######## dm_sba_regs ########
==> dm_sba_regs/flops_by_reg.png <==
Scale bar: 20 µm. Other sequential cells in the stronger gray, the rest of the logic in the fainter gray.
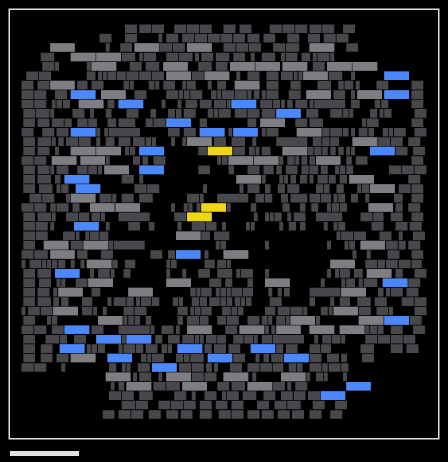

**src/rtl/dm_sba_regs.sv**
```systemverilog
// ---------------------------------------------------------------------------
// dm_sba_regs
//
// DMI-facing register file for system bus access. Holds sbcs (0x38),
// sbaddress0 (0x39) and sbdata0 (0x3C), decodes DMI read/write requests,
// applies busy and error gating, and emits single-cycle access triggers to
// the downstream bus-access controller. Read data, auto-incremented
// addresses and bus errors reported by that controller are absorbed here.
//
// Ports
//   clk_i, rst_ni                     clock, synchronous active-low reset
//   dmactive_i                        low clears all state at the clock edge
//   dmi_req_*                         DMI request (op 1=read, 2=write)
//   dmi_resp_*                        registered single-entry response
//   sbaddress_o, sbdata_o             current register values
//   sbreadonaddr_o, sbautoincrement_o,
//   sbaccess_o, sbreadondata_o        sbcs control fields
//   sbaddress_write_valid_o           read-on-address trigger pulse
//   sbdata_read_valid_o               read-on-data trigger pulse
//   sbdata_write_valid_o              bus write trigger pulse
//   sbbusy_i                          controller busy
//   sbaddress_next_i/_update_i        auto-increment address load
//   sbdata_i/sbdata_valid_i           bus read data load
//   sberror_i/sberror_valid_i         bus error report
// ---------------------------------------------------------------------------
module dm_sba_regs #(
    parameter int unsigned SbVersion = 1,
    parameter int unsigned SbaSize   = 32
) (
    input  logic        clk_i,
    input  logic        rst_ni,
    input  logic        dmactive_i,
    input  logic        dmi_req_valid_i,
    output logic        dmi_req_ready_o,
    input  logic [6:0]  dmi_req_addr_i,
    input  logic [1:0]  dmi_req_op_i,
    input  logic [31:0] dmi_req_data_i,
    output logic        dmi_resp_valid_o,
    input  logic        dmi_resp_ready_i,
    output logic [31:0] dmi_resp_data_o,
    output logic [31:0] sbaddress_o,
    output logic        sbaddress_write_valid_o,
    output logic        sbreadonaddr_o,
    output logic        sbautoincrement_o,
    output logic [2:0]  sbaccess_o,
    output logic        sbreadondata_o,
    output logic [31:0] sbdata_o,
    output logic        sbdata_read_valid_o,
    output logic        sbdata_write_valid_o,
    input  logic        sbbusy_i,
    input  logic [31:0] sbaddress_next_i,
    input  logic        sbaddress_update_i,
    input  logic [31:0] sbdata_i,
    input  logic        sbdata_valid_i,
    input  logic        sberror_valid_i,
    input  logic [2:0]  sberror_i
);

    localparam logic [6:0] ADDR_SBCS       = 7'h38;
    localparam logic [6:0] ADDR_SBADDRESS0 = 7'h39;
    localparam logic [6:0] ADDR_SBDATA0    = 7'h3C;
    localparam logic [1:0] OP_READ         = 2'd1;
    localparam logic [1:0] OP_WRITE        = 2'd2;
    localparam logic [2:0] SB_VERSION      = 3'(SbVersion);
    localparam logic [6:0] SBA_SIZE        = 7'(SbaSize);

    // Returns the sberror code an access would raise, or 0 if it may proceed.
    function automatic logic [2:0] access_error(input logic [2:0] access, input logic [31:0] addr);
        logic [31:0] mask;
        if (access > 3'd2) return 3'd4;
        mask = (32'd1 << access) - 32'd1;
        if ((addr & mask) != 32'd0) return 3'd3;
        return 3'd0;
    endfunction

    logic [31:0] sbaddress_q, sbaddress_d;
    logic [31:0] sbdata_q, sbdata_d;
    logic        sbbusyerror_q, sbbusyerror_d;
    logic        sbreadonaddr_q, sbreadonaddr_d;
    logic [2:0]  sbaccess_q, sbaccess_d;
    logic        sbautoincrement_q, sbautoincrement_d;
    logic        sbreadondata_q, sbreadondata_d;
    logic [2:0]  sberror_q, sberror_d;
    logic        resp_valid_q, resp_valid_d;
    logic [31:0] resp_data_q, resp_data_d;
    logic        addr_trig_q, addr_trig_d;
    logic        rd_trig_q, rd_trig_d;
    logic        wr_trig_q, wr_trig_d;

    logic        req_fire, is_read, is_write, sbcs_write, err_w1c;
    logic        trig_q, busy_eff, can_trigger;
    logic [2:0]  chk_err;
    logic [31:0] sbcs_value;

    assign dmi_req_ready_o = !resp_valid_q || dmi_resp_ready_i;
    assign req_fire        = dmi_req_valid_i && dmi_req_ready_o;
    assign is_read         = req_fire && (dmi_req_op_i == OP_READ);
    assign is_write        = req_fire && (dmi_req_op_i == OP_WRITE);
    assign sbcs_write      = is_write && (dmi_req_addr_i == ADDR_SBCS);
    assign err_w1c         = sbcs_write && (dmi_req_data_i[14:12] != 3'd0);

    // A trigger issued last edge has not yet raised sbbusy_i at the
    // controller, so the pulse itself counts as busy for that cycle.
    assign trig_q      = addr_trig_q | rd_trig_q | wr_trig_q;
    assign busy_eff    = sbbusy_i | trig_q;
    assign can_trigger = (sberror_q == 3'd0) && !sbbusyerror_q;

    assign sbcs_value = {SB_VERSION, 6'b0, sbbusyerror_q, busy_eff, sbreadonaddr_q,
                         sbaccess_q, sbautoincrement_q, sbreadondata_q, sberror_q,
                         SBA_SIZE, 5'b00111};

    // NOTE: every signal written here gets a default first so no path leaves
    // it unassigned; otherwise synthesis infers a latch.
    always_comb begin
        sbaddress_d       = sbaddress_q;
        sbdata_d          = sbdata_q;
        sbbusyerror_d     = sbbusyerror_q;
        sbreadonaddr_d    = sbreadonaddr_q;
        sbaccess_d        = sbaccess_q;
        sbautoincrement_d = sbautoincrement_q;
        sbreadondata_d    = sbreadondata_q;
        sberror_d         = sberror_q;
        resp_valid_d      = resp_valid_q;
        resp_data_d       = resp_data_q;
        addr_trig_d       = 1'b0;
        rd_trig_d         = 1'b0;
        wr_trig_d         = 1'b0;
        chk_err           = 3'd0;

        if (resp_valid_q && dmi_resp_ready_i) resp_valid_d = 1'b0;
        if (is_read || is_write) begin
            resp_valid_d = 1'b1;
            resp_data_d  = 32'd0;
        end

        if (is_read) begin
            case (dmi_req_addr_i)
                ADDR_SBCS:       resp_data_d = sbcs_value;
                ADDR_SBADDRESS0: resp_data_d = sbaddress_q;
                ADDR_SBDATA0: begin
                    // Always returns the pre-access value; a triggered read
                    // refreshes sbdata0 later via sbdata_valid_i.
                    resp_data_d = sbdata_q;
                    if (busy_eff) begin
                        sbbusyerror_d = 1'b1;
                    end else if (sbreadondata_q && can_trigger) begin
                        chk_err = access_error(sbaccess_q, sbaddress_q);
                        if (chk_err != 3'd0) sberror_d = chk_err;
                        else                 rd_trig_d = 1'b1;
                    end
                end
                default: ;
            endcase
        end

        if (is_write) begin
            case (dmi_req_addr_i)
                ADDR_SBCS: begin
                    sbbusyerror_d     = sbbusyerror_q & ~dmi_req_data_i[22];
                    sbreadonaddr_d    = dmi_req_data_i[20];
                    sbaccess_d        = dmi_req_data_i[19:17];
                    sbautoincrement_d = dmi_req_data_i[16];
                    sbreadondata_d    = dmi_req_data_i[15];
                    sberror_d         = sberror_q & ~dmi_req_data_i[14:12];
                end
                ADDR_SBADDRESS0: begin
                    if (busy_eff) begin
                        sbbusyerror_d = 1'b1;
                    end else begin
                        sbaddress_d = dmi_req_data_i;
                        if (sbreadonaddr_q && can_trigger) begin
                            chk_err = access_error(sbaccess_q, dmi_req_data_i);
                            if (chk_err != 3'd0) sberror_d   = chk_err;
                            else                 addr_trig_d = 1'b1;
                        end
                    end
                end
                ADDR_SBDATA0: begin
                    if (busy_eff) begin
                        sbbusyerror_d = 1'b1;
                    end else begin
                        sbdata_d = dmi_req_data_i;
                        if (can_trigger) begin
                            chk_err = access_error(sbaccess_q, sbaddress_q);
                            if (chk_err != 3'd0) sberror_d = chk_err;
                            else                 wr_trig_d = 1'b1;
                        end
                    end
                end
                default: ;
            endcase
        end

        // Controller updates take precedence over DMI writes.
        if (sbdata_valid_i)     sbdata_d    = sbdata_i;
        if (sbaddress_update_i) sbaddress_d = sbaddress_next_i;
        // First error is sticky, unless software clears it in this same cycle.
        if (sberror_valid_i && ((sberror_q == 3'd0) || err_w1c)) sberror_d = sberror_i;
    end

    // NOTE: state registers use non-blocking assignments so every flop
    // samples pre-edge values regardless of statement order.
    always_ff @(posedge clk_i) begin
        // NOTE: every register, including response data, is cleared so that
        // nothing stale survives a debug-module deactivation.
        if (!rst_ni || !dmactive_i) begin
            sbaddress_q       <= 32'd0;
            sbdata_q          <= 32'd0;
            sbbusyerror_q     <= 1'b0;
            sbreadonaddr_q    <= 1'b0;
            sbaccess_q        <= 3'b010;
            sbautoincrement_q <= 1'b0;
            sbreadondata_q    <= 1'b0;
            sberror_q         <= 3'd0;
            resp_valid_q      <= 1'b0;
            resp_data_q       <= 32'd0;
            addr_trig_q       <= 1'b0;
            rd_trig_q         <= 1'b0;
            wr_trig_q         <= 1'b0;
        end else begin
            sbaddress_q       <= sbaddress_d;
            sbdata_q          <= sbdata_d;
            sbbusyerror_q     <= sbbusyerror_d;
            sbreadonaddr_q    <= sbreadonaddr_d;
            sbaccess_q        <= sbaccess_d;
            sbautoincrement_q <= sbautoincrement_d;
            sbreadondata_q    <= sbreadondata_d;
            sberror_q         <= sberror_d;
            resp_valid_q      <= resp_valid_d;
            resp_data_q       <= resp_data_d;
            addr_trig_q       <= addr_trig_d;
            rd_trig_q         <= rd_trig_d;
            wr_trig_q         <= wr_trig_d;
        end
    end

    assign dmi_resp_valid_o        = resp_valid_q;
    assign dmi_resp_data_o         = resp_data_q;
    assign sbaddress_o             = sbaddress_q;
    assign sbdata_o                = sbdata_q;
    assign sbreadonaddr_o          = sbreadonaddr_q;
    assign sbautoincrement_o       = sbautoincrement_q;
    assign sbaccess_o              = sbaccess_q;
    assign sbreadondata_o          = sbreadondata_q;
    assign sbaddress_write_valid_o = addr_trig_q;
    assign sbdata_read_valid_o     = rd_trig_q;
    assign sbdata_write_valid_o    = wr_trig_q;

endmodule
```
**config.mk**
```make
export PLATFORM = sky130hd
export DESIGN_NAME = dm_sba_regs
export DESIGN_NICKNAME = d
export VERILOG_FILES = /design/src/rtl/dm_sba_regs.sv
export SDC_FILE = /design/constraint.sdc
export NUM_CORES = 1
export LEC_CHECK = 0
export CAP_MARGIN = 20
export CORE_MARGIN = 3
export CORE_UTILIZATION = 40
export DETAILED_ROUTE_END_ITERATION = 8
export GPL_TIMING_DRIVEN = 0
export PLACE_DENSITY = 0.83
export SLEW_MARGIN = 20
export SYNTH_ARGS = -nofsm -noshare
export SYNTH_HDL_FRONTEND = slang
export SYNTH_SLANG_ARGS = --single-unit
```
**constraint.sdc**
```tcl
create_clock -name clk_i -period 7 [get_ports clk_i]
set_input_delay 1.4 -clock clk_i [delete_from_list [all_inputs] [get_ports clk_i]]
set_output_delay 1.4 -clock clk_i [all_outputs]
set_load 0.02 [all_outputs]
```
######## sram_ctrl ########
[config.mk]
export PLATFORM = sky130hd
export DESIGN_NAME = sram_ctrl
export DESIGN_NICKNAME = d
export VERILOG_FILES = /design/src/rtl/sram_ctrl_pkg.sv /design/src/rtl/sram_ctrl_rsp_fifo.sv /design/src/rtl/sram_ctrl.sv
export SDC_FILE = /design/constraint.sdc
export NUM_CORES = 1
export LEC_CHECK = 0
export CORE_ASPECT_RATIO = 2
export CORE_MARGIN = 3
export CORE_UTILIZATION = 45
export CTS_CLUSTER_SIZE = 10
export DETAILED_ROUTE_END_ITERATION = 10
export HOLD_SLACK_MARGIN = 0.03
export PLACE_DENSITY = 0.72
export SLEW_MARGIN = 5
export SYNTH_ARGS = -nofsm -noshare
export SYNTH_HDL_FRONTEND = slang
export SYNTH_HIERARCHICAL = 1
export SYNTH_SLANG_ARGS = --single-unit
[constraint.sdc]
create_clock -name clk_i -period 13.6 [get_ports clk_i]
set_input_delay 3.4 -clock clk_i [delete_from_list [all_inputs] [get_ports clk_i]]
set_output_delay 3.4 -clock clk_i [all_outputs]
set_load 0.01 [all_outputs]
[src/rtl/sram_ctrl_pkg.sv]
// Shared types and helpers for the sram_ctrl initiator.
package sram_ctrl_pkg;

  typedef enum logic {
    INIT,
    RUN
  } ctrl_state_e;

  // Credit counter must hold 0..depth inclusive.
  function automatic int unsigned credit_width(input int unsigned depth);
    return $clog2(depth + 1);
  endfunction

endpackage

[src/rtl/sram_ctrl_rsp_fifo.sv]
// Generic synchronous circular-buffer FIFO with occupancy output.
// Read data comes from storage only; a push into an empty FIFO is visible next cycle.
module sram_ctrl_rsp_fifo #(
  parameter  int unsigned WIDTH = 65,
  parameter  int unsigned DEPTH = 4,
  localparam int unsigned PW    = (DEPTH > 1) ? $clog2(DEPTH) : 1,
  localparam int unsigned CW    = $clog2(DEPTH + 1)
) (
  input  logic             clk_i,
  input  logic             rst_ni,
  input  logic             push_i,
  input  logic [WIDTH-1:0] wdata_i,
  input  logic             pop_i,
  output logic [WIDTH-1:0] rdata_o,
  output logic             valid_o,
  output logic [CW-1:0]    count_o
);

  logic [WIDTH-1:0] mem_q [DEPTH];
  logic [PW-1:0]    wptr_q, rptr_q;
  logic [CW-1:0]    count_q;
  logic             do_push, do_pop;

  function automatic logic [PW-1:0] ptr_inc(input logic [PW-1:0] p);
    return (p == PW'(DEPTH - 1)) ? '0 : p + 1'b1;
  endfunction

  assign valid_o = (count_q != '0);
  assign do_pop  = pop_i && valid_o;
  assign do_push = push_i && (count_q != CW'(DEPTH));
  assign rdata_o = mem_q[rptr_q];
  assign count_o = count_q;

  always_ff @(posedge clk_i) begin
    if (do_push) mem_q[wptr_q] <= wdata_i;
  end

  always_ff @(posedge clk_i or negedge rst_ni) begin
    if (!rst_ni) begin
      wptr_q  <= '0;
      rptr_q  <= '0;
      count_q <= '0;
    end else begin
      if (do_push) wptr_q <= ptr_inc(wptr_q);
      if (do_pop)  rptr_q <= ptr_inc(rptr_q);
      unique case ({do_push, do_pop})
        2'b10:   count_q <= count_q + 1'b1;
        2'b01:   count_q <= count_q - 1'b1;
        default: count_q <= count_q;
      endcase
    end
  end

endmodule

[src/rtl/sram_ctrl.sv]
// Valid/ready initiator for a single-port SRAM with in-order buffered responses.
// Define SRAM_CTRL_ZEROIZE_EN to clear the array after reset before accepting requests.
module sram_ctrl
  import sram_ctrl_pkg::*;
#(
  parameter  int unsigned DATA_WIDTH = 64,
  parameter  int unsigned NUM_WORDS  = 1024,
  parameter  int unsigned RSP_DEPTH  = 4,
  localparam int unsigned AW         = $clog2(NUM_WORDS),
  localparam int unsigned BW         = (DATA_WIDTH + 7) / 8
) (
  input  logic                  clk_i,
  input  logic                  rst_ni,
  input  logic                  req_valid_i,
  output logic                  req_ready_o,
  input  logic                  req_we_i,
  input  logic [AW-1:0]         req_addr_i,
  input  logic [DATA_WIDTH-1:0] req_wdata_i,
  input  logic [BW-1:0]         req_be_i,
  output logic                  rsp_valid_o,
  input  logic                  rsp_ready_i,
  output logic                  rsp_we_o,
  output logic [DATA_WIDTH-1:0] rsp_rdata_o,
  output logic                  sram_req_o,
  output logic                  sram_we_o,
  output logic [AW-1:0]         sram_addr_o,
  output logic [DATA_WIDTH-1:0] sram_wdata_o,
  output logic [BW-1:0]         sram_be_o,
  input  logic [DATA_WIDTH-1:0] sram_rdata_i,
  output logic                  init_done_o
);

  localparam int unsigned CW = credit_width(RSP_DEPTH);

  typedef struct packed {
    logic                  we;
    logic [DATA_WIDTH-1:0] rdata;
  } rsp_t;

  ctrl_state_e   state_q;
  logic          inflight_q, inflight_we_q;
  logic          accept;
  logic [CW-1:0] fifo_cnt, credit_cnt;
  logic          fifo_valid;
  rsp_t          push_data, pop_data;

`ifdef SRAM_CTRL_ZEROIZE_EN
  ctrl_state_e   state_d;
  logic [AW-1:0] zero_addr_q;

  always_ff @(posedge clk_i or negedge rst_ni) begin
    if (!rst_ni) begin
      state_q     <= INIT;
      zero_addr_q <= '0;
    end else begin
      state_q <= state_d;
      if (state_q == INIT) zero_addr_q <= zero_addr_q + 1'b1;
    end
  end

  always_comb begin
    state_d = state_q;
    if (state_q == INIT && zero_addr_q == AW'(NUM_WORDS - 1)) state_d = RUN;
  end
`else
  assign state_q = RUN;
`endif

  assign init_done_o = (state_q == RUN);

  // Credits use registered state only, so a pop frees a slot one cycle later.
  assign credit_cnt  = fifo_cnt + CW'(inflight_q);
  assign req_ready_o = (state_q == RUN) && (credit_cnt < CW'(RSP_DEPTH));
  assign accept      = req_valid_i && req_ready_o;

  always_ff @(posedge clk_i or negedge rst_ni) begin
    if (!rst_ni) begin
      inflight_q    <= 1'b0;
      inflight_we_q <= 1'b0;
    end else begin
      inflight_q <= accept;
      if (accept) inflight_we_q <= req_we_i;
    end
  end

  always_comb begin
    sram_req_o   = 1'b0;
    sram_we_o    = 1'b0;
    sram_addr_o  = '0;
    sram_wdata_o = '0;
    sram_be_o    = '0;
`ifdef SRAM_CTRL_ZEROIZE_EN
    // Sweep strobes are gated by rst_ni so the port stays idle while reset is held.
    if (state_q == INIT) begin
      sram_req_o  = rst_ni;
      sram_we_o   = rst_ni;
      sram_addr_o = zero_addr_q;
      sram_be_o   = {BW{rst_ni}};
    end else
`endif
    if (accept) begin
      sram_req_o   = 1'b1;
      sram_we_o    = req_we_i;
      sram_addr_o  = req_addr_i;
      sram_wdata_o = req_wdata_i;
      sram_be_o    = req_be_i;
    end
  end

  assign push_data.we    = inflight_we_q;
  assign push_data.rdata = inflight_we_q ? '0 : sram_rdata_i;

  sram_ctrl_rsp_fifo #(
    .WIDTH($bits(rsp_t)),
    .DEPTH(RSP_DEPTH)
  ) u_rsp_fifo (
    .clk_i  (clk_i),
    .rst_ni (rst_ni),
    .push_i (inflight_q),
    .wdata_i(push_data),
    .pop_i  (rsp_ready_i),
    .rdata_o(pop_data),
    .valid_o(fifo_valid),
    .count_o(fifo_cnt)
  );

  assign rsp_valid_o = fifo_valid;
  assign rsp_we_o    = fifo_valid && pop_data.we;
  assign rsp_rdata_o = fifo_valid ? pop_data.rdata : '0;

endmodule

==> sram_ctrl/io_placement.png <==
Pins as bars across the die edge, other pins in gray.
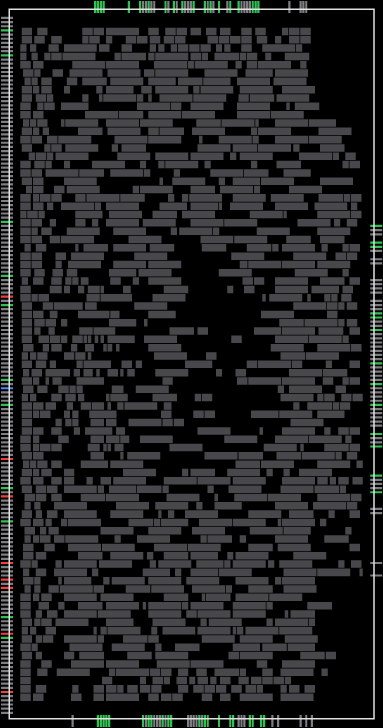
legend:
  red:
    port: sram_be_o
    pins: 8
    direction: output
    edge: left
  green:
    port: sram_rdata_i
    pins: 64
    direction: input
    edge: 21 bottom, 19 top, 13 right, 11 left
  blue:
    port: req_ready_o
    pins: 1
    direction: output
    edge: left
all pins by edge: 168 left, 56 right, 40 bottom, 39 top

==> impl_metrics.env, sram_ctrl <==
# source this file to load flow results
export IMPL_drt_iter0_drc=400
export IMPL_regMostFlops="u_rsp_fifo/mem_q"
export IMPL_nets=1084
export IMPL_synthSimpleGateAreaFrac_pct=12.23
export IMPL_post_cts_resized=0
export IMPL_layout_area_seq_um2=8041
export IMPL_synth_xor_area_share_pct=0.3064
export IMPL_clock_power_share_pct=22.4
export IMPL_lay_top_count="sky130_fd_sc_hd__clkdlybuf4s50_1"
export IMPL_timing_critical_path_arrival_ps=5610
export IMPL_floorplanUtilization_pct=46.23
export IMPL_startpoint_of_the_lowest_slack_hold_path="u_rsp_fifo/count_o[0]"
export IMPL_post_cts_setup_buffer_count=0
export IMPL_status="finished, final reports clean"
export IMPL_setup_ws_ps=4587
export IMPL_cts_path_max_buffers=3
export IMPL_boundaryPins=303
export IMPL_sw_frac_of_total_pct=30.05
export IMPL_worst_setup_path_startpoint="req_valid_i"
export IMPL_number_of_buffers_inserted_during_clock_tree_synthesis=30
export IMPL_compound_gate_portion_of_the_synthesized_area_pct=0.1861
export IMPL_synth_adder_area_share_pct=0.8318
export IMPL_reg2reg_from="u_rsp_fifo/count_o[2]"
export IMPL_n_antenna_cell=1
export IMPL_stage_log_warnings=29
export IMPL_lay_top_cells="301 x sky130_fd_sc_hd__clkdlybuf4s50_1, 260 x sky130_fd_sc_hd__edfxtp_1, 148 x sky130_fd_sc_hd__and2_1"
export IMPL_power_combinational_total_mw=1.25
export IMPL_postRouteAntennaNets=0
export IMPL_wl_met2_um=14710
export IMPL_cp_cell_sequence="clkdlybuf4s50_1 > nand2_1 > mux2i_4 > buf_4 > and2_1 > clkdlybuf4s50_1"
export IMPL_launching_element_type_of_the_critical_path="input pin"
export IMPL_groute_usage_overall_pct=20.27
export IMPL_detailedPlace_worstSlack_ps=4552
export IMPL_grt_start_max_net_pins=68
export IMPL_hold_path_depth=1
export IMPL_rows=81
export IMPL_clockBufferCount=56
export IMPL_final_comb_area_um2=3115
export IMPL_power_top_consumer="combinational logic"
export IMPL_p_per_area_nw_per_um2=206.2
export IMPL_finalSetupTns_ps=0
export IMPL_syn_num_nets=785
[sram_ctrl: cells in the mapped netlist, drive strengths merged]
library cell	n
nand2b	1
edfxtp	260
xnor2	1
mux2i	1
nand2	4
ha	6
fa	1
nand3	1
xor2	3
buf	21
clkbuf	18
dfrtp	9
and2	151
mux2	5
mux4	65
o21ai	1
nor2b	64
inv	7
a21oi	1
a21boi	1
conb	1
nor2	4
or3	1
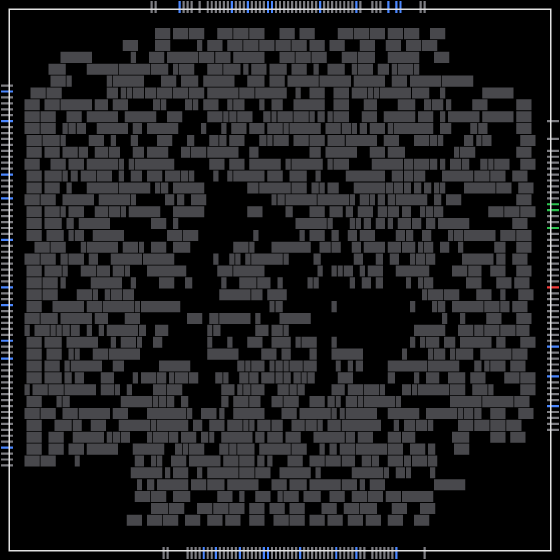
(dm_sba_regs/io_placement.png)
Pins as bars across the die edge, other pins in gray.
legend:
  red:
    port: dmi_resp_valid_o
    pins: 1
    direction: output
    edge: right
  green:
    port: sberror_i
    pins: 3
    direction: input
    edge: right
  blue:
    port: sbaddress_o
    pins: 32
    direction: output
    edge: 10 top, 10 left, 9 bottom, 3 right
all pins by edge: 65 left, 55 bottom, 54 top, 50 right

Notes on dm_sba_regs/flops_by_reg.png above:
legend:
  blue:
    name_in_the_netlist: sbdata_o
    placed_flops: 32
  yellow:
    name_in_the_netlist: sbaccess_o
    placed_flops: 3

==> impl_metrics.env, dm_sba_regs <==
# source this file to load flow results
export IMPL_grt_remaining_overflow=0
export IMPL_routed_wire_length_per_instance_um=20.45
export IMPL_syn_instance_count=627
export IMPL_synth_adder_area_share_pct=0.4514
export IMPL_clkSlewWorstSetupHoldPaths_ps=70
export IMPL_dr_pass1_iters=5
export IMPL_reg2reg_from="sbaccess_o[2]"
export IMPL_signal_buffers=269
export IMPL_cts_tree="done"
export IMPL_max_cap_violations=0
export IMPL_synth_edff_count=0
export IMPL_status="finished, final reports clean"
export IMPL_global_route_usage_met2_pct=44.95
export IMPL_post_route_drc_count=0
export IMPL_nonClkBufAreaFrac_pct=29.06
==> dm_sba_regs: sequential cells by signal, indices dropped and copies added (netlist names) <==
register                 flops
dmi_resp_data_o             32
dmi_resp_valid_o             1
sbaccess_o                   3
sbaddress_o                 32
sbaddress_write_valid_o      1
sbautoincrement_o            1
sbbusyerror_q                1
sbdata_o                    32
sbdata_read_valid_o          1
sbdata_write_valid_o         1
sberror_q                    3
sbreadonaddr_o               1
sbreadondata_o               1

==> gallery <==
Metal layers overlaid.
Two of the layers only.
Plate I
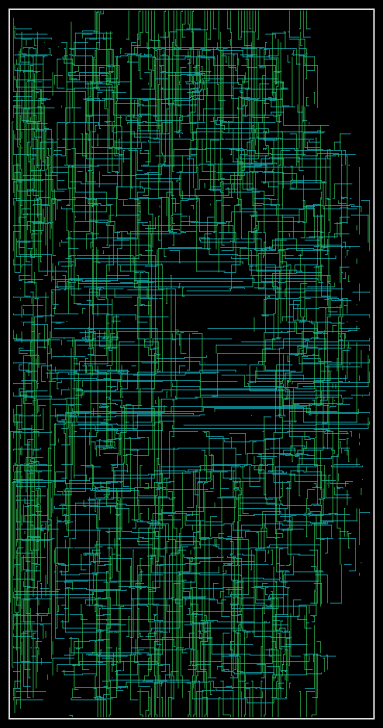
Plate II
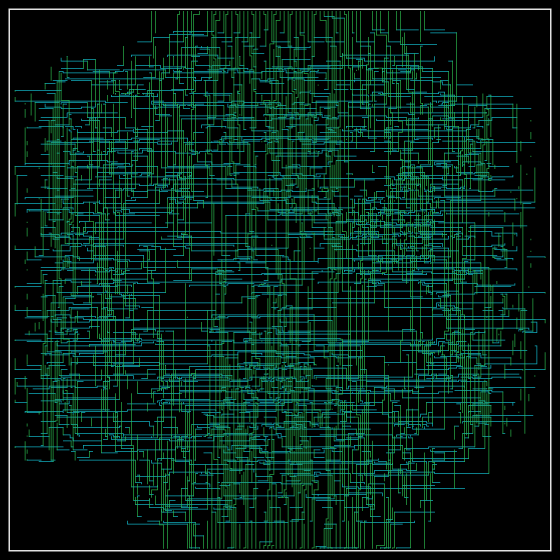
- most wire: Plate I
dm_sba_regs: Plate II
sram_ctrl: Plate I

Key to Plate I:
legend:
  cyan:
    layer: metal 1
    wire_length: 10500 µm
  green:
    layer: metal 2
    wire_length: 14700 µm


######## copro_bus_arbiter ########
==> copro_bus_arbiter/logic_types.png <==
Scale bar: 20 µm.
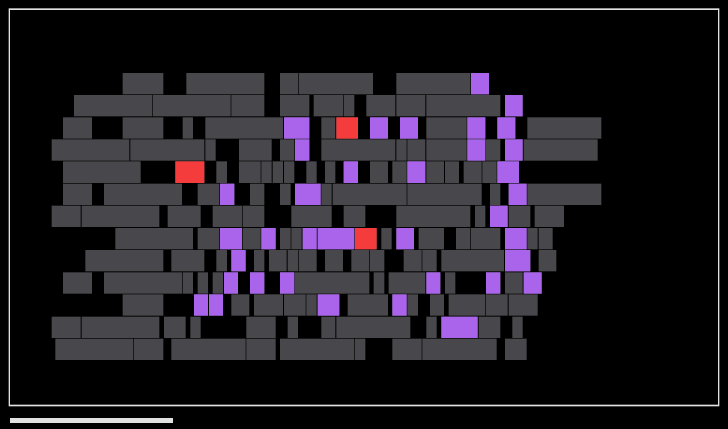

**config.mk**
```make
export PLATFORM = sky130hd
export DESIGN_NAME = copro_bus_arbiter
export DESIGN_NICKNAME = d
export VERILOG_FILES = /design/src/rtl/copro_bus_arbiter.sv
export SDC_FILE = /design/constraint.sdc
export NUM_CORES = 1
export LEC_CHECK = 0
export CORE_ASPECT_RATIO = 0.5
export CORE_MARGIN = 5
export CORE_UTILIZATION = 50
export DETAILED_ROUTE_END_ITERATION = 7
export PLACE_DENSITY = 0.84
export SYNTH_ARGS = -nofsm -noshare
export SYNTH_HDL_FRONTEND = slang
export SYNTH_SLANG_ARGS = --single-unit
```
**constraint.sdc**
```tcl
create_clock -name CLK -period 2.1 [get_ports CLK]
set_clock_uncertainty 0.15 [all_clocks]
set_input_delay 0.21 -clock CLK [delete_from_list [all_inputs] [get_ports CLK]]
set_output_delay 0.21 -clock CLK [all_outputs]
set_load 0.005 [all_outputs]
```
**src/rtl/copro_bus_arbiter.sv**
```systemverilog
// rtl/copro_bus_arbiter.sv - two-requester arbiter for Amiga bus mastership (BR/BG/BGACK handshake)
module copro_bus_arbiter #(
    parameter int TIMEOUT     = 255,
    parameter int ROUND_ROBIN = 1
) (
    input  logic CLK,
    input  logic RESETn,
    input  logic BOSSn,
    input  logic req0_n,
    input  logic req1_n,
    input  logic a_BG_n,
    input  logic a_AS_n,
    input  logic a_BGACK_n,
    output logic gnt0_n,
    output logic gnt1_n,
    output logic br_oe,
    output logic bgack_oe,
    output logic owner,
    output logic busy,
    output logic timeout_err
);

    typedef enum logic [2:0] {
        S_IDLE,
        S_REQ,
        S_WAIT_IDLE,
        S_OWN,
        S_RELEASE,
        S_BACKOFF
    } state_t;

    localparam logic [7:0] TIMEOUT_C    = 8'(TIMEOUT);
    localparam logic [7:0] BACKOFF_LAST = 8'd3;

    // bit order: {a_BG_n, a_AS_n, a_BGACK_n, req1_n, req0_n}
    logic [4:0] meta_d, meta_q;
    logic [4:0] sync_d, sync_q;

    state_t     state_d, state_q;
    logic [7:0] cnt_d, cnt_q;
    logic       owner_d, owner_q;
    logic       last_d, last_q;
    logic       gnt0_d, gnt0_q;
    logic       gnt1_d, gnt1_q;
    logic       br_d, br_q;
    logic       bgack_d, bgack_q;
    logic       busy_d, busy_q;
    logic       terr_d, terr_q;

    logic bg_s, as_s, bgack_s, req1_s, req0_s;
    logic win_req_n;
    logic tie_winner;

    assign bg_s    = sync_q[4];
    assign as_s    = sync_q[3];
    assign bgack_s = sync_q[2];
    assign req1_s  = sync_q[1];
    assign req0_s  = sync_q[0];

    assign win_req_n  = owner_q ? req1_s : req0_s;
    assign tie_winner = (ROUND_ROBIN != 0) ? ~last_q : 1'b0;

    always_comb begin
        meta_d = {a_BG_n, a_AS_n, a_BGACK_n, req1_n, req0_n};
        sync_d = meta_q;
    end

    always_comb begin
        state_d = state_q;
        cnt_d   = cnt_q;
        owner_d = owner_q;
        last_d  = last_q;
        gnt0_d  = gnt0_q;
        gnt1_d  = gnt1_q;
        br_d    = br_q;
        bgack_d = bgack_q;
        terr_d  = 1'b0;

        if (BOSSn) begin
            // Adapter does not own the Amiga side: drop everything, keep fairness history.
            state_d = S_IDLE;
            cnt_d   = 8'd0;
            gnt0_d  = 1'b1;
            gnt1_d  = 1'b1;
            br_d    = 1'b0;
            bgack_d = 1'b0;
        end else begin
            unique case (state_q)
                S_IDLE: begin
                    if (!req0_s || !req1_s) begin
                        owner_d = (!req0_s && !req1_s) ? tie_winner : req0_s;
                        br_d    = 1'b1;
                        cnt_d   = 8'd0;
                        state_d = S_REQ;
                    end
                end
                S_REQ: begin
                    cnt_d = cnt_q + 8'd1;
                    if (win_req_n) begin
                        br_d    = 1'b0;
                        state_d = S_IDLE;
                    end else if (!bg_s) begin
                        state_d = S_WAIT_IDLE;
                    end else if (cnt_q + 8'd1 == TIMEOUT_C) begin
                        br_d    = 1'b0;
                        terr_d  = 1'b1;
                        cnt_d   = 8'd0;
                        state_d = S_BACKOFF;
                    end
                end
                S_WAIT_IDLE: begin
                    // Take the bus only once the previous master has let AS and BGACK float high.
                    if (as_s && bgack_s) begin
                        bgack_d = 1'b1;
                        br_d    = 1'b0;
                        gnt0_d  = owner_q;
                        gnt1_d  = ~owner_q;
                        state_d = S_OWN;
                    end
                end
                S_OWN: begin
                    if (win_req_n) begin
                        gnt0_d  = 1'b1;
                        gnt1_d  = 1'b1;
                        state_d = S_RELEASE;
                    end
                end
                S_RELEASE: begin
                    bgack_d = 1'b0;
                    last_d  = owner_q;
                    state_d = S_IDLE;
                end
                S_BACKOFF: begin
                    cnt_d = cnt_q + 8'd1;
                    if (cnt_q == BACKOFF_LAST) begin
                        cnt_d   = 8'd0;
                        state_d = S_IDLE;
                    end
                end
                default: begin
                    state_d = S_IDLE;
                    cnt_d   = 8'd0;
                    gnt0_d  = 1'b1;
                    gnt1_d  = 1'b1;
                    br_d    = 1'b0;
                    bgack_d = 1'b0;
                end
            endcase
        end

        busy_d = (state_d != S_IDLE);
    end

    always_ff @(posedge CLK or negedge RESETn) begin
        if (!RESETn) begin
            meta_q  <= 5'b11111;
            sync_q  <= 5'b11111;
            state_q <= S_IDLE;
            cnt_q   <= 8'd0;
            owner_q <= 1'b0;
            last_q  <= 1'b1;
            gnt0_q  <= 1'b1;
            gnt1_q  <= 1'b1;
            br_q    <= 1'b0;
            bgack_q <= 1'b0;
            busy_q  <= 1'b0;
            terr_q  <= 1'b0;
        end else begin
            meta_q  <= meta_d;
            sync_q  <= sync_d;
            state_q <= state_d;
            cnt_q   <= cnt_d;
            owner_q <= owner_d;
            last_q  <= last_d;
            gnt0_q  <= gnt0_d;
            gnt1_q  <= gnt1_d;
            br_q    <= br_d;
            bgack_q <= bgack_d;
            busy_q  <= busy_d;
            terr_q  <= terr_d;
        end
    end

    assign gnt0_n      = gnt0_q;
    assign gnt1_n      = gnt1_q;
    assign br_oe       = br_q;
    assign bgack_oe    = bgack_q;
    assign owner       = owner_q;
    assign busy        = busy_q;
    assign timeout_err = terr_q;

endmodule

```
######## data_mem_lsu ########
**config.mk**
```make
export PLATFORM = sky130hd
export DESIGN_NAME = data_mem_lsu
export DESIGN_NICKNAME = d
export VERILOG_FILES = /design/src/rtl/data_mem_lsu.sv
export SDC_FILE = /design/constraint.sdc
export NUM_CORES = 2
export LEC_CHECK = 0
export CAP_MARGIN = 10
export CORE_ASPECT_RATIO = 0.9
export CORE_MARGIN = 2
export CORE_UTILIZATION = 25
export DETAILED_ROUTE_END_ITERATION = 6
export PLACE_DENSITY_LB_ADDON = 0.1
export SLEW_MARGIN = 10
export SYNTH_ARGS = -nofsm -noshare
export SYNTH_HDL_FRONTEND = slang
export SYNTH_SLANG_ARGS = --single-unit
```
**constraint.sdc**
```tcl
create_clock -name clk -period 4.52 [get_ports clk]
set_input_delay 0.904 -clock clk [delete_from_list [all_inputs] [get_ports clk]]
set_output_delay 0.904 -clock clk [all_outputs]
set_load 0.005 [all_outputs]
```
**src/rtl/data_mem_lsu.sv**
```systemverilog
// data_mem_lsu: valid/ready load/store unit in front of a synchronous-read, byte-lane word RAM.
// Optional: define DATA_MEM_BOUNDS_CHECK_EN to fault word indices >= MEM_SIZE instead of wrapping.
module data_mem_lsu #(
  parameter int unsigned DATA_WIDTH = 32,
  parameter int unsigned ADDR_WIDTH = 32,
  parameter int unsigned MEM_SIZE   = 64
) (
  input  logic                  clk,
  input  logic                  reset,
  input  logic                  req_valid,
  output logic                  req_ready,
  input  logic                  req_we,
  input  logic [2:0]            req_funct3,
  input  logic [ADDR_WIDTH-1:0] req_addr,
  input  logic [DATA_WIDTH-1:0] req_wdata,
  output logic                  rsp_valid,
  input  logic                  rsp_ready,
  output logic [DATA_WIDTH-1:0] rsp_rdata,
  output logic                  rsp_err
);
  localparam int unsigned IdxW  = (MEM_SIZE > 1) ? $clog2(MEM_SIZE) : 1;
  localparam int unsigned WordW = ADDR_WIDTH - 2;

  typedef enum logic [1:0] {StIdle, StAccess, StResp} state_e;

  state_e                state_q, state_d;
  logic                  we_q, we_d;
  logic [2:0]            funct3_q, funct3_d;
  logic [ADDR_WIDTH-1:0] addr_q, addr_d;
  logic [DATA_WIDTH-1:0] wdata_q, wdata_d;
  logic                  err_q, err_d;
  logic [DATA_WIDTH-1:0] rword_q, rword_d;

  logic [DATA_WIDTH-1:0] mem [MEM_SIZE];

  logic                  req_err, req_oob;
  logic [IdxW-1:0]       mem_idx;
  logic                  mem_we;
  logic [3:0]            wr_be;
  logic [DATA_WIDTH-1:0] wr_data;
  logic [7:0]            lane_byte;
  logic [15:0]           lane_half;
  logic [DATA_WIDTH-1:0] load_data;

`ifdef DATA_MEM_BOUNDS_CHECK_EN
  assign req_oob = {2'b00, req_addr[ADDR_WIDTH-1:2]} >= ADDR_WIDTH'(MEM_SIZE);
`else
  assign req_oob = 1'b0;
`endif

  // Alignment and funct3 legality, judged on the live request so err_q is ready by ACCESS.
  always_comb begin
    case (req_funct3)
      3'b000:  req_err = 1'b0;
      3'b001:  req_err = req_addr[0];
      3'b010:  req_err = |req_addr[1:0];
      3'b100:  req_err = req_we;
      3'b101:  req_err = req_we | req_addr[0];
      default: req_err = 1'b1;
    endcase
    req_err = req_err | req_oob;
  end

  // Out-of-range indices only reach the RAM when bounds checking is off, where they wrap.
  assign mem_idx = IdxW'(addr_q[ADDR_WIDTH-1:2] % WordW'(MEM_SIZE));

  always_comb begin
    case (funct3_q[1:0])
      2'b00: begin
        wr_be   = 4'b0001 << addr_q[1:0];
        wr_data = {4{wdata_q[7:0]}};
      end
      2'b01: begin
        wr_be   = addr_q[1] ? 4'b1100 : 4'b0011;
        wr_data = {2{wdata_q[15:0]}};
      end
      default: begin
        wr_be   = 4'b1111;
        wr_data = wdata_q;
      end
    endcase
  end

  assign mem_we = (state_q == StAccess) && we_q && !err_q && !reset;

  always_ff @(posedge clk) begin
    if (mem_we) begin
      for (int i = 0; i < 4; i++) begin
        if (wr_be[i]) mem[mem_idx][8*i +: 8] <= wr_data[8*i +: 8];
      end
    end
  end

  always_comb begin
    lane_byte = rword_q[8*addr_q[1:0] +: 8];
    lane_half = rword_q[16*addr_q[1] +: 16];
    case (funct3_q)
      3'b000:  load_data = {{24{lane_byte[7]}}, lane_byte};
      3'b001:  load_data = {{16{lane_half[15]}}, lane_half};
      3'b100:  load_data = {24'b0, lane_byte};
      3'b101:  load_data = {16'b0, lane_half};
      default: load_data = rword_q;
    endcase
  end

  assign req_ready = (state_q == StIdle);
  assign rsp_valid = (state_q == StResp);
  assign rsp_err   = (state_q == StResp) && err_q;
  assign rsp_rdata = ((state_q == StResp) && !we_q && !err_q) ? load_data : '0;

  always_comb begin
    state_d  = state_q;
    we_d     = we_q;
    funct3_d = funct3_q;
    addr_d   = addr_q;
    wdata_d  = wdata_q;
    err_d    = err_q;
    rword_d  = rword_q;
    case (state_q)
      StIdle: begin
        if (req_valid) begin
          we_d     = req_we;
          funct3_d = req_funct3;
          addr_d   = req_addr;
          wdata_d  = req_wdata;
          err_d    = req_err;
          state_d  = StAccess;
        end
      end
      StAccess: begin
        rword_d = mem[mem_idx];
        state_d = StResp;
      end
      StResp: begin
        if (rsp_ready) state_d = StIdle;
      end
      default: state_d = StIdle;
    endcase
  end

  always_ff @(posedge clk) begin
    if (reset) begin
      state_q  <= StIdle;
      we_q     <= 1'b0;
      funct3_q <= 3'b000;
      addr_q   <= '0;
      wdata_q  <= '0;
      err_q    <= 1'b0;
      rword_q  <= '0;
    end else begin
      state_q  <= state_d;
      we_q     <= we_d;
      funct3_q <= funct3_d;
      addr_q   <= addr_d;
      wdata_q  <= wdata_d;
      err_q    <= err_d;
      rword_q  <= rword_d;
    end
  end

endmodule
```
==> copro_bus_arbiter/wires.png <==
Two of the layers only.
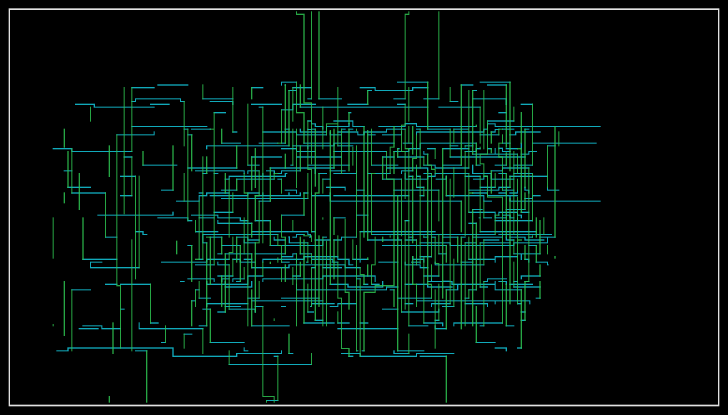
legend:
  green:
    layer: metal 2
    wire_length: 1560 µm
  cyan:
    layer: metal 1
    wire_length: 1220 µm

Notes on copro_bus_arbiter/logic_types.png above:
legend:
  red:
    family: AND-OR and OR-AND gates
    cells: 3
  purple:
    family: inverting AOI/OAI gates
    cells: 36

==> impl_metrics.env, copro_bus_arbiter <==
# source this file to load flow results
export IMPL_wl_met1_um=1220
export IMPL_rows=13
export IMPL_lay_top_count="sky130_fd_sc_hd__nor2_1"
export IMPL_placed_cells_incl_taps=201
export IMPL_clock_root_buffer="sky130_fd_sc_hd__clkbuf_8"
export IMPL_synth_adder_area_share_pct=1.691
export IMPL_floorplanUtilization_pct=54.49
export IMPL_lay_top_cells="18 x sky130_fd_sc_hd__nor2_1, 16 x sky130_fd_sc_hd__dfrtp_1, 14 x sky130_fd_sc_hd__clkdlybuf4s50_1"
export IMPL_num_multi_input_gates=106
export IMPL_clock_sink_count=29
export IMPL_synth_yosys_seq_area_share_pct=50.13
export IMPL_highest_routed_metal_layer="met4"
export IMPL_seq_power_share_pct=47.0
export IMPL_worst_setup_path_endpoint="cnt_q[3]"
export IMPL_worst_setup_path_startpoint="cnt_q[0]"
export IMPL_maxClockFrequency_ghz=0.5088
export IMPL_syn_num_nets=161
export IMPL_dominant_flop_cell="sky130_fd_sc_hd__dfrtp_1"
export IMPL_height_of_the_chip_um=48.48
export IMPL_clkSlewWorstSetupHoldPaths_ps=60
export IMPL_drt_iter0_drc=127
export IMPL_timing_hold_ws_ps=156.5
export IMPL_critical_path_required_ps=2100
export IMPL_wire_length_of_the_first_global_routing_pass_um=5119
export IMPL_final_period_utilization_pct=93.59
export IMPL_timing_max_slew_rel_slack_pct=66.16
export IMPL_p_per_area_nw_per_um2=763.4
export IMPL_status="finished, final reports clean"
export IMPL_timing_critical_path_arrival_ps=1970
export IMPL_reg2reg_from="cnt_q[0]"
export IMPL_critPathKind="register to register"
export IMPL_cts_hold_buffers=0
export IMPL_synth_edff_count=0
export IMPL_endpoint_kind="register"
export IMPL_power_sequential_mw=0.640
export IMPL_synth_dominant_cell_count="sky130_fd_sc_hd__nor2_1"
export IMPL_cts_tree="done"
export IMPL_wl_met2_um=1560
-- copro_bus_arbiter: worst max-delay path, stage by stage (launching register included) --
cell and delay (ps):
sky130_fd_sc_hd__dfrtp_1 380, sky130_fd_sc_hd__ha_1 220, sky130_fd_sc_hd__a21oi_1 170, sky130_fd_sc_hd__mux2i_1 120
sky130_fd_sc_hd__o22ai_2 220, sky130_fd_sc_hd__nand4_4 240, sky130_fd_sc_hd__a31oi_1 240, sky130_fd_sc_hd__o22ai_1 100
-- copro_bus_arbiter: repair_timing --
action | CTS | global route
endpoints found under the setup margin | 0 | 1
setup buffers | 0 | 0
gates resized | 0 | 1
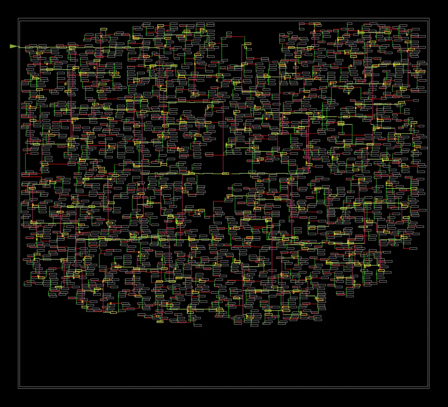
(data_mem_lsu/clocks.png)
clock buf count: 319
clock latency (worst-skew pair): 910 ps
power of the clock network: 18.2 mW
count of sequential standard cells: 2127
number of buffers inserted during clock tree synthesis: 231

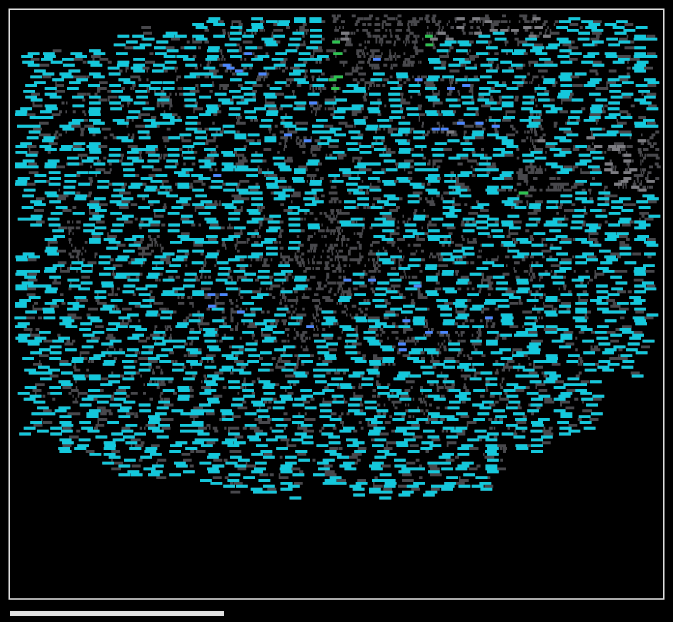
(data_mem_lsu/flops_by_reg.png)
Scale bar: 200 µm. Other sequential cells in the stronger gray, the rest of the logic in the fainter gray.
legend:
  blue:
    name_in_the_netlist: rword_q
    placed_flops: 32
  green:
    name_in_the_netlist: addr_q
    placed_flops: 8
    where: top middle
  cyan:
    name_in_the_netlist: mem
    placed_flops: 2048
    where: spread over the die
not colored: 39

==> impl_metrics.env, data_mem_lsu <==
# source this file to load flow results
export IMPL_endpoint_kind="output pin"
export IMPL_min_period_ps=4157
export IMPL_synth_adder_area_share_pct=0
export IMPL_seqAreaFraction_pct=63.73
export IMPL_nonClkBufAreaFrac_pct=4.999
export IMPL_combAreaFraction_pct=18.55
export IMPL_startpoint_of_the_lowest_slack_hold_path="wdata_q[17]"
export IMPL_power_net_switching_mw=10.23
export IMPL_ys_ff=2127
export IMPL_worst_setup_path_endpoint="rsp_rdata[2]"
export IMPL_hold_path_depth=2
export IMPL_worst_pin_slew_ps=1319
export IMPL_path_max_fanout=10
export IMPL_die_w_um=611.6
export IMPL_layout_cell_area_non_filler_um2=99010
export IMPL_critical_path_required_ps=3620
export IMPL_placedInstanceArea_um2=91930
export IMPL_power_combinational_total_mw=2.96
export IMPL_fin_worst_skew_ps=57.24
export IMPL_status="finished, final reports clean"
export IMPL_n_antenna_cell=12
==> data_mem_lsu: per-layer routing <==
| metal | part of all wire (%) | vias to the layer above | track usage [%] |
|---|---|---|---|
| li1 | - | 19780 | - |
| met1 | 47 | 25760 | 27.63 |
| met2 | 44 | 1496 | 28.52 |
| met3 | 5.6 | 358 | 3.264 |
| met4 | 2.6 | 2 | 4.978 |
| met5 | 0.0040 | - | 0 |
==> data_mem_lsu: registers in the layout, summed over array words and instances (netlist names) <==
name      cells
rword_q      32
we_q          1
wdata_q      32
funct3_q      3
addr_q        8
err_q         1
state_q       2
mem        2048

######## car_sequencer ########
**config.mk**
```make
export PLATFORM = sky130hd
export DESIGN_NAME = car_sequencer
export DESIGN_NICKNAME = d
export VERILOG_FILES = /design/src/rtl/car_sequencer_pkg.sv /design/src/rtl/car_return_stack.sv /design/src/rtl/car_sequencer.sv
export SDC_FILE = /design/constraint.sdc
export NUM_CORES = 1
export LEC_CHECK = 0
export CORE_AREA = 3 3 72 74
export CTS_CLUSTER_SIZE = 12
export DETAILED_ROUTE_END_ITERATION = 6
export DIE_AREA = 0 0 75 77
export SETUP_SLACK_MARGIN = 0.4
export SLEW_MARGIN = 10
export SYNTH_ARGS = -nofsm -noshare
export SYNTH_HDL_FRONTEND = slang
export SYNTH_HIERARCHICAL = 1
export SYNTH_SLANG_ARGS = --single-unit
```
**constraint.sdc**
```tcl
create_clock -name clk -period 2.6 [get_ports clk]
set_input_delay 0.52 -clock clk [delete_from_list [all_inputs] [get_ports clk]]
set_output_delay 0.52 -clock clk [all_outputs]
set_load 0.02 [all_outputs]
```
**src/rtl/car_sequencer_pkg.sv**
```systemverilog
// Shared constants, next-address source encoding and helpers for the microcode CAR sequencer.
package car_sequencer_pkg;

  localparam int unsigned CAR_BITS_DEF     = 6;
  localparam int unsigned INT_CHANNELS_DEF = 2;
  localparam int unsigned STACK_DEPTH_DEF  = 2;
  localparam int unsigned CAR_RESET_DEF    = 0;
  localparam int unsigned CAR_INT0_DEF     = 40;
  localparam int unsigned INT_STRIDE_DEF   = 4;

  typedef enum logic [2:0] {
    SRC_INC,
    SRC_HOLD,
    SRC_INT,
    SRC_NEW,
    SRC_RET
  } car_src_e;

  // Untruncated entry point of interrupt channel k; the caller narrows it to the CAR width.
  function automatic int unsigned int_entry_addr(input int unsigned base,
                                                 input int unsigned stride,
                                                 input int unsigned k);
    return base + stride * k;
  endfunction

endpackage

```
**src/rtl/car_return_stack.sv**
```systemverilog
// Micro-subroutine return-address LIFO; flush beats pop, pop beats push, and
// push/pop are ignored when full/empty respectively.
module car_return_stack #(
  parameter int unsigned WIDTH = 6,
  parameter int unsigned DEPTH = 2
) (
  input  logic             clk,
  input  logic             rst,
  input  logic             push_i,
  input  logic             pop_i,
  input  logic             flush_i,
  input  logic [WIDTH-1:0] data_i,
  output logic [WIDTH-1:0] top_c,
  output logic             full_c,
  output logic             empty_c
);

  localparam int unsigned SP_W = $clog2(DEPTH + 1);

  logic [SP_W-1:0]             sp_q, sp_d;
  logic [DEPTH-1:0][WIDTH-1:0] mem_q, mem_d;

  assign full_c  = (sp_q == SP_W'(DEPTH));
  assign empty_c = (sp_q == '0);

  always_comb begin
    top_c = '0;
    for (int i = 0; i < int'(DEPTH); i++) begin
      if (sp_q == SP_W'(i + 1)) top_c = mem_q[i];
    end
  end

  always_comb begin
    sp_d  = sp_q;
    mem_d = mem_q;
    if (flush_i) begin
      sp_d = '0;
    end else if (pop_i && !empty_c) begin
      sp_d = sp_q - SP_W'(1);
    end else if (push_i && !full_c) begin
      for (int i = 0; i < int'(DEPTH); i++) begin
        if (sp_q == SP_W'(i)) mem_d[i] = data_i;
      end
      sp_d = sp_q + SP_W'(1);
    end
  end

  always_ff @(posedge clk) begin
    if (rst) begin
      sp_q  <= '0;
      mem_q <= '0;
    end else begin
      sp_q  <= sp_d;
      mem_q <= mem_d;
    end
  end

endmodule

```
**src/rtl/car_sequencer.sv**
```systemverilog
// Registered control-address sequencer: dispatch/branch/call/return, prioritised
// latched interrupt entry and stall hold, with a bounded micro-return stack.
module car_sequencer
  import car_sequencer_pkg::*;
#(
  parameter int unsigned CAR_BITS     = CAR_BITS_DEF,
  parameter int unsigned INT_CHANNELS = INT_CHANNELS_DEF,
  parameter int unsigned STACK_DEPTH  = STACK_DEPTH_DEF,
  parameter int unsigned CAR_RESET    = CAR_RESET_DEF,
  parameter int unsigned CAR_INT0     = CAR_INT0_DEF,
  parameter int unsigned INT_STRIDE   = INT_STRIDE_DEF
) (
  input  logic                    clk,
  input  logic                    rst,
  input  logic                    stall,
  input  logic                    IF,
  input  logic                    Br,
  input  logic                    Call,
  input  logic                    Ret,
  input  logic [CAR_BITS-1:0]     CARnew,
  input  logic [INT_CHANNELS-1:0] INTREQ,
  output logic [INT_CHANNELS-1:0] INTACK,
  output logic [CAR_BITS-1:0]     CAR,
  output logic [CAR_BITS-1:0]     CARnext,
  output logic                    ovf,
  output logic                    unf
);

  logic [CAR_BITS-1:0]     car_q, car_d, car_inc, int_entry, stk_top;
  logic [INT_CHANNELS-1:0] pend_q, pend_d, ack_q, ack_d, int_sel, int_clr;
  logic                    ovf_q, ovf_d, unf_q, unf_d;
  logic                    push, pop, flush, stk_full, stk_empty;
  int unsigned             int_k;
  car_src_e                src;

  assign car_inc = car_q + CAR_BITS'(1);

  // Lowest pending channel wins; the entry address wraps to the CAR width.
  always_comb begin
    int_sel = '0;
    int_k   = 0;
    for (int i = int'(INT_CHANNELS) - 1; i >= 0; i--) begin
      if (pend_q[i]) begin
        int_sel    = '0;
        int_sel[i] = 1'b1;
        int_k      = i;
      end
    end
    int_entry = CAR_BITS'(int_entry_addr(CAR_INT0, INT_STRIDE, int_k));
  end

  always_comb begin
    src     = SRC_INC;
    push    = 1'b0;
    pop     = 1'b0;
    flush   = 1'b0;
    int_clr = '0;
    ack_d   = '0;
    ovf_d   = ovf_q;
    unf_d   = unf_q;
    if (stall) begin
      src = SRC_HOLD;
    end else if (IF && (|pend_q)) begin
      src     = SRC_INT;
      ack_d   = int_sel;
      int_clr = int_sel;
      flush   = 1'b1;
    end else if (IF) begin
      src = SRC_NEW;
    end else if (Ret) begin
      if (stk_empty) begin
        unf_d = 1'b1;
      end else begin
        src = SRC_RET;
        pop = 1'b1;
      end
    end else if (Call) begin
      src = SRC_NEW;
      if (stk_full) ovf_d = 1'b1;
      else          push  = 1'b1;
    end else if (Br) begin
      src = SRC_NEW;
    end
    // A new request in the same cycle as its acknowledge re-pends the channel.
    pend_d = (pend_q & ~int_clr) | INTREQ;
  end

  always_comb begin
    case (src)
      SRC_HOLD: car_d = car_q;
      SRC_INT:  car_d = int_entry;
      SRC_NEW:  car_d = CARnew;
      SRC_RET:  car_d = stk_top;
      default:  car_d = car_inc;
    endcase
  end

  car_return_stack #(
    .WIDTH (CAR_BITS),
    .DEPTH (STACK_DEPTH)
  ) u_stack (
    .clk     (clk),
    .rst     (rst),
    .push_i  (push),
    .pop_i   (pop),
    .flush_i (flush),
    .data_i  (car_inc),
    .top_c   (stk_top),
    .full_c  (stk_full),
    .empty_c (stk_empty)
  );

  always_ff @(posedge clk) begin
    if (rst) begin
      car_q  <= CAR_BITS'(CAR_RESET);
      pend_q <= '0;
      ack_q  <= '0;
      ovf_q  <= 1'b0;
      unf_q  <= 1'b0;
    end else begin
      car_q  <= car_d;
      pend_q <= pend_d;
      ack_q  <= ack_d;
      ovf_q  <= ovf_d;
      unf_q  <= unf_d;
    end
  end

  assign CAR     = car_q;
  assign CARnext = car_d;
  assign INTACK  = ack_q;
  assign ovf     = ovf_q;
  assign unf     = unf_q;

endmodule

```
######## systolic_array_row_feeder ########
==> src/rtl/sys_arr_pkg.sv <==
// Shared systolic-array parameters and the types used by the row feeder.
package sys_arr_pkg;

    localparam int N        = 4;
    localparam int DW       = 16;
    localparam int FEED_GAP = 1;

    typedef enum logic [2:0] {
        ST_IDLE       = 3'd0,
        ST_WAIT_DRAIN = 3'd1,
        ST_LOAD_W     = 3'd2,
        ST_WAIT_SPACE = 3'd3,
        ST_LOAD_IN    = 3'd4,
        ST_GAP_WAIT   = 3'd5,
        ST_DONE       = 3'd6
    } feed_state_e;

    typedef enum logic {
        ROW_WEIGHT = 1'b0,
        ROW_INPUT  = 1'b1
    } row_type_e;

endpackage

==> src/rtl/systolic_array_row_feeder.sv <==
// Tile sequencer for the systolic array: weight rows high-to-low, then input and
// partial-sum rows low-to-high with an idle gap between input issues.
module systolic_array_row_feeder #(
    parameter int N   = sys_arr_pkg::N,
    parameter int DW  = sys_arr_pkg::DW,
    parameter int GAP = sys_arr_pkg::FEED_GAP
) (
    input  logic                   clk,
    input  logic                   nRST,
    input  logic                   cmd_valid,
    output logic                   cmd_ready,
    input  logic                   cmd_load_weights,
    input  logic                   row_valid,
    output logic                   row_ready,
    input  logic [N*DW-1:0]        row_data,
    input  logic [N*DW-1:0]        row_partial,
    input  logic                   drained,
    input  logic                   fifo_has_space,
    output logic                   weight_en,
    output logic                   input_en,
    output logic                   partial_en,
    output logic [$clog2(N)-1:0]   row_in_en,
    output logic [$clog2(N)-1:0]   row_ps_en,
    output logic [N*DW-1:0]        array_in,
    output logic [N*DW-1:0]        array_in_partials,
    output logic                   busy,
    output logic                   tile_done
);
    import sys_arr_pkg::*;

    localparam int IW = $clog2(N);
    localparam int CW = IW + 1;
    localparam logic [CW-1:0] LAST_CNT = CW'(N - 1);
    localparam logic [IW-1:0] LAST_IDX = IW'(N - 1);
    localparam logic [1:0]    GAP_LAST = (GAP > 0) ? 2'(GAP - 1) : 2'd0;

    feed_state_e state;
    feed_state_e next_state;
    logic [CW-1:0] cnt;
    logic [1:0]    gap_cnt;
    logic          accept;
    logic          cmd_take;
    row_type_e     row_type;

    // Both handshakes are valid/ready: a transfer happens on a rising edge where
    // valid and ready are both high; valid may wait on ready indefinitely.
    assign row_ready = (state == ST_LOAD_W) || (state == ST_LOAD_IN);
    assign busy      = (state != ST_IDLE);
    assign accept    = row_valid && row_ready;
    assign cmd_take  = cmd_valid && cmd_ready;
    assign row_type  = (state == ST_LOAD_W) ? ROW_WEIGHT : ROW_INPUT;

    always_comb begin
        next_state = state;
        case (state)
            ST_IDLE:       if (cmd_take) next_state = cmd_load_weights ? ST_WAIT_DRAIN : ST_WAIT_SPACE;
            ST_WAIT_DRAIN: if (drained) next_state = ST_LOAD_W;
            ST_LOAD_W:     if (accept && cnt == LAST_CNT) next_state = ST_WAIT_SPACE;
            ST_WAIT_SPACE: if (fifo_has_space) next_state = ST_LOAD_IN;
            ST_LOAD_IN: begin
                if (accept) begin
                    if (cnt == LAST_CNT)  next_state = ST_DONE;
                    else if (GAP > 0)     next_state = ST_GAP_WAIT;
                end
            end
            ST_GAP_WAIT:   if (gap_cnt == GAP_LAST) next_state = ST_LOAD_IN;
            ST_DONE:       next_state = ST_IDLE;
            default:       next_state = ST_IDLE;
        endcase
    end

    always_ff @(posedge clk or negedge nRST) begin
        if (!nRST) begin
            state             <= ST_IDLE;
            cnt               <= '0;
            gap_cnt           <= '0;
            cmd_ready         <= 1'b0;
            tile_done         <= 1'b0;
            weight_en         <= 1'b0;
            input_en          <= 1'b0;
            partial_en        <= 1'b0;
            row_in_en         <= '0;
            row_ps_en         <= '0;
            array_in          <= '0;
            array_in_partials <= '0;
        end else begin
            state     <= next_state;
            // Registered so it stays low through reset and rises one edge after release.
            cmd_ready <= (next_state == ST_IDLE);
            tile_done <= (state == ST_DONE);
            gap_cnt   <= (state == ST_GAP_WAIT) ? gap_cnt + 2'd1 : 2'd0;

            if ((state == ST_WAIT_DRAIN && next_state == ST_LOAD_W) ||
                (state == ST_WAIT_SPACE && next_state == ST_LOAD_IN))
                cnt <= '0;
            else if (accept)
                cnt <= cnt + 1'b1;

            weight_en         <= 1'b0;
            input_en          <= 1'b0;
            partial_en        <= 1'b0;
            row_in_en         <= '0;
            row_ps_en         <= '0;
            array_in          <= '0;
            array_in_partials <= '0;
            if (accept) begin
                array_in <= row_data;
                case (row_type)
                    ROW_WEIGHT: begin
                        weight_en <= 1'b1;
                        row_in_en <= LAST_IDX - cnt[IW-1:0];
                    end
                    default: begin
                        input_en          <= 1'b1;
                        partial_en        <= 1'b1;
                        row_in_en         <= cnt[IW-1:0];
                        row_ps_en         <= cnt[IW-1:0];
                        array_in_partials <= row_partial;
                    end
                endcase
            end
        end
    end

endmodule

==> config.mk <==
export PLATFORM = sky130hd
export DESIGN_NAME = systolic_array_row_feeder
export DESIGN_NICKNAME = d
export VERILOG_FILES = /design/src/rtl/sys_arr_pkg.sv /design/src/rtl/systolic_array_row_feeder.sv
export SDC_FILE = /design/constraint.sdc
export NUM_CORES = 1
export LEC_CHECK = 0
export ABC_CLOCK_PERIOD_IN_PS = 1900
export CORE_MARGIN = 2
export CORE_UTILIZATION = 38
export CTS_CLUSTER_SIZE = 24
export DETAILED_ROUTE_END_ITERATION = 10
export GPL_TIMING_DRIVEN = 0
export PLACE_DENSITY_LB_ADDON = 0.25
export SLEW_MARGIN = 20
export SYNTH_ARGS = -nofsm -noshare
export SYNTH_HDL_FRONTEND = slang
export SYNTH_SLANG_ARGS = --single-unit
==> constraint.sdc <==
create_clock -name clk -period 1.9 [get_ports clk]
set_clock_uncertainty 0.15 [all_clocks]
set_input_delay 0.38 -clock clk [delete_from_list [all_inputs] [get_ports clk]]
set_output_delay 0.38 -clock clk [all_outputs]
set_load 0.005 [all_outputs]
==> car_sequencer/logic_types.png <==
Scale bar: 20 µm.
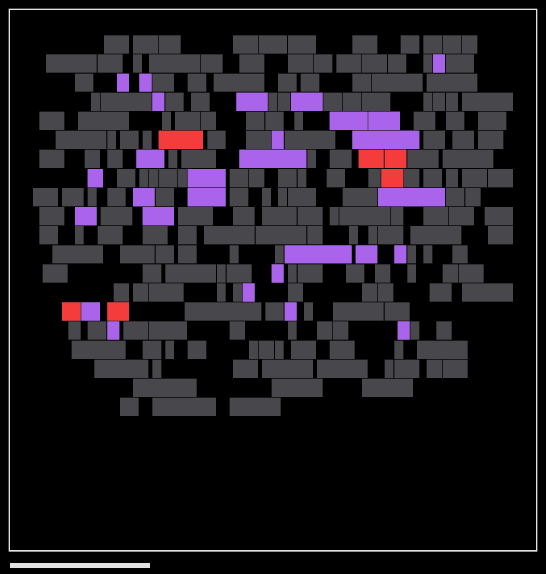
legend:
  red:
    family: AND-OR and OR-AND gates
    cells: 6
  purple:
    family: inverting AOI/OAI gates
    cells: 28

==> impl_metrics.env, car_sequencer <==
# source this file to load flow results
export IMPL_status="finished, final reports clean"
export IMPL_clockNetworkAreaShare_pct=3.060
export IMPL_groute_usage_overall_pct=15.21
export IMPL_post_cts_setup_buffer_count=12
export IMPL_startpoint_of_the_lowest_slack_hold_path="u_stack/mem_q[10]"
export IMPL_power_combinational_total_mw=0.265
export IMPL_final_hold_violation_count=0
export IMPL_timing_rr_end="u_stack/mem_q[9]"
export IMPL_numPortBuffers=30
export IMPL_ys_ff=26
export IMPL_slowest_stage="sky130_fd_sc_hd__or4b_4"
export IMPL_final_comb_area_um2=1001
export IMPL_synthArstFlopShare_pct=0
export IMPL_boundaryPins=31
export IMPL_mux_share_pct=8.836
export IMPL_setup_ws_ps=141.4
export IMPL_n_antenna_cell=0
export IMPL_synth_distinct_cells=46
export IMPL_height_of_the_chip_um=77
export IMPL_post_cts_resized=61
export IMPL_wire_length_of_the_first_global_routing_pass_um=6975
export IMPL_clkSlewWorstSetupHoldPaths_ps=110
export IMPL_launching_element_type_of_the_critical_path="register"
car_sequencer: flip-flops by register name, indices dropped and copies added (netlist names):
register and flops:
INTACK 2, pend_q 2, u_stack/mem_q 12, ovf 1
CAR 6, u_stack/sp_q 2, unf 1
car_sequencer: worst min-delay path: cells and delay by family (launching register included):
kind,cells,cell delay [ps]
and+or+nand+nor,1,60
DFF,1,330
muxes,1,60
car_sequencer: per-layer routing:
layer / wire length, µm / global-route usage [%] / part of all wire, %
met5: 0 / 0 / 0
met4: 61 / 3.737 / 1.5
met3: 147 / 3.670 / 3.6
met2: 1852 / 23.17 / 45
met1: 2017 / 21.27 / 49
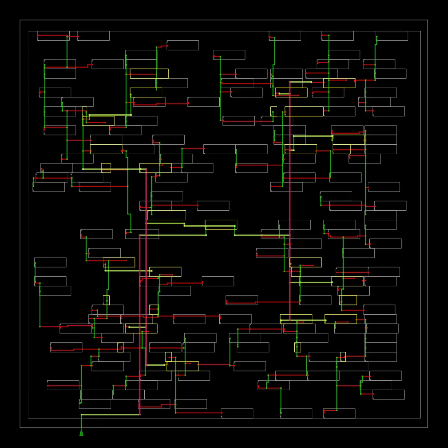
(systolic_array_row_feeder/clocks.png)
clock buf count: 21
clock latency (worst-skew pair): 410 ps
sink count of the clock tree: 144

==> impl_metrics.env, systolic_array_row_feeder <==
# source this file to load flow results
export IMPL_status="complete, but fails checks"
export IMPL_failed_checks="setup timing"
export IMPL_worst_pin_slew_ps=555.5
export IMPL_rsz0062_at_grt="yes"
export IMPL_comb_power_share_pct=30.0
export IMPL_stage_log_warnings=28
export IMPL_routed_wire_length_per_instance_um=17.06
export IMPL_timing_max_slew_rel_slack_pct=62.97
export IMPL_syn_instance_count=349
export IMPL_final_setup_viol_count=2
export IMPL_synth_yosys_seq_area_share_pct=73.66
export IMPL_first_global_vias=4031
export IMPL_global_route_usage_met2_pct=37.68
export IMPL_detailedPlace_worstSlack_ps=-543.7
export IMPL_top_area_cell="sky130_fd_sc_hd__dfrtp_1"
export IMPL_setup_ws_ps=-103.8
export IMPL_lay_top_count="sky130_fd_sc_hd__clkdlybuf4s50_1"
export IMPL_timing_hold_worst_class="register to register"
export IMPL_post_cts_setup_buffer_count=6
export IMPL_min_period_ps=2004
export IMPL_yosys_top_cells_count="144 x sky130_fd_sc_hd__dfrtp_1, 67 x sky130_fd_sc_hd__and3_1, 64 x sky130_fd_sc_hd__and2_1"
export IMPL_post_synth_cell_area_avg_um2=14.02
export IMPL_groute_usage_overall_pct=21.60
export IMPL_grt_start_max_net_pins=75
export IMPL_syn_num_nets=489
export IMPL_ys_area_um2=4892
export IMPL_globalRouteMet1Util_pct=23.99
export IMPL_post_route_drc_count=0
export IMPL_cp_cell_sequence="buf_6 > or3_4 > buf_6"
export IMPL_postRouteAntennaNets=0
export IMPL_initial_antenna_violation_count=0
export IMPL_busiest_layer="met2"
export IMPL_clock_root_buffer="sky130_fd_sc_hd__clkbuf_16"
export IMPL_rows=41
export IMPL_timing_rr_end="row_in_en[0]"
export IMPL_layout_drive_gt1_share_pct=10.48
export IMPL_power_sequential_mw=3.70
export IMPL_drt_iter0_drc=234
-- systolic_array_row_feeder: cell families after synthesis --
logic type | after synthesis | synth area share, %
and+or+nand+nor | 155 | 19.77
AOI/OAI and AO/OA | 13 | 1.637
muxes | 1 | 0.2046
DFF | 144 | 73.66
adders and majority gates | 5 | 1.279
buffers and inverters | 29 | 2.941
xor gates and xnor gates | 2 | 0.5116
-- systolic_array_row_feeder: sequential cells by signal, indices dropped and copies added (netlist names) --
name	count
weight_en	1
array_in	64
array_in_partials	64
row_in_en	2
cnt	3
row_ps_en	2
cmd_ready	1
gap_cnt	2
partial_en	1
state	3
tile_done	1

######## store_narrow_unit_flat ########
==> store_narrow_unit_flat/wires.png <==
Two of the layers only.
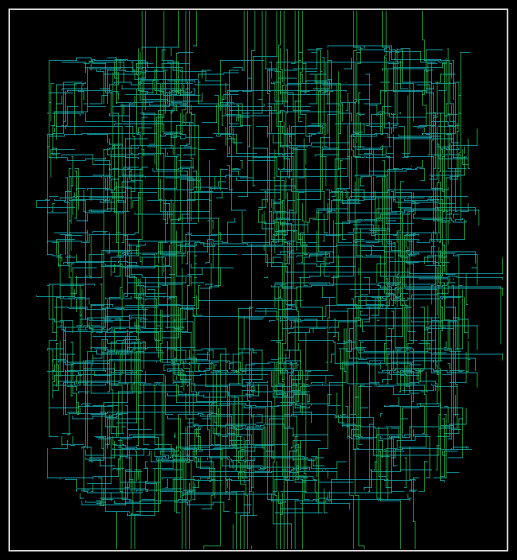

===== config.mk =====
export PLATFORM = sky130hd
export DESIGN_NAME = store_narrow_unit_flat
export DESIGN_NICKNAME = d
export VERILOG_FILES = /design/src/rtl/store_narrow_unit_if.sv /design/src/rtl/store_narrow_unit.sv /design/src/flat_wrapper.sv
export SDC_FILE = /design/constraint.sdc
export NUM_CORES = 1
export LEC_CHECK = 0
export CAP_MARGIN = 10
export CELL_PAD_IN_SITES_DETAIL_PLACEMENT = 1
export CELL_PAD_IN_SITES_GLOBAL_PLACEMENT = 1
export CORE_ASPECT_RATIO = 1.1
export CORE_MARGIN = 8
export CORE_UTILIZATION = 45
export DETAILED_ROUTE_END_ITERATION = 7
export DONT_BUFFER_PORTS = 1
export PLACE_DENSITY_LB_ADDON = 0.1
export SLEW_MARGIN = 15
export SYNTH_ARGS = -nofsm -noshare
export SYNTH_HDL_FRONTEND = slang
export SYNTH_SLANG_ARGS = --single-unit

===== constraint.sdc =====
create_clock -name clk -period 4 [get_ports clk]
set_input_delay 0.8 -clock clk [delete_from_list [all_inputs] [get_ports clk]]
set_output_delay 0.8 -clock clk [all_outputs]
set_load 0.005 [all_outputs]

===== src/rtl/store_narrow_unit_if.sv =====
// ---------------------------------------------------------------------------
// store_narrow_unit_if
//   Bundles the store request handshake from the MEM stage, the byte-wide
//   data-memory write port and the completion/fault pulses returned to the
//   pipeline controller.
//
//   Request side : req_valid, req_ready, req_addr[31:0], req_data[31:0],
//                  req_size[1:0] (00 byte, 01 half, 10 word, 11 illegal)
//   Memory side  : mem_wvalid, mem_wready, mem_waddr[31:0], mem_wdata[7:0]
//   Status       : done (store finished), fault (misaligned / illegal size)
//
//   slave  : view taken by the narrowing unit
//   master : view taken by the pipeline / memory model driving the unit
// ---------------------------------------------------------------------------
interface store_narrow_unit_if;
    logic        req_valid;
    logic        req_ready;
    logic [31:0] req_addr;
    logic [31:0] req_data;
    logic [1:0]  req_size;
    logic        mem_wvalid;
    logic        mem_wready;
    logic [31:0] mem_waddr;
    logic [7:0]  mem_wdata;
    logic        done;
    logic        fault;

    modport slave (
        input  req_valid, req_addr, req_data, req_size, mem_wready,
        output req_ready, mem_wvalid, mem_waddr, mem_wdata, done, fault
    );

    modport master (
        output req_valid, req_addr, req_data, req_size, mem_wready,
        input  req_ready, mem_wvalid, mem_waddr, mem_wdata, done, fault
    );
endinterface


===== src/rtl/store_narrow_unit.sv =====
// ---------------------------------------------------------------------------
// store_narrow_unit
//   Store-path narrowing unit for the 32-bit MIPS datapath. Takes a register
//   value plus a store size, truncates it to 8/16/32 bits, checks alignment
//   and streams the retained bytes one per beat onto the byte-wide memory
//   write port.
//
//   Parameters
//     BIG_ENDIAN : 1 = most-significant retained byte at the lowest address,
//                  0 = least-significant byte at the lowest address.
//   Ports
//     clk   : rising-edge clock
//     reset : synchronous active-high reset
//     bus   : store_narrow_unit_if.slave (request, memory write, done/fault)
//
//   All outputs are registered. The next beat's address and data are
//   computed combinationally and loaded into the output registers at the
//   edge where a request is accepted or the current beat is taken, so the
//   beat presented on the port never changes while mem_wready is low.
// ---------------------------------------------------------------------------
module store_narrow_unit #(
    parameter bit BIG_ENDIAN = 1'b1
) (
    input  logic                  clk,
    input  logic                  reset,
    store_narrow_unit_if.slave    bus
);

    typedef enum logic {IDLE, SEND} state_t;

    state_t      state_reg;
    logic [31:0] base_reg;
    logic [31:0] data_reg;
    logic [1:0]  last_reg;      // index of the final beat: 0, 1 or 3
    logic [1:0]  index_reg;

    logic        req_ready_reg;
    logic        mem_wvalid_reg;
    logic [31:0] mem_waddr_reg;
    logic [7:0]  mem_wdata_reg;
    logic        done_reg;
    logic        fault_reg;

    // Request decode: legality, truncated value and final beat index.
    logic        req_legal;
    logic [31:0] req_trunc;
    logic [1:0]  req_last;

    always_comb begin
        req_legal = 1'b0;
        req_trunc = {24'd0, bus.req_data[7:0]};
        req_last  = 2'd0;
        case (bus.req_size)
            2'b00: begin
                req_legal = 1'b1;
            end
            2'b01: begin
                req_legal = ~bus.req_addr[0];
                req_trunc = {16'd0, bus.req_data[15:0]};
                req_last  = 2'd1;
            end
            2'b10: begin
                req_legal = (bus.req_addr[1:0] == 2'b00);
                req_trunc = bus.req_data;
                req_last  = 2'd3;
            end
            default: begin
                req_legal = 1'b0;
            end
        endcase
    end

    // Source of the beat to be loaded at the next edge: the incoming request
    // while idle, otherwise the following beat of the latched store.
    logic [31:0] src_data;
    logic [31:0] src_base;
    logic [1:0]  src_last;
    logic [1:0]  src_index;
    logic [7:0]  src_lane [4];
    logic [1:0]  beat_sel;
    logic [31:0] beat_addr;
    logic [7:0]  beat_data;

    always_comb begin
        src_data  = data_reg;
        src_base  = base_reg;
        src_last  = last_reg;
        src_index = index_reg + 2'd1;
        if (state_reg == IDLE) begin
            src_data  = req_trunc;
            src_base  = bus.req_addr;
            src_last  = req_last;
            src_index = 2'd0;
        end
    end

    for (genvar gi = 0; gi < 4; gi++) begin : g_lane
        assign src_lane[gi] = src_data[gi*8 +: 8];
    end

    // Big-endian beat i carries byte (last - i); the address add wraps
    // naturally at 2^32.
    assign beat_sel  = BIG_ENDIAN ? (src_last - src_index) : src_index;
    assign beat_data = src_lane[beat_sel];
    assign beat_addr = src_base + {30'd0, src_index};

    logic beat_fire;
    logic last_beat;
    assign beat_fire = mem_wvalid_reg & bus.mem_wready;
    assign last_beat = (index_reg == last_reg);

    always_ff @(posedge clk) begin
        if (reset) begin
            state_reg      <= IDLE;
            base_reg       <= 32'd0;
            data_reg       <= 32'd0;
            last_reg       <= 2'd0;
            index_reg      <= 2'd0;
            req_ready_reg  <= 1'b1;
            mem_wvalid_reg <= 1'b0;
            mem_waddr_reg  <= 32'd0;
            mem_wdata_reg  <= 8'd0;
            done_reg       <= 1'b0;
            fault_reg      <= 1'b0;
        end else begin
            done_reg  <= 1'b0;
            fault_reg <= 1'b0;
            if (state_reg == IDLE) begin
                // req_ready_reg is high throughout IDLE.
                if (bus.req_valid) begin
                    if (req_legal) begin
                        base_reg       <= bus.req_addr;
                        data_reg       <= req_trunc;
                        last_reg       <= req_last;
                        index_reg      <= 2'd0;
                        mem_wvalid_reg <= 1'b1;
                        mem_waddr_reg  <= beat_addr;
                        mem_wdata_reg  <= beat_data;
                        req_ready_reg  <= 1'b0;
                        state_reg      <= SEND;
                    end else begin
                        fault_reg <= 1'b1;
                    end
                end
            end else begin
                if (beat_fire) begin
                    if (last_beat) begin
                        mem_wvalid_reg <= 1'b0;
                        req_ready_reg  <= 1'b1;
                        done_reg       <= 1'b1;
                        index_reg      <= 2'd0;
                        state_reg      <= IDLE;
                    end else begin
                        index_reg     <= src_index;
                        mem_waddr_reg <= beat_addr;
                        mem_wdata_reg <= beat_data;
                    end
                end
            end
        end
    end

    assign bus.req_ready  = req_ready_reg;
    assign bus.mem_wvalid = mem_wvalid_reg;
    assign bus.mem_waddr  = mem_waddr_reg;
    assign bus.mem_wdata  = mem_wdata_reg;
    assign bus.done       = done_reg;
    assign bus.fault      = fault_reg;

endmodule


===== src/flat_wrapper.sv =====
// flat-port wrapper written by rule: the top's interface ports become plain ports
module store_narrow_unit_flat 
#(
    parameter bit BIG_ENDIAN = 1'b1
)
  (clk, reset, bus_req_valid, bus_req_addr, bus_req_data, bus_req_size, bus_mem_wready, bus_req_ready, bus_mem_wvalid, bus_mem_waddr, bus_mem_wdata, bus_done, bus_fault);
  store_narrow_unit_if bus_i ();
  input  logic clk;
  input  logic reset;
  input wire logic [$bits(bus_i.req_valid)-1:0] bus_req_valid;
  input wire logic [$bits(bus_i.req_addr)-1:0] bus_req_addr;
  input wire logic [$bits(bus_i.req_data)-1:0] bus_req_data;
  input wire logic [$bits(bus_i.req_size)-1:0] bus_req_size;
  input wire logic [$bits(bus_i.mem_wready)-1:0] bus_mem_wready;
  output wire logic [$bits(bus_i.req_ready)-1:0] bus_req_ready;
  output wire logic [$bits(bus_i.mem_wvalid)-1:0] bus_mem_wvalid;
  output wire logic [$bits(bus_i.mem_waddr)-1:0] bus_mem_waddr;
  output wire logic [$bits(bus_i.mem_wdata)-1:0] bus_mem_wdata;
  output wire logic [$bits(bus_i.done)-1:0] bus_done;
  output wire logic [$bits(bus_i.fault)-1:0] bus_fault;
  assign bus_i.req_valid = bus_req_valid;
  assign bus_i.req_addr = bus_req_addr;
  assign bus_i.req_data = bus_req_data;
  assign bus_i.req_size = bus_req_size;
  assign bus_i.mem_wready = bus_mem_wready;
  assign bus_req_ready = bus_i.req_ready;
  assign bus_mem_wvalid = bus_i.mem_wvalid;
  assign bus_mem_waddr = bus_i.mem_waddr;
  assign bus_mem_wdata = bus_i.mem_wdata;
  assign bus_done = bus_i.done;
  assign bus_fault = bus_i.fault;
  store_narrow_unit #(.BIG_ENDIAN(BIG_ENDIAN)) u_core (.clk(clk), .reset(reset), .bus(bus_i));
endmodule

######## ser_ctrl_decoder_flat ########
## src/rtl/ser_ctrl_decoder_pkg.sv

```systemverilog
// ============================================================================
// Module   : ser_ctrl_pkg
// Purpose  : Shared types and constants for the serial command decoder.
// Revision : 1.0 - initial release
// ============================================================================
`default_nettype none

package ser_ctrl_pkg;

  typedef enum logic [1:0] {
    IDLE  = 2'd0,
    RECV  = 2'd1,
    FLUSH = 2'd2
  } state_t;

  localparam logic [1:0]  ERR_PARITY   = 2'b01;
  localparam logic [1:0]  ERR_TIMEOUT  = 2'b10;
  localparam int unsigned PAYLOAD_BITS = 5;
  localparam int unsigned LANES        = 4;

  function automatic logic [LANES-1:0] lane_onehot(input logic [1:0] idx);
    lane_onehot      = '0;
    lane_onehot[idx] = 1'b1;
  endfunction

endpackage

`default_nettype wire

```

## src/rtl/ser_ctrl_decoder_if.sv

```systemverilog
// ============================================================================
// Module   : ser_ctrl_decoder_if
// Purpose  : Serial command input and register-write side outputs.
// Revision : 1.0 - initial release
// ============================================================================
`default_nettype none

interface ser_ctrl_decoder_if
  import ser_ctrl_pkg::*;
#(
  parameter int unsigned CNT_W = 8
);
  logic             sdi;
  logic             sdi_valid;
  logic [LANES-1:0] ctrl;
  logic             dout;
  logic             busy;
  logic             err;
  logic [1:0]       err_code;
  logic [CNT_W-1:0] frame_cnt;

  modport master (
    output sdi, sdi_valid,
    input  ctrl, dout, busy, err, err_code, frame_cnt
  );

  modport slave (
    input  sdi, sdi_valid,
    output ctrl, dout, busy, err, err_code, frame_cnt
  );
endinterface

`default_nettype wire

```

## src/rtl/ser_ctrl_decoder_stall_timer.sv

```systemverilog
// ============================================================================
// Module   : stall_timer
// Purpose  : Counts consecutive stalled cycles; flags the TIMEOUT-th one.
// Revision : 1.0 - initial release
// ============================================================================
`default_nettype none

module stall_timer #(
  parameter int unsigned TIMEOUT = 16
) (
  input  wire logic clk,
  input  wire logic rst_n,
  input  wire logic clr,
  input  wire logic en,
  output logic      expired
);
  logic [7:0] r_cnt;

  always_ff @(posedge clk or negedge rst_n) begin
    if (!rst_n)   r_cnt <= '0;
    else if (clr) r_cnt <= '0;
    else if (en)  r_cnt <= r_cnt + 8'd1;
  end

  // Fires on the stall that would bring the count to TIMEOUT; a clear wins.
  assign expired = en && !clr && (r_cnt == 8'(TIMEOUT - 1));
endmodule

`default_nettype wire

```

## src/rtl/ser_ctrl_decoder.sv

```systemverilog
// ============================================================================
// Module   : ser_ctrl_decoder
// Purpose  : Framed serial command decoder with even parity and stall abort.
// Revision : 1.0 - initial release
// ============================================================================
`default_nettype none

module ser_ctrl_decoder
  import ser_ctrl_pkg::*;
#(
  parameter int unsigned TIMEOUT = 16,
  parameter int unsigned CNT_W   = 8
) (
  input wire logic            clk,
  input wire logic            rst_n,
  ser_ctrl_decoder_if.slave   bus
);
  state_t                  r_state, w_state_nxt;
  logic [2:0]              r_bit_cnt, w_bit_cnt_nxt;
  logic [PAYLOAD_BITS-2:0] r_sh, w_sh_nxt;
  logic [LANES-1:0]        r_ctrl, w_ctrl_nxt;
  logic                    r_dout, w_dout_nxt;
  logic                    r_err, w_err_nxt;
  logic [1:0]              r_err_code, w_err_code_nxt;
  logic [CNT_W-1:0]        r_frame_cnt, w_frame_cnt_nxt;
  logic                    w_stall_en, w_stall_clr, w_expired;

  assign w_stall_en  = (r_state == RECV) && !bus.sdi_valid;
  assign w_stall_clr = (r_state != RECV) || bus.sdi_valid;

  stall_timer #(.TIMEOUT(TIMEOUT)) u_stall_timer (
    .clk     (clk),
    .rst_n   (rst_n),
    .clr     (w_stall_clr),
    .en      (w_stall_en),
    .expired (w_expired)
  );

  always_ff @(posedge clk or negedge rst_n) begin
    if (!rst_n) begin
      r_state     <= IDLE;
      r_bit_cnt   <= '0;
      r_sh        <= '0;
      r_ctrl      <= '0;
      r_dout      <= 1'b0;
      r_err       <= 1'b0;
      r_err_code  <= '0;
      r_frame_cnt <= '0;
    end else begin
      r_state     <= w_state_nxt;
      r_bit_cnt   <= w_bit_cnt_nxt;
      r_sh        <= w_sh_nxt;
      r_ctrl      <= w_ctrl_nxt;
      r_dout      <= w_dout_nxt;
      r_err       <= w_err_nxt;
      r_err_code  <= w_err_code_nxt;
      r_frame_cnt <= w_frame_cnt_nxt;
    end
  end

  always_comb begin
    w_state_nxt     = r_state;
    w_bit_cnt_nxt   = r_bit_cnt;
    w_sh_nxt        = r_sh;
    w_ctrl_nxt      = '0;
    w_dout_nxt      = 1'b0;
    w_err_nxt       = 1'b0;
    w_err_code_nxt  = r_err_code;
    w_frame_cnt_nxt = r_frame_cnt;
    case (r_state)
      IDLE: begin
        if (bus.sdi_valid && bus.sdi) begin
          w_state_nxt   = RECV;
          w_bit_cnt_nxt = '0;
        end
      end
      RECV: begin
        if (bus.sdi_valid) begin
          w_sh_nxt      = {r_sh[PAYLOAD_BITS-3:0], bus.sdi};
          w_bit_cnt_nxt = r_bit_cnt + 3'd1;
          if (r_bit_cnt == 3'(PAYLOAD_BITS - 1)) begin
            w_bit_cnt_nxt = '0;
            // r_sh holds {op, a1, a0, d}; the live bit is parity.
            if (^{r_sh, bus.sdi} == 1'b0) begin
              w_state_nxt = IDLE;
              w_ctrl_nxt  = r_sh[3] ? {LANES{1'b1}} : lane_onehot(r_sh[2:1]);
              w_dout_nxt  = r_sh[0];
              if (r_frame_cnt != {CNT_W{1'b1}})
                w_frame_cnt_nxt = r_frame_cnt + CNT_W'(1);
            end else begin
              w_state_nxt    = FLUSH;
              w_err_nxt      = 1'b1;
              w_err_code_nxt = ERR_PARITY;
            end
          end
        end else if (w_expired) begin
          w_state_nxt    = IDLE;
          w_bit_cnt_nxt  = '0;
          w_err_nxt      = 1'b1;
          w_err_code_nxt = ERR_TIMEOUT;
        end
      end
      FLUSH: begin
        if (!bus.sdi_valid) w_state_nxt = IDLE;
      end
      default: w_state_nxt = IDLE;
    endcase
  end

  assign bus.ctrl      = r_ctrl;
  assign bus.dout      = r_dout;
  assign bus.busy      = (r_state != IDLE);
  assign bus.err       = r_err;
  assign bus.err_code  = r_err_code;
  assign bus.frame_cnt = r_frame_cnt;
endmodule

`default_nettype wire

```

## src/flat_wrapper.sv

```systemverilog
// flat-port wrapper written by rule: the top's interface ports become plain ports
module ser_ctrl_decoder_flat import ser_ctrl_pkg::*;
#(
  parameter int unsigned TIMEOUT = 16,
  parameter int unsigned CNT_W   = 8
)
  (clk, rst_n, bus_sdi, bus_sdi_valid, bus_ctrl, bus_dout, bus_busy, bus_err, bus_err_code, bus_frame_cnt);
  ser_ctrl_decoder_if #(.CNT_W(CNT_W)) bus_i ();
  input wire logic clk;
  input wire logic rst_n;
  input wire logic [$bits(bus_i.sdi)-1:0] bus_sdi;
  input wire logic [$bits(bus_i.sdi_valid)-1:0] bus_sdi_valid;
  output wire logic [$bits(bus_i.ctrl)-1:0] bus_ctrl;
  output wire logic [$bits(bus_i.dout)-1:0] bus_dout;
  output wire logic [$bits(bus_i.busy)-1:0] bus_busy;
  output wire logic [$bits(bus_i.err)-1:0] bus_err;
  output wire logic [$bits(bus_i.err_code)-1:0] bus_err_code;
  output wire logic [$bits(bus_i.frame_cnt)-1:0] bus_frame_cnt;
  assign bus_i.sdi = bus_sdi;
  assign bus_i.sdi_valid = bus_sdi_valid;
  assign bus_ctrl = bus_i.ctrl;
  assign bus_dout = bus_i.dout;
  assign bus_busy = bus_i.busy;
  assign bus_err = bus_i.err;
  assign bus_err_code = bus_i.err_code;
  assign bus_frame_cnt = bus_i.frame_cnt;
  ser_ctrl_decoder #(.TIMEOUT(TIMEOUT), .CNT_W(CNT_W)) u_core (.clk(clk), .rst_n(rst_n), .bus(bus_i));
endmodule
```

## config.mk

```make
export PLATFORM = sky130hd
export DESIGN_NAME = ser_ctrl_decoder_flat
export DESIGN_NICKNAME = d
export VERILOG_FILES = /design/src/rtl/ser_ctrl_decoder_pkg.sv /design/src/rtl/ser_ctrl_decoder_if.sv /design/src/rtl/ser_ctrl_decoder_stall_timer.sv /design/src/rtl/ser_ctrl_decoder.sv /design/src/flat_wrapper.sv
export SDC_FILE = /design/constraint.sdc
export NUM_CORES = 1
export LEC_CHECK = 0
export ABC_CLOCK_PERIOD_IN_PS = 1880
export CAP_MARGIN = 20
export CORE_MARGIN = 1
export CORE_UTILIZATION = 47
export CTS_BUF_LIST = sky130_fd_sc_hd__clkbuf_2 sky130_fd_sc_hd__clkbuf_4 sky130_fd_sc_hd__clkbuf_8
export CTS_CLUSTER_DIAMETER = 100
export DETAILED_ROUTE_END_ITERATION = 16
export PLACE_DENSITY = 0.73
export SKIP_CTS_REPAIR_TIMING = 1
export SLEW_MARGIN = 15
export SYNTH_ARGS = -nofsm -noshare
export SYNTH_HDL_FRONTEND = slang
export SYNTH_SLANG_ARGS = --single-unit
```

## constraint.sdc

```tcl
create_clock -name clk -period 1.88 [get_ports clk]
set_input_delay 0.376 -clock clk [delete_from_list [all_inputs] [get_ports clk]]
set_output_delay 0.376 -clock clk [all_outputs]
set_load 0.005 [all_outputs]
```

######## tx_scheduler ########
<file path="config.mk">
export PLATFORM = sky130hd
export DESIGN_NAME = tx_scheduler
export DESIGN_NICKNAME = d
export VERILOG_FILES = /design/src/rtl/tx_scheduler.sv
export SDC_FILE = /design/constraint.sdc
export NUM_CORES = 1
export LEC_CHECK = 0
export CORE_AREA = 2 2 43 55
export DETAILED_ROUTE_END_ITERATION = 10
export DIE_AREA = 0 0 45 57
export GPL_ROUTABILITY_DRIVEN = 0
export PLACE_DENSITY = 0.81
export SETUP_SLACK_MARGIN = 0.1
export SYNTH_ARGS = -nofsm -noshare
export SYNTH_HDL_FRONTEND = slang
export SYNTH_SLANG_ARGS = --single-unit
</file>
<file path="constraint.sdc">
create_clock -name clk -period 4.9 [get_ports clk]
set_clock_uncertainty 0.15 [all_clocks]
set_input_delay 0.98 -clock clk [delete_from_list [all_inputs] [get_ports clk]]
set_output_delay 0.98 -clock clk [all_outputs]
set_load 0.1 [all_outputs]
</file>
<file path="src/rtl/tx_scheduler.sv">
// Shared serial TX channel: round-robin grant between prefetcher and memory unit, then START/HEADER/PAYLOAD serialisation.
// Latency: *_started is combinational in the grant cycle; the START marker appears on the next cycle; a frame spans 2+HDR_CYCLES+PAYLOAD_CYCLES cycles including the grant.
// Backpressure: requesters hold valid until started; a response-expecting request waits while the owner FIFO is full (a same-cycle pop frees a slot).
module tx_scheduler #(
  parameter int IO_BITS         = 2,
  parameter int PAYLOAD_CYCLES  = 8,
  parameter int CMD_BITS        = 3,
  parameter int MAX_OUTSTANDING = 2,
  localparam int HDR_CYCLES     = (CMD_BITS + IO_BITS - 1) / IO_BITS,
  localparam int CNT_W          = $clog2(PAYLOAD_CYCLES) + 1
) (
  input  logic                clk,
  input  logic                rst_n,
  input  logic                pf_cmd_valid,
  input  logic [CMD_BITS-1:0] pf_cmd,
  output logic                pf_started,
  input  logic [IO_BITS-1:0]  pf_data,
  output logic                pf_data_next,
  input  logic                mem_cmd_valid,
  input  logic [CMD_BITS-1:0] mem_cmd,
  input  logic                mem_expect_rsp,
  output logic                mem_started,
  input  logic [IO_BITS-1:0]  mem_data,
  output logic                mem_data_next,
  output logic [IO_BITS-1:0]  tx_pins,
  output logic                tx_active,
  output logic [CNT_W-1:0]    tx_counter,
  output logic                tx_done,
  input  logic                rx_done,
  output logic                rx_owner_valid,
  output logic                rx_owner_pf
);

  localparam int HDR_W = HDR_CYCLES * IO_BITS;
  localparam int PTR_W = (MAX_OUTSTANDING > 1) ? $clog2(MAX_OUTSTANDING) : 1;
  localparam int OCC_W = $clog2(MAX_OUTSTANDING + 1);
  localparam logic [CNT_W-1:0] HDR_LAST = CNT_W'(HDR_CYCLES - 1);
  localparam logic [CNT_W-1:0] PAY_LAST = CNT_W'(PAYLOAD_CYCLES - 1);
  localparam logic [OCC_W-1:0] OCC_FULL = OCC_W'(MAX_OUTSTANDING);
  localparam logic [PTR_W-1:0] PTR_LAST = PTR_W'(MAX_OUTSTANDING - 1);

  typedef enum logic [1:0] {
    S_IDLE,
    S_START,
    S_HEADER,
    S_PAYLOAD
  } state_t;

  state_t               r_state;
  logic [CNT_W-1:0]     r_cnt;
  logic [CMD_BITS-1:0]  r_cmd;
  logic                 r_owner_pf;
  logic                 r_rr_last_pf;

  // Owner FIFO: one bit per response-expecting frame, 1 = prefetcher.
  logic                 r_own [MAX_OUTSTANDING];
  logic [PTR_W-1:0]     r_wr_ptr;
  logic [PTR_W-1:0]     r_rd_ptr;
  logic [OCC_W-1:0]     r_occ;

  logic                 w_pop;
  logic                 w_room;
  logic                 w_pf_elig;
  logic                 w_mem_elig;
  logic                 w_idle;
  logic                 w_grant_pf;
  logic                 w_grant_mem;
  logic                 w_push;
  logic [PTR_W-1:0]     w_wr_nxt;
  logic [PTR_W-1:0]     w_rd_nxt;
  logic [HDR_W-1:0]     w_hdr_pad;
  logic [HDR_W-1:0]     w_hdr_sel;
  logic [IO_BITS-1:0]   w_tx_pins;

  // A pop on an empty FIFO is an RX protocol error and is simply dropped.
  assign w_pop      = rx_done && (r_occ != '0);
  // Full FIFO still has room for a new entry if the head leaves in the same cycle.
  assign w_room     = (r_occ != OCC_FULL) || w_pop;
  assign w_pf_elig  = pf_cmd_valid && w_room;
  assign w_mem_elig = mem_cmd_valid && (!mem_expect_rsp || w_room);

  // Grants are gated by rst_n so no started pulse leaks out while reset is held.
  assign w_idle      = rst_n && (r_state == S_IDLE);
  assign w_grant_pf  = w_idle && w_pf_elig && (!w_mem_elig || !r_rr_last_pf);
  assign w_grant_mem = w_idle && w_mem_elig && !w_grant_pf;
  assign w_push      = w_grant_pf || (w_grant_mem && mem_expect_rsp);

  assign w_wr_nxt = (r_wr_ptr == PTR_LAST) ? '0 : r_wr_ptr + 1'b1;
  assign w_rd_nxt = (r_rd_ptr == PTR_LAST) ? '0 : r_rd_ptr + 1'b1;

  // Header is sent LSB first, zero-padded up to a whole number of pin-cycles.
  assign w_hdr_pad = HDR_W'(r_cmd);
  assign w_hdr_sel = w_hdr_pad >> (r_cnt * IO_BITS);

  // Pin mux: idle low, start marker, header slice, or live payload from the owner.
  always_comb begin
    w_tx_pins = '0;
    case (r_state)
      S_START:   w_tx_pins = IO_BITS'(1);
      S_HEADER:  w_tx_pins = w_hdr_sel[IO_BITS-1:0];
      S_PAYLOAD: w_tx_pins = r_owner_pf ? pf_data : mem_data;
      default:   w_tx_pins = '0;
    endcase
  end

  // Frame FSM: grant/latch in IDLE, then walk START, HEADER and PAYLOAD phases.
  always_ff @(posedge clk or negedge rst_n) begin
    if (!rst_n) begin
      r_state      <= S_IDLE;
      r_cnt        <= '0;
      r_cmd        <= '0;
      r_owner_pf   <= 1'b0;
      r_rr_last_pf <= 1'b0;
    end else begin
      case (r_state)
        S_IDLE: begin
          r_cnt <= '0;
          if (w_grant_pf || w_grant_mem) begin
            r_state      <= S_START;
            r_owner_pf   <= w_grant_pf;
            r_rr_last_pf <= w_grant_pf;
            r_cmd        <= w_grant_pf ? pf_cmd : mem_cmd;
          end
        end
        S_START: begin
          r_state <= S_HEADER;
          r_cnt   <= '0;
        end
        S_HEADER: begin
          if (r_cnt == HDR_LAST) begin
            r_state <= S_PAYLOAD;
            r_cnt   <= '0;
          end else begin
            r_cnt <= r_cnt + 1'b1;
          end
        end
        S_PAYLOAD: begin
          if (r_cnt == PAY_LAST) begin
            r_state <= S_IDLE;
            r_cnt   <= '0;
          end else begin
            r_cnt <= r_cnt + 1'b1;
          end
        end
        default: begin
          r_state <= S_IDLE;
          r_cnt   <= '0;
        end
      endcase
    end
  end

  // Owner FIFO bookkeeping: push on grant, pop on rx_done, push+pop keeps occupancy.
  always_ff @(posedge clk or negedge rst_n) begin
    if (!rst_n) begin
      r_wr_ptr <= '0;
      r_rd_ptr <= '0;
      r_occ    <= '0;
      for (int i = 0; i < MAX_OUTSTANDING; i++) begin
        r_own[i] <= 1'b0;
      end
    end else begin
      if (w_push) begin
        r_own[r_wr_ptr] <= w_grant_pf;
        r_wr_ptr        <= w_wr_nxt;
      end
      if (w_pop) begin
        r_rd_ptr <= w_rd_nxt;
      end
      if (w_push && !w_pop) begin
        r_occ <= r_occ + 1'b1;
      end else if (!w_push && w_pop) begin
        r_occ <= r_occ - 1'b1;
      end
    end
  end

  assign pf_started     = w_grant_pf;
  assign mem_started    = w_grant_mem;
  assign pf_data_next   = (r_state == S_PAYLOAD) && r_owner_pf;
  assign mem_data_next  = (r_state == S_PAYLOAD) && !r_owner_pf;
  assign tx_pins        = w_tx_pins;
  assign tx_active      = (r_state != S_IDLE);
  assign tx_counter     = r_cnt;
  assign tx_done        = (r_state == S_PAYLOAD) && (r_cnt == PAY_LAST);
  assign rx_owner_valid = (r_occ != '0);
  assign rx_owner_pf    = r_own[r_rd_ptr];

endmodule

</file>
######## hazard_scoreboard ########
## config.mk

```make
export PLATFORM = sky130hd
export DESIGN_NAME = hazard_scoreboard
export DESIGN_NICKNAME = d
export VERILOG_FILES = /design/src/rtl/hazard_scoreboard.sv
export SDC_FILE = /design/constraint.sdc
export NUM_CORES = 1
export LEC_CHECK = 0
export CAP_MARGIN = 20
export CORE_MARGIN = 2
export CORE_UTILIZATION = 45
export CTS_BUF_LIST = sky130_fd_sc_hd__clkbuf_8
export DETAILED_ROUTE_END_ITERATION = 7
export GPL_ROUTABILITY_DRIVEN = 0
export GPL_TIMING_DRIVEN = 0
export PLACE_DENSITY_LB_ADDON = 0.2
export SETUP_SLACK_MARGIN = 0.3
export SYNTH_ARGS = -nofsm -noshare
export SYNTH_HDL_FRONTEND = slang
export SYNTH_SLANG_ARGS = --single-unit
```

## constraint.sdc

```tcl
create_clock -name clk -period 5.61 [get_ports clk]
set_input_delay 1.122 -clock clk [delete_from_list [all_inputs] [get_ports clk]]
set_output_delay 1.122 -clock clk [all_outputs]
set_load 0.01 [all_outputs]
```

## src/rtl/hazard_scoreboard.sv

```systemverilog
`default_nettype none
// ============================================================================
//  Module      : hazard_scoreboard
//  Description : Scoreboard hazard detector for the ID stage. It keeps a
//                pending-writer counter for every architectural register and
//                asks IF/ID to stall while a source operand is not yet safe
//                to read.
//                  fu_en=0 : stall while any writer of a source is in flight
//                  fu_en=1 : stall only on a load-use in the load's EXE cycle
//                A writer whose destination already has MAX_INFLIGHT
//                outstanding writers is always stalled.
//  Ports       : clk, rst            clock, synchronous active-high reset
//                fu_en               forwarding mode select
//                flush_all           squash in-flight work, clear scoreboard
//                id_valid, id_src, id_src_vld, id_wb_en, id_dst, id_mem_r
//                                    ID-stage instruction description
//                wb_en, wb_dst       WB-stage register retire
//                hazard              combinational stall request
//                busy_mask           registered per-register "pending" flags
//                err_underflow       sticky retire-without-writer flag
//                stall_cycles        saturating count of stalled ID cycles
//  Config      : HAZARD_SB_STATS_EN  defined   -> stall_cycles counter built
//                                    undefined -> stall_cycles tied to 0
//  Revision    : 1.0  initial release
// ============================================================================
module hazard_scoreboard #(
    parameter int REG_ADDR_W   = 4,
    parameter int NUM_SRC      = 3,
    parameter int MAX_INFLIGHT = 3,
    parameter int STALL_CNT_W  = 16
) (
    input  logic                               clk,
    input  logic                               rst,
    input  logic                               fu_en,
    input  logic                               flush_all,
    input  logic                               id_valid,
    input  logic [NUM_SRC*REG_ADDR_W-1:0]      id_src,
    input  logic [NUM_SRC-1:0]                 id_src_vld,
    input  logic                               id_wb_en,
    input  logic [REG_ADDR_W-1:0]              id_dst,
    input  logic                               id_mem_r,
    input  logic                               wb_en,
    input  logic [REG_ADDR_W-1:0]              wb_dst,
    output logic                               hazard,
    output logic [(2**REG_ADDR_W)-1:0]         busy_mask,
    output logic                               err_underflow,
    output logic [STALL_CNT_W-1:0]             stall_cycles
);

    localparam int c_num_regs = 2**REG_ADDR_W;
    localparam int c_cnt_w    = $clog2(MAX_INFLIGHT + 1);
    localparam logic [c_cnt_w-1:0] c_cnt_max = c_cnt_w'(MAX_INFLIGHT);
    localparam logic [c_cnt_w-1:0] c_cnt_one = c_cnt_w'(1);

    typedef enum logic [0:0] {
        LS_IDLE = 1'b0,
        LS_EXE  = 1'b1
    } ls_state_t;

    ls_state_t               r_ls_state;
    ls_state_t               w_ls_state_nxt;
    logic [REG_ADDR_W-1:0]   r_ld_dst;
    logic [REG_ADDR_W-1:0]   w_ld_dst_nxt;

    logic [c_cnt_w-1:0]      r_pend_cnt [c_num_regs];
    logic [c_cnt_w-1:0]      w_cnt_nxt  [c_num_regs];
    logic [c_num_regs-1:0]   w_busy_nxt;
    logic [c_num_regs-1:0]   w_uflow;

    logic [NUM_SRC-1:0]      w_src_hit;
    logic [NUM_SRC-1:0]      w_ldu_hit;
    logic                    w_full_hit;
    logic                    w_issue;
    logic                    w_retire;

    // ------------------------------------------------------------------
    // Per-source hit detection
    // ------------------------------------------------------------------
    generate
        for (genvar k = 0; k < NUM_SRC; k++) begin : g_src
            logic [REG_ADDR_W-1:0] w_src;
            assign w_src        = id_src[k*REG_ADDR_W +: REG_ADDR_W];
            assign w_src_hit[k] = id_src_vld[k] & (r_pend_cnt[w_src] != '0);
            assign w_ldu_hit[k] = id_src_vld[k] & (r_ls_state == LS_EXE)
                                  & (w_src == r_ld_dst);
        end
    endgenerate

    assign w_full_hit = id_wb_en & (r_pend_cnt[id_dst] == c_cnt_max);

    // The register's own retire this cycle is deliberately not used to
    // release the stall: the reader waits until the counter has dropped.
    assign hazard   = id_valid & ~flush_all
                      & (w_full_hit | (fu_en ? (|w_ldu_hit) : (|w_src_hit)));
    assign w_issue  = id_valid & id_wb_en & ~hazard & ~flush_all;
    // Flush wins over a retire arriving in the same cycle.
    assign w_retire = wb_en & ~flush_all;

    // ------------------------------------------------------------------
    // Pending-writer counters
    // ------------------------------------------------------------------
    generate
        for (genvar r = 0; r < c_num_regs; r++) begin : g_reg
            localparam logic [REG_ADDR_W-1:0] c_idx = REG_ADDR_W'(r);
            logic w_inc;
            logic w_dec;

            assign w_inc      = w_issue  & (id_dst == c_idx);
            assign w_dec      = w_retire & (wb_dst == c_idx);
            assign w_uflow[r] = w_dec & ~w_inc & (r_pend_cnt[r] == '0);

            // Increment cannot overflow: an issue to a full register is
            // blocked by w_full_hit. A retire of an empty register holds 0.
            assign w_cnt_nxt[r] =
                flush_all                                  ? '0 :
                (w_inc & ~w_dec)                           ? r_pend_cnt[r] + c_cnt_one :
                (w_dec & ~w_inc & (r_pend_cnt[r] != '0))   ? r_pend_cnt[r] - c_cnt_one :
                                                             r_pend_cnt[r];
            assign w_busy_nxt[r] = (w_cnt_nxt[r] != '0);
        end
    endgenerate

    always_ff @(posedge clk) begin
        if (rst) begin
            for (int i = 0; i < c_num_regs; i++) begin
                r_pend_cnt[i] <= '0;
            end
            busy_mask     <= '0;
            err_underflow <= 1'b0;
        end else begin
            r_pend_cnt    <= w_cnt_nxt;
            // Registered from the next-state counters so it lines up with them.
            busy_mask     <= w_busy_nxt;
            err_underflow <= err_underflow | (|w_uflow);
        end
    end

    // ------------------------------------------------------------------
    // Load shadow FSM: marks the single EXE cycle of the latest load
    // ------------------------------------------------------------------
    always_ff @(posedge clk) begin
        if (rst) begin
            r_ls_state <= LS_IDLE;
            r_ld_dst   <= '0;
        end else begin
            r_ls_state <= w_ls_state_nxt;
            r_ld_dst   <= w_ld_dst_nxt;
        end
    end

    always_comb begin
        w_ls_state_nxt = LS_IDLE;
        w_ld_dst_nxt   = r_ld_dst;
        // w_issue is already suppressed by flush_all, so a flush lands in IDLE.
        if (w_issue && id_mem_r) begin
            w_ls_state_nxt = LS_EXE;
            w_ld_dst_nxt   = id_dst;
        end
    end

    // ------------------------------------------------------------------
    // Optional stall statistics
    // ------------------------------------------------------------------
`ifdef HAZARD_SB_STATS_EN
    logic [STALL_CNT_W-1:0] r_stall_cycles;

    always_ff @(posedge clk) begin
        if (rst) begin
            r_stall_cycles <= '0;
        end else if (id_valid && hazard && (r_stall_cycles != '1)) begin
            r_stall_cycles <= r_stall_cycles + STALL_CNT_W'(1);
        end
    end

    assign stall_cycles = r_stall_cycles;
`else
    assign stall_cycles = '0;
`endif

endmodule
`default_nettype wire
```

==> tx_scheduler/wires.png <==
Two of the layers only.
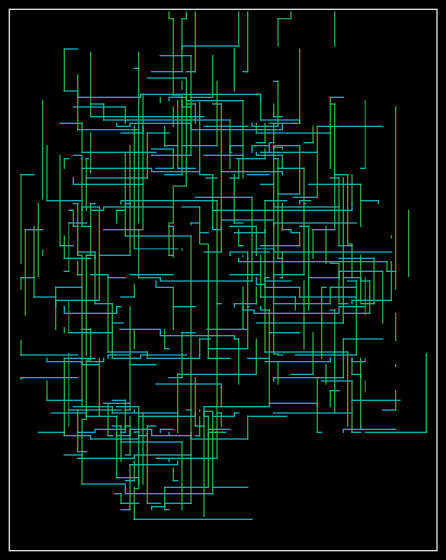
legend:
  green:
    layer: metal 2
    wire_length: 1090 µm
  cyan:
    layer: metal 1
    wire_length: 949 µm

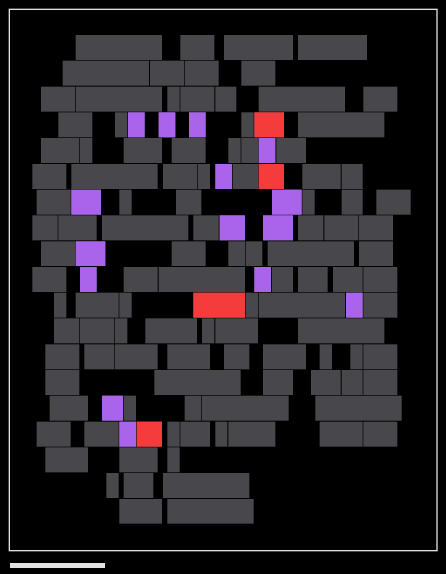
(tx_scheduler/logic_types.png)
Scale bar: 10 µm.
legend:
  purple:
    family: inverting AOI/OAI gates
    cells: 15
  red:
    family: AND-OR and OR-AND gates
    cells: 4

==> impl_metrics.env, tx_scheduler <==
# source this file to load flow results
export IMPL_cts_path_max_buffers=2
export IMPL_setup_ws_ps=1054
export IMPL_reg2reg_from="r_state[0]"
export IMPL_clkSlewWorstSetupHoldPaths_ps=90
export IMPL_max_cap_violations=0
export IMPL_post_route_drc_count=0
export IMPL_status="finished, final reports clean"
export IMPL_timing_hold_ws_ps=332.5
export IMPL_path_max_fanout=11
export IMPL_top_area_cell="sky130_fd_sc_hd__dfrtp_1"
export IMPL_timing_critical_path_buf_inv=4
export IMPL_synth_adder_area_share_pct=8.986
export IMPL_post_cts_setup_buffer_count=0
export IMPL_first_global_vias=890
export IMPL_mux_share_pct=10.27
export IMPL_yosys_cells=94
export IMPL_die_w_um=45
export IMPL_timing_max_slew_rel_slack_pct=34.53
[tx_scheduler: metal layers]
metal	routed length (µm)	vias up	GRT usage (%)
li1	-	395	-
met1	949	399	26.28
met2	1091	32	33.27
met3	131	4	3.797
met4	24	0	6.723
met5	0	-	0
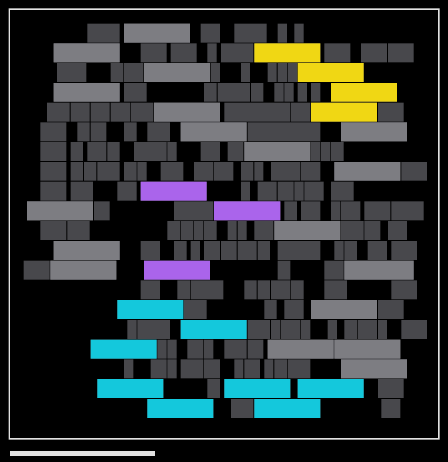
(ser_ctrl_decoder_flat/flops_by_reg.png)
Scale bar: 20 µm. Other sequential cells in the stronger gray, the rest of the logic in the fainter gray.
legend:
  yellow:
    name_in_the_netlist: u_core.bus.ctrl
    placed_flops: 4
    where: top right
  cyan:
    name_in_the_netlist: u_core.u_stall_timer.r_cnt
    placed_flops: 8
  purple:
    name_in_the_netlist: u_core.r_bit_cnt
    placed_flops: 3

==> impl_metrics.env, ser_ctrl_decoder_flat <==
# source this file to load flow results
export IMPL_status="finished, final reports clean"
export IMPL_boundaryPins=21
export IMPL_r2r_cells=6
export IMPL_launching_element_type_of_the_critical_path="register"
export IMPL_cp_num_cells=6
export IMPL_combAreaFraction_pct=35.18
export IMPL_reg2reg_from="u_core.r_sh[2]"
export IMPL_endpoint_kind="register"
export IMPL_stage_log_warnings=31
export IMPL_h_tree_depth=2
export IMPL_nets=199
export IMPL_clkSlewWorstSetupHoldPaths_ps=90
export IMPL_post_route_drc_count=0
export IMPL_synth_dominant_cell_count="sky130_fd_sc_hd__dfrtp_1"
export IMPL_placed_cells_incl_taps=222
export IMPL_busiest_layer="met2"
export IMPL_synth_edff_count=0
export IMPL_final_comb_area_um2=700.7
export IMPL_final_hold_violation_count=0
export IMPL_final_core_density_pct=65.25
export IMPL_sequential_cell_total=33
export IMPL_timing_hold_worst_class="input pin to async pin"
export IMPL_nonClkBufAreaFrac_pct=15.83
export IMPL_synthSimpleGateAreaFrac_pct=19.79
export IMPL_slowest_stage="sky130_fd_sc_hd__dfrtp_1"
export IMPL_num_tap_cells=44
export IMPL_non_clock_inverter_count=9
## ser_ctrl_decoder_flat: path summary, 6_finish.rpt
check                                           endpoint
setup reg to reg                 u_core.bus.frame_cnt[6]
hold / removal                   u_core.bus.frame_cnt[2]
max in group asynchronous              u_core.r_state[1]
min in group clk           u_core.u_stall_timer.r_cnt[0]
hold reg to reg            u_core.u_stall_timer.r_cnt[0]
setup / recovery                 u_core.bus.frame_cnt[6]
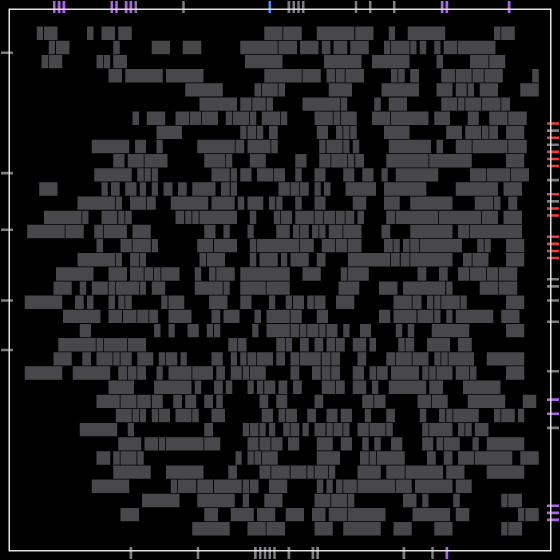
(hazard_scoreboard/io_placement.png)
Pins as bars across the die edge, other pins in gray.
legend:
  red:
    port: id_src
    pins: 12
    direction: input
    edge: right
  purple:
    port: stall_cycles
    pins: 16
    direction: output
    edge: 10 top, 5 right, 1 bottom
  blue:
    port: flush_all
    pins: 1
    direction: input
    edge: top

==> impl_metrics.env, hazard_scoreboard <==
# source this file to load flow results
export IMPL_n_antenna_cell=0
export IMPL_final_core_density_pct=54.46
export IMPL_hold_end="busy_mask[6]"
export IMPL_maxClockFrequency_ghz=0.1914
export IMPL_clockBufferCount=6
export IMPL_clock_latency_late_pin_ps=330
export IMPL_final_setup_viol_count=0
export IMPL_r2r_slack_ps=2380
export IMPL_post_route_drc_count=0
export IMPL_synthArstFlopShare_pct=0
export IMPL_clock_root_buffer="sky130_fd_sc_hd__clkbuf_8"
export IMPL_synth_comb_largest_family="simple AND/OR/NAND/NOR gates"
export IMPL_launching_element_type_of_the_critical_path="input pin"
export IMPL_height_of_the_chip_um=103.8
export IMPL_synth_xor_area_share_pct=4.694
export IMPL_status="finished, final reports clean"
export IMPL_number_of_buffers_inserted_during_clock_tree_synthesis=5
export IMPL_cts_hold_buffers=0
export IMPL_floorplan_die_area_um2=10770
export IMPL_flow_area_growth_from_synthesis_pct=18.33
export IMPL_first_global_vias=4364
export IMPL_post_synth_cell_area_avg_um2=8.054
export IMPL_mux_share_pct=13.97
export IMPL_cp_cell_sequence="clkdlybuf4s50_1 > inv_2 > mux4_2 > mux4_2 > nor3b_4 > nor3_4 > buf_2 > a21oi_1 > clkdlybuf4s50_1"
export IMPL_worst_pin_slew_ps=717.9
export IMPL_synth_distinct_cells=68
export IMPL_reg2reg_from="r_pend_cnt[5]"
-- hazard_scoreboard: metal layers --
layer  wire length [µm]  part of all wire, %
met1               5717                   41
met3               1163                  8.3
met4                570                  4.1
met2               6488                   47
met5                  0                    0
-- hazard_scoreboard: critical path, delay by kind of cell --
family                 cells  cell delay (ps)
buffers and inverters      4             1400
multiplexers               2             1010
AND/OR/NAND/NOR            2              390
AND-OR/OR-AND              1              190
-- hazard_scoreboard: flip-flops by register name, summed over array words and instances, names as in the netlist --
signal         cells
r_pend_cnt        32
busy_mask         16
r_ld_dst           4
err_underflow      1
r_ls_state         1
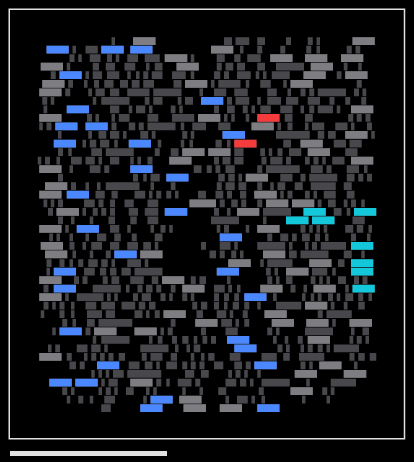
(store_narrow_unit_flat/flops_by_reg.png)
Scale bar: 50 µm. Other sequential cells in the stronger gray, the rest of the logic in the fainter gray.
legend:
  red:
    name_in_the_netlist: u_core.last_reg
    placed_flops: 2
  blue:
    name_in_the_netlist: u_core.base_reg
    placed_flops: 32
  cyan:
    name_in_the_netlist: u_core.bus.mem_wdata
    placed_flops: 8
    where: right middle

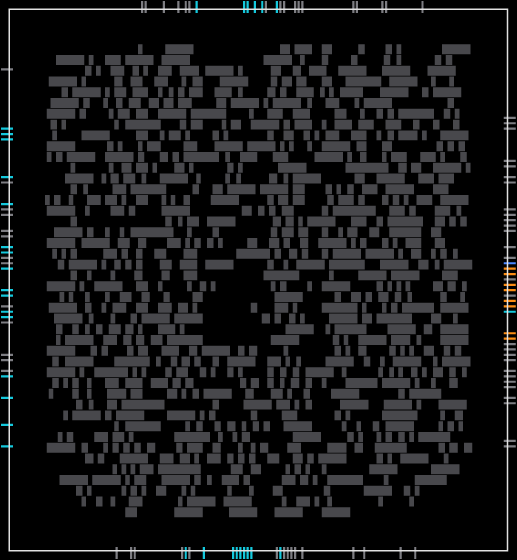
(store_narrow_unit_flat/io_placement.png)
Pins as bars across the die edge, other pins in gray.
legend:
  cyan:
    port: bus_mem_waddr
    pins: 32
    direction: output
    edge: 16 left, 9 bottom, 6 top, 1 right
  blue:
    port: bus_mem_wvalid
    pins: 1
    direction: output
    edge: right
  orange:
    port: bus_mem_wdata
    pins: 8
    direction: output
    edge: right

## Picture notes: store_narrow_unit_flat/wires.png
legend:
  cyan:
    layer: metal 1
    wire_length: 7250 µm
  green:
    layer: metal 2
    wire_length: 9200 µm

==> impl_metrics.env, store_narrow_unit_flat <==
# source this file to load flow results
export IMPL_ys_area_um2=5929
export IMPL_busiest_layer="met2"
export IMPL_timing_hold_ws_ps=445.0
export IMPL_status="finished, final reports clean"
export IMPL_worst_setup_path_endpoint="u_core.bus.mem_waddr[23]"
export IMPL_clock_sink_count=113
export IMPL_r2r_slack_ps=860
export IMPL_clock_latency_late_pin_ps=410
export IMPL_globalRouteMet1Util_pct=23.29
export IMPL_timing_rr_end="u_core.bus.mem_waddr[23]"
export IMPL_n_antenna_cell=0
export IMPL_detailedPlace_worstSlack_ps=777.6
export IMPL_height_of_the_chip_um=136.4
export IMPL_endpoint_kind="register"
export IMPL_min_period_ps=3135
export IMPL_finalMaxSlewViolations=0
export IMPL_post_route_drc_count=0
[store_narrow_unit_flat: final cells by class]
| cell class | instances | share of cell area (%) |
|---|---|---|
| clock buffer | 22 | 7.419 |
| timing repair buffer | 11 | 1.240 |
| inverter | 9 | 0.5071 |
| multi-input combinational | 553 | 51.13 |
| tap | 161 | 3.024 |
| sequential | 113 | 34.02 |
| clock inverter | 10 | 2.667 |
[store_narrow_unit_flat: metrics by stage]
step / cells
detailed placement: 847
finish: 879
CTS: 879
global route: 879
floorplan: 728
global placement: 847

==> notes/layouts.md <==
Pictures saved along the way, in no particular order.

Clock wiring as the flow saved it.
picture 1
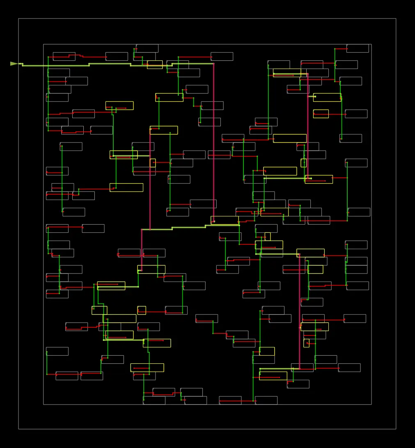
picture 2
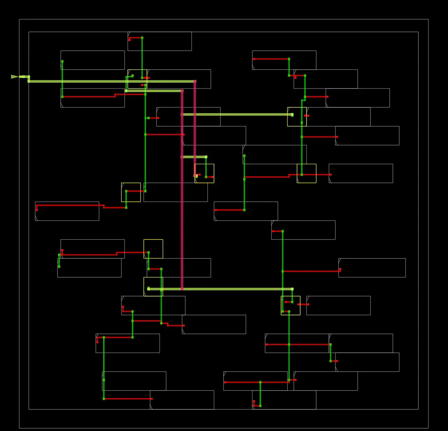
picture 3
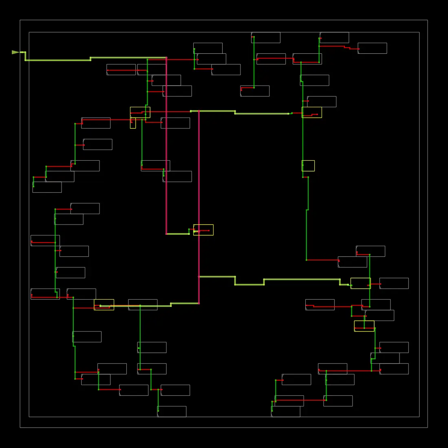
- picture 3 = hazard_scoreboard
- picture 2 = ser_ctrl_decoder_flat
- picture 1 = store_narrow_unit_flat
- most clock buffers: picture 1
- fewest sequential cells: picture 2


######## shift_arbiter_flat ########
==> shift_arbiter_flat/logic_types.png <==
Scale bar: 20 µm.
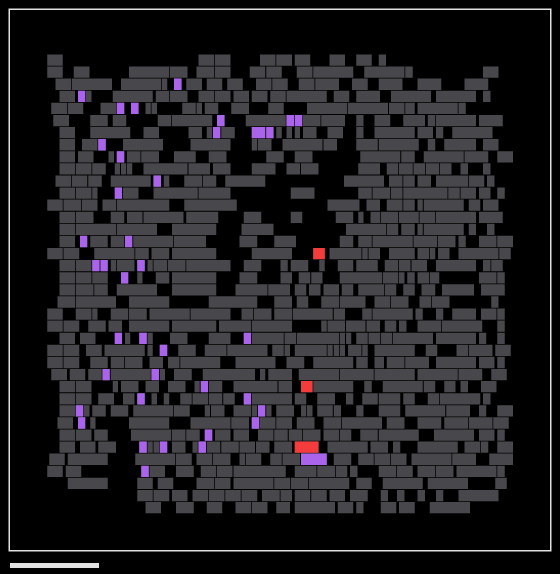

===== config.mk =====
export PLATFORM = sky130hd
export DESIGN_NAME = shift_arbiter_flat
export DESIGN_NICKNAME = d
export VERILOG_FILES = /design/src/rtl/shift_arbiter_if.sv /design/src/rtl/shift_arbiter.sv /design/src/flat_wrapper.sv
export SDC_FILE = /design/constraint.sdc
export NUM_CORES = 1
export LEC_CHECK = 0
export ABC_CLOCK_PERIOD_IN_PS = 1400
export CAP_MARGIN = 40
export CORE_MARGIN = 8
export CORE_UTILIZATION = 37
export CTS_CLUSTER_SIZE = 25
export DETAILED_ROUTE_END_ITERATION = 6
export GPL_ROUTABILITY_DRIVEN = 0
export PLACE_DENSITY = 0.78
export SLEW_MARGIN = 25
export SYNTH_ARGS = -nofsm -noshare
export SYNTH_HDL_FRONTEND = slang
export SYNTH_SLANG_ARGS = --single-unit

===== constraint.sdc =====
create_clock -name clk -period 1.4 [get_ports clk]
set_clock_uncertainty 0.1 [all_clocks]
set_input_delay 0.28 -clock clk [delete_from_list [all_inputs] [get_ports clk]]
set_output_delay 0.28 -clock clk [all_outputs]
set_load 0.01 [all_outputs]

===== src/rtl/shift_arbiter_if.sv =====
// Bus bundle for shift_arbiter: two requester ports, the shared shifter
// port, the response port and status outputs.
// slave  : the arbiter side.
// master : the environment side (requesters, shifter, consumer).
interface shift_arbiter_if #(
  parameter int unsigned WIDTH = 32
);
  logic             req0_valid;
  logic             req0_ready;
  logic [WIDTH-1:0] req0_data;
  logic [4:0]       req0_sel;
  logic             req0_rot;

  logic             req1_valid;
  logic             req1_ready;
  logic [WIDTH-1:0] req1_data;
  logic [4:0]       req1_sel;
  logic             req1_rot;

  logic [WIDTH-1:0] sh_in;
  logic [4:0]       sh_select;
  logic             sh_rotate;
  logic [WIDTH-1:0] sh_out;

  logic             rsp_valid;
  logic             rsp_ready;
  logic [WIDTH-1:0] rsp_data;
  logic             rsp_id;

  logic             busy;
  logic [15:0]      op_count;

  modport slave (
    input  req0_valid, req0_data, req0_sel, req0_rot,
    input  req1_valid, req1_data, req1_sel, req1_rot,
    input  sh_out, rsp_ready,
    output req0_ready, req1_ready,
    output sh_in, sh_select, sh_rotate,
    output rsp_valid, rsp_data, rsp_id, busy, op_count
  );

  modport master (
    output req0_valid, req0_data, req0_sel, req0_rot,
    output req1_valid, req1_data, req1_sel, req1_rot,
    output sh_out, rsp_ready,
    input  req0_ready, req1_ready,
    input  sh_in, sh_select, sh_rotate,
    input  rsp_valid, rsp_data, rsp_id, busy, op_count
  );
endinterface


===== src/rtl/shift_arbiter.sv =====
// Round-robin arbiter sharing one right-shift/rotate unit between two
// requesters. One operation in flight at a time: IDLE -> ISSUE -> RESP.
// SH_LAT selects a combinational (0) or single-register (1) shifter.
module shift_arbiter #(
  parameter int unsigned WIDTH  = 32,
  parameter int unsigned SH_LAT = 0
) (
  input logic            clk,
  input logic            rst_n,
  shift_arbiter_if.slave bus
);

  typedef enum logic [1:0] {StIdle, StIssue, StResp} state_e;

  state_e           state_q;
  logic [WIDTH-1:0] opnd_data_q;
  logic [4:0]       opnd_sel_q;
  logic             opnd_rot_q;
  logic             owner_q;
  logic             last_grant_q;
  logic             issue_cnt_q;
  logic [WIDTH-1:0] rsp_data_q;
  logic             rsp_id_q;
  logic [15:0]      op_count_q;

  logic grant0;
  logic grant1;
  logic issue_last;

  // Grant: a lone requester wins; on contention the one not served last wins.
  always_comb begin
    grant0 = bus.req0_valid && (!bus.req1_valid || last_grant_q);
    grant1 = bus.req1_valid && !grant0;
  end

  // Final ISSUE cycle is the one where the shifter result is valid.
  assign issue_last = (SH_LAT == 0) || issue_cnt_q;

  // Controller FSM and all datapath registers.
  always_ff @(posedge clk or negedge rst_n) begin
    if (!rst_n) begin
      state_q      <= StIdle;
      opnd_data_q  <= '0;
      opnd_sel_q   <= '0;
      opnd_rot_q   <= 1'b0;
      owner_q      <= 1'b0;
      last_grant_q <= 1'b1;
      issue_cnt_q  <= 1'b0;
      rsp_data_q   <= '0;
      rsp_id_q     <= 1'b0;
      op_count_q   <= '0;
    end else begin
      case (state_q)
        StIdle: begin
          issue_cnt_q <= 1'b0;
          if (grant0) begin
            opnd_data_q <= bus.req0_data;
            opnd_sel_q  <= bus.req0_sel;
            opnd_rot_q  <= bus.req0_rot;
            owner_q     <= 1'b0;
            state_q     <= StIssue;
          end else if (grant1) begin
            opnd_data_q <= bus.req1_data;
            opnd_sel_q  <= bus.req1_sel;
            opnd_rot_q  <= bus.req1_rot;
            owner_q     <= 1'b1;
            state_q     <= StIssue;
          end
        end
        StIssue: begin
          if (issue_last) begin
            rsp_data_q <= bus.sh_out;
            rsp_id_q   <= owner_q;
            state_q    <= StResp;
          end else begin
            issue_cnt_q <= 1'b1;
          end
        end
        StResp: begin
          if (bus.rsp_ready) begin
            last_grant_q <= owner_q;
            op_count_q   <= op_count_q + 16'd1;
            state_q      <= StIdle;
          end
        end
        default: state_q <= StIdle;
      endcase
    end
  end

  // Output decode: shifter port is quiet (zero) outside ISSUE.
  always_comb begin
    bus.req0_ready = (state_q == StIdle) && grant0;
    bus.req1_ready = (state_q == StIdle) && grant1;
    bus.sh_in      = (state_q == StIssue) ? opnd_data_q : '0;
    bus.sh_select  = (state_q == StIssue) ? opnd_sel_q : 5'd0;
    bus.sh_rotate  = (state_q == StIssue) && opnd_rot_q;
    bus.rsp_valid  = (state_q == StResp);
    bus.rsp_data   = rsp_data_q;
    bus.rsp_id     = rsp_id_q;
    bus.busy       = (state_q != StIdle);
    bus.op_count   = op_count_q;
  end

endmodule

===== src/flat_wrapper.sv =====
// flat-port wrapper written by rule: the top's interface ports become plain ports
module shift_arbiter_flat 
#(
  parameter int unsigned WIDTH  = 32,
  parameter int unsigned SH_LAT = 0
)
  (clk, rst_n, bus_req0_valid, bus_req0_data, bus_req0_sel, bus_req0_rot, bus_req1_valid, bus_req1_data, bus_req1_sel, bus_req1_rot, bus_sh_out, bus_rsp_ready, bus_req0_ready, bus_req1_ready, bus_sh_in, bus_sh_select, bus_sh_rotate, bus_rsp_valid, bus_rsp_data, bus_rsp_id, bus_busy, bus_op_count);
  shift_arbiter_if #(.WIDTH(WIDTH)) bus_i ();
  input logic clk;
  input logic rst_n;
  input wire logic [$bits(bus_i.req0_valid)-1:0] bus_req0_valid;
  input wire logic [$bits(bus_i.req0_data)-1:0] bus_req0_data;
  input wire logic [$bits(bus_i.req0_sel)-1:0] bus_req0_sel;
  input wire logic [$bits(bus_i.req0_rot)-1:0] bus_req0_rot;
  input wire logic [$bits(bus_i.req1_valid)-1:0] bus_req1_valid;
  input wire logic [$bits(bus_i.req1_data)-1:0] bus_req1_data;
  input wire logic [$bits(bus_i.req1_sel)-1:0] bus_req1_sel;
  input wire logic [$bits(bus_i.req1_rot)-1:0] bus_req1_rot;
  input wire logic [$bits(bus_i.sh_out)-1:0] bus_sh_out;
  input wire logic [$bits(bus_i.rsp_ready)-1:0] bus_rsp_ready;
  output wire logic [$bits(bus_i.req0_ready)-1:0] bus_req0_ready;
  output wire logic [$bits(bus_i.req1_ready)-1:0] bus_req1_ready;
  output wire logic [$bits(bus_i.sh_in)-1:0] bus_sh_in;
  output wire logic [$bits(bus_i.sh_select)-1:0] bus_sh_select;
  output wire logic [$bits(bus_i.sh_rotate)-1:0] bus_sh_rotate;
  output wire logic [$bits(bus_i.rsp_valid)-1:0] bus_rsp_valid;
  output wire logic [$bits(bus_i.rsp_data)-1:0] bus_rsp_data;
  output wire logic [$bits(bus_i.rsp_id)-1:0] bus_rsp_id;
  output wire logic [$bits(bus_i.busy)-1:0] bus_busy;
  output wire logic [$bits(bus_i.op_count)-1:0] bus_op_count;
  assign bus_i.req0_valid = bus_req0_valid;
  assign bus_i.req0_data = bus_req0_data;
  assign bus_i.req0_sel = bus_req0_sel;
  assign bus_i.req0_rot = bus_req0_rot;
  assign bus_i.req1_valid = bus_req1_valid;
  assign bus_i.req1_data = bus_req1_data;
  assign bus_i.req1_sel = bus_req1_sel;
  assign bus_i.req1_rot = bus_req1_rot;
  assign bus_i.sh_out = bus_sh_out;
  assign bus_i.rsp_ready = bus_rsp_ready;
  assign bus_req0_ready = bus_i.req0_ready;
  assign bus_req1_ready = bus_i.req1_ready;
  assign bus_sh_in = bus_i.sh_in;
  assign bus_sh_select = bus_i.sh_select;
  assign bus_sh_rotate = bus_i.sh_rotate;
  assign bus_rsp_valid = bus_i.rsp_valid;
  assign bus_rsp_data = bus_i.rsp_data;
  assign bus_rsp_id = bus_i.rsp_id;
  assign bus_busy = bus_i.busy;
  assign bus_op_count = bus_i.op_count;
  shift_arbiter #(.WIDTH(WIDTH), .SH_LAT(SH_LAT)) u_core (.clk(clk), .rst_n(rst_n), .bus(bus_i));
endmodule

######## upsample_nearest_2x2 ########
File: config.mk
export PLATFORM = sky130hd
export DESIGN_NAME = upsample_nearest_2x2
export DESIGN_NICKNAME = d
export VERILOG_FILES = /design/src/rtl/upsample_pkg.sv /design/src/rtl/row_ram.sv /design/src/rtl/upsample_nearest_2x2.sv
export SDC_FILE = /design/constraint.sdc
export NUM_CORES = 1
export LEC_CHECK = 0
export CAP_MARGIN = 0
export CORE_MARGIN = 2
export CORE_UTILIZATION = 60
export CTS_CLUSTER_DIAMETER = 80
export CTS_CLUSTER_SIZE = 40
export DETAILED_ROUTE_END_ITERATION = 10
export PLACE_DENSITY = 0.79
export RECOVER_POWER = 25
export SLEW_MARGIN = 10
export SYNTH_ARGS = -nofsm -noshare
export SYNTH_HDL_FRONTEND = slang
export SYNTH_HIERARCHICAL = 1
export SYNTH_SLANG_ARGS = --single-unit
File: constraint.sdc
create_clock -name clk -period 5.5 [get_ports clk]
set_input_delay 1.1 -clock clk [delete_from_list [all_inputs] [get_ports clk]]
set_output_delay 1.1 -clock clk [all_outputs]
set_load 0.1 [all_outputs]
File: src/rtl/upsample_pkg.sv
// Shared definitions for the nearest-neighbour 2x upsampler.
//   state_t         : row FSM encoding (live input row / replayed row)
//   DEF_DATA_WIDTH  : default pixel word width
//   cnt_width()     : counter width for a 0..n-1 counter, never narrower than 1 bit
package upsample_pkg;

  typedef enum logic {
    ST_ROW_LIVE   = 1'b0,
    ST_ROW_REPLAY = 1'b1
  } state_t;

  localparam int DEF_DATA_WIDTH = 32;

  // A counter over 0..n-1 needs clog2(n) bits; n==1 still needs one bit.
  function automatic int cnt_width(input int n);
    return (n <= 2) ? 1 : $clog2(n);
  endfunction

endpackage

File: src/rtl/row_ram.sv
// One-row pixel buffer: DEPTH x DATA_WIDTH, one synchronous write port and
// one asynchronous read port, written so it maps onto distributed RAM.
//   clk      : clock, rising edge
//   we_i     : write enable
//   waddr_i  : write address
//   wdata_i  : write data
//   raddr_i  : read address
//   rdata_o  : read data, combinational from raddr_i
module row_ram #(
  parameter int DEPTH      = 13,
  parameter int DATA_WIDTH = 32,
  parameter int ADDR_W     = 4
) (
  input  logic                  clk,
  input  logic                  we_i,
  input  logic [ADDR_W-1:0]     waddr_i,
  input  logic [DATA_WIDTH-1:0] wdata_i,
  input  logic [ADDR_W-1:0]     raddr_i,
  output logic [DATA_WIDTH-1:0] rdata_o
);

  // Contents are deliberately not reset: every entry is written in the live
  // row before it is read in the replay row.
  logic [DATA_WIDTH-1:0] mem_q [DEPTH];

  always_ff @(posedge clk) begin
    if (we_i) begin
      mem_q[waddr_i] <= wdata_i;
    end
  end

  assign rdata_o = mem_q[raddr_i];

endmodule

File: src/rtl/upsample_nearest_2x2.sv
// Nearest-neighbour 2x upsampler on a raster pixel stream. Every input pixel
// becomes a 2x2 block: each pixel of a live row is emitted twice as it
// arrives, and the whole row is then replayed (each pixel twice) from the
// row buffer, so a W x H frame becomes 2W x 2H.
//   clk        : clock, rising edge
//   rst        : asynchronous reset, active low
//   Data_In    : input pixel
//   Valid_In   : Data_In valid
//   In_Ready   : block can take a pixel this cycle (combinational from state)
//   Data_Out   : output pixel, registered
//   Valid_Out  : Data_Out valid, registered (downstream never stalls)
//   Frame_Done : one-cycle pulse with the last output pixel of a frame
//   Dbg_State  : current row FSM state (0 = live row, 1 = replay row)
//
// Handshake: a pixel is transferred in exactly the cycles where
// Valid_In & In_Ready is high. Valid_In while In_Ready is low is ignored and
// upstream must hold Data_In until it is taken. Valid_Out is not
// back-pressured; every cycle with Valid_Out high carries one output pixel.
module upsample_nearest_2x2
  import upsample_pkg::*;
#(
  parameter int IMG_WIDTH  = 13,
  parameter int IMG_HEIGHT = 13,
  parameter int DATA_WIDTH = DEF_DATA_WIDTH
) (
  input  logic                  clk,
  input  logic                  rst,
  input  logic [DATA_WIDTH-1:0] Data_In,
  input  logic                  Valid_In,
  output logic                  In_Ready,
  output logic [DATA_WIDTH-1:0] Data_Out,
  output logic                  Valid_Out,
  output logic                  Frame_Done,
  output logic                  Dbg_State
);

  localparam int COL_W = cnt_width(IMG_WIDTH);
  localparam int ROW_W = cnt_width(IMG_HEIGHT);
  localparam logic [COL_W-1:0] COL_LAST = COL_W'(IMG_WIDTH - 1);
  localparam logic [ROW_W-1:0] ROW_LAST = ROW_W'(IMG_HEIGHT - 1);

  state_t                state_q, state_d;
  logic                  phase_q, phase_d;
  logic [COL_W-1:0]      col_q, col_d;
  logic [ROW_W-1:0]      row_q, row_d;
  logic [DATA_WIDTH-1:0] data_q, data_d;
  logic                  valid_q, valid_d;
  logic                  done_q, done_d;

  logic                  accept;
  logic                  ram_we;
  logic [DATA_WIDTH-1:0] ram_rdata;

  assign In_Ready = (state_q == ST_ROW_LIVE) & ~phase_q;
  assign accept   = Valid_In & In_Ready;

  // The same column counter addresses the write (live row) and the read
  // (replay row); the two never happen in the same state.
  row_ram #(
    .DEPTH      (IMG_WIDTH),
    .DATA_WIDTH (DATA_WIDTH),
    .ADDR_W     (COL_W)
  ) u_row_ram (
    .clk     (clk),
    .we_i    (ram_we),
    .waddr_i (col_q),
    .wdata_i (Data_In),
    .raddr_i (col_q),
    .rdata_o (ram_rdata)
  );

  always_ff @(posedge clk or negedge rst) begin
    if (!rst) begin
      state_q <= ST_ROW_LIVE;
      phase_q <= 1'b0;
      col_q   <= '0;
      row_q   <= '0;
      data_q  <= '0;
      valid_q <= 1'b0;
      done_q  <= 1'b0;
    end else begin
      state_q <= state_d;
      phase_q <= phase_d;
      col_q   <= col_d;
      row_q   <= row_d;
      data_q  <= data_d;
      valid_q <= valid_d;
      done_q  <= done_d;
    end
  end

  always_comb begin
    state_d = state_q;
    phase_d = phase_q;
    col_d   = col_q;
    row_d   = row_q;
    data_d  = data_q;
    valid_d = 1'b0;
    done_d  = 1'b0;
    ram_we  = 1'b0;

    unique case (state_q)
      ST_ROW_LIVE: begin
        if (!phase_q) begin
          if (accept) begin
            ram_we  = 1'b1;
            data_d  = Data_In;
            valid_d = 1'b1;
            phase_d = 1'b1;
          end
        end else begin
          // Second copy of the pixel: Data_Out simply holds. Leaving for the
          // replay row happens on this same cycle, so the copy is not lost.
          valid_d = 1'b1;
          phase_d = 1'b0;
          if (col_q == COL_LAST) begin
            col_d   = '0;
            state_d = ST_ROW_REPLAY;
          end else begin
            col_d = col_q + COL_W'(1);
          end
        end
      end

      ST_ROW_REPLAY: begin
        data_d  = ram_rdata;
        valid_d = 1'b1;
        phase_d = ~phase_q;
        if (phase_q) begin
          if (col_q == COL_LAST) begin
            // Last replay cycle: straight back to a live row, no idle cycle.
            col_d   = '0;
            state_d = ST_ROW_LIVE;
            if (row_q == ROW_LAST) begin
              row_d  = '0;
              done_d = 1'b1;
            end else begin
              row_d = row_q + ROW_W'(1);
            end
          end else begin
            col_d = col_q + COL_W'(1);
          end
        end
      end

      default: begin
        state_d = ST_ROW_LIVE;
      end
    endcase
  end

  assign Data_Out   = data_q;
  assign Valid_Out  = valid_q;
  assign Frame_Done = done_q;
  assign Dbg_State  = state_q;

endmodule
######## piso_shift_tx ########
===== config.mk =====
export PLATFORM = sky130hd
export DESIGN_NAME = piso_shift_tx
export DESIGN_NICKNAME = d
export VERILOG_FILES = /design/src/rtl/piso_shift_tx.sv
export SDC_FILE = /design/constraint.sdc
export NUM_CORES = 1
export LEC_CHECK = 0
export CORE_MARGIN = 4
export CORE_UTILIZATION = 30
export CTS_BUF_LIST = sky130_fd_sc_hd__clkbuf_16
export CTS_CLUSTER_DIAMETER = 30
export CTS_CLUSTER_SIZE = 25
export DETAILED_ROUTE_END_ITERATION = 16
export GPL_ROUTABILITY_DRIVEN = 1
export PLACE_DENSITY = 0.56
export RECOVER_POWER = 50
export SETUP_SLACK_MARGIN = 0.15
export SLEW_MARGIN = 20
export SYNTH_ARGS = -nofsm -noshare
export SYNTH_HDL_FRONTEND = slang
export SYNTH_SLANG_ARGS = --single-unit

===== constraint.sdc =====
create_clock -name clk -period 2.4 [get_ports clk]
set_clock_uncertainty 0.1 [all_clocks]
set_input_delay 0.48 -clock clk [delete_from_list [all_inputs] [get_ports clk]]
set_output_delay 0.48 -clock clk [all_outputs]
set_load 0.005 [all_outputs]

===== src/rtl/piso_shift_tx.sv =====
// piso_shift_tx: parallel-in/serial-out transmitter with valid/ready word intake
module piso_shift_tx #(
    parameter int   WIDTH      = 8,
    parameter bit   MSB_FIRST  = 1'b1,
    parameter logic IDLE_LEVEL = 1'b0
) (
    input  logic             clk,
    input  logic             rst,
    input  logic [WIDTH-1:0] datin,
    input  logic             din_valid,
    output logic             din_ready,
    output logic             datout,
    output logic             dout_valid,
    output logic             frame_end
);
    localparam int CW = $clog2(WIDTH + 1);
    localparam logic [0:0] IDLE  = 1'b0;
    localparam logic [0:0] SHIFT = 1'b1;
    localparam logic [CW-1:0] LAST = CW'(WIDTH - 1);
    logic [0:0]       state;
    logic [CW-1:0]    count;
    logic [WIDTH-1:0] sr, src, nxt;
    logic             last, accept, head;
    // The shift register only holds bits still to be sent; head is the bit put on datout next edge
    always_comb begin
        last      = (state == SHIFT) && (count == LAST);
        din_ready = (state == IDLE) || last;
        accept    = din_valid && din_ready;
        src       = accept ? datin : sr;
        head      = MSB_FIRST ? src[WIDTH-1] : src[0];
        nxt       = MSB_FIRST ? src << 1 : src >> 1;
    end
    // Load on accept, shift while mid-frame, otherwise fall back to idle
    always_ff @(posedge clk) begin
        if (rst) begin
            state      <= IDLE;
            sr         <= '0;
            count      <= '0;
            datout     <= IDLE_LEVEL;
            dout_valid <= 1'b0;
            frame_end  <= 1'b0;
        end else if (accept) begin
            state      <= SHIFT;
            sr         <= nxt;
            count      <= '0;
            datout     <= head;
            dout_valid <= 1'b1;
            frame_end  <= (LAST == '0);
        end else if (state == SHIFT && !last) begin
            sr         <= nxt;
            count      <= count + CW'(1);
            datout     <= head;
            frame_end  <= (count + CW'(1) == LAST);
        end else begin
            state      <= IDLE;
            count      <= '0;
            datout     <= IDLE_LEVEL;
            dout_valid <= 1'b0;
            frame_end  <= 1'b0;
        end
    end
endmodule

######## control_module ########
File: config.mk
export PLATFORM = sky130hd
export DESIGN_NAME = control_module
export DESIGN_NICKNAME = d
export VERILOG_FILES = /design/src/rtl/control_module_pkg.sv /design/src/rtl/control_output_decoder.sv /design/src/rtl/control_module.sv
export SDC_FILE = /design/constraint.sdc
export NUM_CORES = 1
export LEC_CHECK = 0
export ABC_CLOCK_PERIOD_IN_PS = 1590
export CAP_MARGIN = 20
export CELL_PAD_IN_SITES_DETAIL_PLACEMENT = 0
export CELL_PAD_IN_SITES_GLOBAL_PLACEMENT = 1
export CORE_ASPECT_RATIO = 1.25
export CORE_MARGIN = 4
export CORE_UTILIZATION = 28
export CTS_CLUSTER_SIZE = 24
export DETAILED_ROUTE_END_ITERATION = 10
export PLACE_DENSITY_LB_ADDON = 0.1
export SETUP_SLACK_MARGIN = 0.1
export SYNTH_ARGS = -nofsm -noshare
export SYNTH_HDL_FRONTEND = slang
export SYNTH_HIERARCHICAL = 1
export SYNTH_SLANG_ARGS = --single-unit
File: constraint.sdc
create_clock -name clk -period 1.59 [get_ports clk]
set_input_delay 0.159 -clock clk [delete_from_list [all_inputs] [get_ports clk]]
set_output_delay 0.159 -clock clk [all_outputs]
set_load 0.05 [all_outputs]
File: src/rtl/control_module_pkg.sv
// Shared constants and types for the multicycle MIPS main control FSM.
// Opcode values, state encodings, datapath select encodings and the control bundle.
package control_module_pkg;

    localparam int unsigned OP_W    = 6;
    localparam int unsigned STATE_W = 4;
    localparam int unsigned SRCB_W  = 3;
    localparam int unsigned ALUOP_W = 2;
    localparam int unsigned PCSRC_W = 2;

    localparam logic [OP_W-1:0] OP_RTYPE = 6'b000000;
    localparam logic [OP_W-1:0] OP_LW    = 6'b100011;
    localparam logic [OP_W-1:0] OP_SW    = 6'b101011;
    localparam logic [OP_W-1:0] OP_BEQ   = 6'b000100;
    localparam logic [OP_W-1:0] OP_J     = 6'b000010;
    localparam logic [OP_W-1:0] OP_ADDI  = 6'b001000;
    localparam logic [OP_W-1:0] OP_ORI   = 6'b001101;

    // Encodings 13..15 are unused and recover to FETCH.
    typedef enum logic [STATE_W-1:0] {
        S_FETCH    = 4'd0,
        S_DECODE   = 4'd1,
        S_MEMADR   = 4'd2,
        S_MEMRD    = 4'd3,
        S_MEMWB    = 4'd4,
        S_MEMWR    = 4'd5,
        S_EXEC     = 4'd6,
        S_ALUWB    = 4'd7,
        S_BRANCH   = 4'd8,
        S_JUMP     = 4'd9,
        S_ADDIEXEC = 4'd10,
        S_IMMWB    = 4'd11,
        S_ORIEXEC  = 4'd12
    } state_t;

    typedef enum logic [SRCB_W-1:0] {
        SRCB_REGB     = 3'b000,
        SRCB_FOUR     = 3'b001,
        SRCB_SEXT     = 3'b010,
        SRCB_SEXT_SH2 = 3'b011,
        SRCB_ZEXT     = 3'b100
    } srcb_t;

    typedef enum logic [ALUOP_W-1:0] {
        ALUOP_ADD   = 2'b00,
        ALUOP_SUB   = 2'b01,
        ALUOP_FUNCT = 2'b10,
        ALUOP_OR    = 2'b11
    } aluop_t;

    typedef enum logic [PCSRC_W-1:0] {
        PCSRC_ALU    = 2'b00,
        PCSRC_ALUOUT = 2'b01,
        PCSRC_JUMP   = 2'b10
    } pcsrc_t;

    // Datapath control bundle driven by the FSM.
    typedef struct packed {
        logic   mem_write;
        logic   ir_write;
        logic   mem_to_reg;
        logic   reg_dst;
        logic   reg_write;
        logic   alu_src_a;
        srcb_t  alu_src_b;
        aluop_t alu_op;
        pcsrc_t pc_source;
        logic   pc_write_cond;
        logic   pc_write;
        logic   i_or_d;
    } ctrl_t;

endpackage

File: src/rtl/control_output_decoder.sv
// Moore output table: maps the current FSM state to the datapath control bundle.
// The ORIEXEC row exists only when CTRL_ORI_EN is defined.
module control_output_decoder
    import control_module_pkg::*;
(
    input  state_t i_state,
    output ctrl_t  o_ctrl
);

    always_comb begin
        o_ctrl = '0;
        case (i_state)
            S_FETCH: begin
                o_ctrl.ir_write  = 1'b1;
                o_ctrl.pc_write  = 1'b1;
                o_ctrl.alu_src_a = 1'b0;
                o_ctrl.alu_src_b = SRCB_FOUR;
                o_ctrl.alu_op    = ALUOP_ADD;
                o_ctrl.pc_source = PCSRC_ALU;
                o_ctrl.i_or_d    = 1'b0;
            end
            // Branch target is precomputed while the opcode is being decoded.
            S_DECODE: begin
                o_ctrl.alu_src_b = SRCB_SEXT_SH2;
                o_ctrl.alu_op    = ALUOP_ADD;
            end
            S_MEMADR: begin
                o_ctrl.alu_src_a = 1'b1;
                o_ctrl.alu_src_b = SRCB_SEXT;
                o_ctrl.alu_op    = ALUOP_ADD;
            end
            S_MEMRD: begin
                o_ctrl.i_or_d = 1'b1;
            end
            S_MEMWB: begin
                o_ctrl.reg_write  = 1'b1;
                o_ctrl.mem_to_reg = 1'b1;
                o_ctrl.reg_dst    = 1'b0;
            end
            S_MEMWR: begin
                o_ctrl.i_or_d    = 1'b1;
                o_ctrl.mem_write = 1'b1;
            end
            S_EXEC: begin
                o_ctrl.alu_src_a = 1'b1;
                o_ctrl.alu_src_b = SRCB_REGB;
                o_ctrl.alu_op    = ALUOP_FUNCT;
            end
            S_ALUWB: begin
                o_ctrl.reg_write = 1'b1;
                o_ctrl.reg_dst   = 1'b1;
            end
            S_BRANCH: begin
                o_ctrl.alu_src_a     = 1'b1;
                o_ctrl.alu_src_b     = SRCB_REGB;
                o_ctrl.alu_op        = ALUOP_SUB;
                o_ctrl.pc_source     = PCSRC_ALUOUT;
                o_ctrl.pc_write_cond = 1'b1;
            end
            S_JUMP: begin
                o_ctrl.pc_source = PCSRC_JUMP;
                o_ctrl.pc_write  = 1'b1;
            end
            S_ADDIEXEC: begin
                o_ctrl.alu_src_a = 1'b1;
                o_ctrl.alu_src_b = SRCB_SEXT;
                o_ctrl.alu_op    = ALUOP_ADD;
            end
            S_IMMWB: begin
                o_ctrl.reg_write  = 1'b1;
                o_ctrl.reg_dst    = 1'b0;
                o_ctrl.mem_to_reg = 1'b0;
            end
`ifdef CTRL_ORI_EN
            S_ORIEXEC: begin
                o_ctrl.alu_src_a = 1'b1;
                o_ctrl.alu_src_b = SRCB_ZEXT;
                o_ctrl.alu_op    = ALUOP_OR;
            end
`endif
            default: o_ctrl = '0;
        endcase
    end

endmodule

File: src/rtl/control_module.sv
// Multicycle MIPS main control FSM: state register, next-state logic and reset gating.
// Optional ORI support is enabled by defining CTRL_ORI_EN.
module control_module
    import control_module_pkg::*;
(
    input  logic               clk,
    input  logic               rst,
    input  logic [OP_W-1:0]    Op_code,
    output logic               MemWrite,
    output logic               IRWrite,
    output logic               MemtoReg,
    output logic               RegDst,
    output logic               RegWrite,
    output logic               ALUSrcA,
    output logic [SRCB_W-1:0]  ALUSrcB,
    output logic [ALUOP_W-1:0] ALUOp,
    output logic [PCSRC_W-1:0] PCSource,
    output logic               PCWriteCond,
    output logic               PCWrite,
    output logic               IorD
);

    state_t r_state;
    state_t w_next;
    ctrl_t  w_dec;
    ctrl_t  w_ctrl;

    always_ff @(posedge clk) begin
        if (rst) begin
            r_state <= S_FETCH;
        end else begin
            r_state <= w_next;
        end
    end

    // Opcode only steers the FSM in DECODE and MEMADR.
    always_comb begin
        w_next = S_FETCH;
        case (r_state)
            S_FETCH: w_next = S_DECODE;
            S_DECODE: begin
                case (Op_code)
                    OP_LW, OP_SW: w_next = S_MEMADR;
                    OP_RTYPE:     w_next = S_EXEC;
                    OP_BEQ:       w_next = S_BRANCH;
                    OP_J:         w_next = S_JUMP;
                    OP_ADDI:      w_next = S_ADDIEXEC;
`ifdef CTRL_ORI_EN
                    OP_ORI:       w_next = S_ORIEXEC;
`endif
                    default:      w_next = S_FETCH;
                endcase
            end
            S_MEMADR: begin
                if (Op_code == OP_LW) begin
                    w_next = S_MEMRD;
                end else if (Op_code == OP_SW) begin
                    w_next = S_MEMWR;
                end else begin
                    w_next = S_FETCH;
                end
            end
            S_MEMRD:    w_next = S_MEMWB;
            S_EXEC:     w_next = S_ALUWB;
            S_ADDIEXEC: w_next = S_IMMWB;
`ifdef CTRL_ORI_EN
            S_ORIEXEC:  w_next = S_IMMWB;
`endif
            default:    w_next = S_FETCH;
        endcase
    end

    control_output_decoder u_decoder (
        .i_state (r_state),
        .o_ctrl  (w_dec)
    );

    // Reset suppresses every control output in the same cycle, including write enables.
    assign w_ctrl = rst ? ctrl_t'('0) : w_dec;

    assign MemWrite    = w_ctrl.mem_write;
    assign IRWrite     = w_ctrl.ir_write;
    assign MemtoReg    = w_ctrl.mem_to_reg;
    assign RegDst      = w_ctrl.reg_dst;
    assign RegWrite    = w_ctrl.reg_write;
    assign ALUSrcA     = w_ctrl.alu_src_a;
    assign ALUSrcB     = w_ctrl.alu_src_b;
    assign ALUOp       = w_ctrl.alu_op;
    assign PCSource    = w_ctrl.pc_source;
    assign PCWriteCond = w_ctrl.pc_write_cond;
    assign PCWrite     = w_ctrl.pc_write;
    assign IorD        = w_ctrl.i_or_d;

endmodule


==> notes/layouts.md <==
Pictures saved along the way, in no particular order.

I/O pins on the die edge.
Pins as bars across the die edge, other pins in gray.
(a)
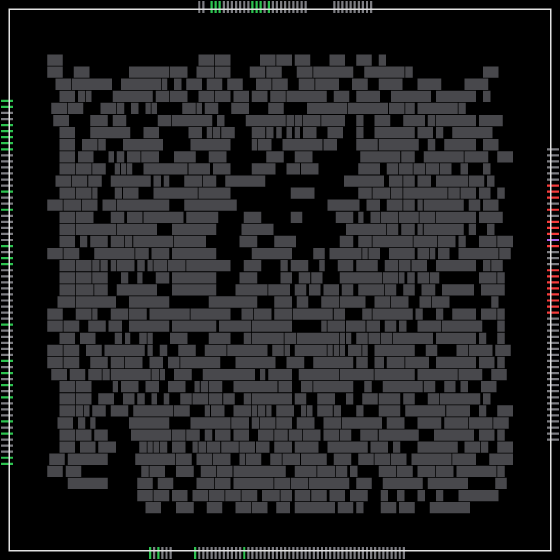
(b)
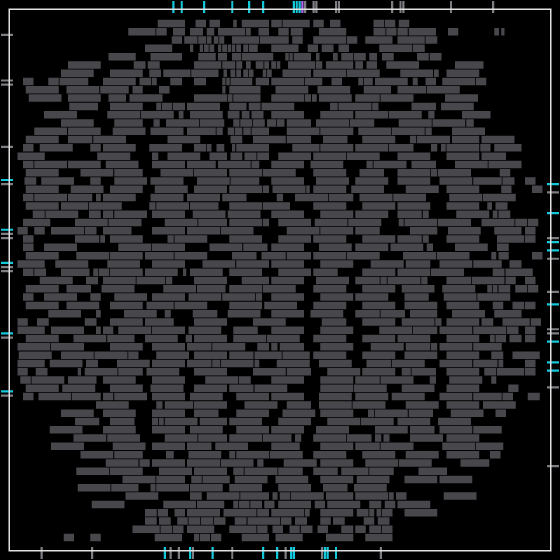
(c)
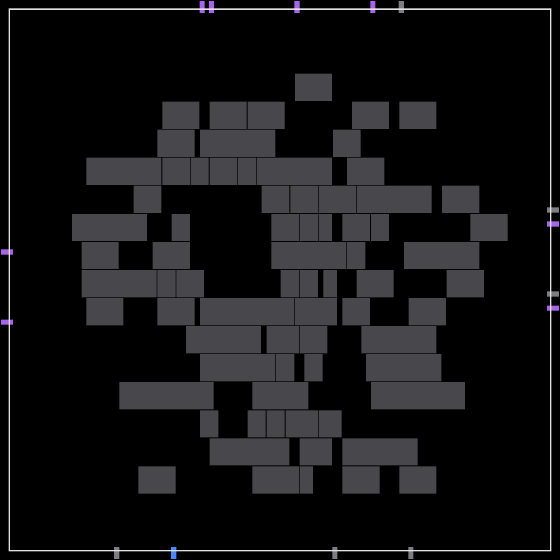
(d)
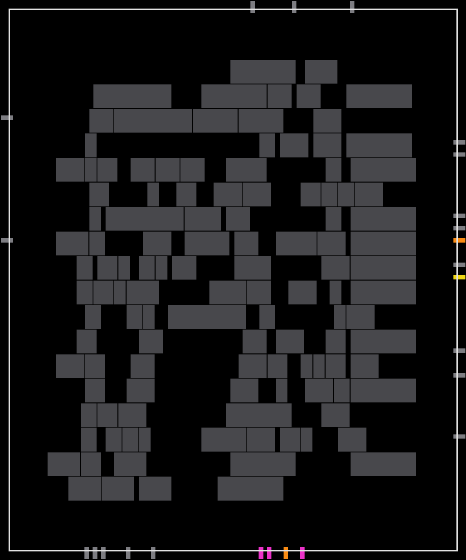
- control_module = (d)
- piso_shift_tx = (c)
- upsample_nearest_2x2 = (b)
- shift_arbiter_flat = (a)
- fewest pins: (c)

Key to (a):
legend:
  green:
    port: bus_req0_data
    pins: 32
    direction: input
    edge: 21 left, 7 top, 4 bottom
  purple:
    port: bus_rsp_id
    pins: 1
    direction: output
    edge: right
  red:
    port: bus_op_count
    pins: 16
    direction: output
    edge: right

==> upsample_nearest_2x2/wires.png <==
Two of the layers only.
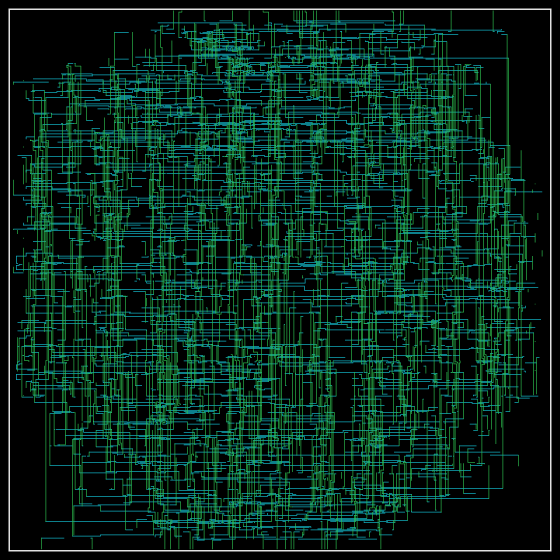
legend:
  cyan:
    layer: metal 1
    wire_length: 14300 µm
  green:
    layer: metal 2
    wire_length: 17500 µm

==> impl_metrics.env, upsample_nearest_2x2 <==
# source this file to load flow results
export IMPL_path_max_fanout=19
export IMPL_final_setup_viol_count=0
export IMPL_launching_element_type_of_the_critical_path="register"
export IMPL_syn_instance_count=833
export IMPL_combAreaFraction_pct=21.24
export IMPL_dr_pass1_iters=6
export IMPL_mappedNetlistArea_um2=17990
export IMPL_synthArstFlopShare_pct=9.565
export IMPL_numPortBuffers=70
export IMPL_reg2reg_from="col_q[2]"
export IMPL_postRouteAntennaNets=0
export IMPL_layout_area_seq_um2=13610
export IMPL_regMostFlops="u_row_ram/mem_q"
export IMPL_rsz0062_at_grt="no"
export IMPL_n_antenna_cell=0
export IMPL_vias=8288
export IMPL_final_comb_area_um2=4209
export IMPL_power_net_switching_mw=3.613
export IMPL_num_tap_cells=390
export IMPL_r2r_slack_ps=2120
export IMPL_placed_cells_incl_taps=1260
export IMPL_synth_yosys_seq_area_share_pct=75.57
export IMPL_layout_area_top_class="sequential cells"
export IMPL_comb_power_share_pct=34.8
export IMPL_max_cap_violations=1
export IMPL_seq_power_share_pct=46.2
export IMPL_clock_root_buffer="sky130_fd_sc_hd__clkbuf_16"
export IMPL_signal_buffers=82
export IMPL_finalMaxSlewViolations=45
export IMPL_cts_hold_buffers=0
export IMPL_status="complete, but fails checks"
export IMPL_number_of_buffers_inserted_during_clock_tree_synthesis=19
export IMPL_clock_power_share_pct=19.0
export IMPL_post_cts_resized=0
export IMPL_routed_wire_length_per_instance_um=26.41
export IMPL_failed_checks="capacitance limit, slew limit"
export IMPL_power_top_consumer="sequential cells"
export IMPL_largest_reg_flops=416
export IMPL_vias_per_cell=6.410
upsample_nearest_2x2: worst min path at each step:
stage                            start           end  slack (ps)  cells past startpoint
final                     Data_Out[26]  Data_Out[26]         510                      1
after global routing      Data_Out[29]  Data_Out[29]         530                      1
after CTS                 Data_Out[26]  Data_Out[26]         520                      1
after detailed placement  Data_Out[29]  Data_Out[29]         490                      1
after global placement    Data_Out[29]  Data_Out[29]         490                      1
after floorplan               row_q[3]      row_q[3]         490                      1
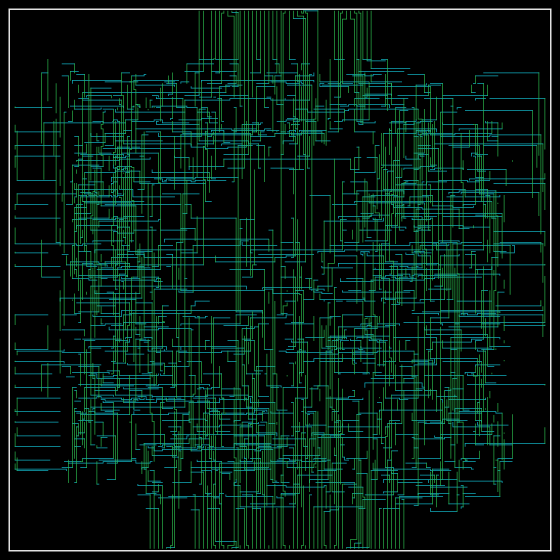
(shift_arbiter_flat/wires.png)
Two of the layers only.
legend:
  green:
    layer: metal 2
    wire_length: 8370 µm
  cyan:
    layer: metal 1
    wire_length: 5820 µm

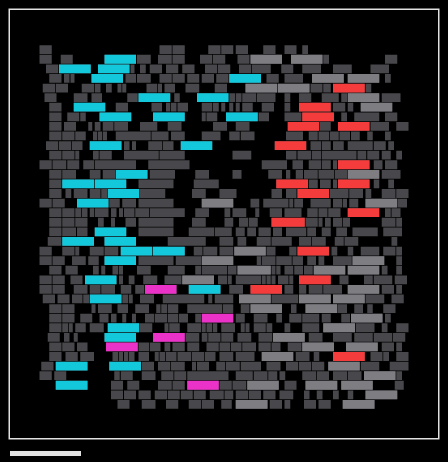
(shift_arbiter_flat/flops_by_reg.png)
Scale bar: 20 µm. Other sequential cells in the stronger gray, the rest of the logic in the fainter gray.
legend:
  red:
    name_in_the_netlist: u_core.bus.op_count
    placed_flops: 16
  magenta:
    name_in_the_netlist: u_core.opnd_sel_q
    placed_flops: 5
  cyan:
    name_in_the_netlist: u_core.opnd_data_q
    placed_flops: 32
not colored: 38

About shift_arbiter_flat/logic_types.png:
legend:
  red:
    family: AND-OR and OR-AND gates
    cells: 3
  purple:
    family: inverting AOI/OAI gates
    cells: 39

==> impl_metrics.env, shift_arbiter_flat <==
# source this file to load flow results
export IMPL_post_synth_cell_area_avg_um2=11.45
export IMPL_worst_setup_path_startpoint="u_core.state_q[1]"
export IMPL_layout_drive_gt1_share_pct=45.88
export IMPL_placedInstanceArea_um2=6566
export IMPL_layout_cell_area_non_filler_um2=7858
export IMPL_combAreaFraction_pct=25.64
export IMPL_detailedPlace_worstSlack_ps=-703.1
export IMPL_height_of_the_chip_um=121.4
export IMPL_clock_root_buffer="sky130_fd_sc_hd__clkbuf_8"
export IMPL_dominant_flop_cell="sky130_fd_sc_hd__dfrtp_1"
export IMPL_numPortBuffers=203
export IMPL_maxClockFrequency_ghz=0.5457
export IMPL_final_setup_viol_count=131
export IMPL_first_global_vias=4391
export IMPL_num_tap_cells=140
export IMPL_h_tree_depth=3
export IMPL_routed_wire_length_per_instance_um=19.55
export IMPL_final_period_utilization_pct=130.9
export IMPL_clock_latency_late_pin_ps=360
export IMPL_r2r_cells=9
export IMPL_setup_ws_ps=-432.5
export IMPL_synthSimpleGateAreaFrac_pct=14.42
export IMPL_num_multi_input_gates=243
export IMPL_status="complete, but fails checks"
export IMPL_met3RoutedLength_um=1106
export IMPL_wl_met2_um=8370
export IMPL_failed_checks="setup timing"
export IMPL_grt_start_max_net_pins=42
## shift_arbiter_flat: power by group
| group | leakage [nW] | internal, mW | switching [mW] | total (mW) |
|---|---|---|---|---|
| Clock | 0.109 | 0.898 | 1.01 | 1.91 |
| Sequential | 1.06 | 3.80 | 0.691 | 4.49 |
| Combinational | 2.60 | 5.93 | 3.74 | 9.67 |
| Total | 3.77 | 10.6 | 5.44 | 16.1 |
## shift_arbiter_flat: repair_timing
item	4_1_cts	5_1_grt
buffers inserted	38	10
hold endpoints to repair	90	0
hold buffers	1	0
gates cloned	18	0
pin swaps	53	6
gates resized	440	66
setup endpoints to repair	175	174
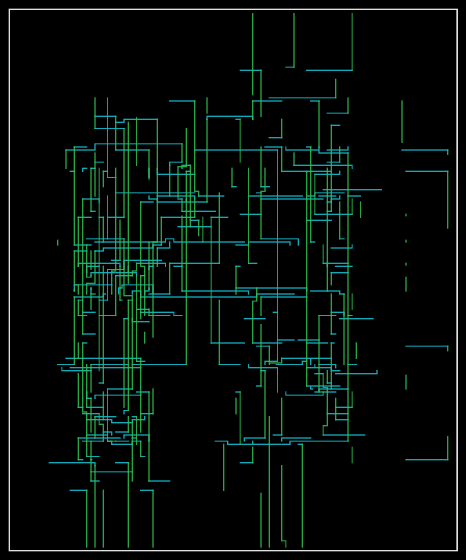
(control_module/wires.png)
Two of the layers only.
legend:
  cyan:
    layer: metal 1
    wire_length: 604 µm
  green:
    layer: metal 2
    wire_length: 898 µm

==> impl_metrics.env, control_module <==
# source this file to load flow results
export IMPL_synth_dominant_cell_count="sky130_fd_sc_hd__nor2b_1"
export IMPL_dominant_flop_cell="sky130_fd_sc_hd__dfxtp_1"
export IMPL_largestRegisters="r_state x4"
export IMPL_clock_power_share_pct=30.9
export IMPL_synth_edff_count=0
export IMPL_yosys_area_top_type_share_pct=16.60
export IMPL_reg2reg_from="r_state[3]"
export IMPL_layout_cell_area_non_filler_um2=1149
export IMPL_initial_antenna_violation_count=0
export IMPL_compound_gate_portion_of_the_synthesized_area_pct=12.03
export IMPL_maxClockFrequency_ghz=0.6346
export IMPL_die_w_um=49.51
export IMPL_floorplan_die_area_um2=2965
export IMPL_ys_ff=4
export IMPL_status="finished, final reports clean"
export IMPL_synthArstFlopShare_pct=0
export IMPL_routed_wire_length_per_instance_um=11.44
export IMPL_mux_share_pct=0
export IMPL_timing_critical_path_buf_inv=1
export IMPL_top_area_cell="sky130_fd_sc_hd__nor2b_1"
export IMPL_post_synth_cell_area_avg_um2=6.627
export IMPL_n_antenna_cell=0
export IMPL_h_tree_depth=1
export IMPL_regMostFlops="r_state"
export IMPL_setup_ws_ps=14.28
export IMPL_first_global_vias=679
export IMPL_clkSlewWorstSetupHoldPaths_ps=40
export IMPL_placedInstanceArea_um2=1047
export IMPL_synth_distinct_cells=29
export IMPL_fin_worst_skew_ps=3.761
export IMPL_final_period_utilization_pct=99.10
## control_module: power by group through the flow
stage          clock (mW)  combinational, mW  sequential (mW)
6_report            0.133              0.196            0.102
5_1_grt             0.141              0.211            0.103
4_1_cts             0.133              0.186            0.105
3_5_place_dp            0              0.180            0.110
3_3_place_gp            0              0.180            0.110
2_1_floorplan           0              0.101            0.108
## control_module: final cells by class
cell class              instances  area [µm²]
flip-flops and latches          4       95.09
fillers                       188       855.8
well taps                      20       25.02
repair buffers                 33       456.7
clock buffers                   3       22.52
inverters                       1       3.754
multi-input cells              78       545.5
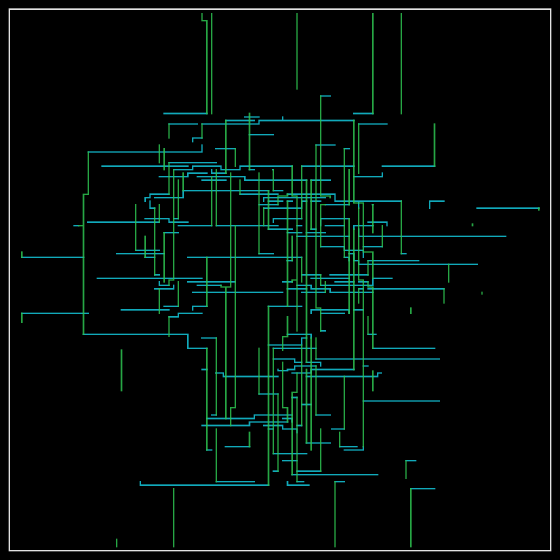
(piso_shift_tx/wires.png)
Two of the layers only.
legend:
  green:
    layer: metal 2
    wire_length: 577 µm
  cyan:
    layer: metal 1
    wire_length: 546 µm

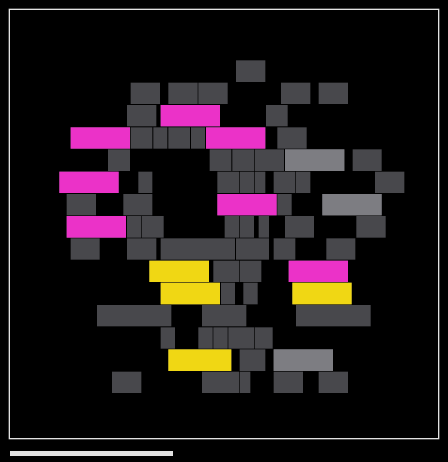
(piso_shift_tx/flops_by_reg.png)
Scale bar: 20 µm. Other sequential cells in the stronger gray, the rest of the logic in the fainter gray.
legend:
  yellow:
    name_in_the_netlist: count
    placed_flops: 4
  magenta:
    name_in_the_netlist: sr
    placed_flops: 7

==> impl_metrics.env, piso_shift_tx <==
# source this file to load flow results
export IMPL_worst_setup_path_startpoint="count[1]"
export IMPL_final_fill_count=183
export IMPL_synthArstFlopShare_pct=0
export IMPL_startpoint_of_the_lowest_slack_hold_path="count[0]"
export IMPL_layout_area_seq_um2=281.5
export IMPL_met3RoutedLength_um=65
export IMPL_clock_power_share_pct=48.9
export IMPL_first_global_vias=450
export IMPL_combAreaFraction_pct=33.93
export IMPL_globalRouteMet1Util_pct=13.06
export IMPL_cp_cell_sequence="ha_2 > nand3b_1 > nand2_4 > clkdlybuf4s50_1"
export IMPL_power_sequential_mw=0.255
export IMPL_seqAreaFraction_pct=33.78
export IMPL_internal_power_mw=0.4998
export IMPL_slowest_stage="sky130_fd_sc_hd__clkdlybuf4s50_1"
export IMPL_synth_adder_area_share_pct=4.237
export IMPL_min_period_ps=2181
export IMPL_clockNetworkAreaShare_pct=9.009
export IMPL_regMostFlops="sr"
export IMPL_busiest_layer="met2"
export IMPL_routabilityCongestion=0.7451
export IMPL_static_leakage_power_nw=0.3249
export IMPL_r2r_slack_ps=1040
export IMPL_boundaryPins=15
export IMPL_initial_antenna_violation_count=0
export IMPL_post_synth_cell_area_avg_um2=10.36
export IMPL_timing_max_slew_rel_slack_pct=67.42
export IMPL_yosys_warnings=0
export IMPL_status="finished, final reports clean"
export IMPL_postRouteAntennaNets=0
export IMPL_core_area_um2=1802
export IMPL_synth_comb_largest_family="simple AND/OR/NAND/NOR gates"
export IMPL_number_of_buffers_inserted_during_clock_tree_synthesis=3
export IMPL_sequential_cell_total=14
==> piso_shift_tx: per-stage QoR <==
step / power, mW / cell area [µm²] / std cells / worst slack (ps)
CTS: 0.6299 / 827.0 / 97 / 203.9
global placement: 0.3194 / 739.5 / 93 / 363.5
global route: 0.6477 / 833.3 / 98 / 134.7
finish: 0.6199 / 833.3 / 98 / 219.0
floorplan: 0.2897 / 590.6 / 57 / 966.8
detailed placement: 0.3192 / 739.5 / 93 / 339.4

######## om_range_ctrl ########
==> om_range_ctrl/logic_types.png <==
Scale bar: 20 µm.
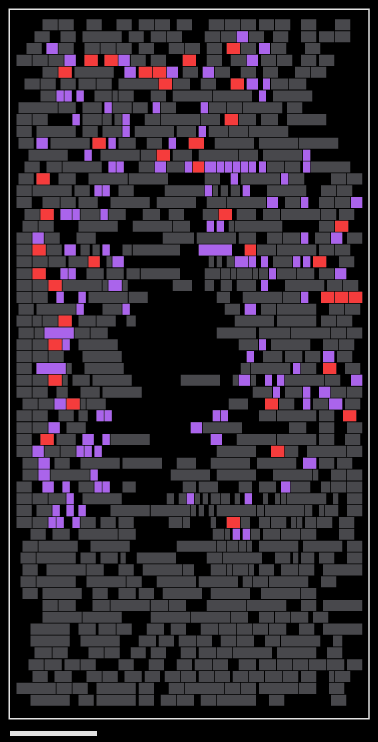

[config.mk]
export PLATFORM = sky130hd
export DESIGN_NAME = om_range_ctrl
export DESIGN_NICKNAME = d
export VERILOG_FILES = /design/src/rtl/om_ctrl_pkg.sv /design/src/rtl/om_rr_arb.sv /design/src/rtl/om_range_ctrl.sv
export SDC_FILE = /design/constraint.sdc
export NUM_CORES = 1
export LEC_CHECK = 0
export CORE_ASPECT_RATIO = 2
export CORE_UTILIZATION = 44
export CTS_CLUSTER_SIZE = 25
export DETAILED_ROUTE_END_ITERATION = 16
export PLACE_DENSITY = 0.95
export SLEW_MARGIN = 20
export SYNTH_ARGS = -nofsm -noshare
export SYNTH_HDL_FRONTEND = slang
export SYNTH_SLANG_ARGS = --single-unit
export TNS_END_PERCENT = 20
[constraint.sdc]
create_clock -name clk_i -period 6.9 [get_ports clk_i]
set_input_delay 1.035 -clock clk_i [delete_from_list [all_inputs] [get_ports clk_i]]
set_output_delay 1.035 -clock clk_i [all_outputs]
set_load 0.05 [all_outputs]
[src/rtl/om_ctrl_pkg.sv]
`default_nettype none
// +--------------------------------------------------------------------+
// | om_ctrl_pkg                                                        |
// | Shared types for the overflow-memory range-buffer controller.      |
// | Rev 1.0 - initial release                                          |
// +--------------------------------------------------------------------+
package om_ctrl_pkg;

    localparam int ADDR_W = 32;

    typedef enum logic [2:0] {
        IDLE   = 3'd0,
        WRITE  = 3'd1,
        LOOKUP = 3'd2,
        RESP   = 3'd3,
        CLEAR  = 3'd4
    } state_t;

    typedef struct packed {
        logic [ADDR_W-1:0] first;
        logic [ADDR_W-1:0] last;
        logic              big;
    } wr_req_t;

endpackage
`default_nettype wire

[src/rtl/om_rr_arb.sv]
`default_nettype none
// +--------------------------------------------------------------------+
// | om_rr_arb                                                          |
// | Round-robin arbiter: one-hot candidate grant searched from a       |
// | rotating pointer; pointer advances past the winner when taken.     |
// | Rev 1.0 - initial release                                          |
// +--------------------------------------------------------------------+
module om_rr_arb #(
    parameter int NUM_WR = 2
) (
    input  logic              clk_i,
    input  logic              rst_i,
    input  logic [NUM_WR-1:0] i_req,
    input  logic              i_update,
    output logic [NUM_WR-1:0] o_gnt
);

    localparam int PTR_W = (NUM_WR > 1) ? $clog2(NUM_WR) : 1;

    logic [PTR_W-1:0] r_ptr;
    logic [PTR_W-1:0] w_idx;
    logic [PTR_W-1:0] w_j;
    logic [PTR_W-1:0] w_ptr_nxt;
    logic             w_found;

    // Find the first requester at or after the pointer, wrapping around.
    always_comb begin
        o_gnt   = '0;
        w_idx   = '0;
        w_j     = '0;
        w_found = 1'b0;
        for (int i = 0; i < NUM_WR; i++) begin
            w_j = PTR_W'((int'(r_ptr) + i) % NUM_WR);
            if (!w_found && i_req[w_j]) begin
                w_found     = 1'b1;
                o_gnt[w_j]  = 1'b1;
                w_idx       = w_j;
            end
        end
        w_ptr_nxt = (w_idx == PTR_W'(NUM_WR - 1)) ? '0 : w_idx + 1'b1;
    end

    // Pointer moves one past the winner only when the grant is consumed.
    always_ff @(posedge clk_i or posedge rst_i) begin
        if (rst_i) begin
            r_ptr <= '0;
        end else if (i_update && w_found) begin
            r_ptr <= w_ptr_nxt;
        end
    end

endmodule
`default_nettype wire

[src/rtl/om_range_ctrl.sv]
`default_nettype none
// +--------------------------------------------------------------------+
// | om_range_ctrl                                                      |
// | Scheduler in front of the overflow-memory range buffer: shares the |
// | write port, sequences lookups and clears, tracks occupancy/errors. |
// | Rev 1.0 - initial release                                          |
// +--------------------------------------------------------------------+
module om_range_ctrl
    import om_ctrl_pkg::*;
#(
    parameter int SIZE      = 8,
    parameter int NUM_WR    = 2,
    parameter int WR_STARVE = 4
) (
    input  logic                       clk_i,
    input  logic                       rst_i,
    input  logic [NUM_WR-1:0]          wr_req_i,
    output logic [NUM_WR-1:0]          wr_gnt_o,
    input  logic [NUM_WR*ADDR_W-1:0]   wr_first_i,
    input  logic [NUM_WR*ADDR_W-1:0]   wr_last_i,
    input  logic [NUM_WR-1:0]          wr_big_i,
    input  logic                       q_valid_i,
    output logic                       q_ready_o,
    input  logic [ADDR_W-1:0]          q_addr_i,
    output logic                       rsp_valid_o,
    input  logic                       rsp_ready_i,
    output logic                       rsp_in_range_o,
    output logic                       rsp_is_first_o,
    input  logic                       clr_req_i,
    output logic                       clr_done_o,
    output logic                       buf_en_write_o,
    output logic                       buf_is_big_o,
    output logic [ADDR_W-1:0]          buf_addr_first_o,
    output logic [ADDR_W-1:0]          buf_addr_last_o,
    output logic                       buf_find_o,
    output logic [ADDR_W-1:0]          buf_find_addr_o,
    output logic                       buf_clr_o,
    input  logic                       buf_in_range_i,
    input  logic                       buf_is_first_i,
    output logic [$clog2(SIZE+1)-1:0]  occupancy_o,
    output logic                       full_o,
    output logic                       err_bad_range_o
);

    localparam int OCC_W = $clog2(SIZE + 1);
    localparam int STV_W = (WR_STARVE > 0) ? $clog2(WR_STARVE + 1) : 1;
    localparam logic [OCC_W-1:0] c_occ_full   = OCC_W'(SIZE);
    localparam logic [STV_W-1:0] c_starve_max = STV_W'(WR_STARVE);

    state_t            r_state;
    state_t            w_state_nxt;
    wr_req_t           r_wr;
    wr_req_t           w_sel;
    logic [ADDR_W-1:0] r_q_addr;
    logic              r_in_range;
    logic              r_is_first;
    logic              r_clr_done;
    logic [OCC_W-1:0]  r_occ;
    logic              r_err;
    logic [STV_W-1:0]  r_starve;
    logic [NUM_WR-1:0] w_arb_gnt;
    logic              w_wr_any;
    logic              w_wr_take;
    logic              w_q_take;
    logic              w_bad;

    assign w_wr_any = |wr_req_i;

    om_rr_arb #(
        .NUM_WR (NUM_WR)
    ) u_arb (
        .clk_i    (clk_i),
        .rst_i    (rst_i),
        .i_req    (wr_req_i),
        .i_update (w_wr_take),
        .o_gnt    (w_arb_gnt)
    );

    // Route the candidate winner's payload onto a single struct.
    always_comb begin
        w_sel = '0;
        for (int k = 0; k < NUM_WR; k++) begin
            if (w_arb_gnt[k]) begin
                w_sel.first = wr_first_i[k*ADDR_W +: ADDR_W];
                w_sel.last  = wr_last_i[k*ADDR_W +: ADDR_W];
                w_sel.big   = wr_big_i[k];
            end
        end
    end

    // State register.
    always_ff @(posedge clk_i or posedge rst_i) begin
        if (rst_i) begin
            r_state <= IDLE;
        end else begin
            r_state <= w_state_nxt;
        end
    end

    // Next-state and IDLE arbitration: clear, starved write, query, write.
    always_comb begin
        w_state_nxt = r_state;
        w_wr_take   = 1'b0;
        w_q_take    = 1'b0;
        w_bad       = 1'b0;
        case (r_state)
            IDLE: begin
                if (clr_req_i) begin
                    w_state_nxt = CLEAR;
                end else if (w_wr_any && (r_starve == c_starve_max)) begin
                    w_wr_take = 1'b1;
                end else if (q_valid_i) begin
                    w_q_take    = 1'b1;
                    w_state_nxt = LOOKUP;
                end else if (w_wr_any) begin
                    w_wr_take = 1'b1;
                end
                if (w_wr_take) begin
                    w_bad = (w_sel.first > w_sel.last);
                    if (!w_bad) begin
                        w_state_nxt = WRITE;
                    end
                end
            end
            WRITE:   w_state_nxt = IDLE;
            LOOKUP:  w_state_nxt = RESP;
            RESP:    if (rsp_ready_i) w_state_nxt = IDLE;
            CLEAR:   w_state_nxt = IDLE;
            default: w_state_nxt = IDLE;
        endcase
    end

    // Grants are suppressed while reset is held so no handshake completes.
    assign wr_gnt_o  = (w_wr_take && !rst_i) ? w_arb_gnt : '0;
    assign q_ready_o = w_q_take && !rst_i;

    assign buf_en_write_o   = (r_state == WRITE);
    assign buf_find_o       = (r_state == LOOKUP);
    assign buf_clr_o        = (r_state == CLEAR);
    assign rsp_valid_o      = (r_state == RESP);
    assign buf_addr_first_o = r_wr.first;
    assign buf_addr_last_o  = r_wr.last;
    assign buf_is_big_o     = r_wr.big;
    assign buf_find_addr_o  = r_q_addr;
    assign rsp_in_range_o   = r_in_range;
    assign rsp_is_first_o   = r_is_first;
    assign clr_done_o       = r_clr_done;
    assign occupancy_o      = r_occ;
    assign full_o           = (r_occ == c_occ_full);
    assign err_bad_range_o  = r_err;

    // Datapath: captured write/query payloads, results and status.
    always_ff @(posedge clk_i or posedge rst_i) begin
        if (rst_i) begin
            r_wr       <= '0;
            r_q_addr   <= '0;
            r_in_range <= 1'b0;
            r_is_first <= 1'b0;
            r_clr_done <= 1'b0;
            r_occ      <= '0;
            r_err      <= 1'b0;
            r_starve   <= '0;
        end else begin
            if (w_wr_take && !w_bad) begin
                r_wr <= w_sel;
            end
            if (w_q_take) begin
                r_q_addr <= q_addr_i;
            end
            if (r_state == LOOKUP) begin
                r_in_range <= buf_in_range_i;
                r_is_first <= buf_is_first_i;
            end
            r_clr_done <= (r_state == CLEAR);
            if (r_state == CLEAR) begin
                r_occ <= '0;
                r_err <= 1'b0;
            end else begin
                if ((r_state == WRITE) && (r_occ != c_occ_full)) begin
                    r_occ <= r_occ + 1'b1;
                end
                if (w_bad) begin
                    r_err <= 1'b1;
                end
            end
            if (w_wr_take || !w_wr_any) begin
                r_starve <= '0;
            end else if ((r_state == IDLE) && (r_starve != c_starve_max)) begin
                r_starve <= r_starve + 1'b1;
            end
        end
    end

endmodule
`default_nettype wire
######## usb_rx_txn_sequencer ########
[src/rtl/usb_pkg.sv]
// Shared USB host-side types: sequencer states, response outcomes, PID codes.
package usb_pkg;

  // Host transaction sequencer states.
  typedef enum logic [2:0] {
    StIdle,
    StTx,
    StRxWait,
    StRxEop,
    StTxAck,
    StDone
  } txn_state_e;

  // What the response PID told us, resolved once EOP arrives.
  typedef enum logic [1:0] {
    OC_GOOD,
    OC_BAD,
    OC_CRC
  } outcome_e;

  // PID codes as seen by the receive decode FSM (low nibble of the PID byte).
  localparam logic [3:0] PID_OUT   = 4'b0001;
  localparam logic [3:0] PID_IN    = 4'b1001;
  localparam logic [3:0] PID_SETUP = 4'b1101;
  localparam logic [3:0] PID_DATA0 = 4'b0011;
  localparam logic [3:0] PID_DATA1 = 4'b1011;
  localparam logic [3:0] PID_ACK   = 4'b0010;
  localparam logic [3:0] PID_NAK   = 4'b1010;
  localparam logic [3:0] PID_STALL = 4'b1110;

  // Counter width for a timeout of cyc cycles; never narrower than one bit.
  function automatic int unsigned timer_width(input int unsigned cyc);
    return (cyc > 2) ? $clog2(cyc) : 1;
  endfunction

  // Classify a response PID. OUT only accepts ACK; IN only accepts DATA0,
  // which still needs the CRC verdict at EOP.
  function automatic outcome_e classify_pid(input logic is_in, input logic ack,
                                            input logic nak, input logic data0);
    outcome_e oc;
    oc = OC_BAD;
    if (is_in) begin
      if (data0) oc = OC_CRC;
    end else begin
      if (ack) oc = OC_GOOD;
    end
    if (!ack && !nak && !data0) oc = OC_BAD;
    return oc;
  endfunction

endpackage

[src/rtl/usb_timeout_timer.sv]
// Saturating cycle timer: clear restarts it, enable advances it, expired flags
// the last allowed cycle (count == TIMEOUT_CYC-1).
module usb_timeout_timer
  import usb_pkg::*;
#(
  parameter int unsigned TIMEOUT_CYC = 256
) (
  input  logic clock,
  input  logic reset,
  input  logic clear,
  input  logic enable,
  output logic expired
);

  localparam int unsigned TimerW = timer_width(TIMEOUT_CYC);
  localparam logic [TimerW-1:0] LastCount = TimerW'(TIMEOUT_CYC - 1);

  logic [TimerW-1:0] count_q, count_d;

  // Clear wins over enable; the count parks at LastCount instead of wrapping.
  always_comb begin
    count_d = count_q;
    if (clear) begin
      count_d = '0;
    end else if (enable && (count_q != LastCount)) begin
      count_d = count_q + 1'b1;
    end
  end

  // Count register with synchronous reset.
  always_ff @(posedge clock) begin
    if (reset) begin
      count_q <= '0;
    end else begin
      count_q <= count_d;
    end
  end

  assign expired = (count_q == LastCount);

endmodule

[src/rtl/usb_rx_txn_sequencer.sv]
// Host transaction sequencer: sends the token/data packet, arms the receiver,
// resolves the response (with timeout), ACKs good IN data and retries failed
// attempts up to MAX_RETRY before reporting one done/success result.
module usb_rx_txn_sequencer
  import usb_pkg::*;
#(
  parameter int unsigned TIMEOUT_CYC = 256,
  parameter int unsigned MAX_RETRY   = 8,
  parameter int unsigned RW          = 4
) (
  input  logic          clock,
  input  logic          reset,
  input  logic          txn_start,
  input  logic          txn_is_in,
  output logic          txn_ready,
  output logic          tx_start,
  output logic          send_ack,
  input  logic          tx_done,
  output logic          rec_start,
  input  logic          ACK_rec,
  input  logic          NAK_rec,
  input  logic          DATA0_rec,
  input  logic          rec_failed,
  input  logic          rec_eop,
  input  logic          crc_ok,
  output logic          txn_done,
  output logic          txn_success,
  output logic [RW-1:0] txn_retries
);

  localparam logic [RW-1:0] MaxRetry = RW'(MAX_RETRY);

  txn_state_e    state_q, state_d;
  outcome_e      outcome_q, outcome_d;
  logic          is_in_q, is_in_d;
  logic [RW-1:0] retry_q, retry_d;
  logic          success_q, success_d;
  logic [RW-1:0] retries_out_q, retries_out_d;

  logic fire_tx, fire_ack, fire_rec;
  logic retry_req, finish_ok;
  logic pid_seen;
  logic timer_clear, timer_en, timer_expired;

  assign pid_seen = ACK_rec | NAK_rec | DATA0_rec;
  assign timer_en = (state_q == StRxWait) || (state_q == StRxEop);

  usb_timeout_timer #(
    .TIMEOUT_CYC(TIMEOUT_CYC)
  ) u_timer (
    .clock  (clock),
    .reset  (reset),
    .clear  (timer_clear),
    .enable (timer_en),
    .expired(timer_expired)
  );

  // State and transaction context registers.
  always_ff @(posedge clock) begin
    if (reset) begin
      state_q       <= StIdle;
      outcome_q     <= OC_BAD;
      is_in_q       <= 1'b0;
      retry_q       <= '0;
      success_q     <= 1'b0;
      retries_out_q <= '0;
    end else begin
      state_q       <= state_d;
      outcome_q     <= outcome_d;
      is_in_q       <= is_in_d;
      retry_q       <= retry_d;
      success_q     <= success_d;
      retries_out_q <= retries_out_d;
    end
  end

  // Next-state logic; per-state decisions collapse into finish_ok / retry_req
  // so the retry-or-give-up rule lives in one place.
  always_comb begin
    state_d       = state_q;
    outcome_d     = outcome_q;
    is_in_d       = is_in_q;
    retry_d       = retry_q;
    success_d     = success_q;
    retries_out_d = retries_out_q;
    fire_tx       = 1'b0;
    fire_ack      = 1'b0;
    fire_rec      = 1'b0;
    timer_clear   = 1'b0;
    retry_req     = 1'b0;
    finish_ok     = 1'b0;

    unique case (state_q)
      StIdle: begin
        if (txn_start) begin
          is_in_d   = txn_is_in;
          retry_d   = '0;
          success_d = 1'b0;
          fire_tx   = 1'b1;
          state_d   = StTx;
        end
      end
      StTx: begin
        if (tx_done) begin
          fire_rec    = 1'b1;
          timer_clear = 1'b1;
          state_d     = StRxWait;
        end
      end
      StRxWait: begin
        // A decoder failure outranks any PID; a PID outranks the timeout.
        if (rec_failed) begin
          retry_req = 1'b1;
        end else if (pid_seen) begin
          outcome_d   = classify_pid(is_in_q, ACK_rec, NAK_rec, DATA0_rec);
          timer_clear = 1'b1;
          state_d     = StRxEop;
        end else if (timer_expired) begin
          retry_req = 1'b1;
        end
      end
      StRxEop: begin
        if (rec_eop) begin
          if (outcome_q == OC_GOOD) begin
            finish_ok = 1'b1;
          end else if ((outcome_q == OC_CRC) && crc_ok) begin
            fire_ack = 1'b1;
            state_d  = StTxAck;
          end else begin
            retry_req = 1'b1;
          end
        end else if (timer_expired) begin
          retry_req = 1'b1;
        end
      end
      StTxAck: begin
        if (tx_done) finish_ok = 1'b1;
      end
      StDone: begin
        state_d = StIdle;
      end
      default: begin
        state_d = StIdle;
      end
    endcase

    if (finish_ok) begin
      state_d       = StDone;
      success_d     = 1'b1;
      retries_out_d = retry_q;
    end

    if (retry_req) begin
      if (retry_q == MaxRetry) begin
        state_d       = StDone;
        success_d     = 1'b0;
        retries_out_d = retry_q;
      end else begin
        retry_d = retry_q + 1'b1;
        fire_tx = 1'b1;
        state_d = StTx;
      end
    end
  end

  // Outputs; strobes are suppressed during reset so no pulse leaks out.
  always_comb begin
    txn_ready   = (state_q == StIdle);
    tx_start    = fire_tx & ~reset;
    send_ack    = fire_ack & ~reset;
    rec_start   = fire_rec & ~reset;
    txn_done    = (state_q == StDone) & ~reset;
    txn_success = success_q;
    txn_retries = retries_out_q;
  end

endmodule

[config.mk]
export PLATFORM = sky130hd
export DESIGN_NAME = usb_rx_txn_sequencer
export DESIGN_NICKNAME = d
export VERILOG_FILES = /design/src/rtl/usb_pkg.sv /design/src/rtl/usb_timeout_timer.sv /design/src/rtl/usb_rx_txn_sequencer.sv
export SDC_FILE = /design/constraint.sdc
export NUM_CORES = 1
export LEC_CHECK = 0
export CAP_MARGIN = 10
export CORE_ASPECT_RATIO = 0.9
export CORE_MARGIN = 5
export CORE_UTILIZATION = 52
export CTS_CLUSTER_DIAMETER = 150
export DETAILED_ROUTE_END_ITERATION = 12
export GPL_TIMING_DRIVEN = 1
export PLACE_DENSITY_LB_ADDON = 0.2
export SYNTH_ARGS = -nofsm -noshare
export SYNTH_HDL_FRONTEND = slang
export SYNTH_SLANG_ARGS = --single-unit
export TNS_END_PERCENT = 50
[constraint.sdc]
create_clock -name clock -period 2.3 [get_ports clock]
set_clock_uncertainty 0.15 [all_clocks]
set_input_delay 0.46 -clock clock [delete_from_list [all_inputs] [get_ports clock]]
set_output_delay 0.46 -clock clock [all_outputs]
set_load 0.02 [all_outputs]
######## decode_stage_pipe ########
[config.mk]
export PLATFORM = sky130hd
export DESIGN_NAME = decode_stage_pipe
export DESIGN_NICKNAME = d
export VERILOG_FILES = /design/src/rtl/pipe_pkg.sv /design/src/rtl/regfile_bypass.sv /design/src/rtl/decode_stage_pipe.sv
export SDC_FILE = /design/constraint.sdc
export NUM_CORES = 1
export LEC_CHECK = 0
export CAP_MARGIN = 10
export CORE_AREA = 2 2 289 291
export CTS_CLUSTER_SIZE = 14
export DETAILED_ROUTE_END_ITERATION = 7
export DIE_AREA = 0 0 291 293
export GPL_TIMING_DRIVEN = 1
export MAX_ROUTING_LAYER = met4
export SYNTH_ARGS = -nofsm -noshare
export SYNTH_HDL_FRONTEND = slang
export SYNTH_HIERARCHICAL = 1
export SYNTH_SLANG_ARGS = --single-unit
[constraint.sdc]
create_clock -name clk -period 5.2 [get_ports clk]
set_input_delay 1.04 -clock clk [delete_from_list [all_inputs] [get_ports clk]]
set_output_delay 1.04 -clock clk [all_outputs]
set_load 0.03 [all_outputs]
[src/rtl/pipe_pkg.sv]
// pipe_pkg: shared widths and instruction field positions for the decode stage
package pipe_pkg;
  localparam int DATA_W  = 32;
  localparam int REG_AW  = 4;
  localparam int RS_LSB  = 16;
  localparam int RT_LSB  = 0;
  localparam int RD_LSB  = 12;
  localparam int IMM24_W = 24;
  localparam int IMM12_W = 12;
  localparam int IMM8_W  = 8;
endpackage

[src/rtl/regfile_bypass.sv]
// regfile_bypass: register array with two async read ports, one sync write port and write-to-read bypass
module regfile_bypass #(
  parameter int DATA_W   = 32,
  parameter int REG_AW   = 4,
  parameter int NUM_REGS = 16
) (
  input  logic              clk,
  input  logic              rst_n,
  input  logic              we,
  input  logic [REG_AW-1:0] waddr,
  input  logic [DATA_W-1:0] wdata,
  input  logic [REG_AW-1:0] raddr_a,
  input  logic [REG_AW-1:0] raddr_b,
  output logic [DATA_W-1:0] rdata_a,
  output logic [DATA_W-1:0] rdata_b
);
  logic [DATA_W-1:0] mem [NUM_REGS];
  logic              w_ok;

  assign w_ok = we && (int'(waddr) < NUM_REGS);

  // Clear on reset, otherwise commit in-range writes
  always_ff @(posedge clk) begin
    if (!rst_n) begin
      for (int i = 0; i < NUM_REGS; i++) mem[i] <= '0;
    end else if (w_ok) begin
      mem[waddr] <= wdata;
    end
  end

  // Same-cycle writeback wins over stored data; out-of-range reads give 0
  always_comb begin
    rdata_a = (w_ok && waddr == raddr_a) ? wdata :
              (int'(raddr_a) < NUM_REGS) ? mem[raddr_a] : '0;
    rdata_b = (w_ok && waddr == raddr_b) ? wdata :
              (int'(raddr_b) < NUM_REGS) ? mem[raddr_b] : '0;
  end
endmodule

[src/rtl/decode_stage_pipe.sv]
// decode_stage_pipe: decodes an instruction, reads operands, extends immediates and latches results
module decode_stage_pipe import pipe_pkg::*; #(
  parameter int DATA_W   = pipe_pkg::DATA_W,
  parameter int REG_AW   = pipe_pkg::REG_AW,
  parameter int NUM_REGS = 16,
  parameter int BR_SHIFT = 2
) (
  input  logic              clk,
  input  logic              rst_n,
  input  logic              in_valid,
  input  logic [31:0]       instruction,
  input  logic [DATA_W-1:0] pc_in,
  input  logic              stall,
  input  logic              flush,
  input  logic              r_write,
  input  logic [REG_AW-1:0] rd_write,
  input  logic [DATA_W-1:0] data_in,
  output logic              in_ready,
  output logic              out_valid,
  output logic [DATA_W-1:0] pc_out,
  output logic [DATA_W-1:0] dataA_out,
  output logic [DATA_W-1:0] dataB_out,
  output logic [DATA_W-1:0] br_se_out,
  output logic [DATA_W-1:0] ls_se_out,
  output logic [DATA_W-1:0] alu_se_out,
  output logic [REG_AW-1:0] rd_out
);
  logic [REG_AW-1:0] rs, rt, rd;
  logic [DATA_W-1:0] data_a, data_b, br_ext, br_se, ls_se, alu_se;
  logic              unused_hi;

  assign unused_hi = ^instruction[31:IMM24_W];
  assign in_ready  = !stall;

  // Field split and immediate extension
  always_comb begin
    rs     = instruction[RS_LSB +: REG_AW];
    rt     = instruction[RT_LSB +: REG_AW];
    rd     = instruction[RD_LSB +: REG_AW];
    br_ext = {{(DATA_W-IMM24_W){instruction[IMM24_W-1]}}, instruction[IMM24_W-1:0]};
    br_se  = br_ext << BR_SHIFT;
    ls_se  = {{(DATA_W-IMM12_W){instruction[IMM12_W-1]}}, instruction[IMM12_W-1:0]};
    alu_se = {{(DATA_W-IMM8_W){1'b0}}, instruction[IMM8_W-1:0]};
  end

  regfile_bypass #(.DATA_W(DATA_W), .REG_AW(REG_AW), .NUM_REGS(NUM_REGS)) u_rf (
    .clk     (clk),
    .rst_n   (rst_n),
    .we      (r_write),
    .waddr   (rd_write),
    .wdata   (data_in),
    .raddr_a (rs),
    .raddr_b (rt),
    .rdata_a (data_a),
    .rdata_b (data_b)
  );

  // Output latch: flush bubbles, stall holds, otherwise load decoded values
  always_ff @(posedge clk) begin
    if (!rst_n) begin
      out_valid  <= 1'b0;
      pc_out     <= '0;
      dataA_out  <= '0;
      dataB_out  <= '0;
      br_se_out  <= '0;
      ls_se_out  <= '0;
      alu_se_out <= '0;
      rd_out     <= '0;
    end else if (flush) begin
      out_valid  <= 1'b0;
    end else if (!stall) begin
      out_valid  <= in_valid;
      pc_out     <= pc_in;
      dataA_out  <= data_a;
      dataB_out  <= data_b;
      br_se_out  <= br_se;
      ls_se_out  <= ls_se;
      alu_se_out <= alu_se;
      rd_out     <= rd;
    end
  end
endmodule
######## mem_arb_ctrl ########
[src/rtl/mem_arb_ctrl.sv]
// mem_arb_ctrl: arbitrates NUM_CH requesters onto one single-port synchronous
// block RAM with byte-lane write enables and a RD_LAT-cycle read latency.
//
// Ports:
//   clk_i, rst_ni      clock (rising edge), asynchronous active-low reset
//   req_i              per-channel request, held until gnt_o
//   we_i               per-channel byte enables (non-zero = write, zero = read)
//   addr_i, wdata_i    per-channel word address / write data
//   gnt_o              one-hot grant pulse (coincides with the memory access)
//   rvalid_o, rdata_o  one-hot read-valid pulse and read data
//   ready_o            controller idle and able to arbitrate
//   mem_*              memory macro interface
//
// Build option: define MEM_ARB_FIXED_PRIO_EN for fixed priority (lowest index
// wins, no round-robin pointer); default is round-robin.
module mem_arb_ctrl #(
    parameter int unsigned NUM_CH = 2,
    parameter int unsigned ADDR_W = 10,
    parameter int unsigned DATA_W = 32,
    parameter int unsigned RD_LAT = 1
) (
    input  logic                           clk_i,
    input  logic                           rst_ni,
    input  logic [NUM_CH-1:0]              req_i,
    input  logic [NUM_CH*(DATA_W/8)-1:0]   we_i,
    input  logic [NUM_CH*ADDR_W-1:0]       addr_i,
    input  logic [NUM_CH*DATA_W-1:0]       wdata_i,
    output logic [NUM_CH-1:0]              gnt_o,
    output logic [NUM_CH-1:0]              rvalid_o,
    output logic [DATA_W-1:0]              rdata_o,
    output logic                           ready_o,
    output logic                           mem_en_o,
    output logic [DATA_W/8-1:0]            mem_we_o,
    output logic [ADDR_W-1:0]              mem_addr_o,
    output logic [DATA_W-1:0]              mem_wdata_o,
    input  logic [DATA_W-1:0]              mem_rdata_i
);

    localparam int unsigned BE_W  = DATA_W / 8;
    localparam int unsigned CH_W  = $clog2(NUM_CH);
    localparam int unsigned CNT_W = 4;
    localparam logic [CH_W-1:0]  LAST_CH  = CH_W'(NUM_CH - 1);
    localparam logic [CNT_W-1:0] CNT_LOAD = CNT_W'((RD_LAT > 1) ? RD_LAT - 2 : 0);

    typedef enum logic [1:0] {
        IDLE    = 2'd0,
        ACCESS  = 2'd1,
        RD_WAIT = 2'd2,
        RD_RESP = 2'd3
    } state_e;

    state_e              state_q, state_d;
    logic [CH_W-1:0]     win_q, win_d;
    logic [ADDR_W-1:0]   addr_q, addr_d;
    logic [DATA_W-1:0]   wdata_q, wdata_d;
    logic [BE_W-1:0]     we_q, we_d;
    logic [CNT_W-1:0]    cnt_q, cnt_d;
    logic [NUM_CH-1:0]   gnt_q, gnt_d;
    logic [NUM_CH-1:0]   rvalid_q, rvalid_d;
    logic                mem_en_q, mem_en_d;
    logic [BE_W-1:0]     mem_we_q, mem_we_d;
`ifndef MEM_ARB_FIXED_PRIO_EN
    logic [CH_W-1:0]     rr_ptr_q, rr_ptr_d;
`endif

    logic [BE_W-1:0]     ch_we    [NUM_CH];
    logic [ADDR_W-1:0]   ch_addr  [NUM_CH];
    logic [DATA_W-1:0]   ch_wdata [NUM_CH];

    logic                arb_found;
    logic [CH_W-1:0]     arb_win;
    logic [CH_W-1:0]     arb_cand;
    int unsigned         arb_start;

    // Unpack the flattened per-channel buses.
    for (genvar c = 0; c < NUM_CH; c++) begin : g_unpack
        assign ch_we[c]    = we_i[c*BE_W +: BE_W];
        assign ch_addr[c]  = addr_i[c*ADDR_W +: ADDR_W];
        assign ch_wdata[c] = wdata_i[c*DATA_W +: DATA_W];
    end

    // Priority search starting at the highest-priority channel.
    always_comb begin
        arb_found = 1'b0;
        arb_win   = '0;
        arb_cand  = '0;
`ifdef MEM_ARB_FIXED_PRIO_EN
        arb_start = 0;
`else
        arb_start = 32'(rr_ptr_q);
`endif
        for (int unsigned i = 0; i < NUM_CH; i++) begin
            arb_cand = CH_W'((arb_start + i) % NUM_CH);
            if (!arb_found && req_i[arb_cand]) begin
                arb_found = 1'b1;
                arb_win   = arb_cand;
            end
        end
    end

    // Next-state and next-output logic; outputs are registered alongside state.
    always_comb begin
        state_d  = state_q;
        win_d    = win_q;
        addr_d   = addr_q;
        wdata_d  = wdata_q;
        we_d     = we_q;
        cnt_d    = cnt_q;
        gnt_d    = '0;
        rvalid_d = '0;
        mem_en_d = 1'b0;
        mem_we_d = '0;
`ifndef MEM_ARB_FIXED_PRIO_EN
        rr_ptr_d = rr_ptr_q;
`endif
        case (state_q)
            IDLE: begin
                if (arb_found) begin
                    state_d        = ACCESS;
                    win_d          = arb_win;
                    addr_d         = ch_addr[arb_win];
                    wdata_d        = ch_wdata[arb_win];
                    we_d           = ch_we[arb_win];
                    gnt_d[arb_win] = 1'b1;
                    mem_en_d       = 1'b1;
                    mem_we_d       = ch_we[arb_win];
`ifndef MEM_ARB_FIXED_PRIO_EN
                    rr_ptr_d = (arb_win == LAST_CH) ? '0 : arb_win + CH_W'(1);
`endif
                end
            end
            ACCESS: begin
                if (we_q != '0) begin
                    state_d = IDLE;
                end else if (RD_LAT == 1) begin
                    state_d         = RD_RESP;
                    rvalid_d[win_q] = 1'b1;
                end else begin
                    state_d = RD_WAIT;
                    cnt_d   = CNT_LOAD;
                end
            end
            RD_WAIT: begin
                if (cnt_q == '0) begin
                    state_d         = RD_RESP;
                    rvalid_d[win_q] = 1'b1;
                end else begin
                    cnt_d = cnt_q - CNT_W'(1);
                end
            end
            RD_RESP: state_d = IDLE;
            default: state_d = IDLE;
        endcase
    end

    // State and registered outputs.
    always_ff @(posedge clk_i or negedge rst_ni) begin
        if (!rst_ni) begin
            state_q  <= IDLE;
            win_q    <= '0;
            addr_q   <= '0;
            wdata_q  <= '0;
            we_q     <= '0;
            cnt_q    <= '0;
            gnt_q    <= '0;
            rvalid_q <= '0;
            mem_en_q <= 1'b0;
            mem_we_q <= '0;
`ifndef MEM_ARB_FIXED_PRIO_EN
            rr_ptr_q <= '0;
`endif
        end else begin
            state_q  <= state_d;
            win_q    <= win_d;
            addr_q   <= addr_d;
            wdata_q  <= wdata_d;
            we_q     <= we_d;
            cnt_q    <= cnt_d;
            gnt_q    <= gnt_d;
            rvalid_q <= rvalid_d;
            mem_en_q <= mem_en_d;
            mem_we_q <= mem_we_d;
`ifndef MEM_ARB_FIXED_PRIO_EN
            rr_ptr_q <= rr_ptr_d;
`endif
        end
    end

    assign gnt_o       = gnt_q;
    assign rvalid_o    = rvalid_q;
    assign mem_en_o    = mem_en_q;
    assign mem_we_o    = mem_we_q;
    assign mem_addr_o  = addr_q;
    assign mem_wdata_o = wdata_q;
    assign ready_o     = (state_q == IDLE);
    // Read data is a gated passthrough of the memory output.
    assign rdata_o     = (|rvalid_q) ? mem_rdata_i : '0;

endmodule

[config.mk]
export PLATFORM = sky130hd
export DESIGN_NAME = mem_arb_ctrl
export DESIGN_NICKNAME = d
export VERILOG_FILES = /design/src/rtl/mem_arb_ctrl.sv
export SDC_FILE = /design/constraint.sdc
export NUM_CORES = 1
export LEC_CHECK = 0
export ABC_AREA = 1
export CORE_MARGIN = 2
export CORE_UTILIZATION = 38
export CTS_BUF_LIST = sky130_fd_sc_hd__clkbuf_4
export CTS_CLUSTER_SIZE = 16
export DETAILED_ROUTE_END_ITERATION = 16
export PLACE_DENSITY_LB_ADDON = 0.2
export SLEW_MARGIN = 20
export SYNTH_ARGS = -nofsm -noshare
export SYNTH_HDL_FRONTEND = slang
export SYNTH_SLANG_ARGS = --single-unit
[constraint.sdc]
create_clock -name clk_i -period 2.6 [get_ports clk_i]
set_input_delay 0.39 -clock clk_i [delete_from_list [all_inputs] [get_ports clk_i]]
set_output_delay 0.39 -clock clk_i [all_outputs]
set_load 0.05 [all_outputs]
==> usb_rx_txn_sequencer/logic_types.png <==
Scale bar: 20 µm.
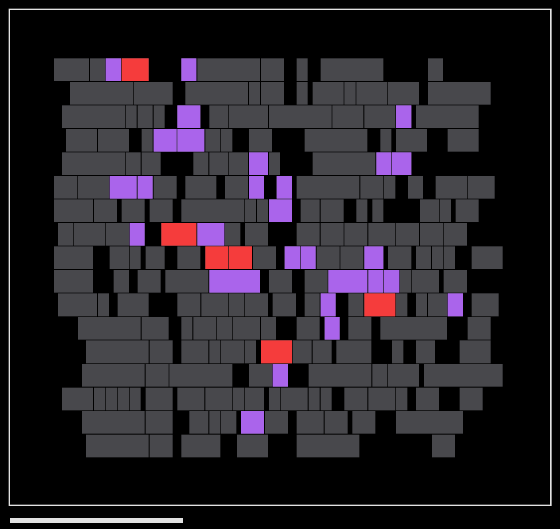
legend:
  red:
    family: AND-OR and OR-AND gates
    cells: 6
  purple:
    family: inverting AOI/OAI gates
    cells: 28

==> impl_metrics.env, usb_rx_txn_sequencer <==
# source this file to load flow results
export IMPL_mappedNetlistArea_um2=1289
export IMPL_final_comb_area_um2=830.8
export IMPL_launching_element_type_of_the_critical_path="input pin"
export IMPL_vias_per_cell=5.660
export IMPL_final_period_utilization_pct=100.3
export IMPL_cts_path_max_buffers=2
export IMPL_signal_buffers=61
export IMPL_post_cts_resized=14
export IMPL_static_leakage_power_nw=0.7855
export IMPL_core_area_um2=2404
export IMPL_fin_total_pwr_mw=0.8013
export IMPL_finalMaxSlewViolations=0
export IMPL_wire_length_of_the_first_global_routing_pass_um=6141
export IMPL_clock_sink_count=23
export IMPL_boundaryPins=21
export IMPL_met3RoutedLength_um=240
export IMPL_detail_route_wirelength_um=3585
export IMPL_layout_cell_area_non_filler_um2=1884
export IMPL_number_of_buffers_inserted_during_clock_tree_synthesis=3
export IMPL_grt_start_max_net_pins=14
export IMPL_hold_end="txn_retries[1]"
export IMPL_status="complete, but fails checks"
export IMPL_power_top_consumer="sequential cells"
export IMPL_failed_checks="setup timing"
export IMPL_sequential_cell_total=23
export IMPL_drt_iter0_drc=80
export IMPL_max_cap_violations=0
export IMPL_p_per_area_nw_per_um2=425.2
export IMPL_seq_power_share_pct=52.0
export IMPL_min_period_ps=2306
export IMPL_final_hold_violation_count=0
export IMPL_setup_ws_ps=-6.430
export IMPL_r2r_slack_ps=260
export IMPL_maxClockFrequency_ghz=0.4336
export IMPL_syn_instance_count=160
export IMPL_layout_drive_gt1_share_pct=29.22
export IMPL_final_setup_viol_count=1
export IMPL_power_sequential_mw=0.416
==> usb_rx_txn_sequencer: worst max-delay path: stages <==
cell and delay, ps:
sky130_fd_sc_hd__clkdlybuf4s50_1 460, sky130_fd_sc_hd__or2_1 250, sky130_fd_sc_hd__a32o_2 260, sky130_fd_sc_hd__nand2_2 70, sky130_fd_sc_hd__a21oi_2 60, sky130_fd_sc_hd__buf_6 130
==> usb_rx_txn_sequencer: stage by stage <==
step                setup slack [ps]  util [%]
floorplan                      41.14         -
global placement              -563.9     74.54
detailed placement            -711.5     74.54
CTS                           -181.0     75.43
global route                  -71.83     78.40
finish                        -6.430     78.40
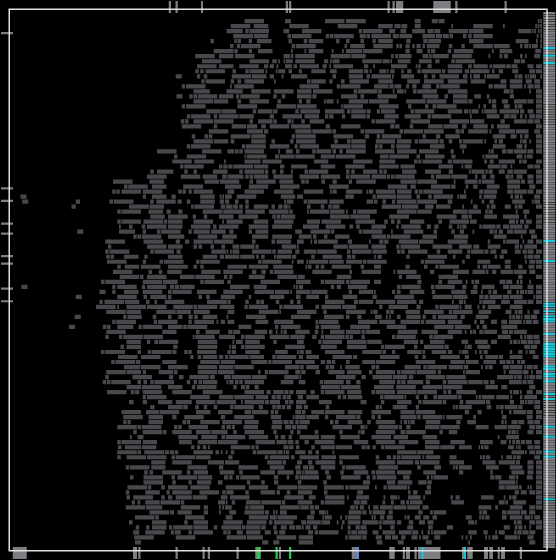
(decode_stage_pipe/io_placement.png)
Pins as bars across the die edge, other pins in gray.
legend:
  blue:
    port: rst_n
    pins: 1
    direction: input
    edge: bottom
  green:
    port: rd_write
    pins: 4
    direction: input
    edge: bottom
  cyan:
    port: pc_in
    pins: 32
    direction: input
    edge: 30 right, 2 bottom
all pins by edge: 214 right, 58 bottom, 23 top, 9 left

==> impl_metrics.env, decode_stage_pipe <==
# source this file to load flow results
export IMPL_wl_met1_um=40790
export IMPL_layout_cell_area_non_filler_um2=38560
export IMPL_cts_path_max_buffers=3
export IMPL_timing_hold_worst_class="register to register"
export IMPL_path_max_fanout=19
export IMPL_cp_num_cells=6
export IMPL_final_hold_violation_count=0
export IMPL_top_area_cell="sky130_fd_sc_hd__edfxtp_1"
export IMPL_synth_yosys_seq_area_share_pct=54.44
export IMPL_sequential_cell_total=633
export IMPL_finalSetupTns_ps=0
export IMPL_vias=21810
export IMPL_floorplanUtilization_pct=39.94
export IMPL_placedInstanceArea_um2=36320
export IMPL_detailedPlace_worstSlack_ps=1257
export IMPL_timing_max_slew_rel_slack_pct=36.02
export IMPL_rsz0062_at_grt="no"
export IMPL_worst_setup_path_endpoint="u_rf/mem[0][28]"
export IMPL_cts_tree="done"
export IMPL_fin_worst_skew_ps=28.58
export IMPL_maxClockFrequency_ghz=0.2977
export IMPL_internal_power_mw=9.333
export IMPL_yosys_warnings=6
export IMPL_vdd_drop_max_mv=0.1843
export IMPL_clkSlewWorstSetupHoldPaths_ps=60
export IMPL_global_route_usage_met2_pct=41.88
export IMPL_lay_top_count="sky130_fd_sc_hd__and2_1"
export IMPL_fin_total_pwr_mw=12.54
export IMPL_status="finished, final reports clean"
export IMPL_wire_length_of_the_first_global_routing_pass_um=153000
export IMPL_power_net_switching_mw=3.210
export IMPL_signal_buffers=349
export IMPL_startpoint_of_the_lowest_slack_hold_path="br_se_out[19]"
export IMPL_non_clock_inverter_count=1
export IMPL_globalRouteMet1Util_pct=30.89
## decode_stage_pipe: power groups by stage
stage | Sequential [mW] | Clock [mW] | Combinational, mW
finish | 5.91 | 4.89 | 1.75
global route | 5.94 | 5.16 | 1.83
detailed placement | 6.01 | 0 | 1.74
floorplan | 6.07 | 0 | 1.00
CTS | 5.91 | 4.97 | 1.75
global placement | 5.98 | 0 | 1.73
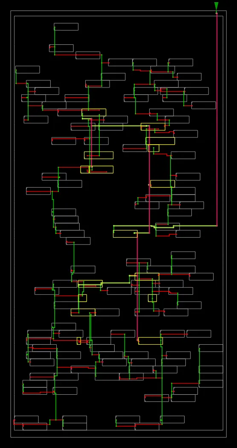
(om_range_ctrl/clocks.png)
number of buffers inserted during clock tree synthesis: 9
sink count of the clock tree: 112
power of the clock network: 0.577 mW
clock latency (worst-skew pair): 350 ps
count of sequential standard cells: 112

Notes on om_range_ctrl/logic_types.png above:
legend:
  purple:
    family: inverting AOI/OAI gates
    cells: 127
  red:
    family: AND-OR and OR-AND gates
    cells: 37

==> impl_metrics.env, om_range_ctrl <==
# source this file to load flow results
export IMPL_power_net_switching_mw=2.207
export IMPL_top_area_cell="sky130_fd_sc_hd__dfrtp_1"
export IMPL_die_w_um=82.27
export IMPL_h_tree_depth=3
export IMPL_postRouteAntennaNets=0
export IMPL_flow_area_growth_from_synthesis_pct=57.85
export IMPL_min_period_ps=5126
export IMPL_wl_met2_um=10400
export IMPL_status="finished, final reports clean"
export IMPL_post_cts_resized=0
export IMPL_ys_area_um2=5669
export IMPL_synth_xor_area_share_pct=0.7725
export IMPL_cp_cell_sequence="clkdlybuf4s50_1 > a21boi_4 > buf_12 > a22oi_1 > ha_1 > and3_4 > a221o_1 > nand2_1 > nand3_2 > o211ai_4 > and2_4 > mux2_2"
export IMPL_worst_pin_slew_ps=1012
export IMPL_post_synth_cell_area_avg_um2=11.62
export IMPL_final_core_density_pct=71.28
export IMPL_endpoint_kind="register"
export IMPL_hpwlAfterDp_um=14440
export IMPL_met3_use_gr_pct=3.866
export IMPL_met3RoutedLength_um=858
export IMPL_floorplanUtilization_pct=45.16
export IMPL_mux_share_pct=13.29
export IMPL_dr_pass1_iters=5
export IMPL_crit_path_max_incr_delay_ps=850
export IMPL_yosys_top_cells_count="112 x sky130_fd_sc_hd__dfrtp_1, 81 x sky130_fd_sc_hd__a21oi_1, 52 x sky130_fd_sc_hd__mux2_2"
export IMPL_synth_yosys_seq_area_share_pct=49.44
export IMPL_layout_cell_area_non_filler_um2=8949
export IMPL_syn_num_nets=695
export IMPL_syn_instance_count=488
export IMPL_stage_log_warnings=28
export IMPL_synth_distinct_cells=45
export IMPL_launching_element_type_of_the_critical_path="input pin"
export IMPL_lay_top_count="sky130_fd_sc_hd__clkdlybuf4s50_1"
export IMPL_initial_antenna_violation_count=1
export IMPL_sw_frac_of_total_pct=49.33
export IMPL_globalRouteMet1Util_pct=32.44
export IMPL_highest_routed_metal_layer="met4"
export IMPL_cts_hold_buffers=0
export IMPL_critPathKind="input pin to register"
## om_range_ctrl: layout make-up
cell class,instances,area (µm²)
well taps,150,187.7
inverters,9,36.28
flip-flops and latches,112,2803
repair buffers,289,2903
clock buffers,10,229.0
fillers,906,3606
clock inverters,6,97.59
diodes,1,2.502
multi-input cells,336,2690
## om_range_ctrl: worst reg2reg max path, delay by kind of cell, from the launching register on
kind | cells | cell delay (ps)
fa+ha+maj | 1 | 350
mux | 1 | 450
flops | 1 | 440
simple gates | 4 | 1110
buf+inv | 1 | 280
compound gates | 4 | 1530
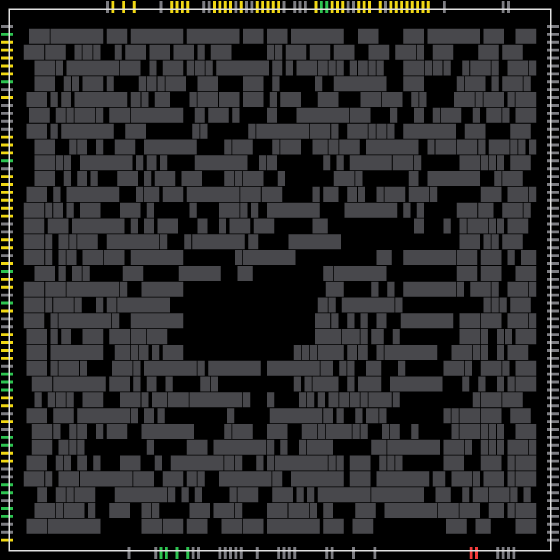
(mem_arb_ctrl/io_placement.png)
Pins as bars across the die edge, other pins in gray.
legend:
  yellow:
    port: wdata_i
    pins: 64
    direction: input
    edge: 33 top, 31 left
  red:
    port: rvalid_o
    pins: 2
    direction: output
    edge: bottom
  green:
    port: addr_i
    pins: 20
    direction: input
    edge: 14 left, 4 bottom, 2 top

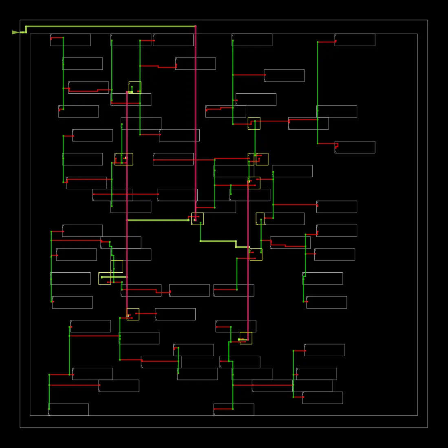
(mem_arb_ctrl/clocks.png)
clk_skew: 15.02 ps
sink count of the clock tree: 63
clock latency (worst-skew pair): 390 ps
clock buf count: 11

==> impl_metrics.env, mem_arb_ctrl <==
# source this file to load flow results
export IMPL_status="finished, final reports clean"
export IMPL_layout_cell_area_non_filler_um2=5300
export IMPL_routed_wire_length_per_instance_um=13.03
export IMPL_die_w_um=92.93
export IMPL_nonClkBufAreaFrac_pct=41.03
export IMPL_wl_met1_um=3271
export IMPL_floorplan_die_area_um2=8636
export IMPL_detail_route_wirelength_um=9240
export IMPL_busiest_layer="met2"
export IMPL_synth_distinct_cells=17
export IMPL_vias_per_cell=4.595
export IMPL_max_cap_violations=0
export IMPL_synth_dominant_cell_count="sky130_fd_sc_hd__nand2_1"
export IMPL_finalSetupTns_ps=0
export IMPL_critPathKind="register to output pin"
export IMPL_num_multi_input_gates=265
export IMPL_maxClockFrequency_ghz=0.4266
export IMPL_final_hold_violation_count=0
export IMPL_cp_num_cells=4
export IMPL_yosys_area_top_type_share_pct=52.46
export IMPL_timing_critical_path_arrival_ps=1950
export IMPL_vdd_drop_max_mv=0.7462
[mem_arb_ctrl: registers in the layout (all words and copies together), names as in the netlist]
signal and cells:
mem_addr_o 10, state_q 2, gnt_o 2, rr_ptr_q 1, mem_wdata_o 32, cnt_q 4, rvalid_o 2, we_q 4
mem_we_o 4, mem_en_o 1, win_q 1
[mem_arb_ctrl: report_power, final]
group | switching (mW) | internal, mW | leakage [nW]
Sequential | 0.245 | 1.45 | 0.779
Combinational | 2.72 | 1.38 | 1.70
Clock | 0.323 | 0.201 | 0.0577
Total | 3.29 | 3.03 | 2.54

==> screenshots <==
Sequential cells colored by netlist name.
shot_01.png
Scale bar: 20 µm. Other sequential cells in the stronger gray, the rest of the logic in the fainter gray.
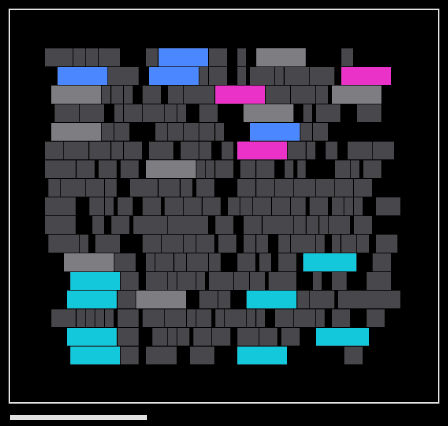
shot_02.png
Scale bar: 20 µm. Other sequential cells in the stronger gray, the rest of the logic in the fainter gray.
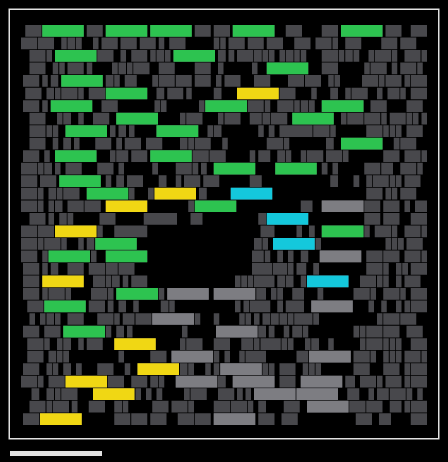
shot_03.png
Scale bar: 100 µm. Other sequential cells in the stronger gray, the rest of the logic in the fainter gray.
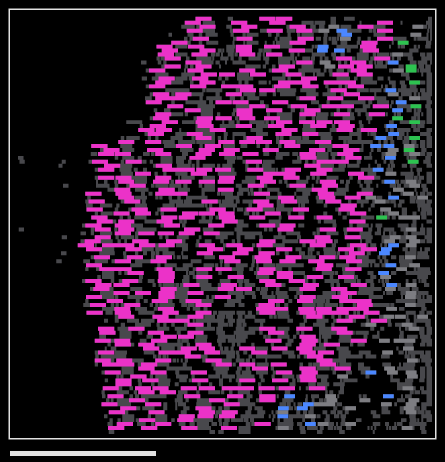
shot_04.png
Scale bar: 20 µm. Other sequential cells in the stronger gray, the rest of the logic in the fainter gray.
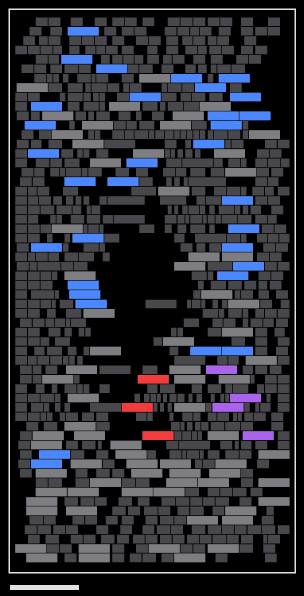
shot_02.png comes from mem_arb_ctrl.
shot_04.png comes from om_range_ctrl.
shot_03.png comes from decode_stage_pipe.
shot_01.png comes from usb_rx_txn_sequencer.

Key to shot_02.png:
legend:
  green:
    name_in_the_netlist: mem_wdata_o
    placed_flops: 32
  yellow:
    name_in_the_netlist: mem_addr_o
    placed_flops: 10
  cyan:
    name_in_the_netlist: cnt_q
    placed_flops: 4


######## modport_router ########
==> config.mk <==
export PLATFORM = sky130hd
export DESIGN_NAME = modport_router
export DESIGN_NICKNAME = d
export VERILOG_FILES = /design/src/rtl/modport_router.sv
export SDC_FILE = /design/constraint.sdc
export NUM_CORES = 1
export LEC_CHECK = 0
export ABC_AREA = 1
export CORE_MARGIN = 4
export CORE_UTILIZATION = 62
export DETAILED_ROUTE_END_ITERATION = 7
export PLACE_DENSITY = 0.77
export RECOVER_POWER = 50
export SLEW_MARGIN = 20
export SYNTH_ARGS = -nofsm -noshare
export SYNTH_HDL_FRONTEND = slang
export SYNTH_SLANG_ARGS = --single-unit
export TNS_END_PERCENT = 100
==> constraint.sdc <==
create_clock -name clock -period 2.9 [get_ports clock]
set_input_delay 0.435 -clock clock [delete_from_list [all_inputs] [get_ports clock]]
set_output_delay 0.435 -clock clock [all_outputs]
set_load 0.05 [all_outputs]
==> src/rtl/modport_router.sv <==
// Byte-serial packet router: one source, three 16-deep output FIFOs selected by header address.
// Checks packet parity, back-pressures the source with busy, and flushes ports left unread.
module modport_router #(
    parameter int unsigned FIFO_DEPTH = 16,
    parameter int unsigned SOFT_TMO   = 30
) (
    input  logic       clock,
    input  logic       resetn,
    input  logic       pkt_valid,
    input  logic [7:0] data_in,
    output logic       busy,
    output logic       error,
    input  logic       read_enb_0,
    input  logic       read_enb_1,
    input  logic       read_enb_2,
    output logic       vld_out_0,
    output logic       vld_out_1,
    output logic       vld_out_2,
    output logic [7:0] data_out_0,
    output logic [7:0] data_out_1,
    output logic [7:0] data_out_2
);

    localparam int unsigned PtrW = $clog2(FIFO_DEPTH);
    localparam int unsigned CntW = PtrW + 1;
    localparam int unsigned TmoW = $clog2(SOFT_TMO + 1);
    localparam logic [CntW-1:0] CntFull   = CntW'(FIFO_DEPTH);
    localparam logic [CntW-1:0] CntAlmost = CntW'(FIFO_DEPTH - 1);
    localparam logic [TmoW-1:0] TmoLast   = TmoW'(SOFT_TMO - 1);

    typedef enum logic [2:0] {StDecode, StWaitEmpty, StLoadData, StFull, StCheck} state_e;

    state_e     state_q, state_d;
    logic [1:0] addr_q, addr_d;
    logic [7:0] parity_q, parity_d;
    logic [7:0] recv_q, recv_d;
    logic       error_q, error_d;
    logic       drop_q, drop_d;

    logic [7:0]      mem_q [3][FIFO_DEPTH];
    logic [PtrW-1:0] wr_ptr_q [3];
    logic [PtrW-1:0] wr_ptr_d [3];
    logic [PtrW-1:0] rd_ptr_q [3];
    logic [PtrW-1:0] rd_ptr_d [3];
    logic [CntW-1:0] cnt_q [3];
    logic [CntW-1:0] cnt_d [3];
    logic [TmoW-1:0] tmo_q [3];
    logic [TmoW-1:0] tmo_d [3];
    logic [7:0]      dout_q [3];
    logic [7:0]      dout_d [3];

    logic [2:0] rd_req, empty, full, pop, push, flush;
    logic [1:0] hdr_addr;
    logic       abandon;

    assign rd_req   = {read_enb_2, read_enb_1, read_enb_0};
    assign hdr_addr = data_in[1:0];

    // FIFO status and idle-read timers; independent of the FSM so no combinational loop forms.
    always_comb begin
        for (int n = 0; n < 3; n++) begin
            empty[n] = (cnt_q[n] == '0);
            full[n]  = (cnt_q[n] == CntFull);
            pop[n]   = rd_req[n] & ~empty[n];
            flush[n] = ~empty[n] & ~rd_req[n] & (tmo_q[n] == TmoLast);
            if (empty[n] || rd_req[n] || flush[n]) begin
                tmo_d[n] = '0;
            end else begin
                tmo_d[n] = tmo_q[n] + TmoW'(1);
            end
        end
    end

    always_comb begin
        state_d  = state_q;
        addr_d   = addr_q;
        parity_d = parity_q;
        recv_d   = recv_q;
        error_d  = error_q;
        drop_d   = drop_q;
        busy     = 1'b0;
        push     = '0;
        abandon  = flush[addr_q] && (state_q == StLoadData || state_q == StFull);
        case (state_q)
            StDecode: begin
                if (drop_q) begin
                    // Discard the rest of an addr-3 packet up to its parity byte.
                    if (!pkt_valid) drop_d = 1'b0;
                end else if (pkt_valid) begin
                    if (hdr_addr == 2'd3) begin
                        drop_d = 1'b1;
                    end else begin
                        addr_d = hdr_addr;
                        if (empty[hdr_addr]) begin
                            push[hdr_addr] = 1'b1;
                            parity_d       = data_in;
                            state_d        = StLoadData;
                        end else begin
                            state_d = StWaitEmpty;
                        end
                    end
                end
            end
            StWaitEmpty: begin
                busy = 1'b1;
                if (empty[addr_q]) begin
                    push[addr_q] = 1'b1;
                    parity_d     = data_in;
                    state_d      = StLoadData;
                end
            end
            StLoadData: begin
                if (full[addr_q]) begin
                    state_d = StFull;
                end else if (pkt_valid) begin
                    push[addr_q] = 1'b1;
                    parity_d     = parity_q ^ data_in;
                    // Enter FULL as the FIFO fills so the source holds its next byte.
                    if (cnt_q[addr_q] == CntAlmost && !pop[addr_q]) state_d = StFull;
                end else begin
                    push[addr_q] = 1'b1;
                    recv_d       = data_in;
                    state_d      = StCheck;
                end
            end
            StFull: begin
                busy = 1'b1;
                if (!full[addr_q]) state_d = StLoadData;
            end
            StCheck: begin
                busy    = 1'b1;
                error_d = (parity_q != recv_q);
                state_d = StDecode;
            end
            default: state_d = StDecode;
        endcase
        if (abandon) begin
            push    = '0;
            state_d = StDecode;
        end
    end

    always_comb begin
        for (int n = 0; n < 3; n++) begin
            wr_ptr_d[n] = wr_ptr_q[n];
            rd_ptr_d[n] = rd_ptr_q[n];
            cnt_d[n]    = cnt_q[n];
            dout_d[n]   = dout_q[n];
            if (flush[n]) begin
                wr_ptr_d[n] = '0;
                rd_ptr_d[n] = '0;
                cnt_d[n]    = '0;
            end else begin
                if (push[n]) wr_ptr_d[n] = wr_ptr_q[n] + PtrW'(1);
                if (pop[n]) begin
                    rd_ptr_d[n] = rd_ptr_q[n] + PtrW'(1);
                    dout_d[n]   = mem_q[n][rd_ptr_q[n]];
                end
                if (push[n] && !pop[n]) cnt_d[n] = cnt_q[n] + CntW'(1);
                if (pop[n] && !push[n]) cnt_d[n] = cnt_q[n] - CntW'(1);
            end
        end
    end

    always_ff @(posedge clock) begin
        for (int n = 0; n < 3; n++) begin
            if (push[n]) mem_q[n][wr_ptr_q[n]] <= data_in;
        end
    end

    always_ff @(posedge clock or negedge resetn) begin
        if (!resetn) begin
            state_q  <= StDecode;
            addr_q   <= '0;
            parity_q <= '0;
            recv_q   <= '0;
            error_q  <= 1'b0;
            drop_q   <= 1'b0;
            for (int n = 0; n < 3; n++) begin
                wr_ptr_q[n] <= '0;
                rd_ptr_q[n] <= '0;
                cnt_q[n]    <= '0;
                tmo_q[n]    <= '0;
                dout_q[n]   <= '0;
            end
        end else begin
            state_q  <= state_d;
            addr_q   <= addr_d;
            parity_q <= parity_d;
            recv_q   <= recv_d;
            error_q  <= error_d;
            drop_q   <= drop_d;
            for (int n = 0; n < 3; n++) begin
                wr_ptr_q[n] <= wr_ptr_d[n];
                rd_ptr_q[n] <= rd_ptr_d[n];
                cnt_q[n]    <= cnt_d[n];
                tmo_q[n]    <= tmo_d[n];
                dout_q[n]   <= dout_d[n];
            end
        end
    end

    assign error      = error_q;
    assign vld_out_0  = ~empty[0];
    assign vld_out_1  = ~empty[1];
    assign vld_out_2  = ~empty[2];
    assign data_out_0 = dout_q[0];
    assign data_out_1 = dout_q[1];
    assign data_out_2 = dout_q[2];

endmodule

######## bit_permute_pipe ########
$ cat src/rtl/bit_permute_pipe.sv
// Registered valid/ready stage applying one of four bit permutations
// (pass, full reverse, in-group reverse, group swap) per transferred word.
module bit_permute_pipe #(
    parameter int N = 3,
    parameter int G = 1
) (
    input  logic              clk,
    input  logic              reset,
    input  logic              in_valid,
    output logic              in_ready,
    input  logic [2**N-1:0]   in_data,
    input  logic [1:0]        in_mode,
    output logic              out_valid,
    input  logic              out_ready,
    output logic [2**N-1:0]   out_data,
    output logic [1:0]        out_mode,
    output logic [15:0]       xfer_cnt
);

    localparam int W  = 2**N;
    localparam int K  = 2**G;
    localparam int NG = W / K;

    generate
        if (G <= 0 || G >= N) begin : g_bad_group
            $error("bit_permute_pipe: G must satisfy 0 < G < N");
        end
    endgenerate

    logic [W-1:0] rev_w;
    logic [W-1:0] grev_w;
    logic [W-1:0] gswp_w;
    logic [W-1:0] perm_w;

    // Bit i sits at offset i%K inside group i/K.
    always_comb begin
        rev_w  = '0;
        grev_w = '0;
        gswp_w = '0;
        for (int i = 0; i < W; i++) begin
            rev_w[W-1-i]                      = in_data[i];
            grev_w[(i/K)*K + (K-1-(i%K))]     = in_data[i];
            gswp_w[(NG-1-(i/K))*K + (i%K)]    = in_data[i];
        end
    end

    always_comb begin
        perm_w = in_data;
        unique case (in_mode)
            2'b00: perm_w = in_data;
            2'b01: perm_w = rev_w;
            2'b10: perm_w = grev_w;
            2'b11: perm_w = gswp_w;
            default: perm_w = in_data;
        endcase
    end

    logic          out_valid_q, out_valid_d;
    logic [W-1:0]  out_data_q,  out_data_d;
    logic [1:0]    out_mode_q,  out_mode_d;
    logic [15:0]   xfer_cnt_q,  xfer_cnt_d;
    logic          in_xfer;
    logic          out_xfer;

    // Ready is held low while reset is asserted so stimulus is ignored.
    assign in_ready = !reset && (!out_valid_q || out_ready);
    assign in_xfer  = in_valid && in_ready;
    assign out_xfer = out_valid_q && out_ready;

    always_comb begin
        out_valid_d = out_valid_q;
        out_data_d  = out_data_q;
        out_mode_d  = out_mode_q;
        xfer_cnt_d  = xfer_cnt_q + {15'd0, out_xfer};
        if (in_xfer) begin
            out_valid_d = 1'b1;
            out_data_d  = perm_w;
            out_mode_d  = in_mode;
        end else if (out_xfer) begin
            out_valid_d = 1'b0;
        end
    end

    always_ff @(posedge clk) begin
        if (reset) begin
            out_valid_q <= 1'b0;
            out_data_q  <= '0;
            out_mode_q  <= 2'b00;
            xfer_cnt_q  <= 16'd0;
        end else begin
            out_valid_q <= out_valid_d;
            out_data_q  <= out_data_d;
            out_mode_q  <= out_mode_d;
            xfer_cnt_q  <= xfer_cnt_d;
        end
    end

    assign out_valid = out_valid_q;
    assign out_data  = out_data_q;
    assign out_mode  = out_mode_q;
    assign xfer_cnt  = xfer_cnt_q;

endmodule
$ cat config.mk
export PLATFORM = sky130hd
export DESIGN_NAME = bit_permute_pipe
export DESIGN_NICKNAME = d
export VERILOG_FILES = /design/src/rtl/bit_permute_pipe.sv
export SDC_FILE = /design/constraint.sdc
export NUM_CORES = 1
export LEC_CHECK = 0
export CORE_UTILIZATION = 49
export DETAILED_ROUTE_END_ITERATION = 16
export GPL_ROUTABILITY_DRIVEN = 0
export GPL_TIMING_DRIVEN = 0
export PLACE_DENSITY = 0.88
export SYNTH_ARGS = -nofsm -noshare
export SYNTH_HDL_FRONTEND = slang
export SYNTH_SLANG_ARGS = --single-unit
export TNS_END_PERCENT = 1
$ cat constraint.sdc
create_clock -name clk -period 3.4 [get_ports clk]
set_clock_uncertainty 0.15 [all_clocks]
set_input_delay 0.51 -clock clk [delete_from_list [all_inputs] [get_ports clk]]
set_output_delay 0.51 -clock clk [all_outputs]
set_load 0.01 [all_outputs]

==> gallery <==
Sequential cells colored by netlist name.
panel A
Scale bar: 20 µm. Other sequential cells in the stronger gray, the rest of the logic in the fainter gray.
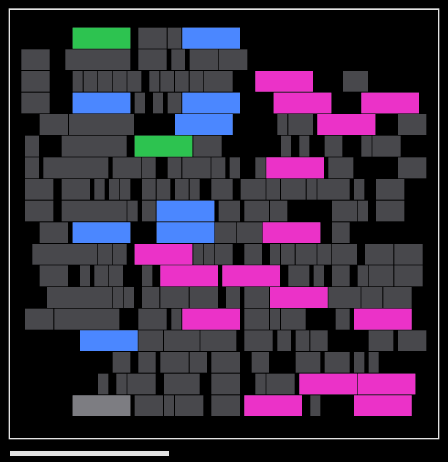
panel B
Scale bar: 50 µm. Other sequential cells in the stronger gray, the rest of the logic in the fainter gray.
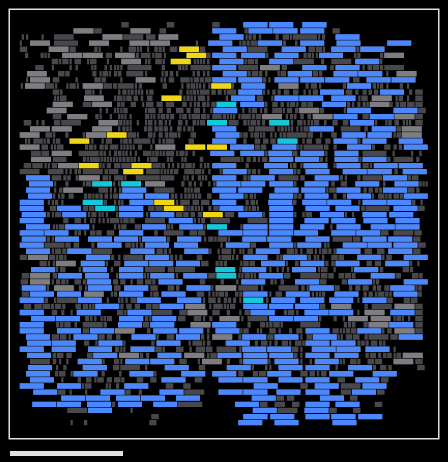
- most sequential cells: panel B
bit_permute_pipe -> panel A
modport_router -> panel B

Key to panel B:
legend:
  blue:
    name_in_the_netlist: mem_q
    placed_flops: 384
    where: spread over the die
  cyan:
    name_in_the_netlist: wr_ptr_q
    placed_flops: 12
  yellow:
    name_in_the_netlist: cnt_q
    placed_flops: 15

==> modport_router/logic_types.png <==
Scale bar: 50 µm.
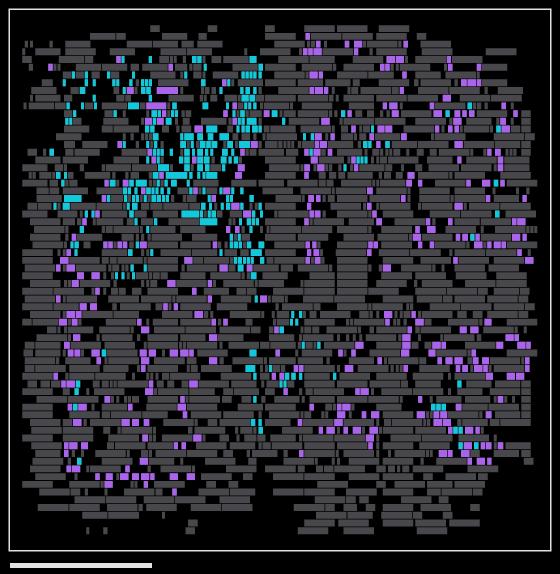
legend:
  purple:
    family: inverting AOI/OAI gates
    cells: 337
    where: spread over the die
  cyan:
    family: NAND gates
    cells: 270

==> impl_metrics.env, modport_router <==
# source this file to load flow results
export IMPL_numPortBuffers=42
export IMPL_groute_usage_overall_pct=26.25
export IMPL_mux_share_pct=2.408
export IMPL_first_global_vias=13580
export IMPL_post_cts_setup_buffer_count=0
export IMPL_non_clock_inverter_count=94
export IMPL_clock_latency_late_pin_ps=570
export IMPL_synth_adder_area_share_pct=1.642
export IMPL_max_cap_violations=6
export IMPL_final_hold_violation_count=0
export IMPL_wire_length_of_the_first_global_routing_pass_um=74210
export IMPL_ys_ff=485
export IMPL_hold_end="recv_q[1]"
export IMPL_path_max_fanout=7
export IMPL_min_period_ps=2668
export IMPL_cts_tree="done"
export IMPL_comb_power_share_pct=34.8
export IMPL_failed_checks="capacitance limit, slew limit"
export IMPL_rows=66
export IMPL_power_sequential_mw=9.14
export IMPL_finalMaxSlewViolations=221
export IMPL_p_per_area_nw_per_um2=1010
export IMPL_status="complete, but fails checks"
export IMPL_n_antenna_cell=0
export IMPL_compound_gate_portion_of_the_synthesized_area_pct=10.77
export IMPL_nets=1820
export IMPL_synth_comb_largest_family="simple AND/OR/NAND/NOR gates"
export IMPL_floorplan_die_area_um2=36160
export IMPL_final_period_utilization_pct=92.01
export IMPL_sw_frac_of_total_pct=37.52
export IMPL_cp_num_cells=3
export IMPL_synth_dominant_cell_count="sky130_fd_sc_hd__edfxtp_1"
export IMPL_detail_route_wirelength_um=47100
export IMPL_worst_setup_path_endpoint="vld_out_0"
==> modport_router: routing by layer <==
metal	up-vias	GRT usage, %	wire, µm
met2	648	42.88	22740
met4	0	8.039	1432
met3	110	4.734	3931
met1	6765	36.70	19000
li1	6323	-	-
met5	-	0	0
==> modport_router: worst min-delay path, cell delays in order <==
cell,delay [ps]
sky130_fd_sc_hd__clkbuf_2,230
sky130_fd_sc_hd__nand3_1,150
sky130_fd_sc_hd__nand2_1,50
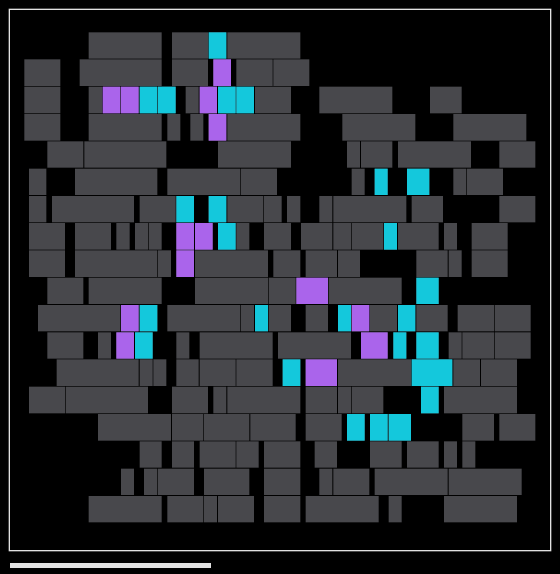
(bit_permute_pipe/logic_types.png)
Scale bar: 20 µm.
legend:
  purple:
    family: inverting AOI/OAI gates
    cells: 14
  cyan:
    family: NAND gates
    cells: 25

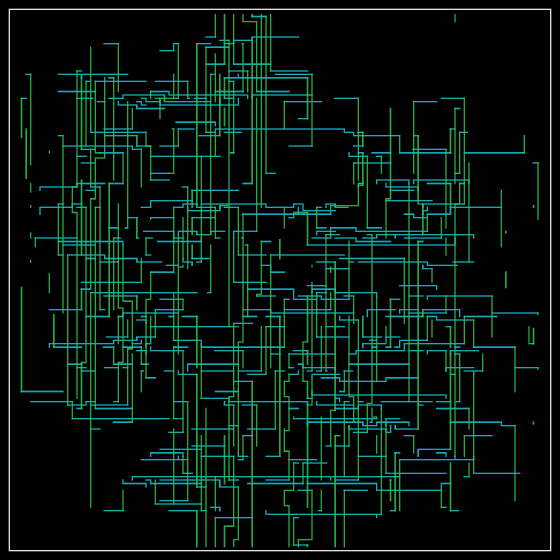
(bit_permute_pipe/wires.png)
Two of the layers only.
legend:
  green:
    layer: metal 2
    wire_length: 1470 µm
  cyan:
    layer: metal 1
    wire_length: 1110 µm

==> impl_metrics.env, bit_permute_pipe <==
# source this file to load flow results
export IMPL_status="finished, final reports clean"
export IMPL_lay_top_count="sky130_fd_sc_hd__clkdlybuf4s50_1"
export IMPL_syn_instance_count=138
export IMPL_worst_setup_path_endpoint="in_ready"
export IMPL_number_of_buffers_inserted_during_clock_tree_synthesis=3
export IMPL_timing_hold_worst_class="register to register"
export IMPL_highest_routed_metal_layer="met4"
export IMPL_flow_area_growth_from_synthesis_pct=34.57
export IMPL_path_max_fanout=10
export IMPL_mappedNetlistArea_um2=1318
export IMPL_boundaryPins=42
export IMPL_clkSlewWorstSetupHoldPaths_ps=140
export IMPL_endpoint_kind="output pin"
export IMPL_layout_drive_gt1_share_pct=11.05
export IMPL_cp_cell_sequence="clkdlybuf4s50_1 > clkbuf_1 > clkbuf_1 > nor2_1 > clkdlybuf4s50_1"
export IMPL_cts_hold_buffers=0
export IMPL_power_net_switching_mw=0.1397
export IMPL_synthSimpleGateAreaFrac_pct=21.84
export IMPL_timing_hold_ws_ps=336.4
export IMPL_detail_route_wirelength_um=2708
export IMPL_sw_frac_of_total_pct=24.54
export IMPL_top_area_cell="sky130_fd_sc_hd__dfxtp_1"
export IMPL_cts_path_max_buffers=2
export IMPL_worst_pin_slew_ps=474.4
export IMPL_hold_path_depth=2
export IMPL_synth_dominant_cell_count="sky130_fd_sc_hd__dfxtp_1"
export IMPL_launching_element_type_of_the_critical_path="input pin"
export IMPL_power_sequential_mw=0.336
export IMPL_timing_max_slew_rel_slack_pct=68.37
export IMPL_height_of_the_chip_um=53.86
export IMPL_yosys_top_cells_count="27 x sky130_fd_sc_hd__dfxtp_1, 15 x sky130_fd_sc_hd__nand3_1, 14 x sky130_fd_sc_hd__nor2_1"
export IMPL_placedInstanceArea_um2=1745
export IMPL_layout_cell_area_non_filler_um2=1773
export IMPL_final_period_utilization_pct=87.74
export IMPL_critical_path_required_ps=2740
export IMPL_power_combinational_total_mw=0.0973
export IMPL_rows=18
export IMPL_global_route_usage_met2_pct=39.71
export IMPL_synth_distinct_cells=31
export IMPL_grt_start_max_net_pins=16
export IMPL_clock_latency_late_pin_ps=320
export IMPL_globalRouteMet1Util_pct=21.97
export IMPL_critPathKind="input pin to output pin"
## bit_permute_pipe: stage by stage
stage | utilization (%) | worst slack [ps]
after floorplan | - | 1535
after global placement | 69.82 | 407.5
after detailed placement | 69.82 | 388.6
after CTS | 70.92 | 388.5
after global routing | 70.92 | 266.2
final | 70.92 | 416.9
## bit_permute_pipe: final cells by class
type	count	area share, %
plain buffers	8	2.258
clock buffers	3	1.270
clock inverters	1	0.2823
inverters	12	2.541
multi-input cells	91	39.03
flip-flops and latches	27	30.49
well taps	30	2.117
repair buffers	39	22.02

######## fir_stream_feeder ########
<file path="src/rtl/fir_stream_feeder.sv">
// fir_stream_feeder: buffers producer samples in a small FIFO and drives the
// FIR filter's free-running one-sample-per-clock input, inserting zeros when
// starved, plus a delay line that marks which filter outputs are real.
module fir_stream_feeder #(
  parameter int WORD_SIZE_IN = 8,
  parameter int DEPTH        = 8,
  parameter int LATENCY      = 17
) (
  input  logic                       clock,
  input  logic                       reset,
  input  logic                       enable,
  input  logic [WORD_SIZE_IN-1:0]    s_data,
  input  logic                       s_valid,
  output logic                       s_ready,
  output logic [WORD_SIZE_IN-1:0]    sample_out,
  output logic                       sample_valid,
  output logic                       out_valid,
  output logic                       underrun,
  input  logic                       clear_underrun,
  output logic [$clog2(DEPTH):0]     fill_level
);

  localparam int AW = $clog2(DEPTH);
  localparam int CW = AW + 1;

  localparam logic [1:0] IDLE = 2'd0;
  localparam logic [1:0] FILL = 2'd1;
  localparam logic [1:0] RUN  = 2'd2;

  logic [1:0]              state;
  logic [1:0]              state_next;
  logic [WORD_SIZE_IN-1:0] mem [DEPTH];
  logic [AW-1:0]           wr_ptr;
  logic [AW-1:0]           rd_ptr;
  logic [CW-1:0]           count;
  logic [LATENCY-1:0]      valid_pipe;
  logic                    push;
  logic                    pop;
  logic                    fifo_empty;
  logic                    underrun_event;

  // The pop decision looks only at the pre-push occupancy, so a sample
  // pushed into an empty FIFO is never bypassed straight to the filter.
  assign fifo_empty     = (count == '0);
  assign s_ready        = (count < CW'(DEPTH));
  assign push           = s_valid && s_ready;
  assign pop            = (state == RUN) && enable && !fifo_empty;
  assign underrun_event = (state == RUN) && fifo_empty;
  assign fill_level     = count;
  assign out_valid      = valid_pipe[LATENCY-1];

  // Next-state logic; dropping enable always returns to IDLE first.
  always_comb begin
    state_next = state;
    case (state)
      IDLE: if (enable) state_next = FILL;
      FILL: begin
        if (!enable)
          state_next = IDLE;
        else if (count >= CW'(DEPTH / 2))
          state_next = RUN;
      end
      RUN:  if (!enable) state_next = IDLE;
      default: state_next = IDLE;
    endcase
  end

  // State register.
  always_ff @(posedge clock or negedge reset) begin
    if (!reset)
      state <= IDLE;
    else
      state <= state_next;
  end

  // FIFO storage; contents deliberately survive reset.
  always_ff @(posedge clock) begin
    if (push)
      mem[wr_ptr] <= s_data;
  end

  // FIFO pointers and occupancy counter.
  always_ff @(posedge clock or negedge reset) begin
    if (!reset) begin
      wr_ptr <= '0;
      rd_ptr <= '0;
      count  <= '0;
    end else begin
      if (push)
        wr_ptr <= wr_ptr + AW'(1);
      if (pop)
        rd_ptr <= rd_ptr + AW'(1);
      case ({push, pop})
        2'b10:   count <= count + CW'(1);
        2'b01:   count <= count - CW'(1);
        default: count <= count;
      endcase
    end
  end

  // Registered filter input: a real sample on a pop, zero fill otherwise.
  always_ff @(posedge clock or negedge reset) begin
    if (!reset) begin
      sample_out   <= '0;
      sample_valid <= 1'b0;
    end else if (pop) begin
      sample_out   <= mem[rd_ptr];
      sample_valid <= 1'b1;
    end else begin
      sample_out   <= '0;
      sample_valid <= 1'b0;
    end
  end

  // Sticky underrun flag; a fresh underrun beats a same-cycle clear.
  always_ff @(posedge clock or negedge reset) begin
    if (!reset)
      underrun <= 1'b0;
    else if (underrun_event)
      underrun <= 1'b1;
    else if (clear_underrun)
      underrun <= 1'b0;
  end

  // Delay line tracking sample_valid through the filter's latency.
  always_ff @(posedge clock or negedge reset) begin
    if (!reset)
      valid_pipe <= '0;
    else
      valid_pipe <= {valid_pipe[LATENCY-2:0], sample_valid};
  end

endmodule
</file>
<file path="config.mk">
export PLATFORM = sky130hd
export DESIGN_NAME = fir_stream_feeder
export DESIGN_NICKNAME = d
export VERILOG_FILES = /design/src/rtl/fir_stream_feeder.sv
export SDC_FILE = /design/constraint.sdc
export NUM_CORES = 1
export LEC_CHECK = 0
export CORE_ASPECT_RATIO = 0.75
export CORE_MARGIN = 4
export CORE_UTILIZATION = 30
export CTS_BUF_LIST = sky130_fd_sc_hd__clkbuf_4 sky130_fd_sc_hd__clkbuf_8 sky130_fd_sc_hd__clkbuf_16
export CTS_CLUSTER_SIZE = 8
export DETAILED_ROUTE_END_ITERATION = 10
export MAX_ROUTING_LAYER = met4
export REMOVE_ABC_BUFFERS = 1
export SLEW_MARGIN = 5
export SYNTH_ARGS = -nofsm -noshare
export SYNTH_HDL_FRONTEND = slang
export SYNTH_SLANG_ARGS = --single-unit
export TNS_END_PERCENT = 5
</file>
<file path="constraint.sdc">
create_clock -name clock -period 2.9 [get_ports clock]
set_input_delay 0.435 -clock clock [delete_from_list [all_inputs] [get_ports clock]]
set_output_delay 0.435 -clock clock [all_outputs]
set_load 0.005 [all_outputs]
</file>
######## rom_arbiter_flat ########
`config.mk`:
```
export PLATFORM = sky130hd
export DESIGN_NAME = rom_arbiter_flat
export DESIGN_NICKNAME = d
export VERILOG_FILES = /design/src/rtl/rom_arbiter_if.sv /design/src/rtl/rom_arbiter.sv /design/src/flat_wrapper.sv
export SDC_FILE = /design/constraint.sdc
export NUM_CORES = 1
export LEC_CHECK = 0
export ABC_AREA = 0
export CAP_MARGIN = 40
export CELL_PAD_IN_SITES_DETAIL_PLACEMENT = 0
export CELL_PAD_IN_SITES_GLOBAL_PLACEMENT = 1
export CORE_MARGIN = 10
export CORE_UTILIZATION = 28
export CTS_CLUSTER_SIZE = 24
export DETAILED_ROUTE_END_ITERATION = 12
export PLACE_DENSITY = 0.82
export SLEW_MARGIN = 15
export SYNTH_ARGS = -nofsm -noshare
export SYNTH_HDL_FRONTEND = slang
export SYNTH_SLANG_ARGS = --single-unit
```
`constraint.sdc`:
```
create_clock -name clk -period 3.23 [get_ports clk]
set_input_delay 0.8075 -clock clk [delete_from_list [all_inputs] [get_ports clk]]
set_output_delay 0.8075 -clock clk [all_outputs]
set_load 0.01 [all_outputs]
```
`src/rtl/rom_arbiter_if.sv`:
```
// Request/grant, read-data and ROM-port signals of the two-requester ROM arbiter.
// The master modport is the arbiter's view; slave is the requesters'/ROM view.
interface rom_arbiter_if #(
  parameter int ADDRESS_WIDTH = 16,
  parameter int DATA_WIDTH    = 16
);
  logic                     sink_req0;
  logic [ADDRESS_WIDTH-1:0] sink_addr0;
  logic                     sink_req1;
  logic [ADDRESS_WIDTH-1:0] sink_addr1;
  logic                     src_gnt0;
  logic                     src_gnt1;
  logic                     src_valid0;
  logic                     src_valid1;
  logic [DATA_WIDTH-1:0]    src_data;
  logic [ADDRESS_WIDTH-1:0] src_rom_address;
  logic                     src_rom_ren;
  logic                     src_rom_cen;
  logic [DATA_WIDTH-1:0]    sink_rom_data;
  logic                     src_busy;

  modport master (
    input  sink_req0, sink_addr0, sink_req1, sink_addr1, sink_rom_data,
    output src_gnt0, src_gnt1, src_valid0, src_valid1, src_data,
           src_rom_address, src_rom_ren, src_rom_cen, src_busy
  );

  modport slave (
    output sink_req0, sink_addr0, sink_req1, sink_addr1, sink_rom_data,
    input  src_gnt0, src_gnt1, src_valid0, src_valid1, src_data,
           src_rom_address, src_rom_ren, src_rom_cen, src_busy
  );
endinterface

```
`src/rtl/rom_arbiter.sv`:
```
// Round-robin arbiter sharing one single-port ROM between two requesters;
// one read per two cycles, all outputs registered.
module rom_arbiter #(
  parameter int ADDRESS_WIDTH = 16,
  parameter int DATA_WIDTH    = 16
) (
  input  logic          clk,
  input  logic          rst,
  rom_arbiter_if.master bus
);

  typedef enum logic [1:0] {IDLE, ISSUE, RESP} state_e;

  state_e                   state_q, state_d;
  logic [ADDRESS_WIDTH-1:0] addr_q, addr_d;
  logic [DATA_WIDTH-1:0]    data_q, data_d;
  logic                     owner_q, owner_d;
  logic                     last_q, last_d;
  logic                     gnt0_q, gnt0_d, gnt1_q, gnt1_d;
  logic                     valid0_q, valid0_d, valid1_q, valid1_d;
  logic                     en_q, en_d;
  logic                     busy_q, busy_d;
  logic                     win;

  always_comb begin
    state_d  = state_q;
    addr_d   = addr_q;
    data_d   = data_q;
    owner_d  = owner_q;
    last_d   = last_q;
    gnt0_d   = 1'b0;
    gnt1_d   = 1'b0;
    valid0_d = 1'b0;
    valid1_d = 1'b0;
    en_d     = 1'b0;
    // On a tie the requester not served last wins; otherwise the sole requester.
    win = (bus.sink_req0 && bus.sink_req1) ? ~last_q : bus.sink_req1;

    case (state_q)
      ISSUE: begin
        data_d   = bus.sink_rom_data;
        valid0_d = ~owner_q;
        valid1_d = owner_q;
        state_d  = RESP;
      end
      default: begin
        // IDLE and RESP both arbitrate among the current requests.
        if (bus.sink_req0 || bus.sink_req1) begin
          state_d = ISSUE;
          addr_d  = win ? bus.sink_addr1 : bus.sink_addr0;
          owner_d = win;
          last_d  = win;
          gnt0_d  = ~win;
          gnt1_d  = win;
          en_d    = 1'b1;
        end else begin
          state_d = IDLE;
        end
      end
    endcase

    busy_d = (state_d != IDLE);
  end

  always_ff @(posedge clk) begin
    if (rst) begin
      state_q  <= IDLE;
      addr_q   <= '0;
      data_q   <= '0;
      owner_q  <= 1'b0;
      last_q   <= 1'b1;
      gnt0_q   <= 1'b0;
      gnt1_q   <= 1'b0;
      valid0_q <= 1'b0;
      valid1_q <= 1'b0;
      en_q     <= 1'b0;
      busy_q   <= 1'b0;
    end else begin
      state_q  <= state_d;
      addr_q   <= addr_d;
      data_q   <= data_d;
      owner_q  <= owner_d;
      last_q   <= last_d;
      gnt0_q   <= gnt0_d;
      gnt1_q   <= gnt1_d;
      valid0_q <= valid0_d;
      valid1_q <= valid1_d;
      en_q     <= en_d;
      busy_q   <= busy_d;
    end
  end

  assign bus.src_gnt0        = gnt0_q;
  assign bus.src_gnt1        = gnt1_q;
  assign bus.src_valid0      = valid0_q;
  assign bus.src_valid1      = valid1_q;
  assign bus.src_data        = data_q;
  assign bus.src_rom_address = addr_q;
  assign bus.src_rom_ren     = en_q;
  assign bus.src_rom_cen     = en_q;
  assign bus.src_busy        = busy_q;

endmodule

```
`src/flat_wrapper.sv`:
```
// flat-port wrapper written by rule: the top's interface ports become plain ports
module rom_arbiter_flat 
#(
  parameter int ADDRESS_WIDTH = 16,
  parameter int DATA_WIDTH    = 16
)
  (clk, rst, bus_sink_req0, bus_sink_addr0, bus_sink_req1, bus_sink_addr1, bus_sink_rom_data, bus_src_gnt0, bus_src_gnt1, bus_src_valid0, bus_src_valid1, bus_src_data, bus_src_rom_address, bus_src_rom_ren, bus_src_rom_cen, bus_src_busy);
  rom_arbiter_if #(.ADDRESS_WIDTH(ADDRESS_WIDTH), .DATA_WIDTH(DATA_WIDTH)) bus_i ();
  input  logic clk;
  input  logic rst;
  input wire logic [$bits(bus_i.sink_req0)-1:0] bus_sink_req0;
  input wire logic [$bits(bus_i.sink_addr0)-1:0] bus_sink_addr0;
  input wire logic [$bits(bus_i.sink_req1)-1:0] bus_sink_req1;
  input wire logic [$bits(bus_i.sink_addr1)-1:0] bus_sink_addr1;
  input wire logic [$bits(bus_i.sink_rom_data)-1:0] bus_sink_rom_data;
  output wire logic [$bits(bus_i.src_gnt0)-1:0] bus_src_gnt0;
  output wire logic [$bits(bus_i.src_gnt1)-1:0] bus_src_gnt1;
  output wire logic [$bits(bus_i.src_valid0)-1:0] bus_src_valid0;
  output wire logic [$bits(bus_i.src_valid1)-1:0] bus_src_valid1;
  output wire logic [$bits(bus_i.src_data)-1:0] bus_src_data;
  output wire logic [$bits(bus_i.src_rom_address)-1:0] bus_src_rom_address;
  output wire logic [$bits(bus_i.src_rom_ren)-1:0] bus_src_rom_ren;
  output wire logic [$bits(bus_i.src_rom_cen)-1:0] bus_src_rom_cen;
  output wire logic [$bits(bus_i.src_busy)-1:0] bus_src_busy;
  assign bus_i.sink_req0 = bus_sink_req0;
  assign bus_i.sink_addr0 = bus_sink_addr0;
  assign bus_i.sink_req1 = bus_sink_req1;
  assign bus_i.sink_addr1 = bus_sink_addr1;
  assign bus_i.sink_rom_data = bus_sink_rom_data;
  assign bus_src_gnt0 = bus_i.src_gnt0;
  assign bus_src_gnt1 = bus_i.src_gnt1;
  assign bus_src_valid0 = bus_i.src_valid0;
  assign bus_src_valid1 = bus_i.src_valid1;
  assign bus_src_data = bus_i.src_data;
  assign bus_src_rom_address = bus_i.src_rom_address;
  assign bus_src_rom_ren = bus_i.src_rom_ren;
  assign bus_src_rom_cen = bus_i.src_rom_cen;
  assign bus_src_busy = bus_i.src_busy;
  rom_arbiter #(.ADDRESS_WIDTH(ADDRESS_WIDTH), .DATA_WIDTH(DATA_WIDTH)) u_core (.clk(clk), .rst(rst), .bus(bus_i));
endmodule
```
==> rom_arbiter_flat/io_placement.png <==
Pins as bars across the die edge, other pins in gray.
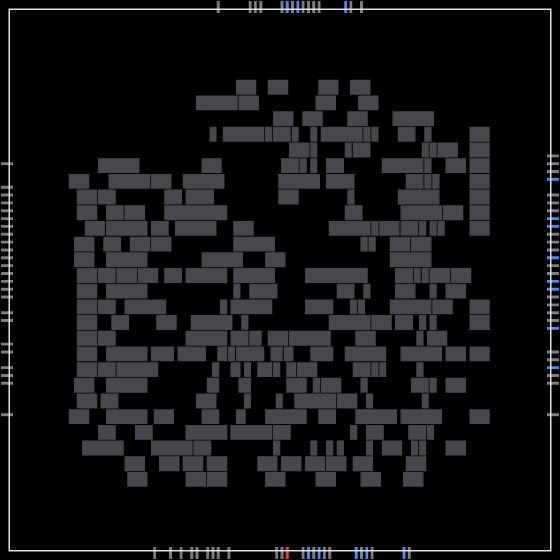
legend:
  red:
    port: bus_sink_req1
    pins: 1
    direction: input
    edge: bottom
  blue:
    port: bus_sink_addr0
    pins: 16
    direction: input
    edge: 8 right, 5 bottom, 3 top
all pins by edge: 28 right, 24 bottom, 24 left, 15 top

==> impl_metrics.env, rom_arbiter_flat <==
# source this file to load flow results
export IMPL_status="finished, final reports clean"
export IMPL_detailedPlace_worstSlack_ps=766.8
export IMPL_num_multi_input_gates=99
export IMPL_maxClockFrequency_ghz=0.4680
export IMPL_p_per_area_nw_per_um2=526.5
export IMPL_final_period_utilization_pct=66.16
export IMPL_detail_route_wirelength_um=4757
export IMPL_core_area_um2=5172
export IMPL_finalSetupTns_ps=0
export IMPL_clock_root_buffer="sky130_fd_sc_hd__clkbuf_8"
export IMPL_sequential_cell_total=42
export IMPL_yosys_warnings=0
export IMPL_min_period_ps=2137
export IMPL_layout_cell_area_non_filler_um2=2577
export IMPL_lay_top_count="sky130_fd_sc_hd__clkdlybuf4s50_1"
export IMPL_yosys_area_top_type_share_pct=55.40
export IMPL_number_of_buffers_inserted_during_clock_tree_synthesis=5
export IMPL_hold_end="u_core.bus.src_valid0"
export IMPL_synthSimpleGateAreaFrac_pct=16.57
export IMPL_synthArstFlopShare_pct=0
export IMPL_power_net_switching_mw=0.3184
export IMPL_timing_critical_path_buf_inv=1
export IMPL_post_route_drc_count=0
export IMPL_yosys_top_cells_count="49 x sky130_fd_sc_hd__nand2_1, 42 x sky130_fd_sc_hd__dfxtp_1, 16 x sky130_fd_sc_hd__a22o_1, 16 x sky130_fd_sc_hd__a32oi_1"
export IMPL_drt_iter0_drc=27
export IMPL_final_fill_count=505
export IMPL_placed_cells_incl_taps=307
export IMPL_synth_adder_area_share_pct=0
export IMPL_vdd_drop_max_mv=0.2345
export IMPL_internal_power_mw=1.039
export IMPL_non_clock_inverter_count=4
export IMPL_final_comb_area_um2=576.8
export IMPL_nonClkBufAreaFrac_pct=35.68
export IMPL_boundaryPins=91
export IMPL_syn_num_nets=209
rom_arbiter_flat: per-layer routing:
metal  global-route usage [%]  wire length [µm]  up-vias
met5                        0                 0        -
met4                    3.797                65        0
met3                    5.116               473        7
met2                    17.23              2110       61
met1                    12.65              2108      637
li1                         -                 -      722
rom_arbiter_flat: cell families (layout without fill, tap and decap cells):
kind of cell | after synthesis | after routing
and+or+nand+nor | 61 | 61
DFF | 42 | 42
AOI/OAI and AO/OA | 38 | 38
buffers and inverters | 16 | 104
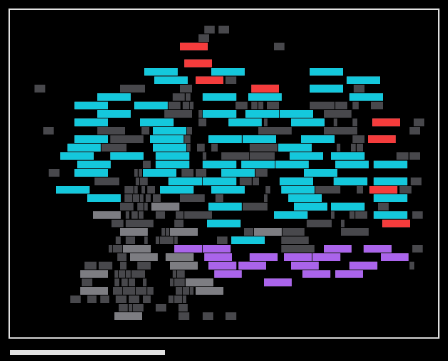
(fir_stream_feeder/flops_by_reg.png)
Scale bar: 50 µm. Other sequential cells in the stronger gray, the rest of the logic in the fainter gray.
legend:
  purple:
    name_in_the_netlist: valid_pipe
    placed_flops: 17
  red:
    name_in_the_netlist: sample_out
    placed_flops: 8
  cyan:
    name_in_the_netlist: mem
    placed_flops: 64
not colored: 14

==> impl_metrics.env, fir_stream_feeder <==
# source this file to load flow results
export IMPL_highest_routed_metal_layer="met4"
export IMPL_detailedPlace_worstSlack_ps=454.2
export IMPL_timing_hold_worst_class="input pin to async pin"
export IMPL_ys_area_um2=3812
export IMPL_cts_tree="done"
export IMPL_floorplan_die_area_um2=14590
export IMPL_nets=278
export IMPL_placedInstanceArea_um2=4354
export IMPL_stage_log_warnings=26
export IMPL_final_setup_viol_count=0
export IMPL_rsz0062_at_grt="no"
export IMPL_synthSimpleGateAreaFrac_pct=6.039
export IMPL_endpoint_kind="register"
export IMPL_static_leakage_power_nw=1.753
export IMPL_groute_usage_overall_pct=10.72
export IMPL_timing_critical_path_arrival_ps=2690
export IMPL_status="finished, final reports clean"
export IMPL_fin_total_pwr_mw=4.224
export IMPL_placed_cells_incl_taps=415
export IMPL_clock_root_buffer="sky130_fd_sc_hd__clkbuf_16"
export IMPL_clkSlewWorstSetupHoldPaths_ps=70
fir_stream_feeder: registers in the layout (all words and copies together) (netlist names):
name          cells
mem              64
valid_pipe       17
sample_out        8
fill_level        4
rd_ptr            3
wr_ptr            3
state             2
sample_valid      1
underrun          1
fir_stream_feeder: area by class of cell:
class / instances / area [µm²]
inverters: 6 / 22.52
repair buffers: 40 / 377.9
multi-input cells: 100 / 848.3
clock buffers: 10 / 232.7
fillers: 1159 / 7630
well taps: 166 / 207.7
flip-flops and latches: 103 / 2898
clock inverters: 6 / 132.6

==> notes/layouts.md <==
Pictures saved along the way, in no particular order.

Clock wiring as the flow saved it.
image #1
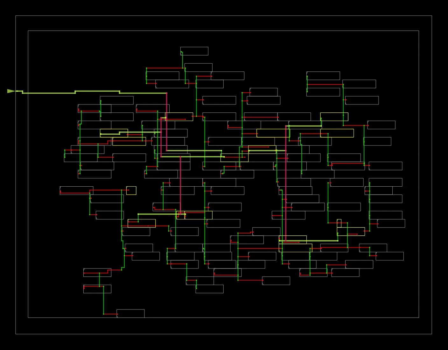
image #2
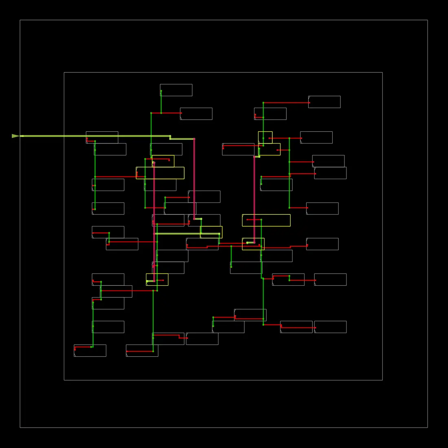
For fir_stream_feeder, see image #1.
For rom_arbiter_flat, see image #2.



==> gallery <==
Sequential cells colored by netlist name.
panel A
Scale bar: 10 µm. Other sequential cells in the stronger gray, the rest of the logic in the fainter gray.
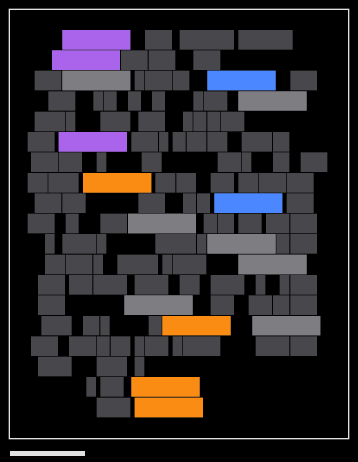
panel B
Scale bar: 50 µm. Other sequential cells in the stronger gray, the rest of the logic in the fainter gray.
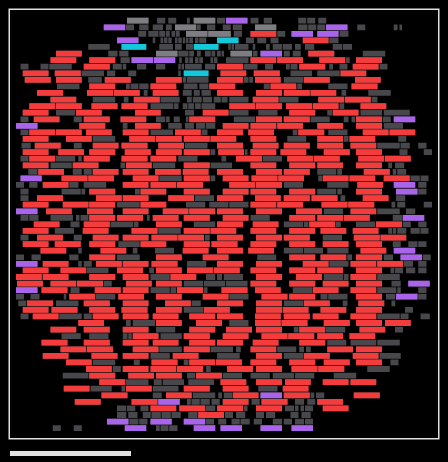
panel C
Scale bar: 20 µm. Other sequential cells in the stronger gray, the rest of the logic in the fainter gray.
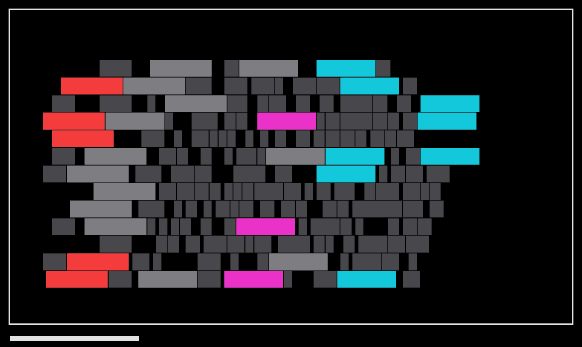
panel D
Scale bar: 20 µm. Other sequential cells in the stronger gray, the rest of the logic in the fainter gray.
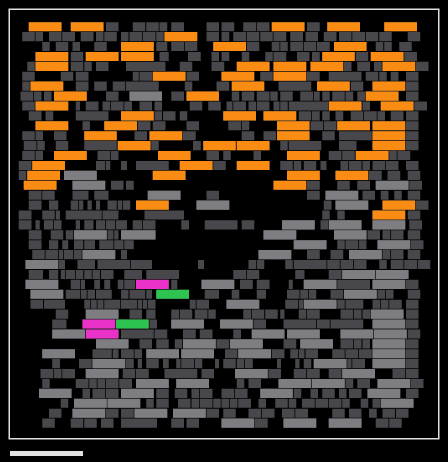
panel E
Scale bar: 20 µm. Other sequential cells in the stronger gray, the rest of the logic in the fainter gray.
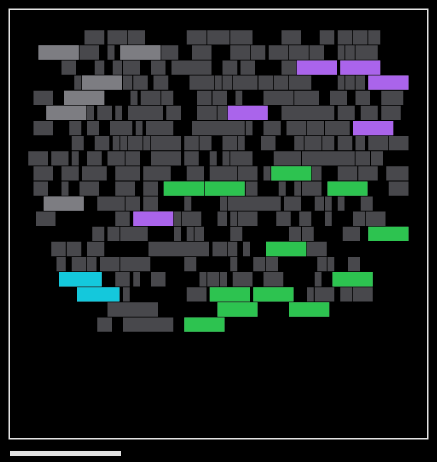
panel F
Scale bar: 20 µm. Other sequential cells in the stronger gray, the rest of the logic in the fainter gray.
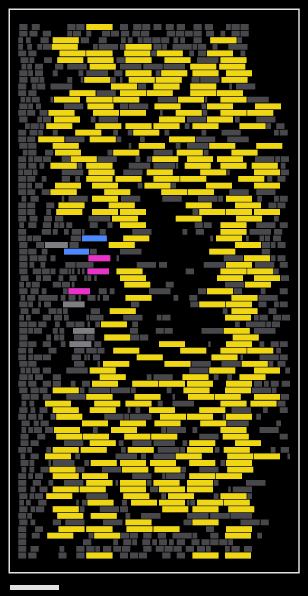
Panel B comes from upsample_nearest_2x2.
Panel D comes from systolic_array_row_feeder.
Panel F comes from sram_ctrl.
Panel A comes from tx_scheduler.
Panel E comes from car_sequencer.
Panel C comes from copro_bus_arbiter.


==> layout pictures side by side <==
Clock wiring as the flow saved it.
picture 1
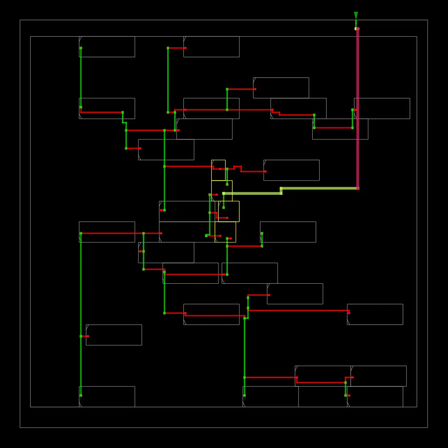
picture 2
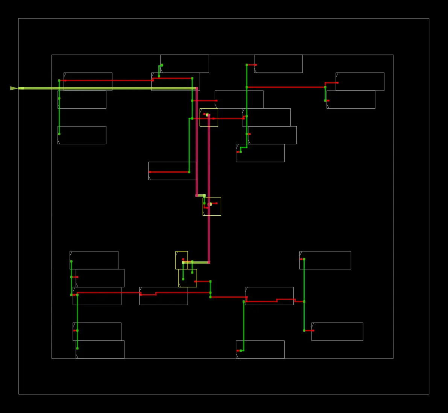
picture 3
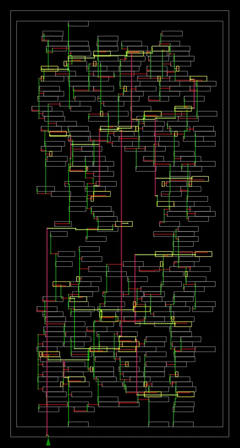
picture 4
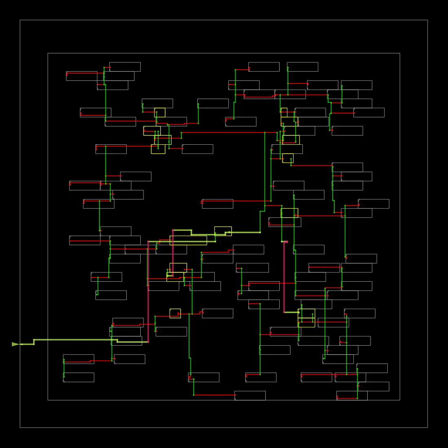
picture 5
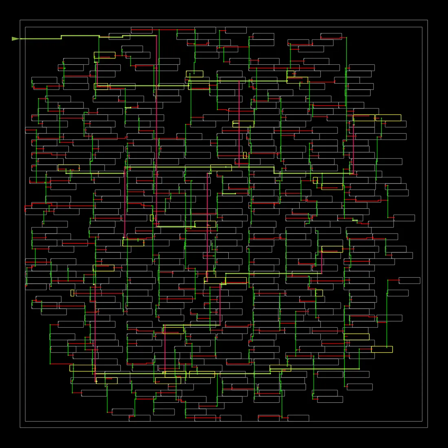
picture 6
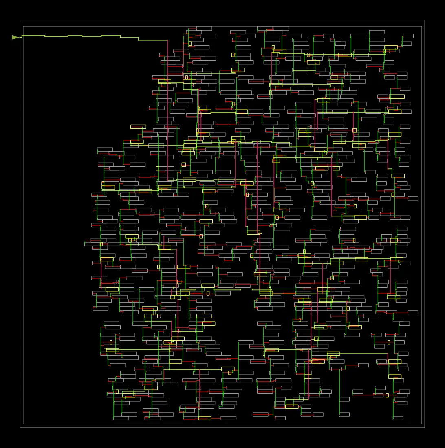
| from | picture |
|---|---|
| usb_rx_txn_sequencer | picture 2 |
| bit_permute_pipe | picture 1 |
| upsample_nearest_2x2 | picture 5 |
| decode_stage_pipe | picture 6 |
| sram_ctrl | picture 3 |
| shift_arbiter_flat | picture 4 |
Of these, most sequential cells: picture 6
Of these, most clock buffers: picture 6

Power is estimated from default activity; no workload was simulated.
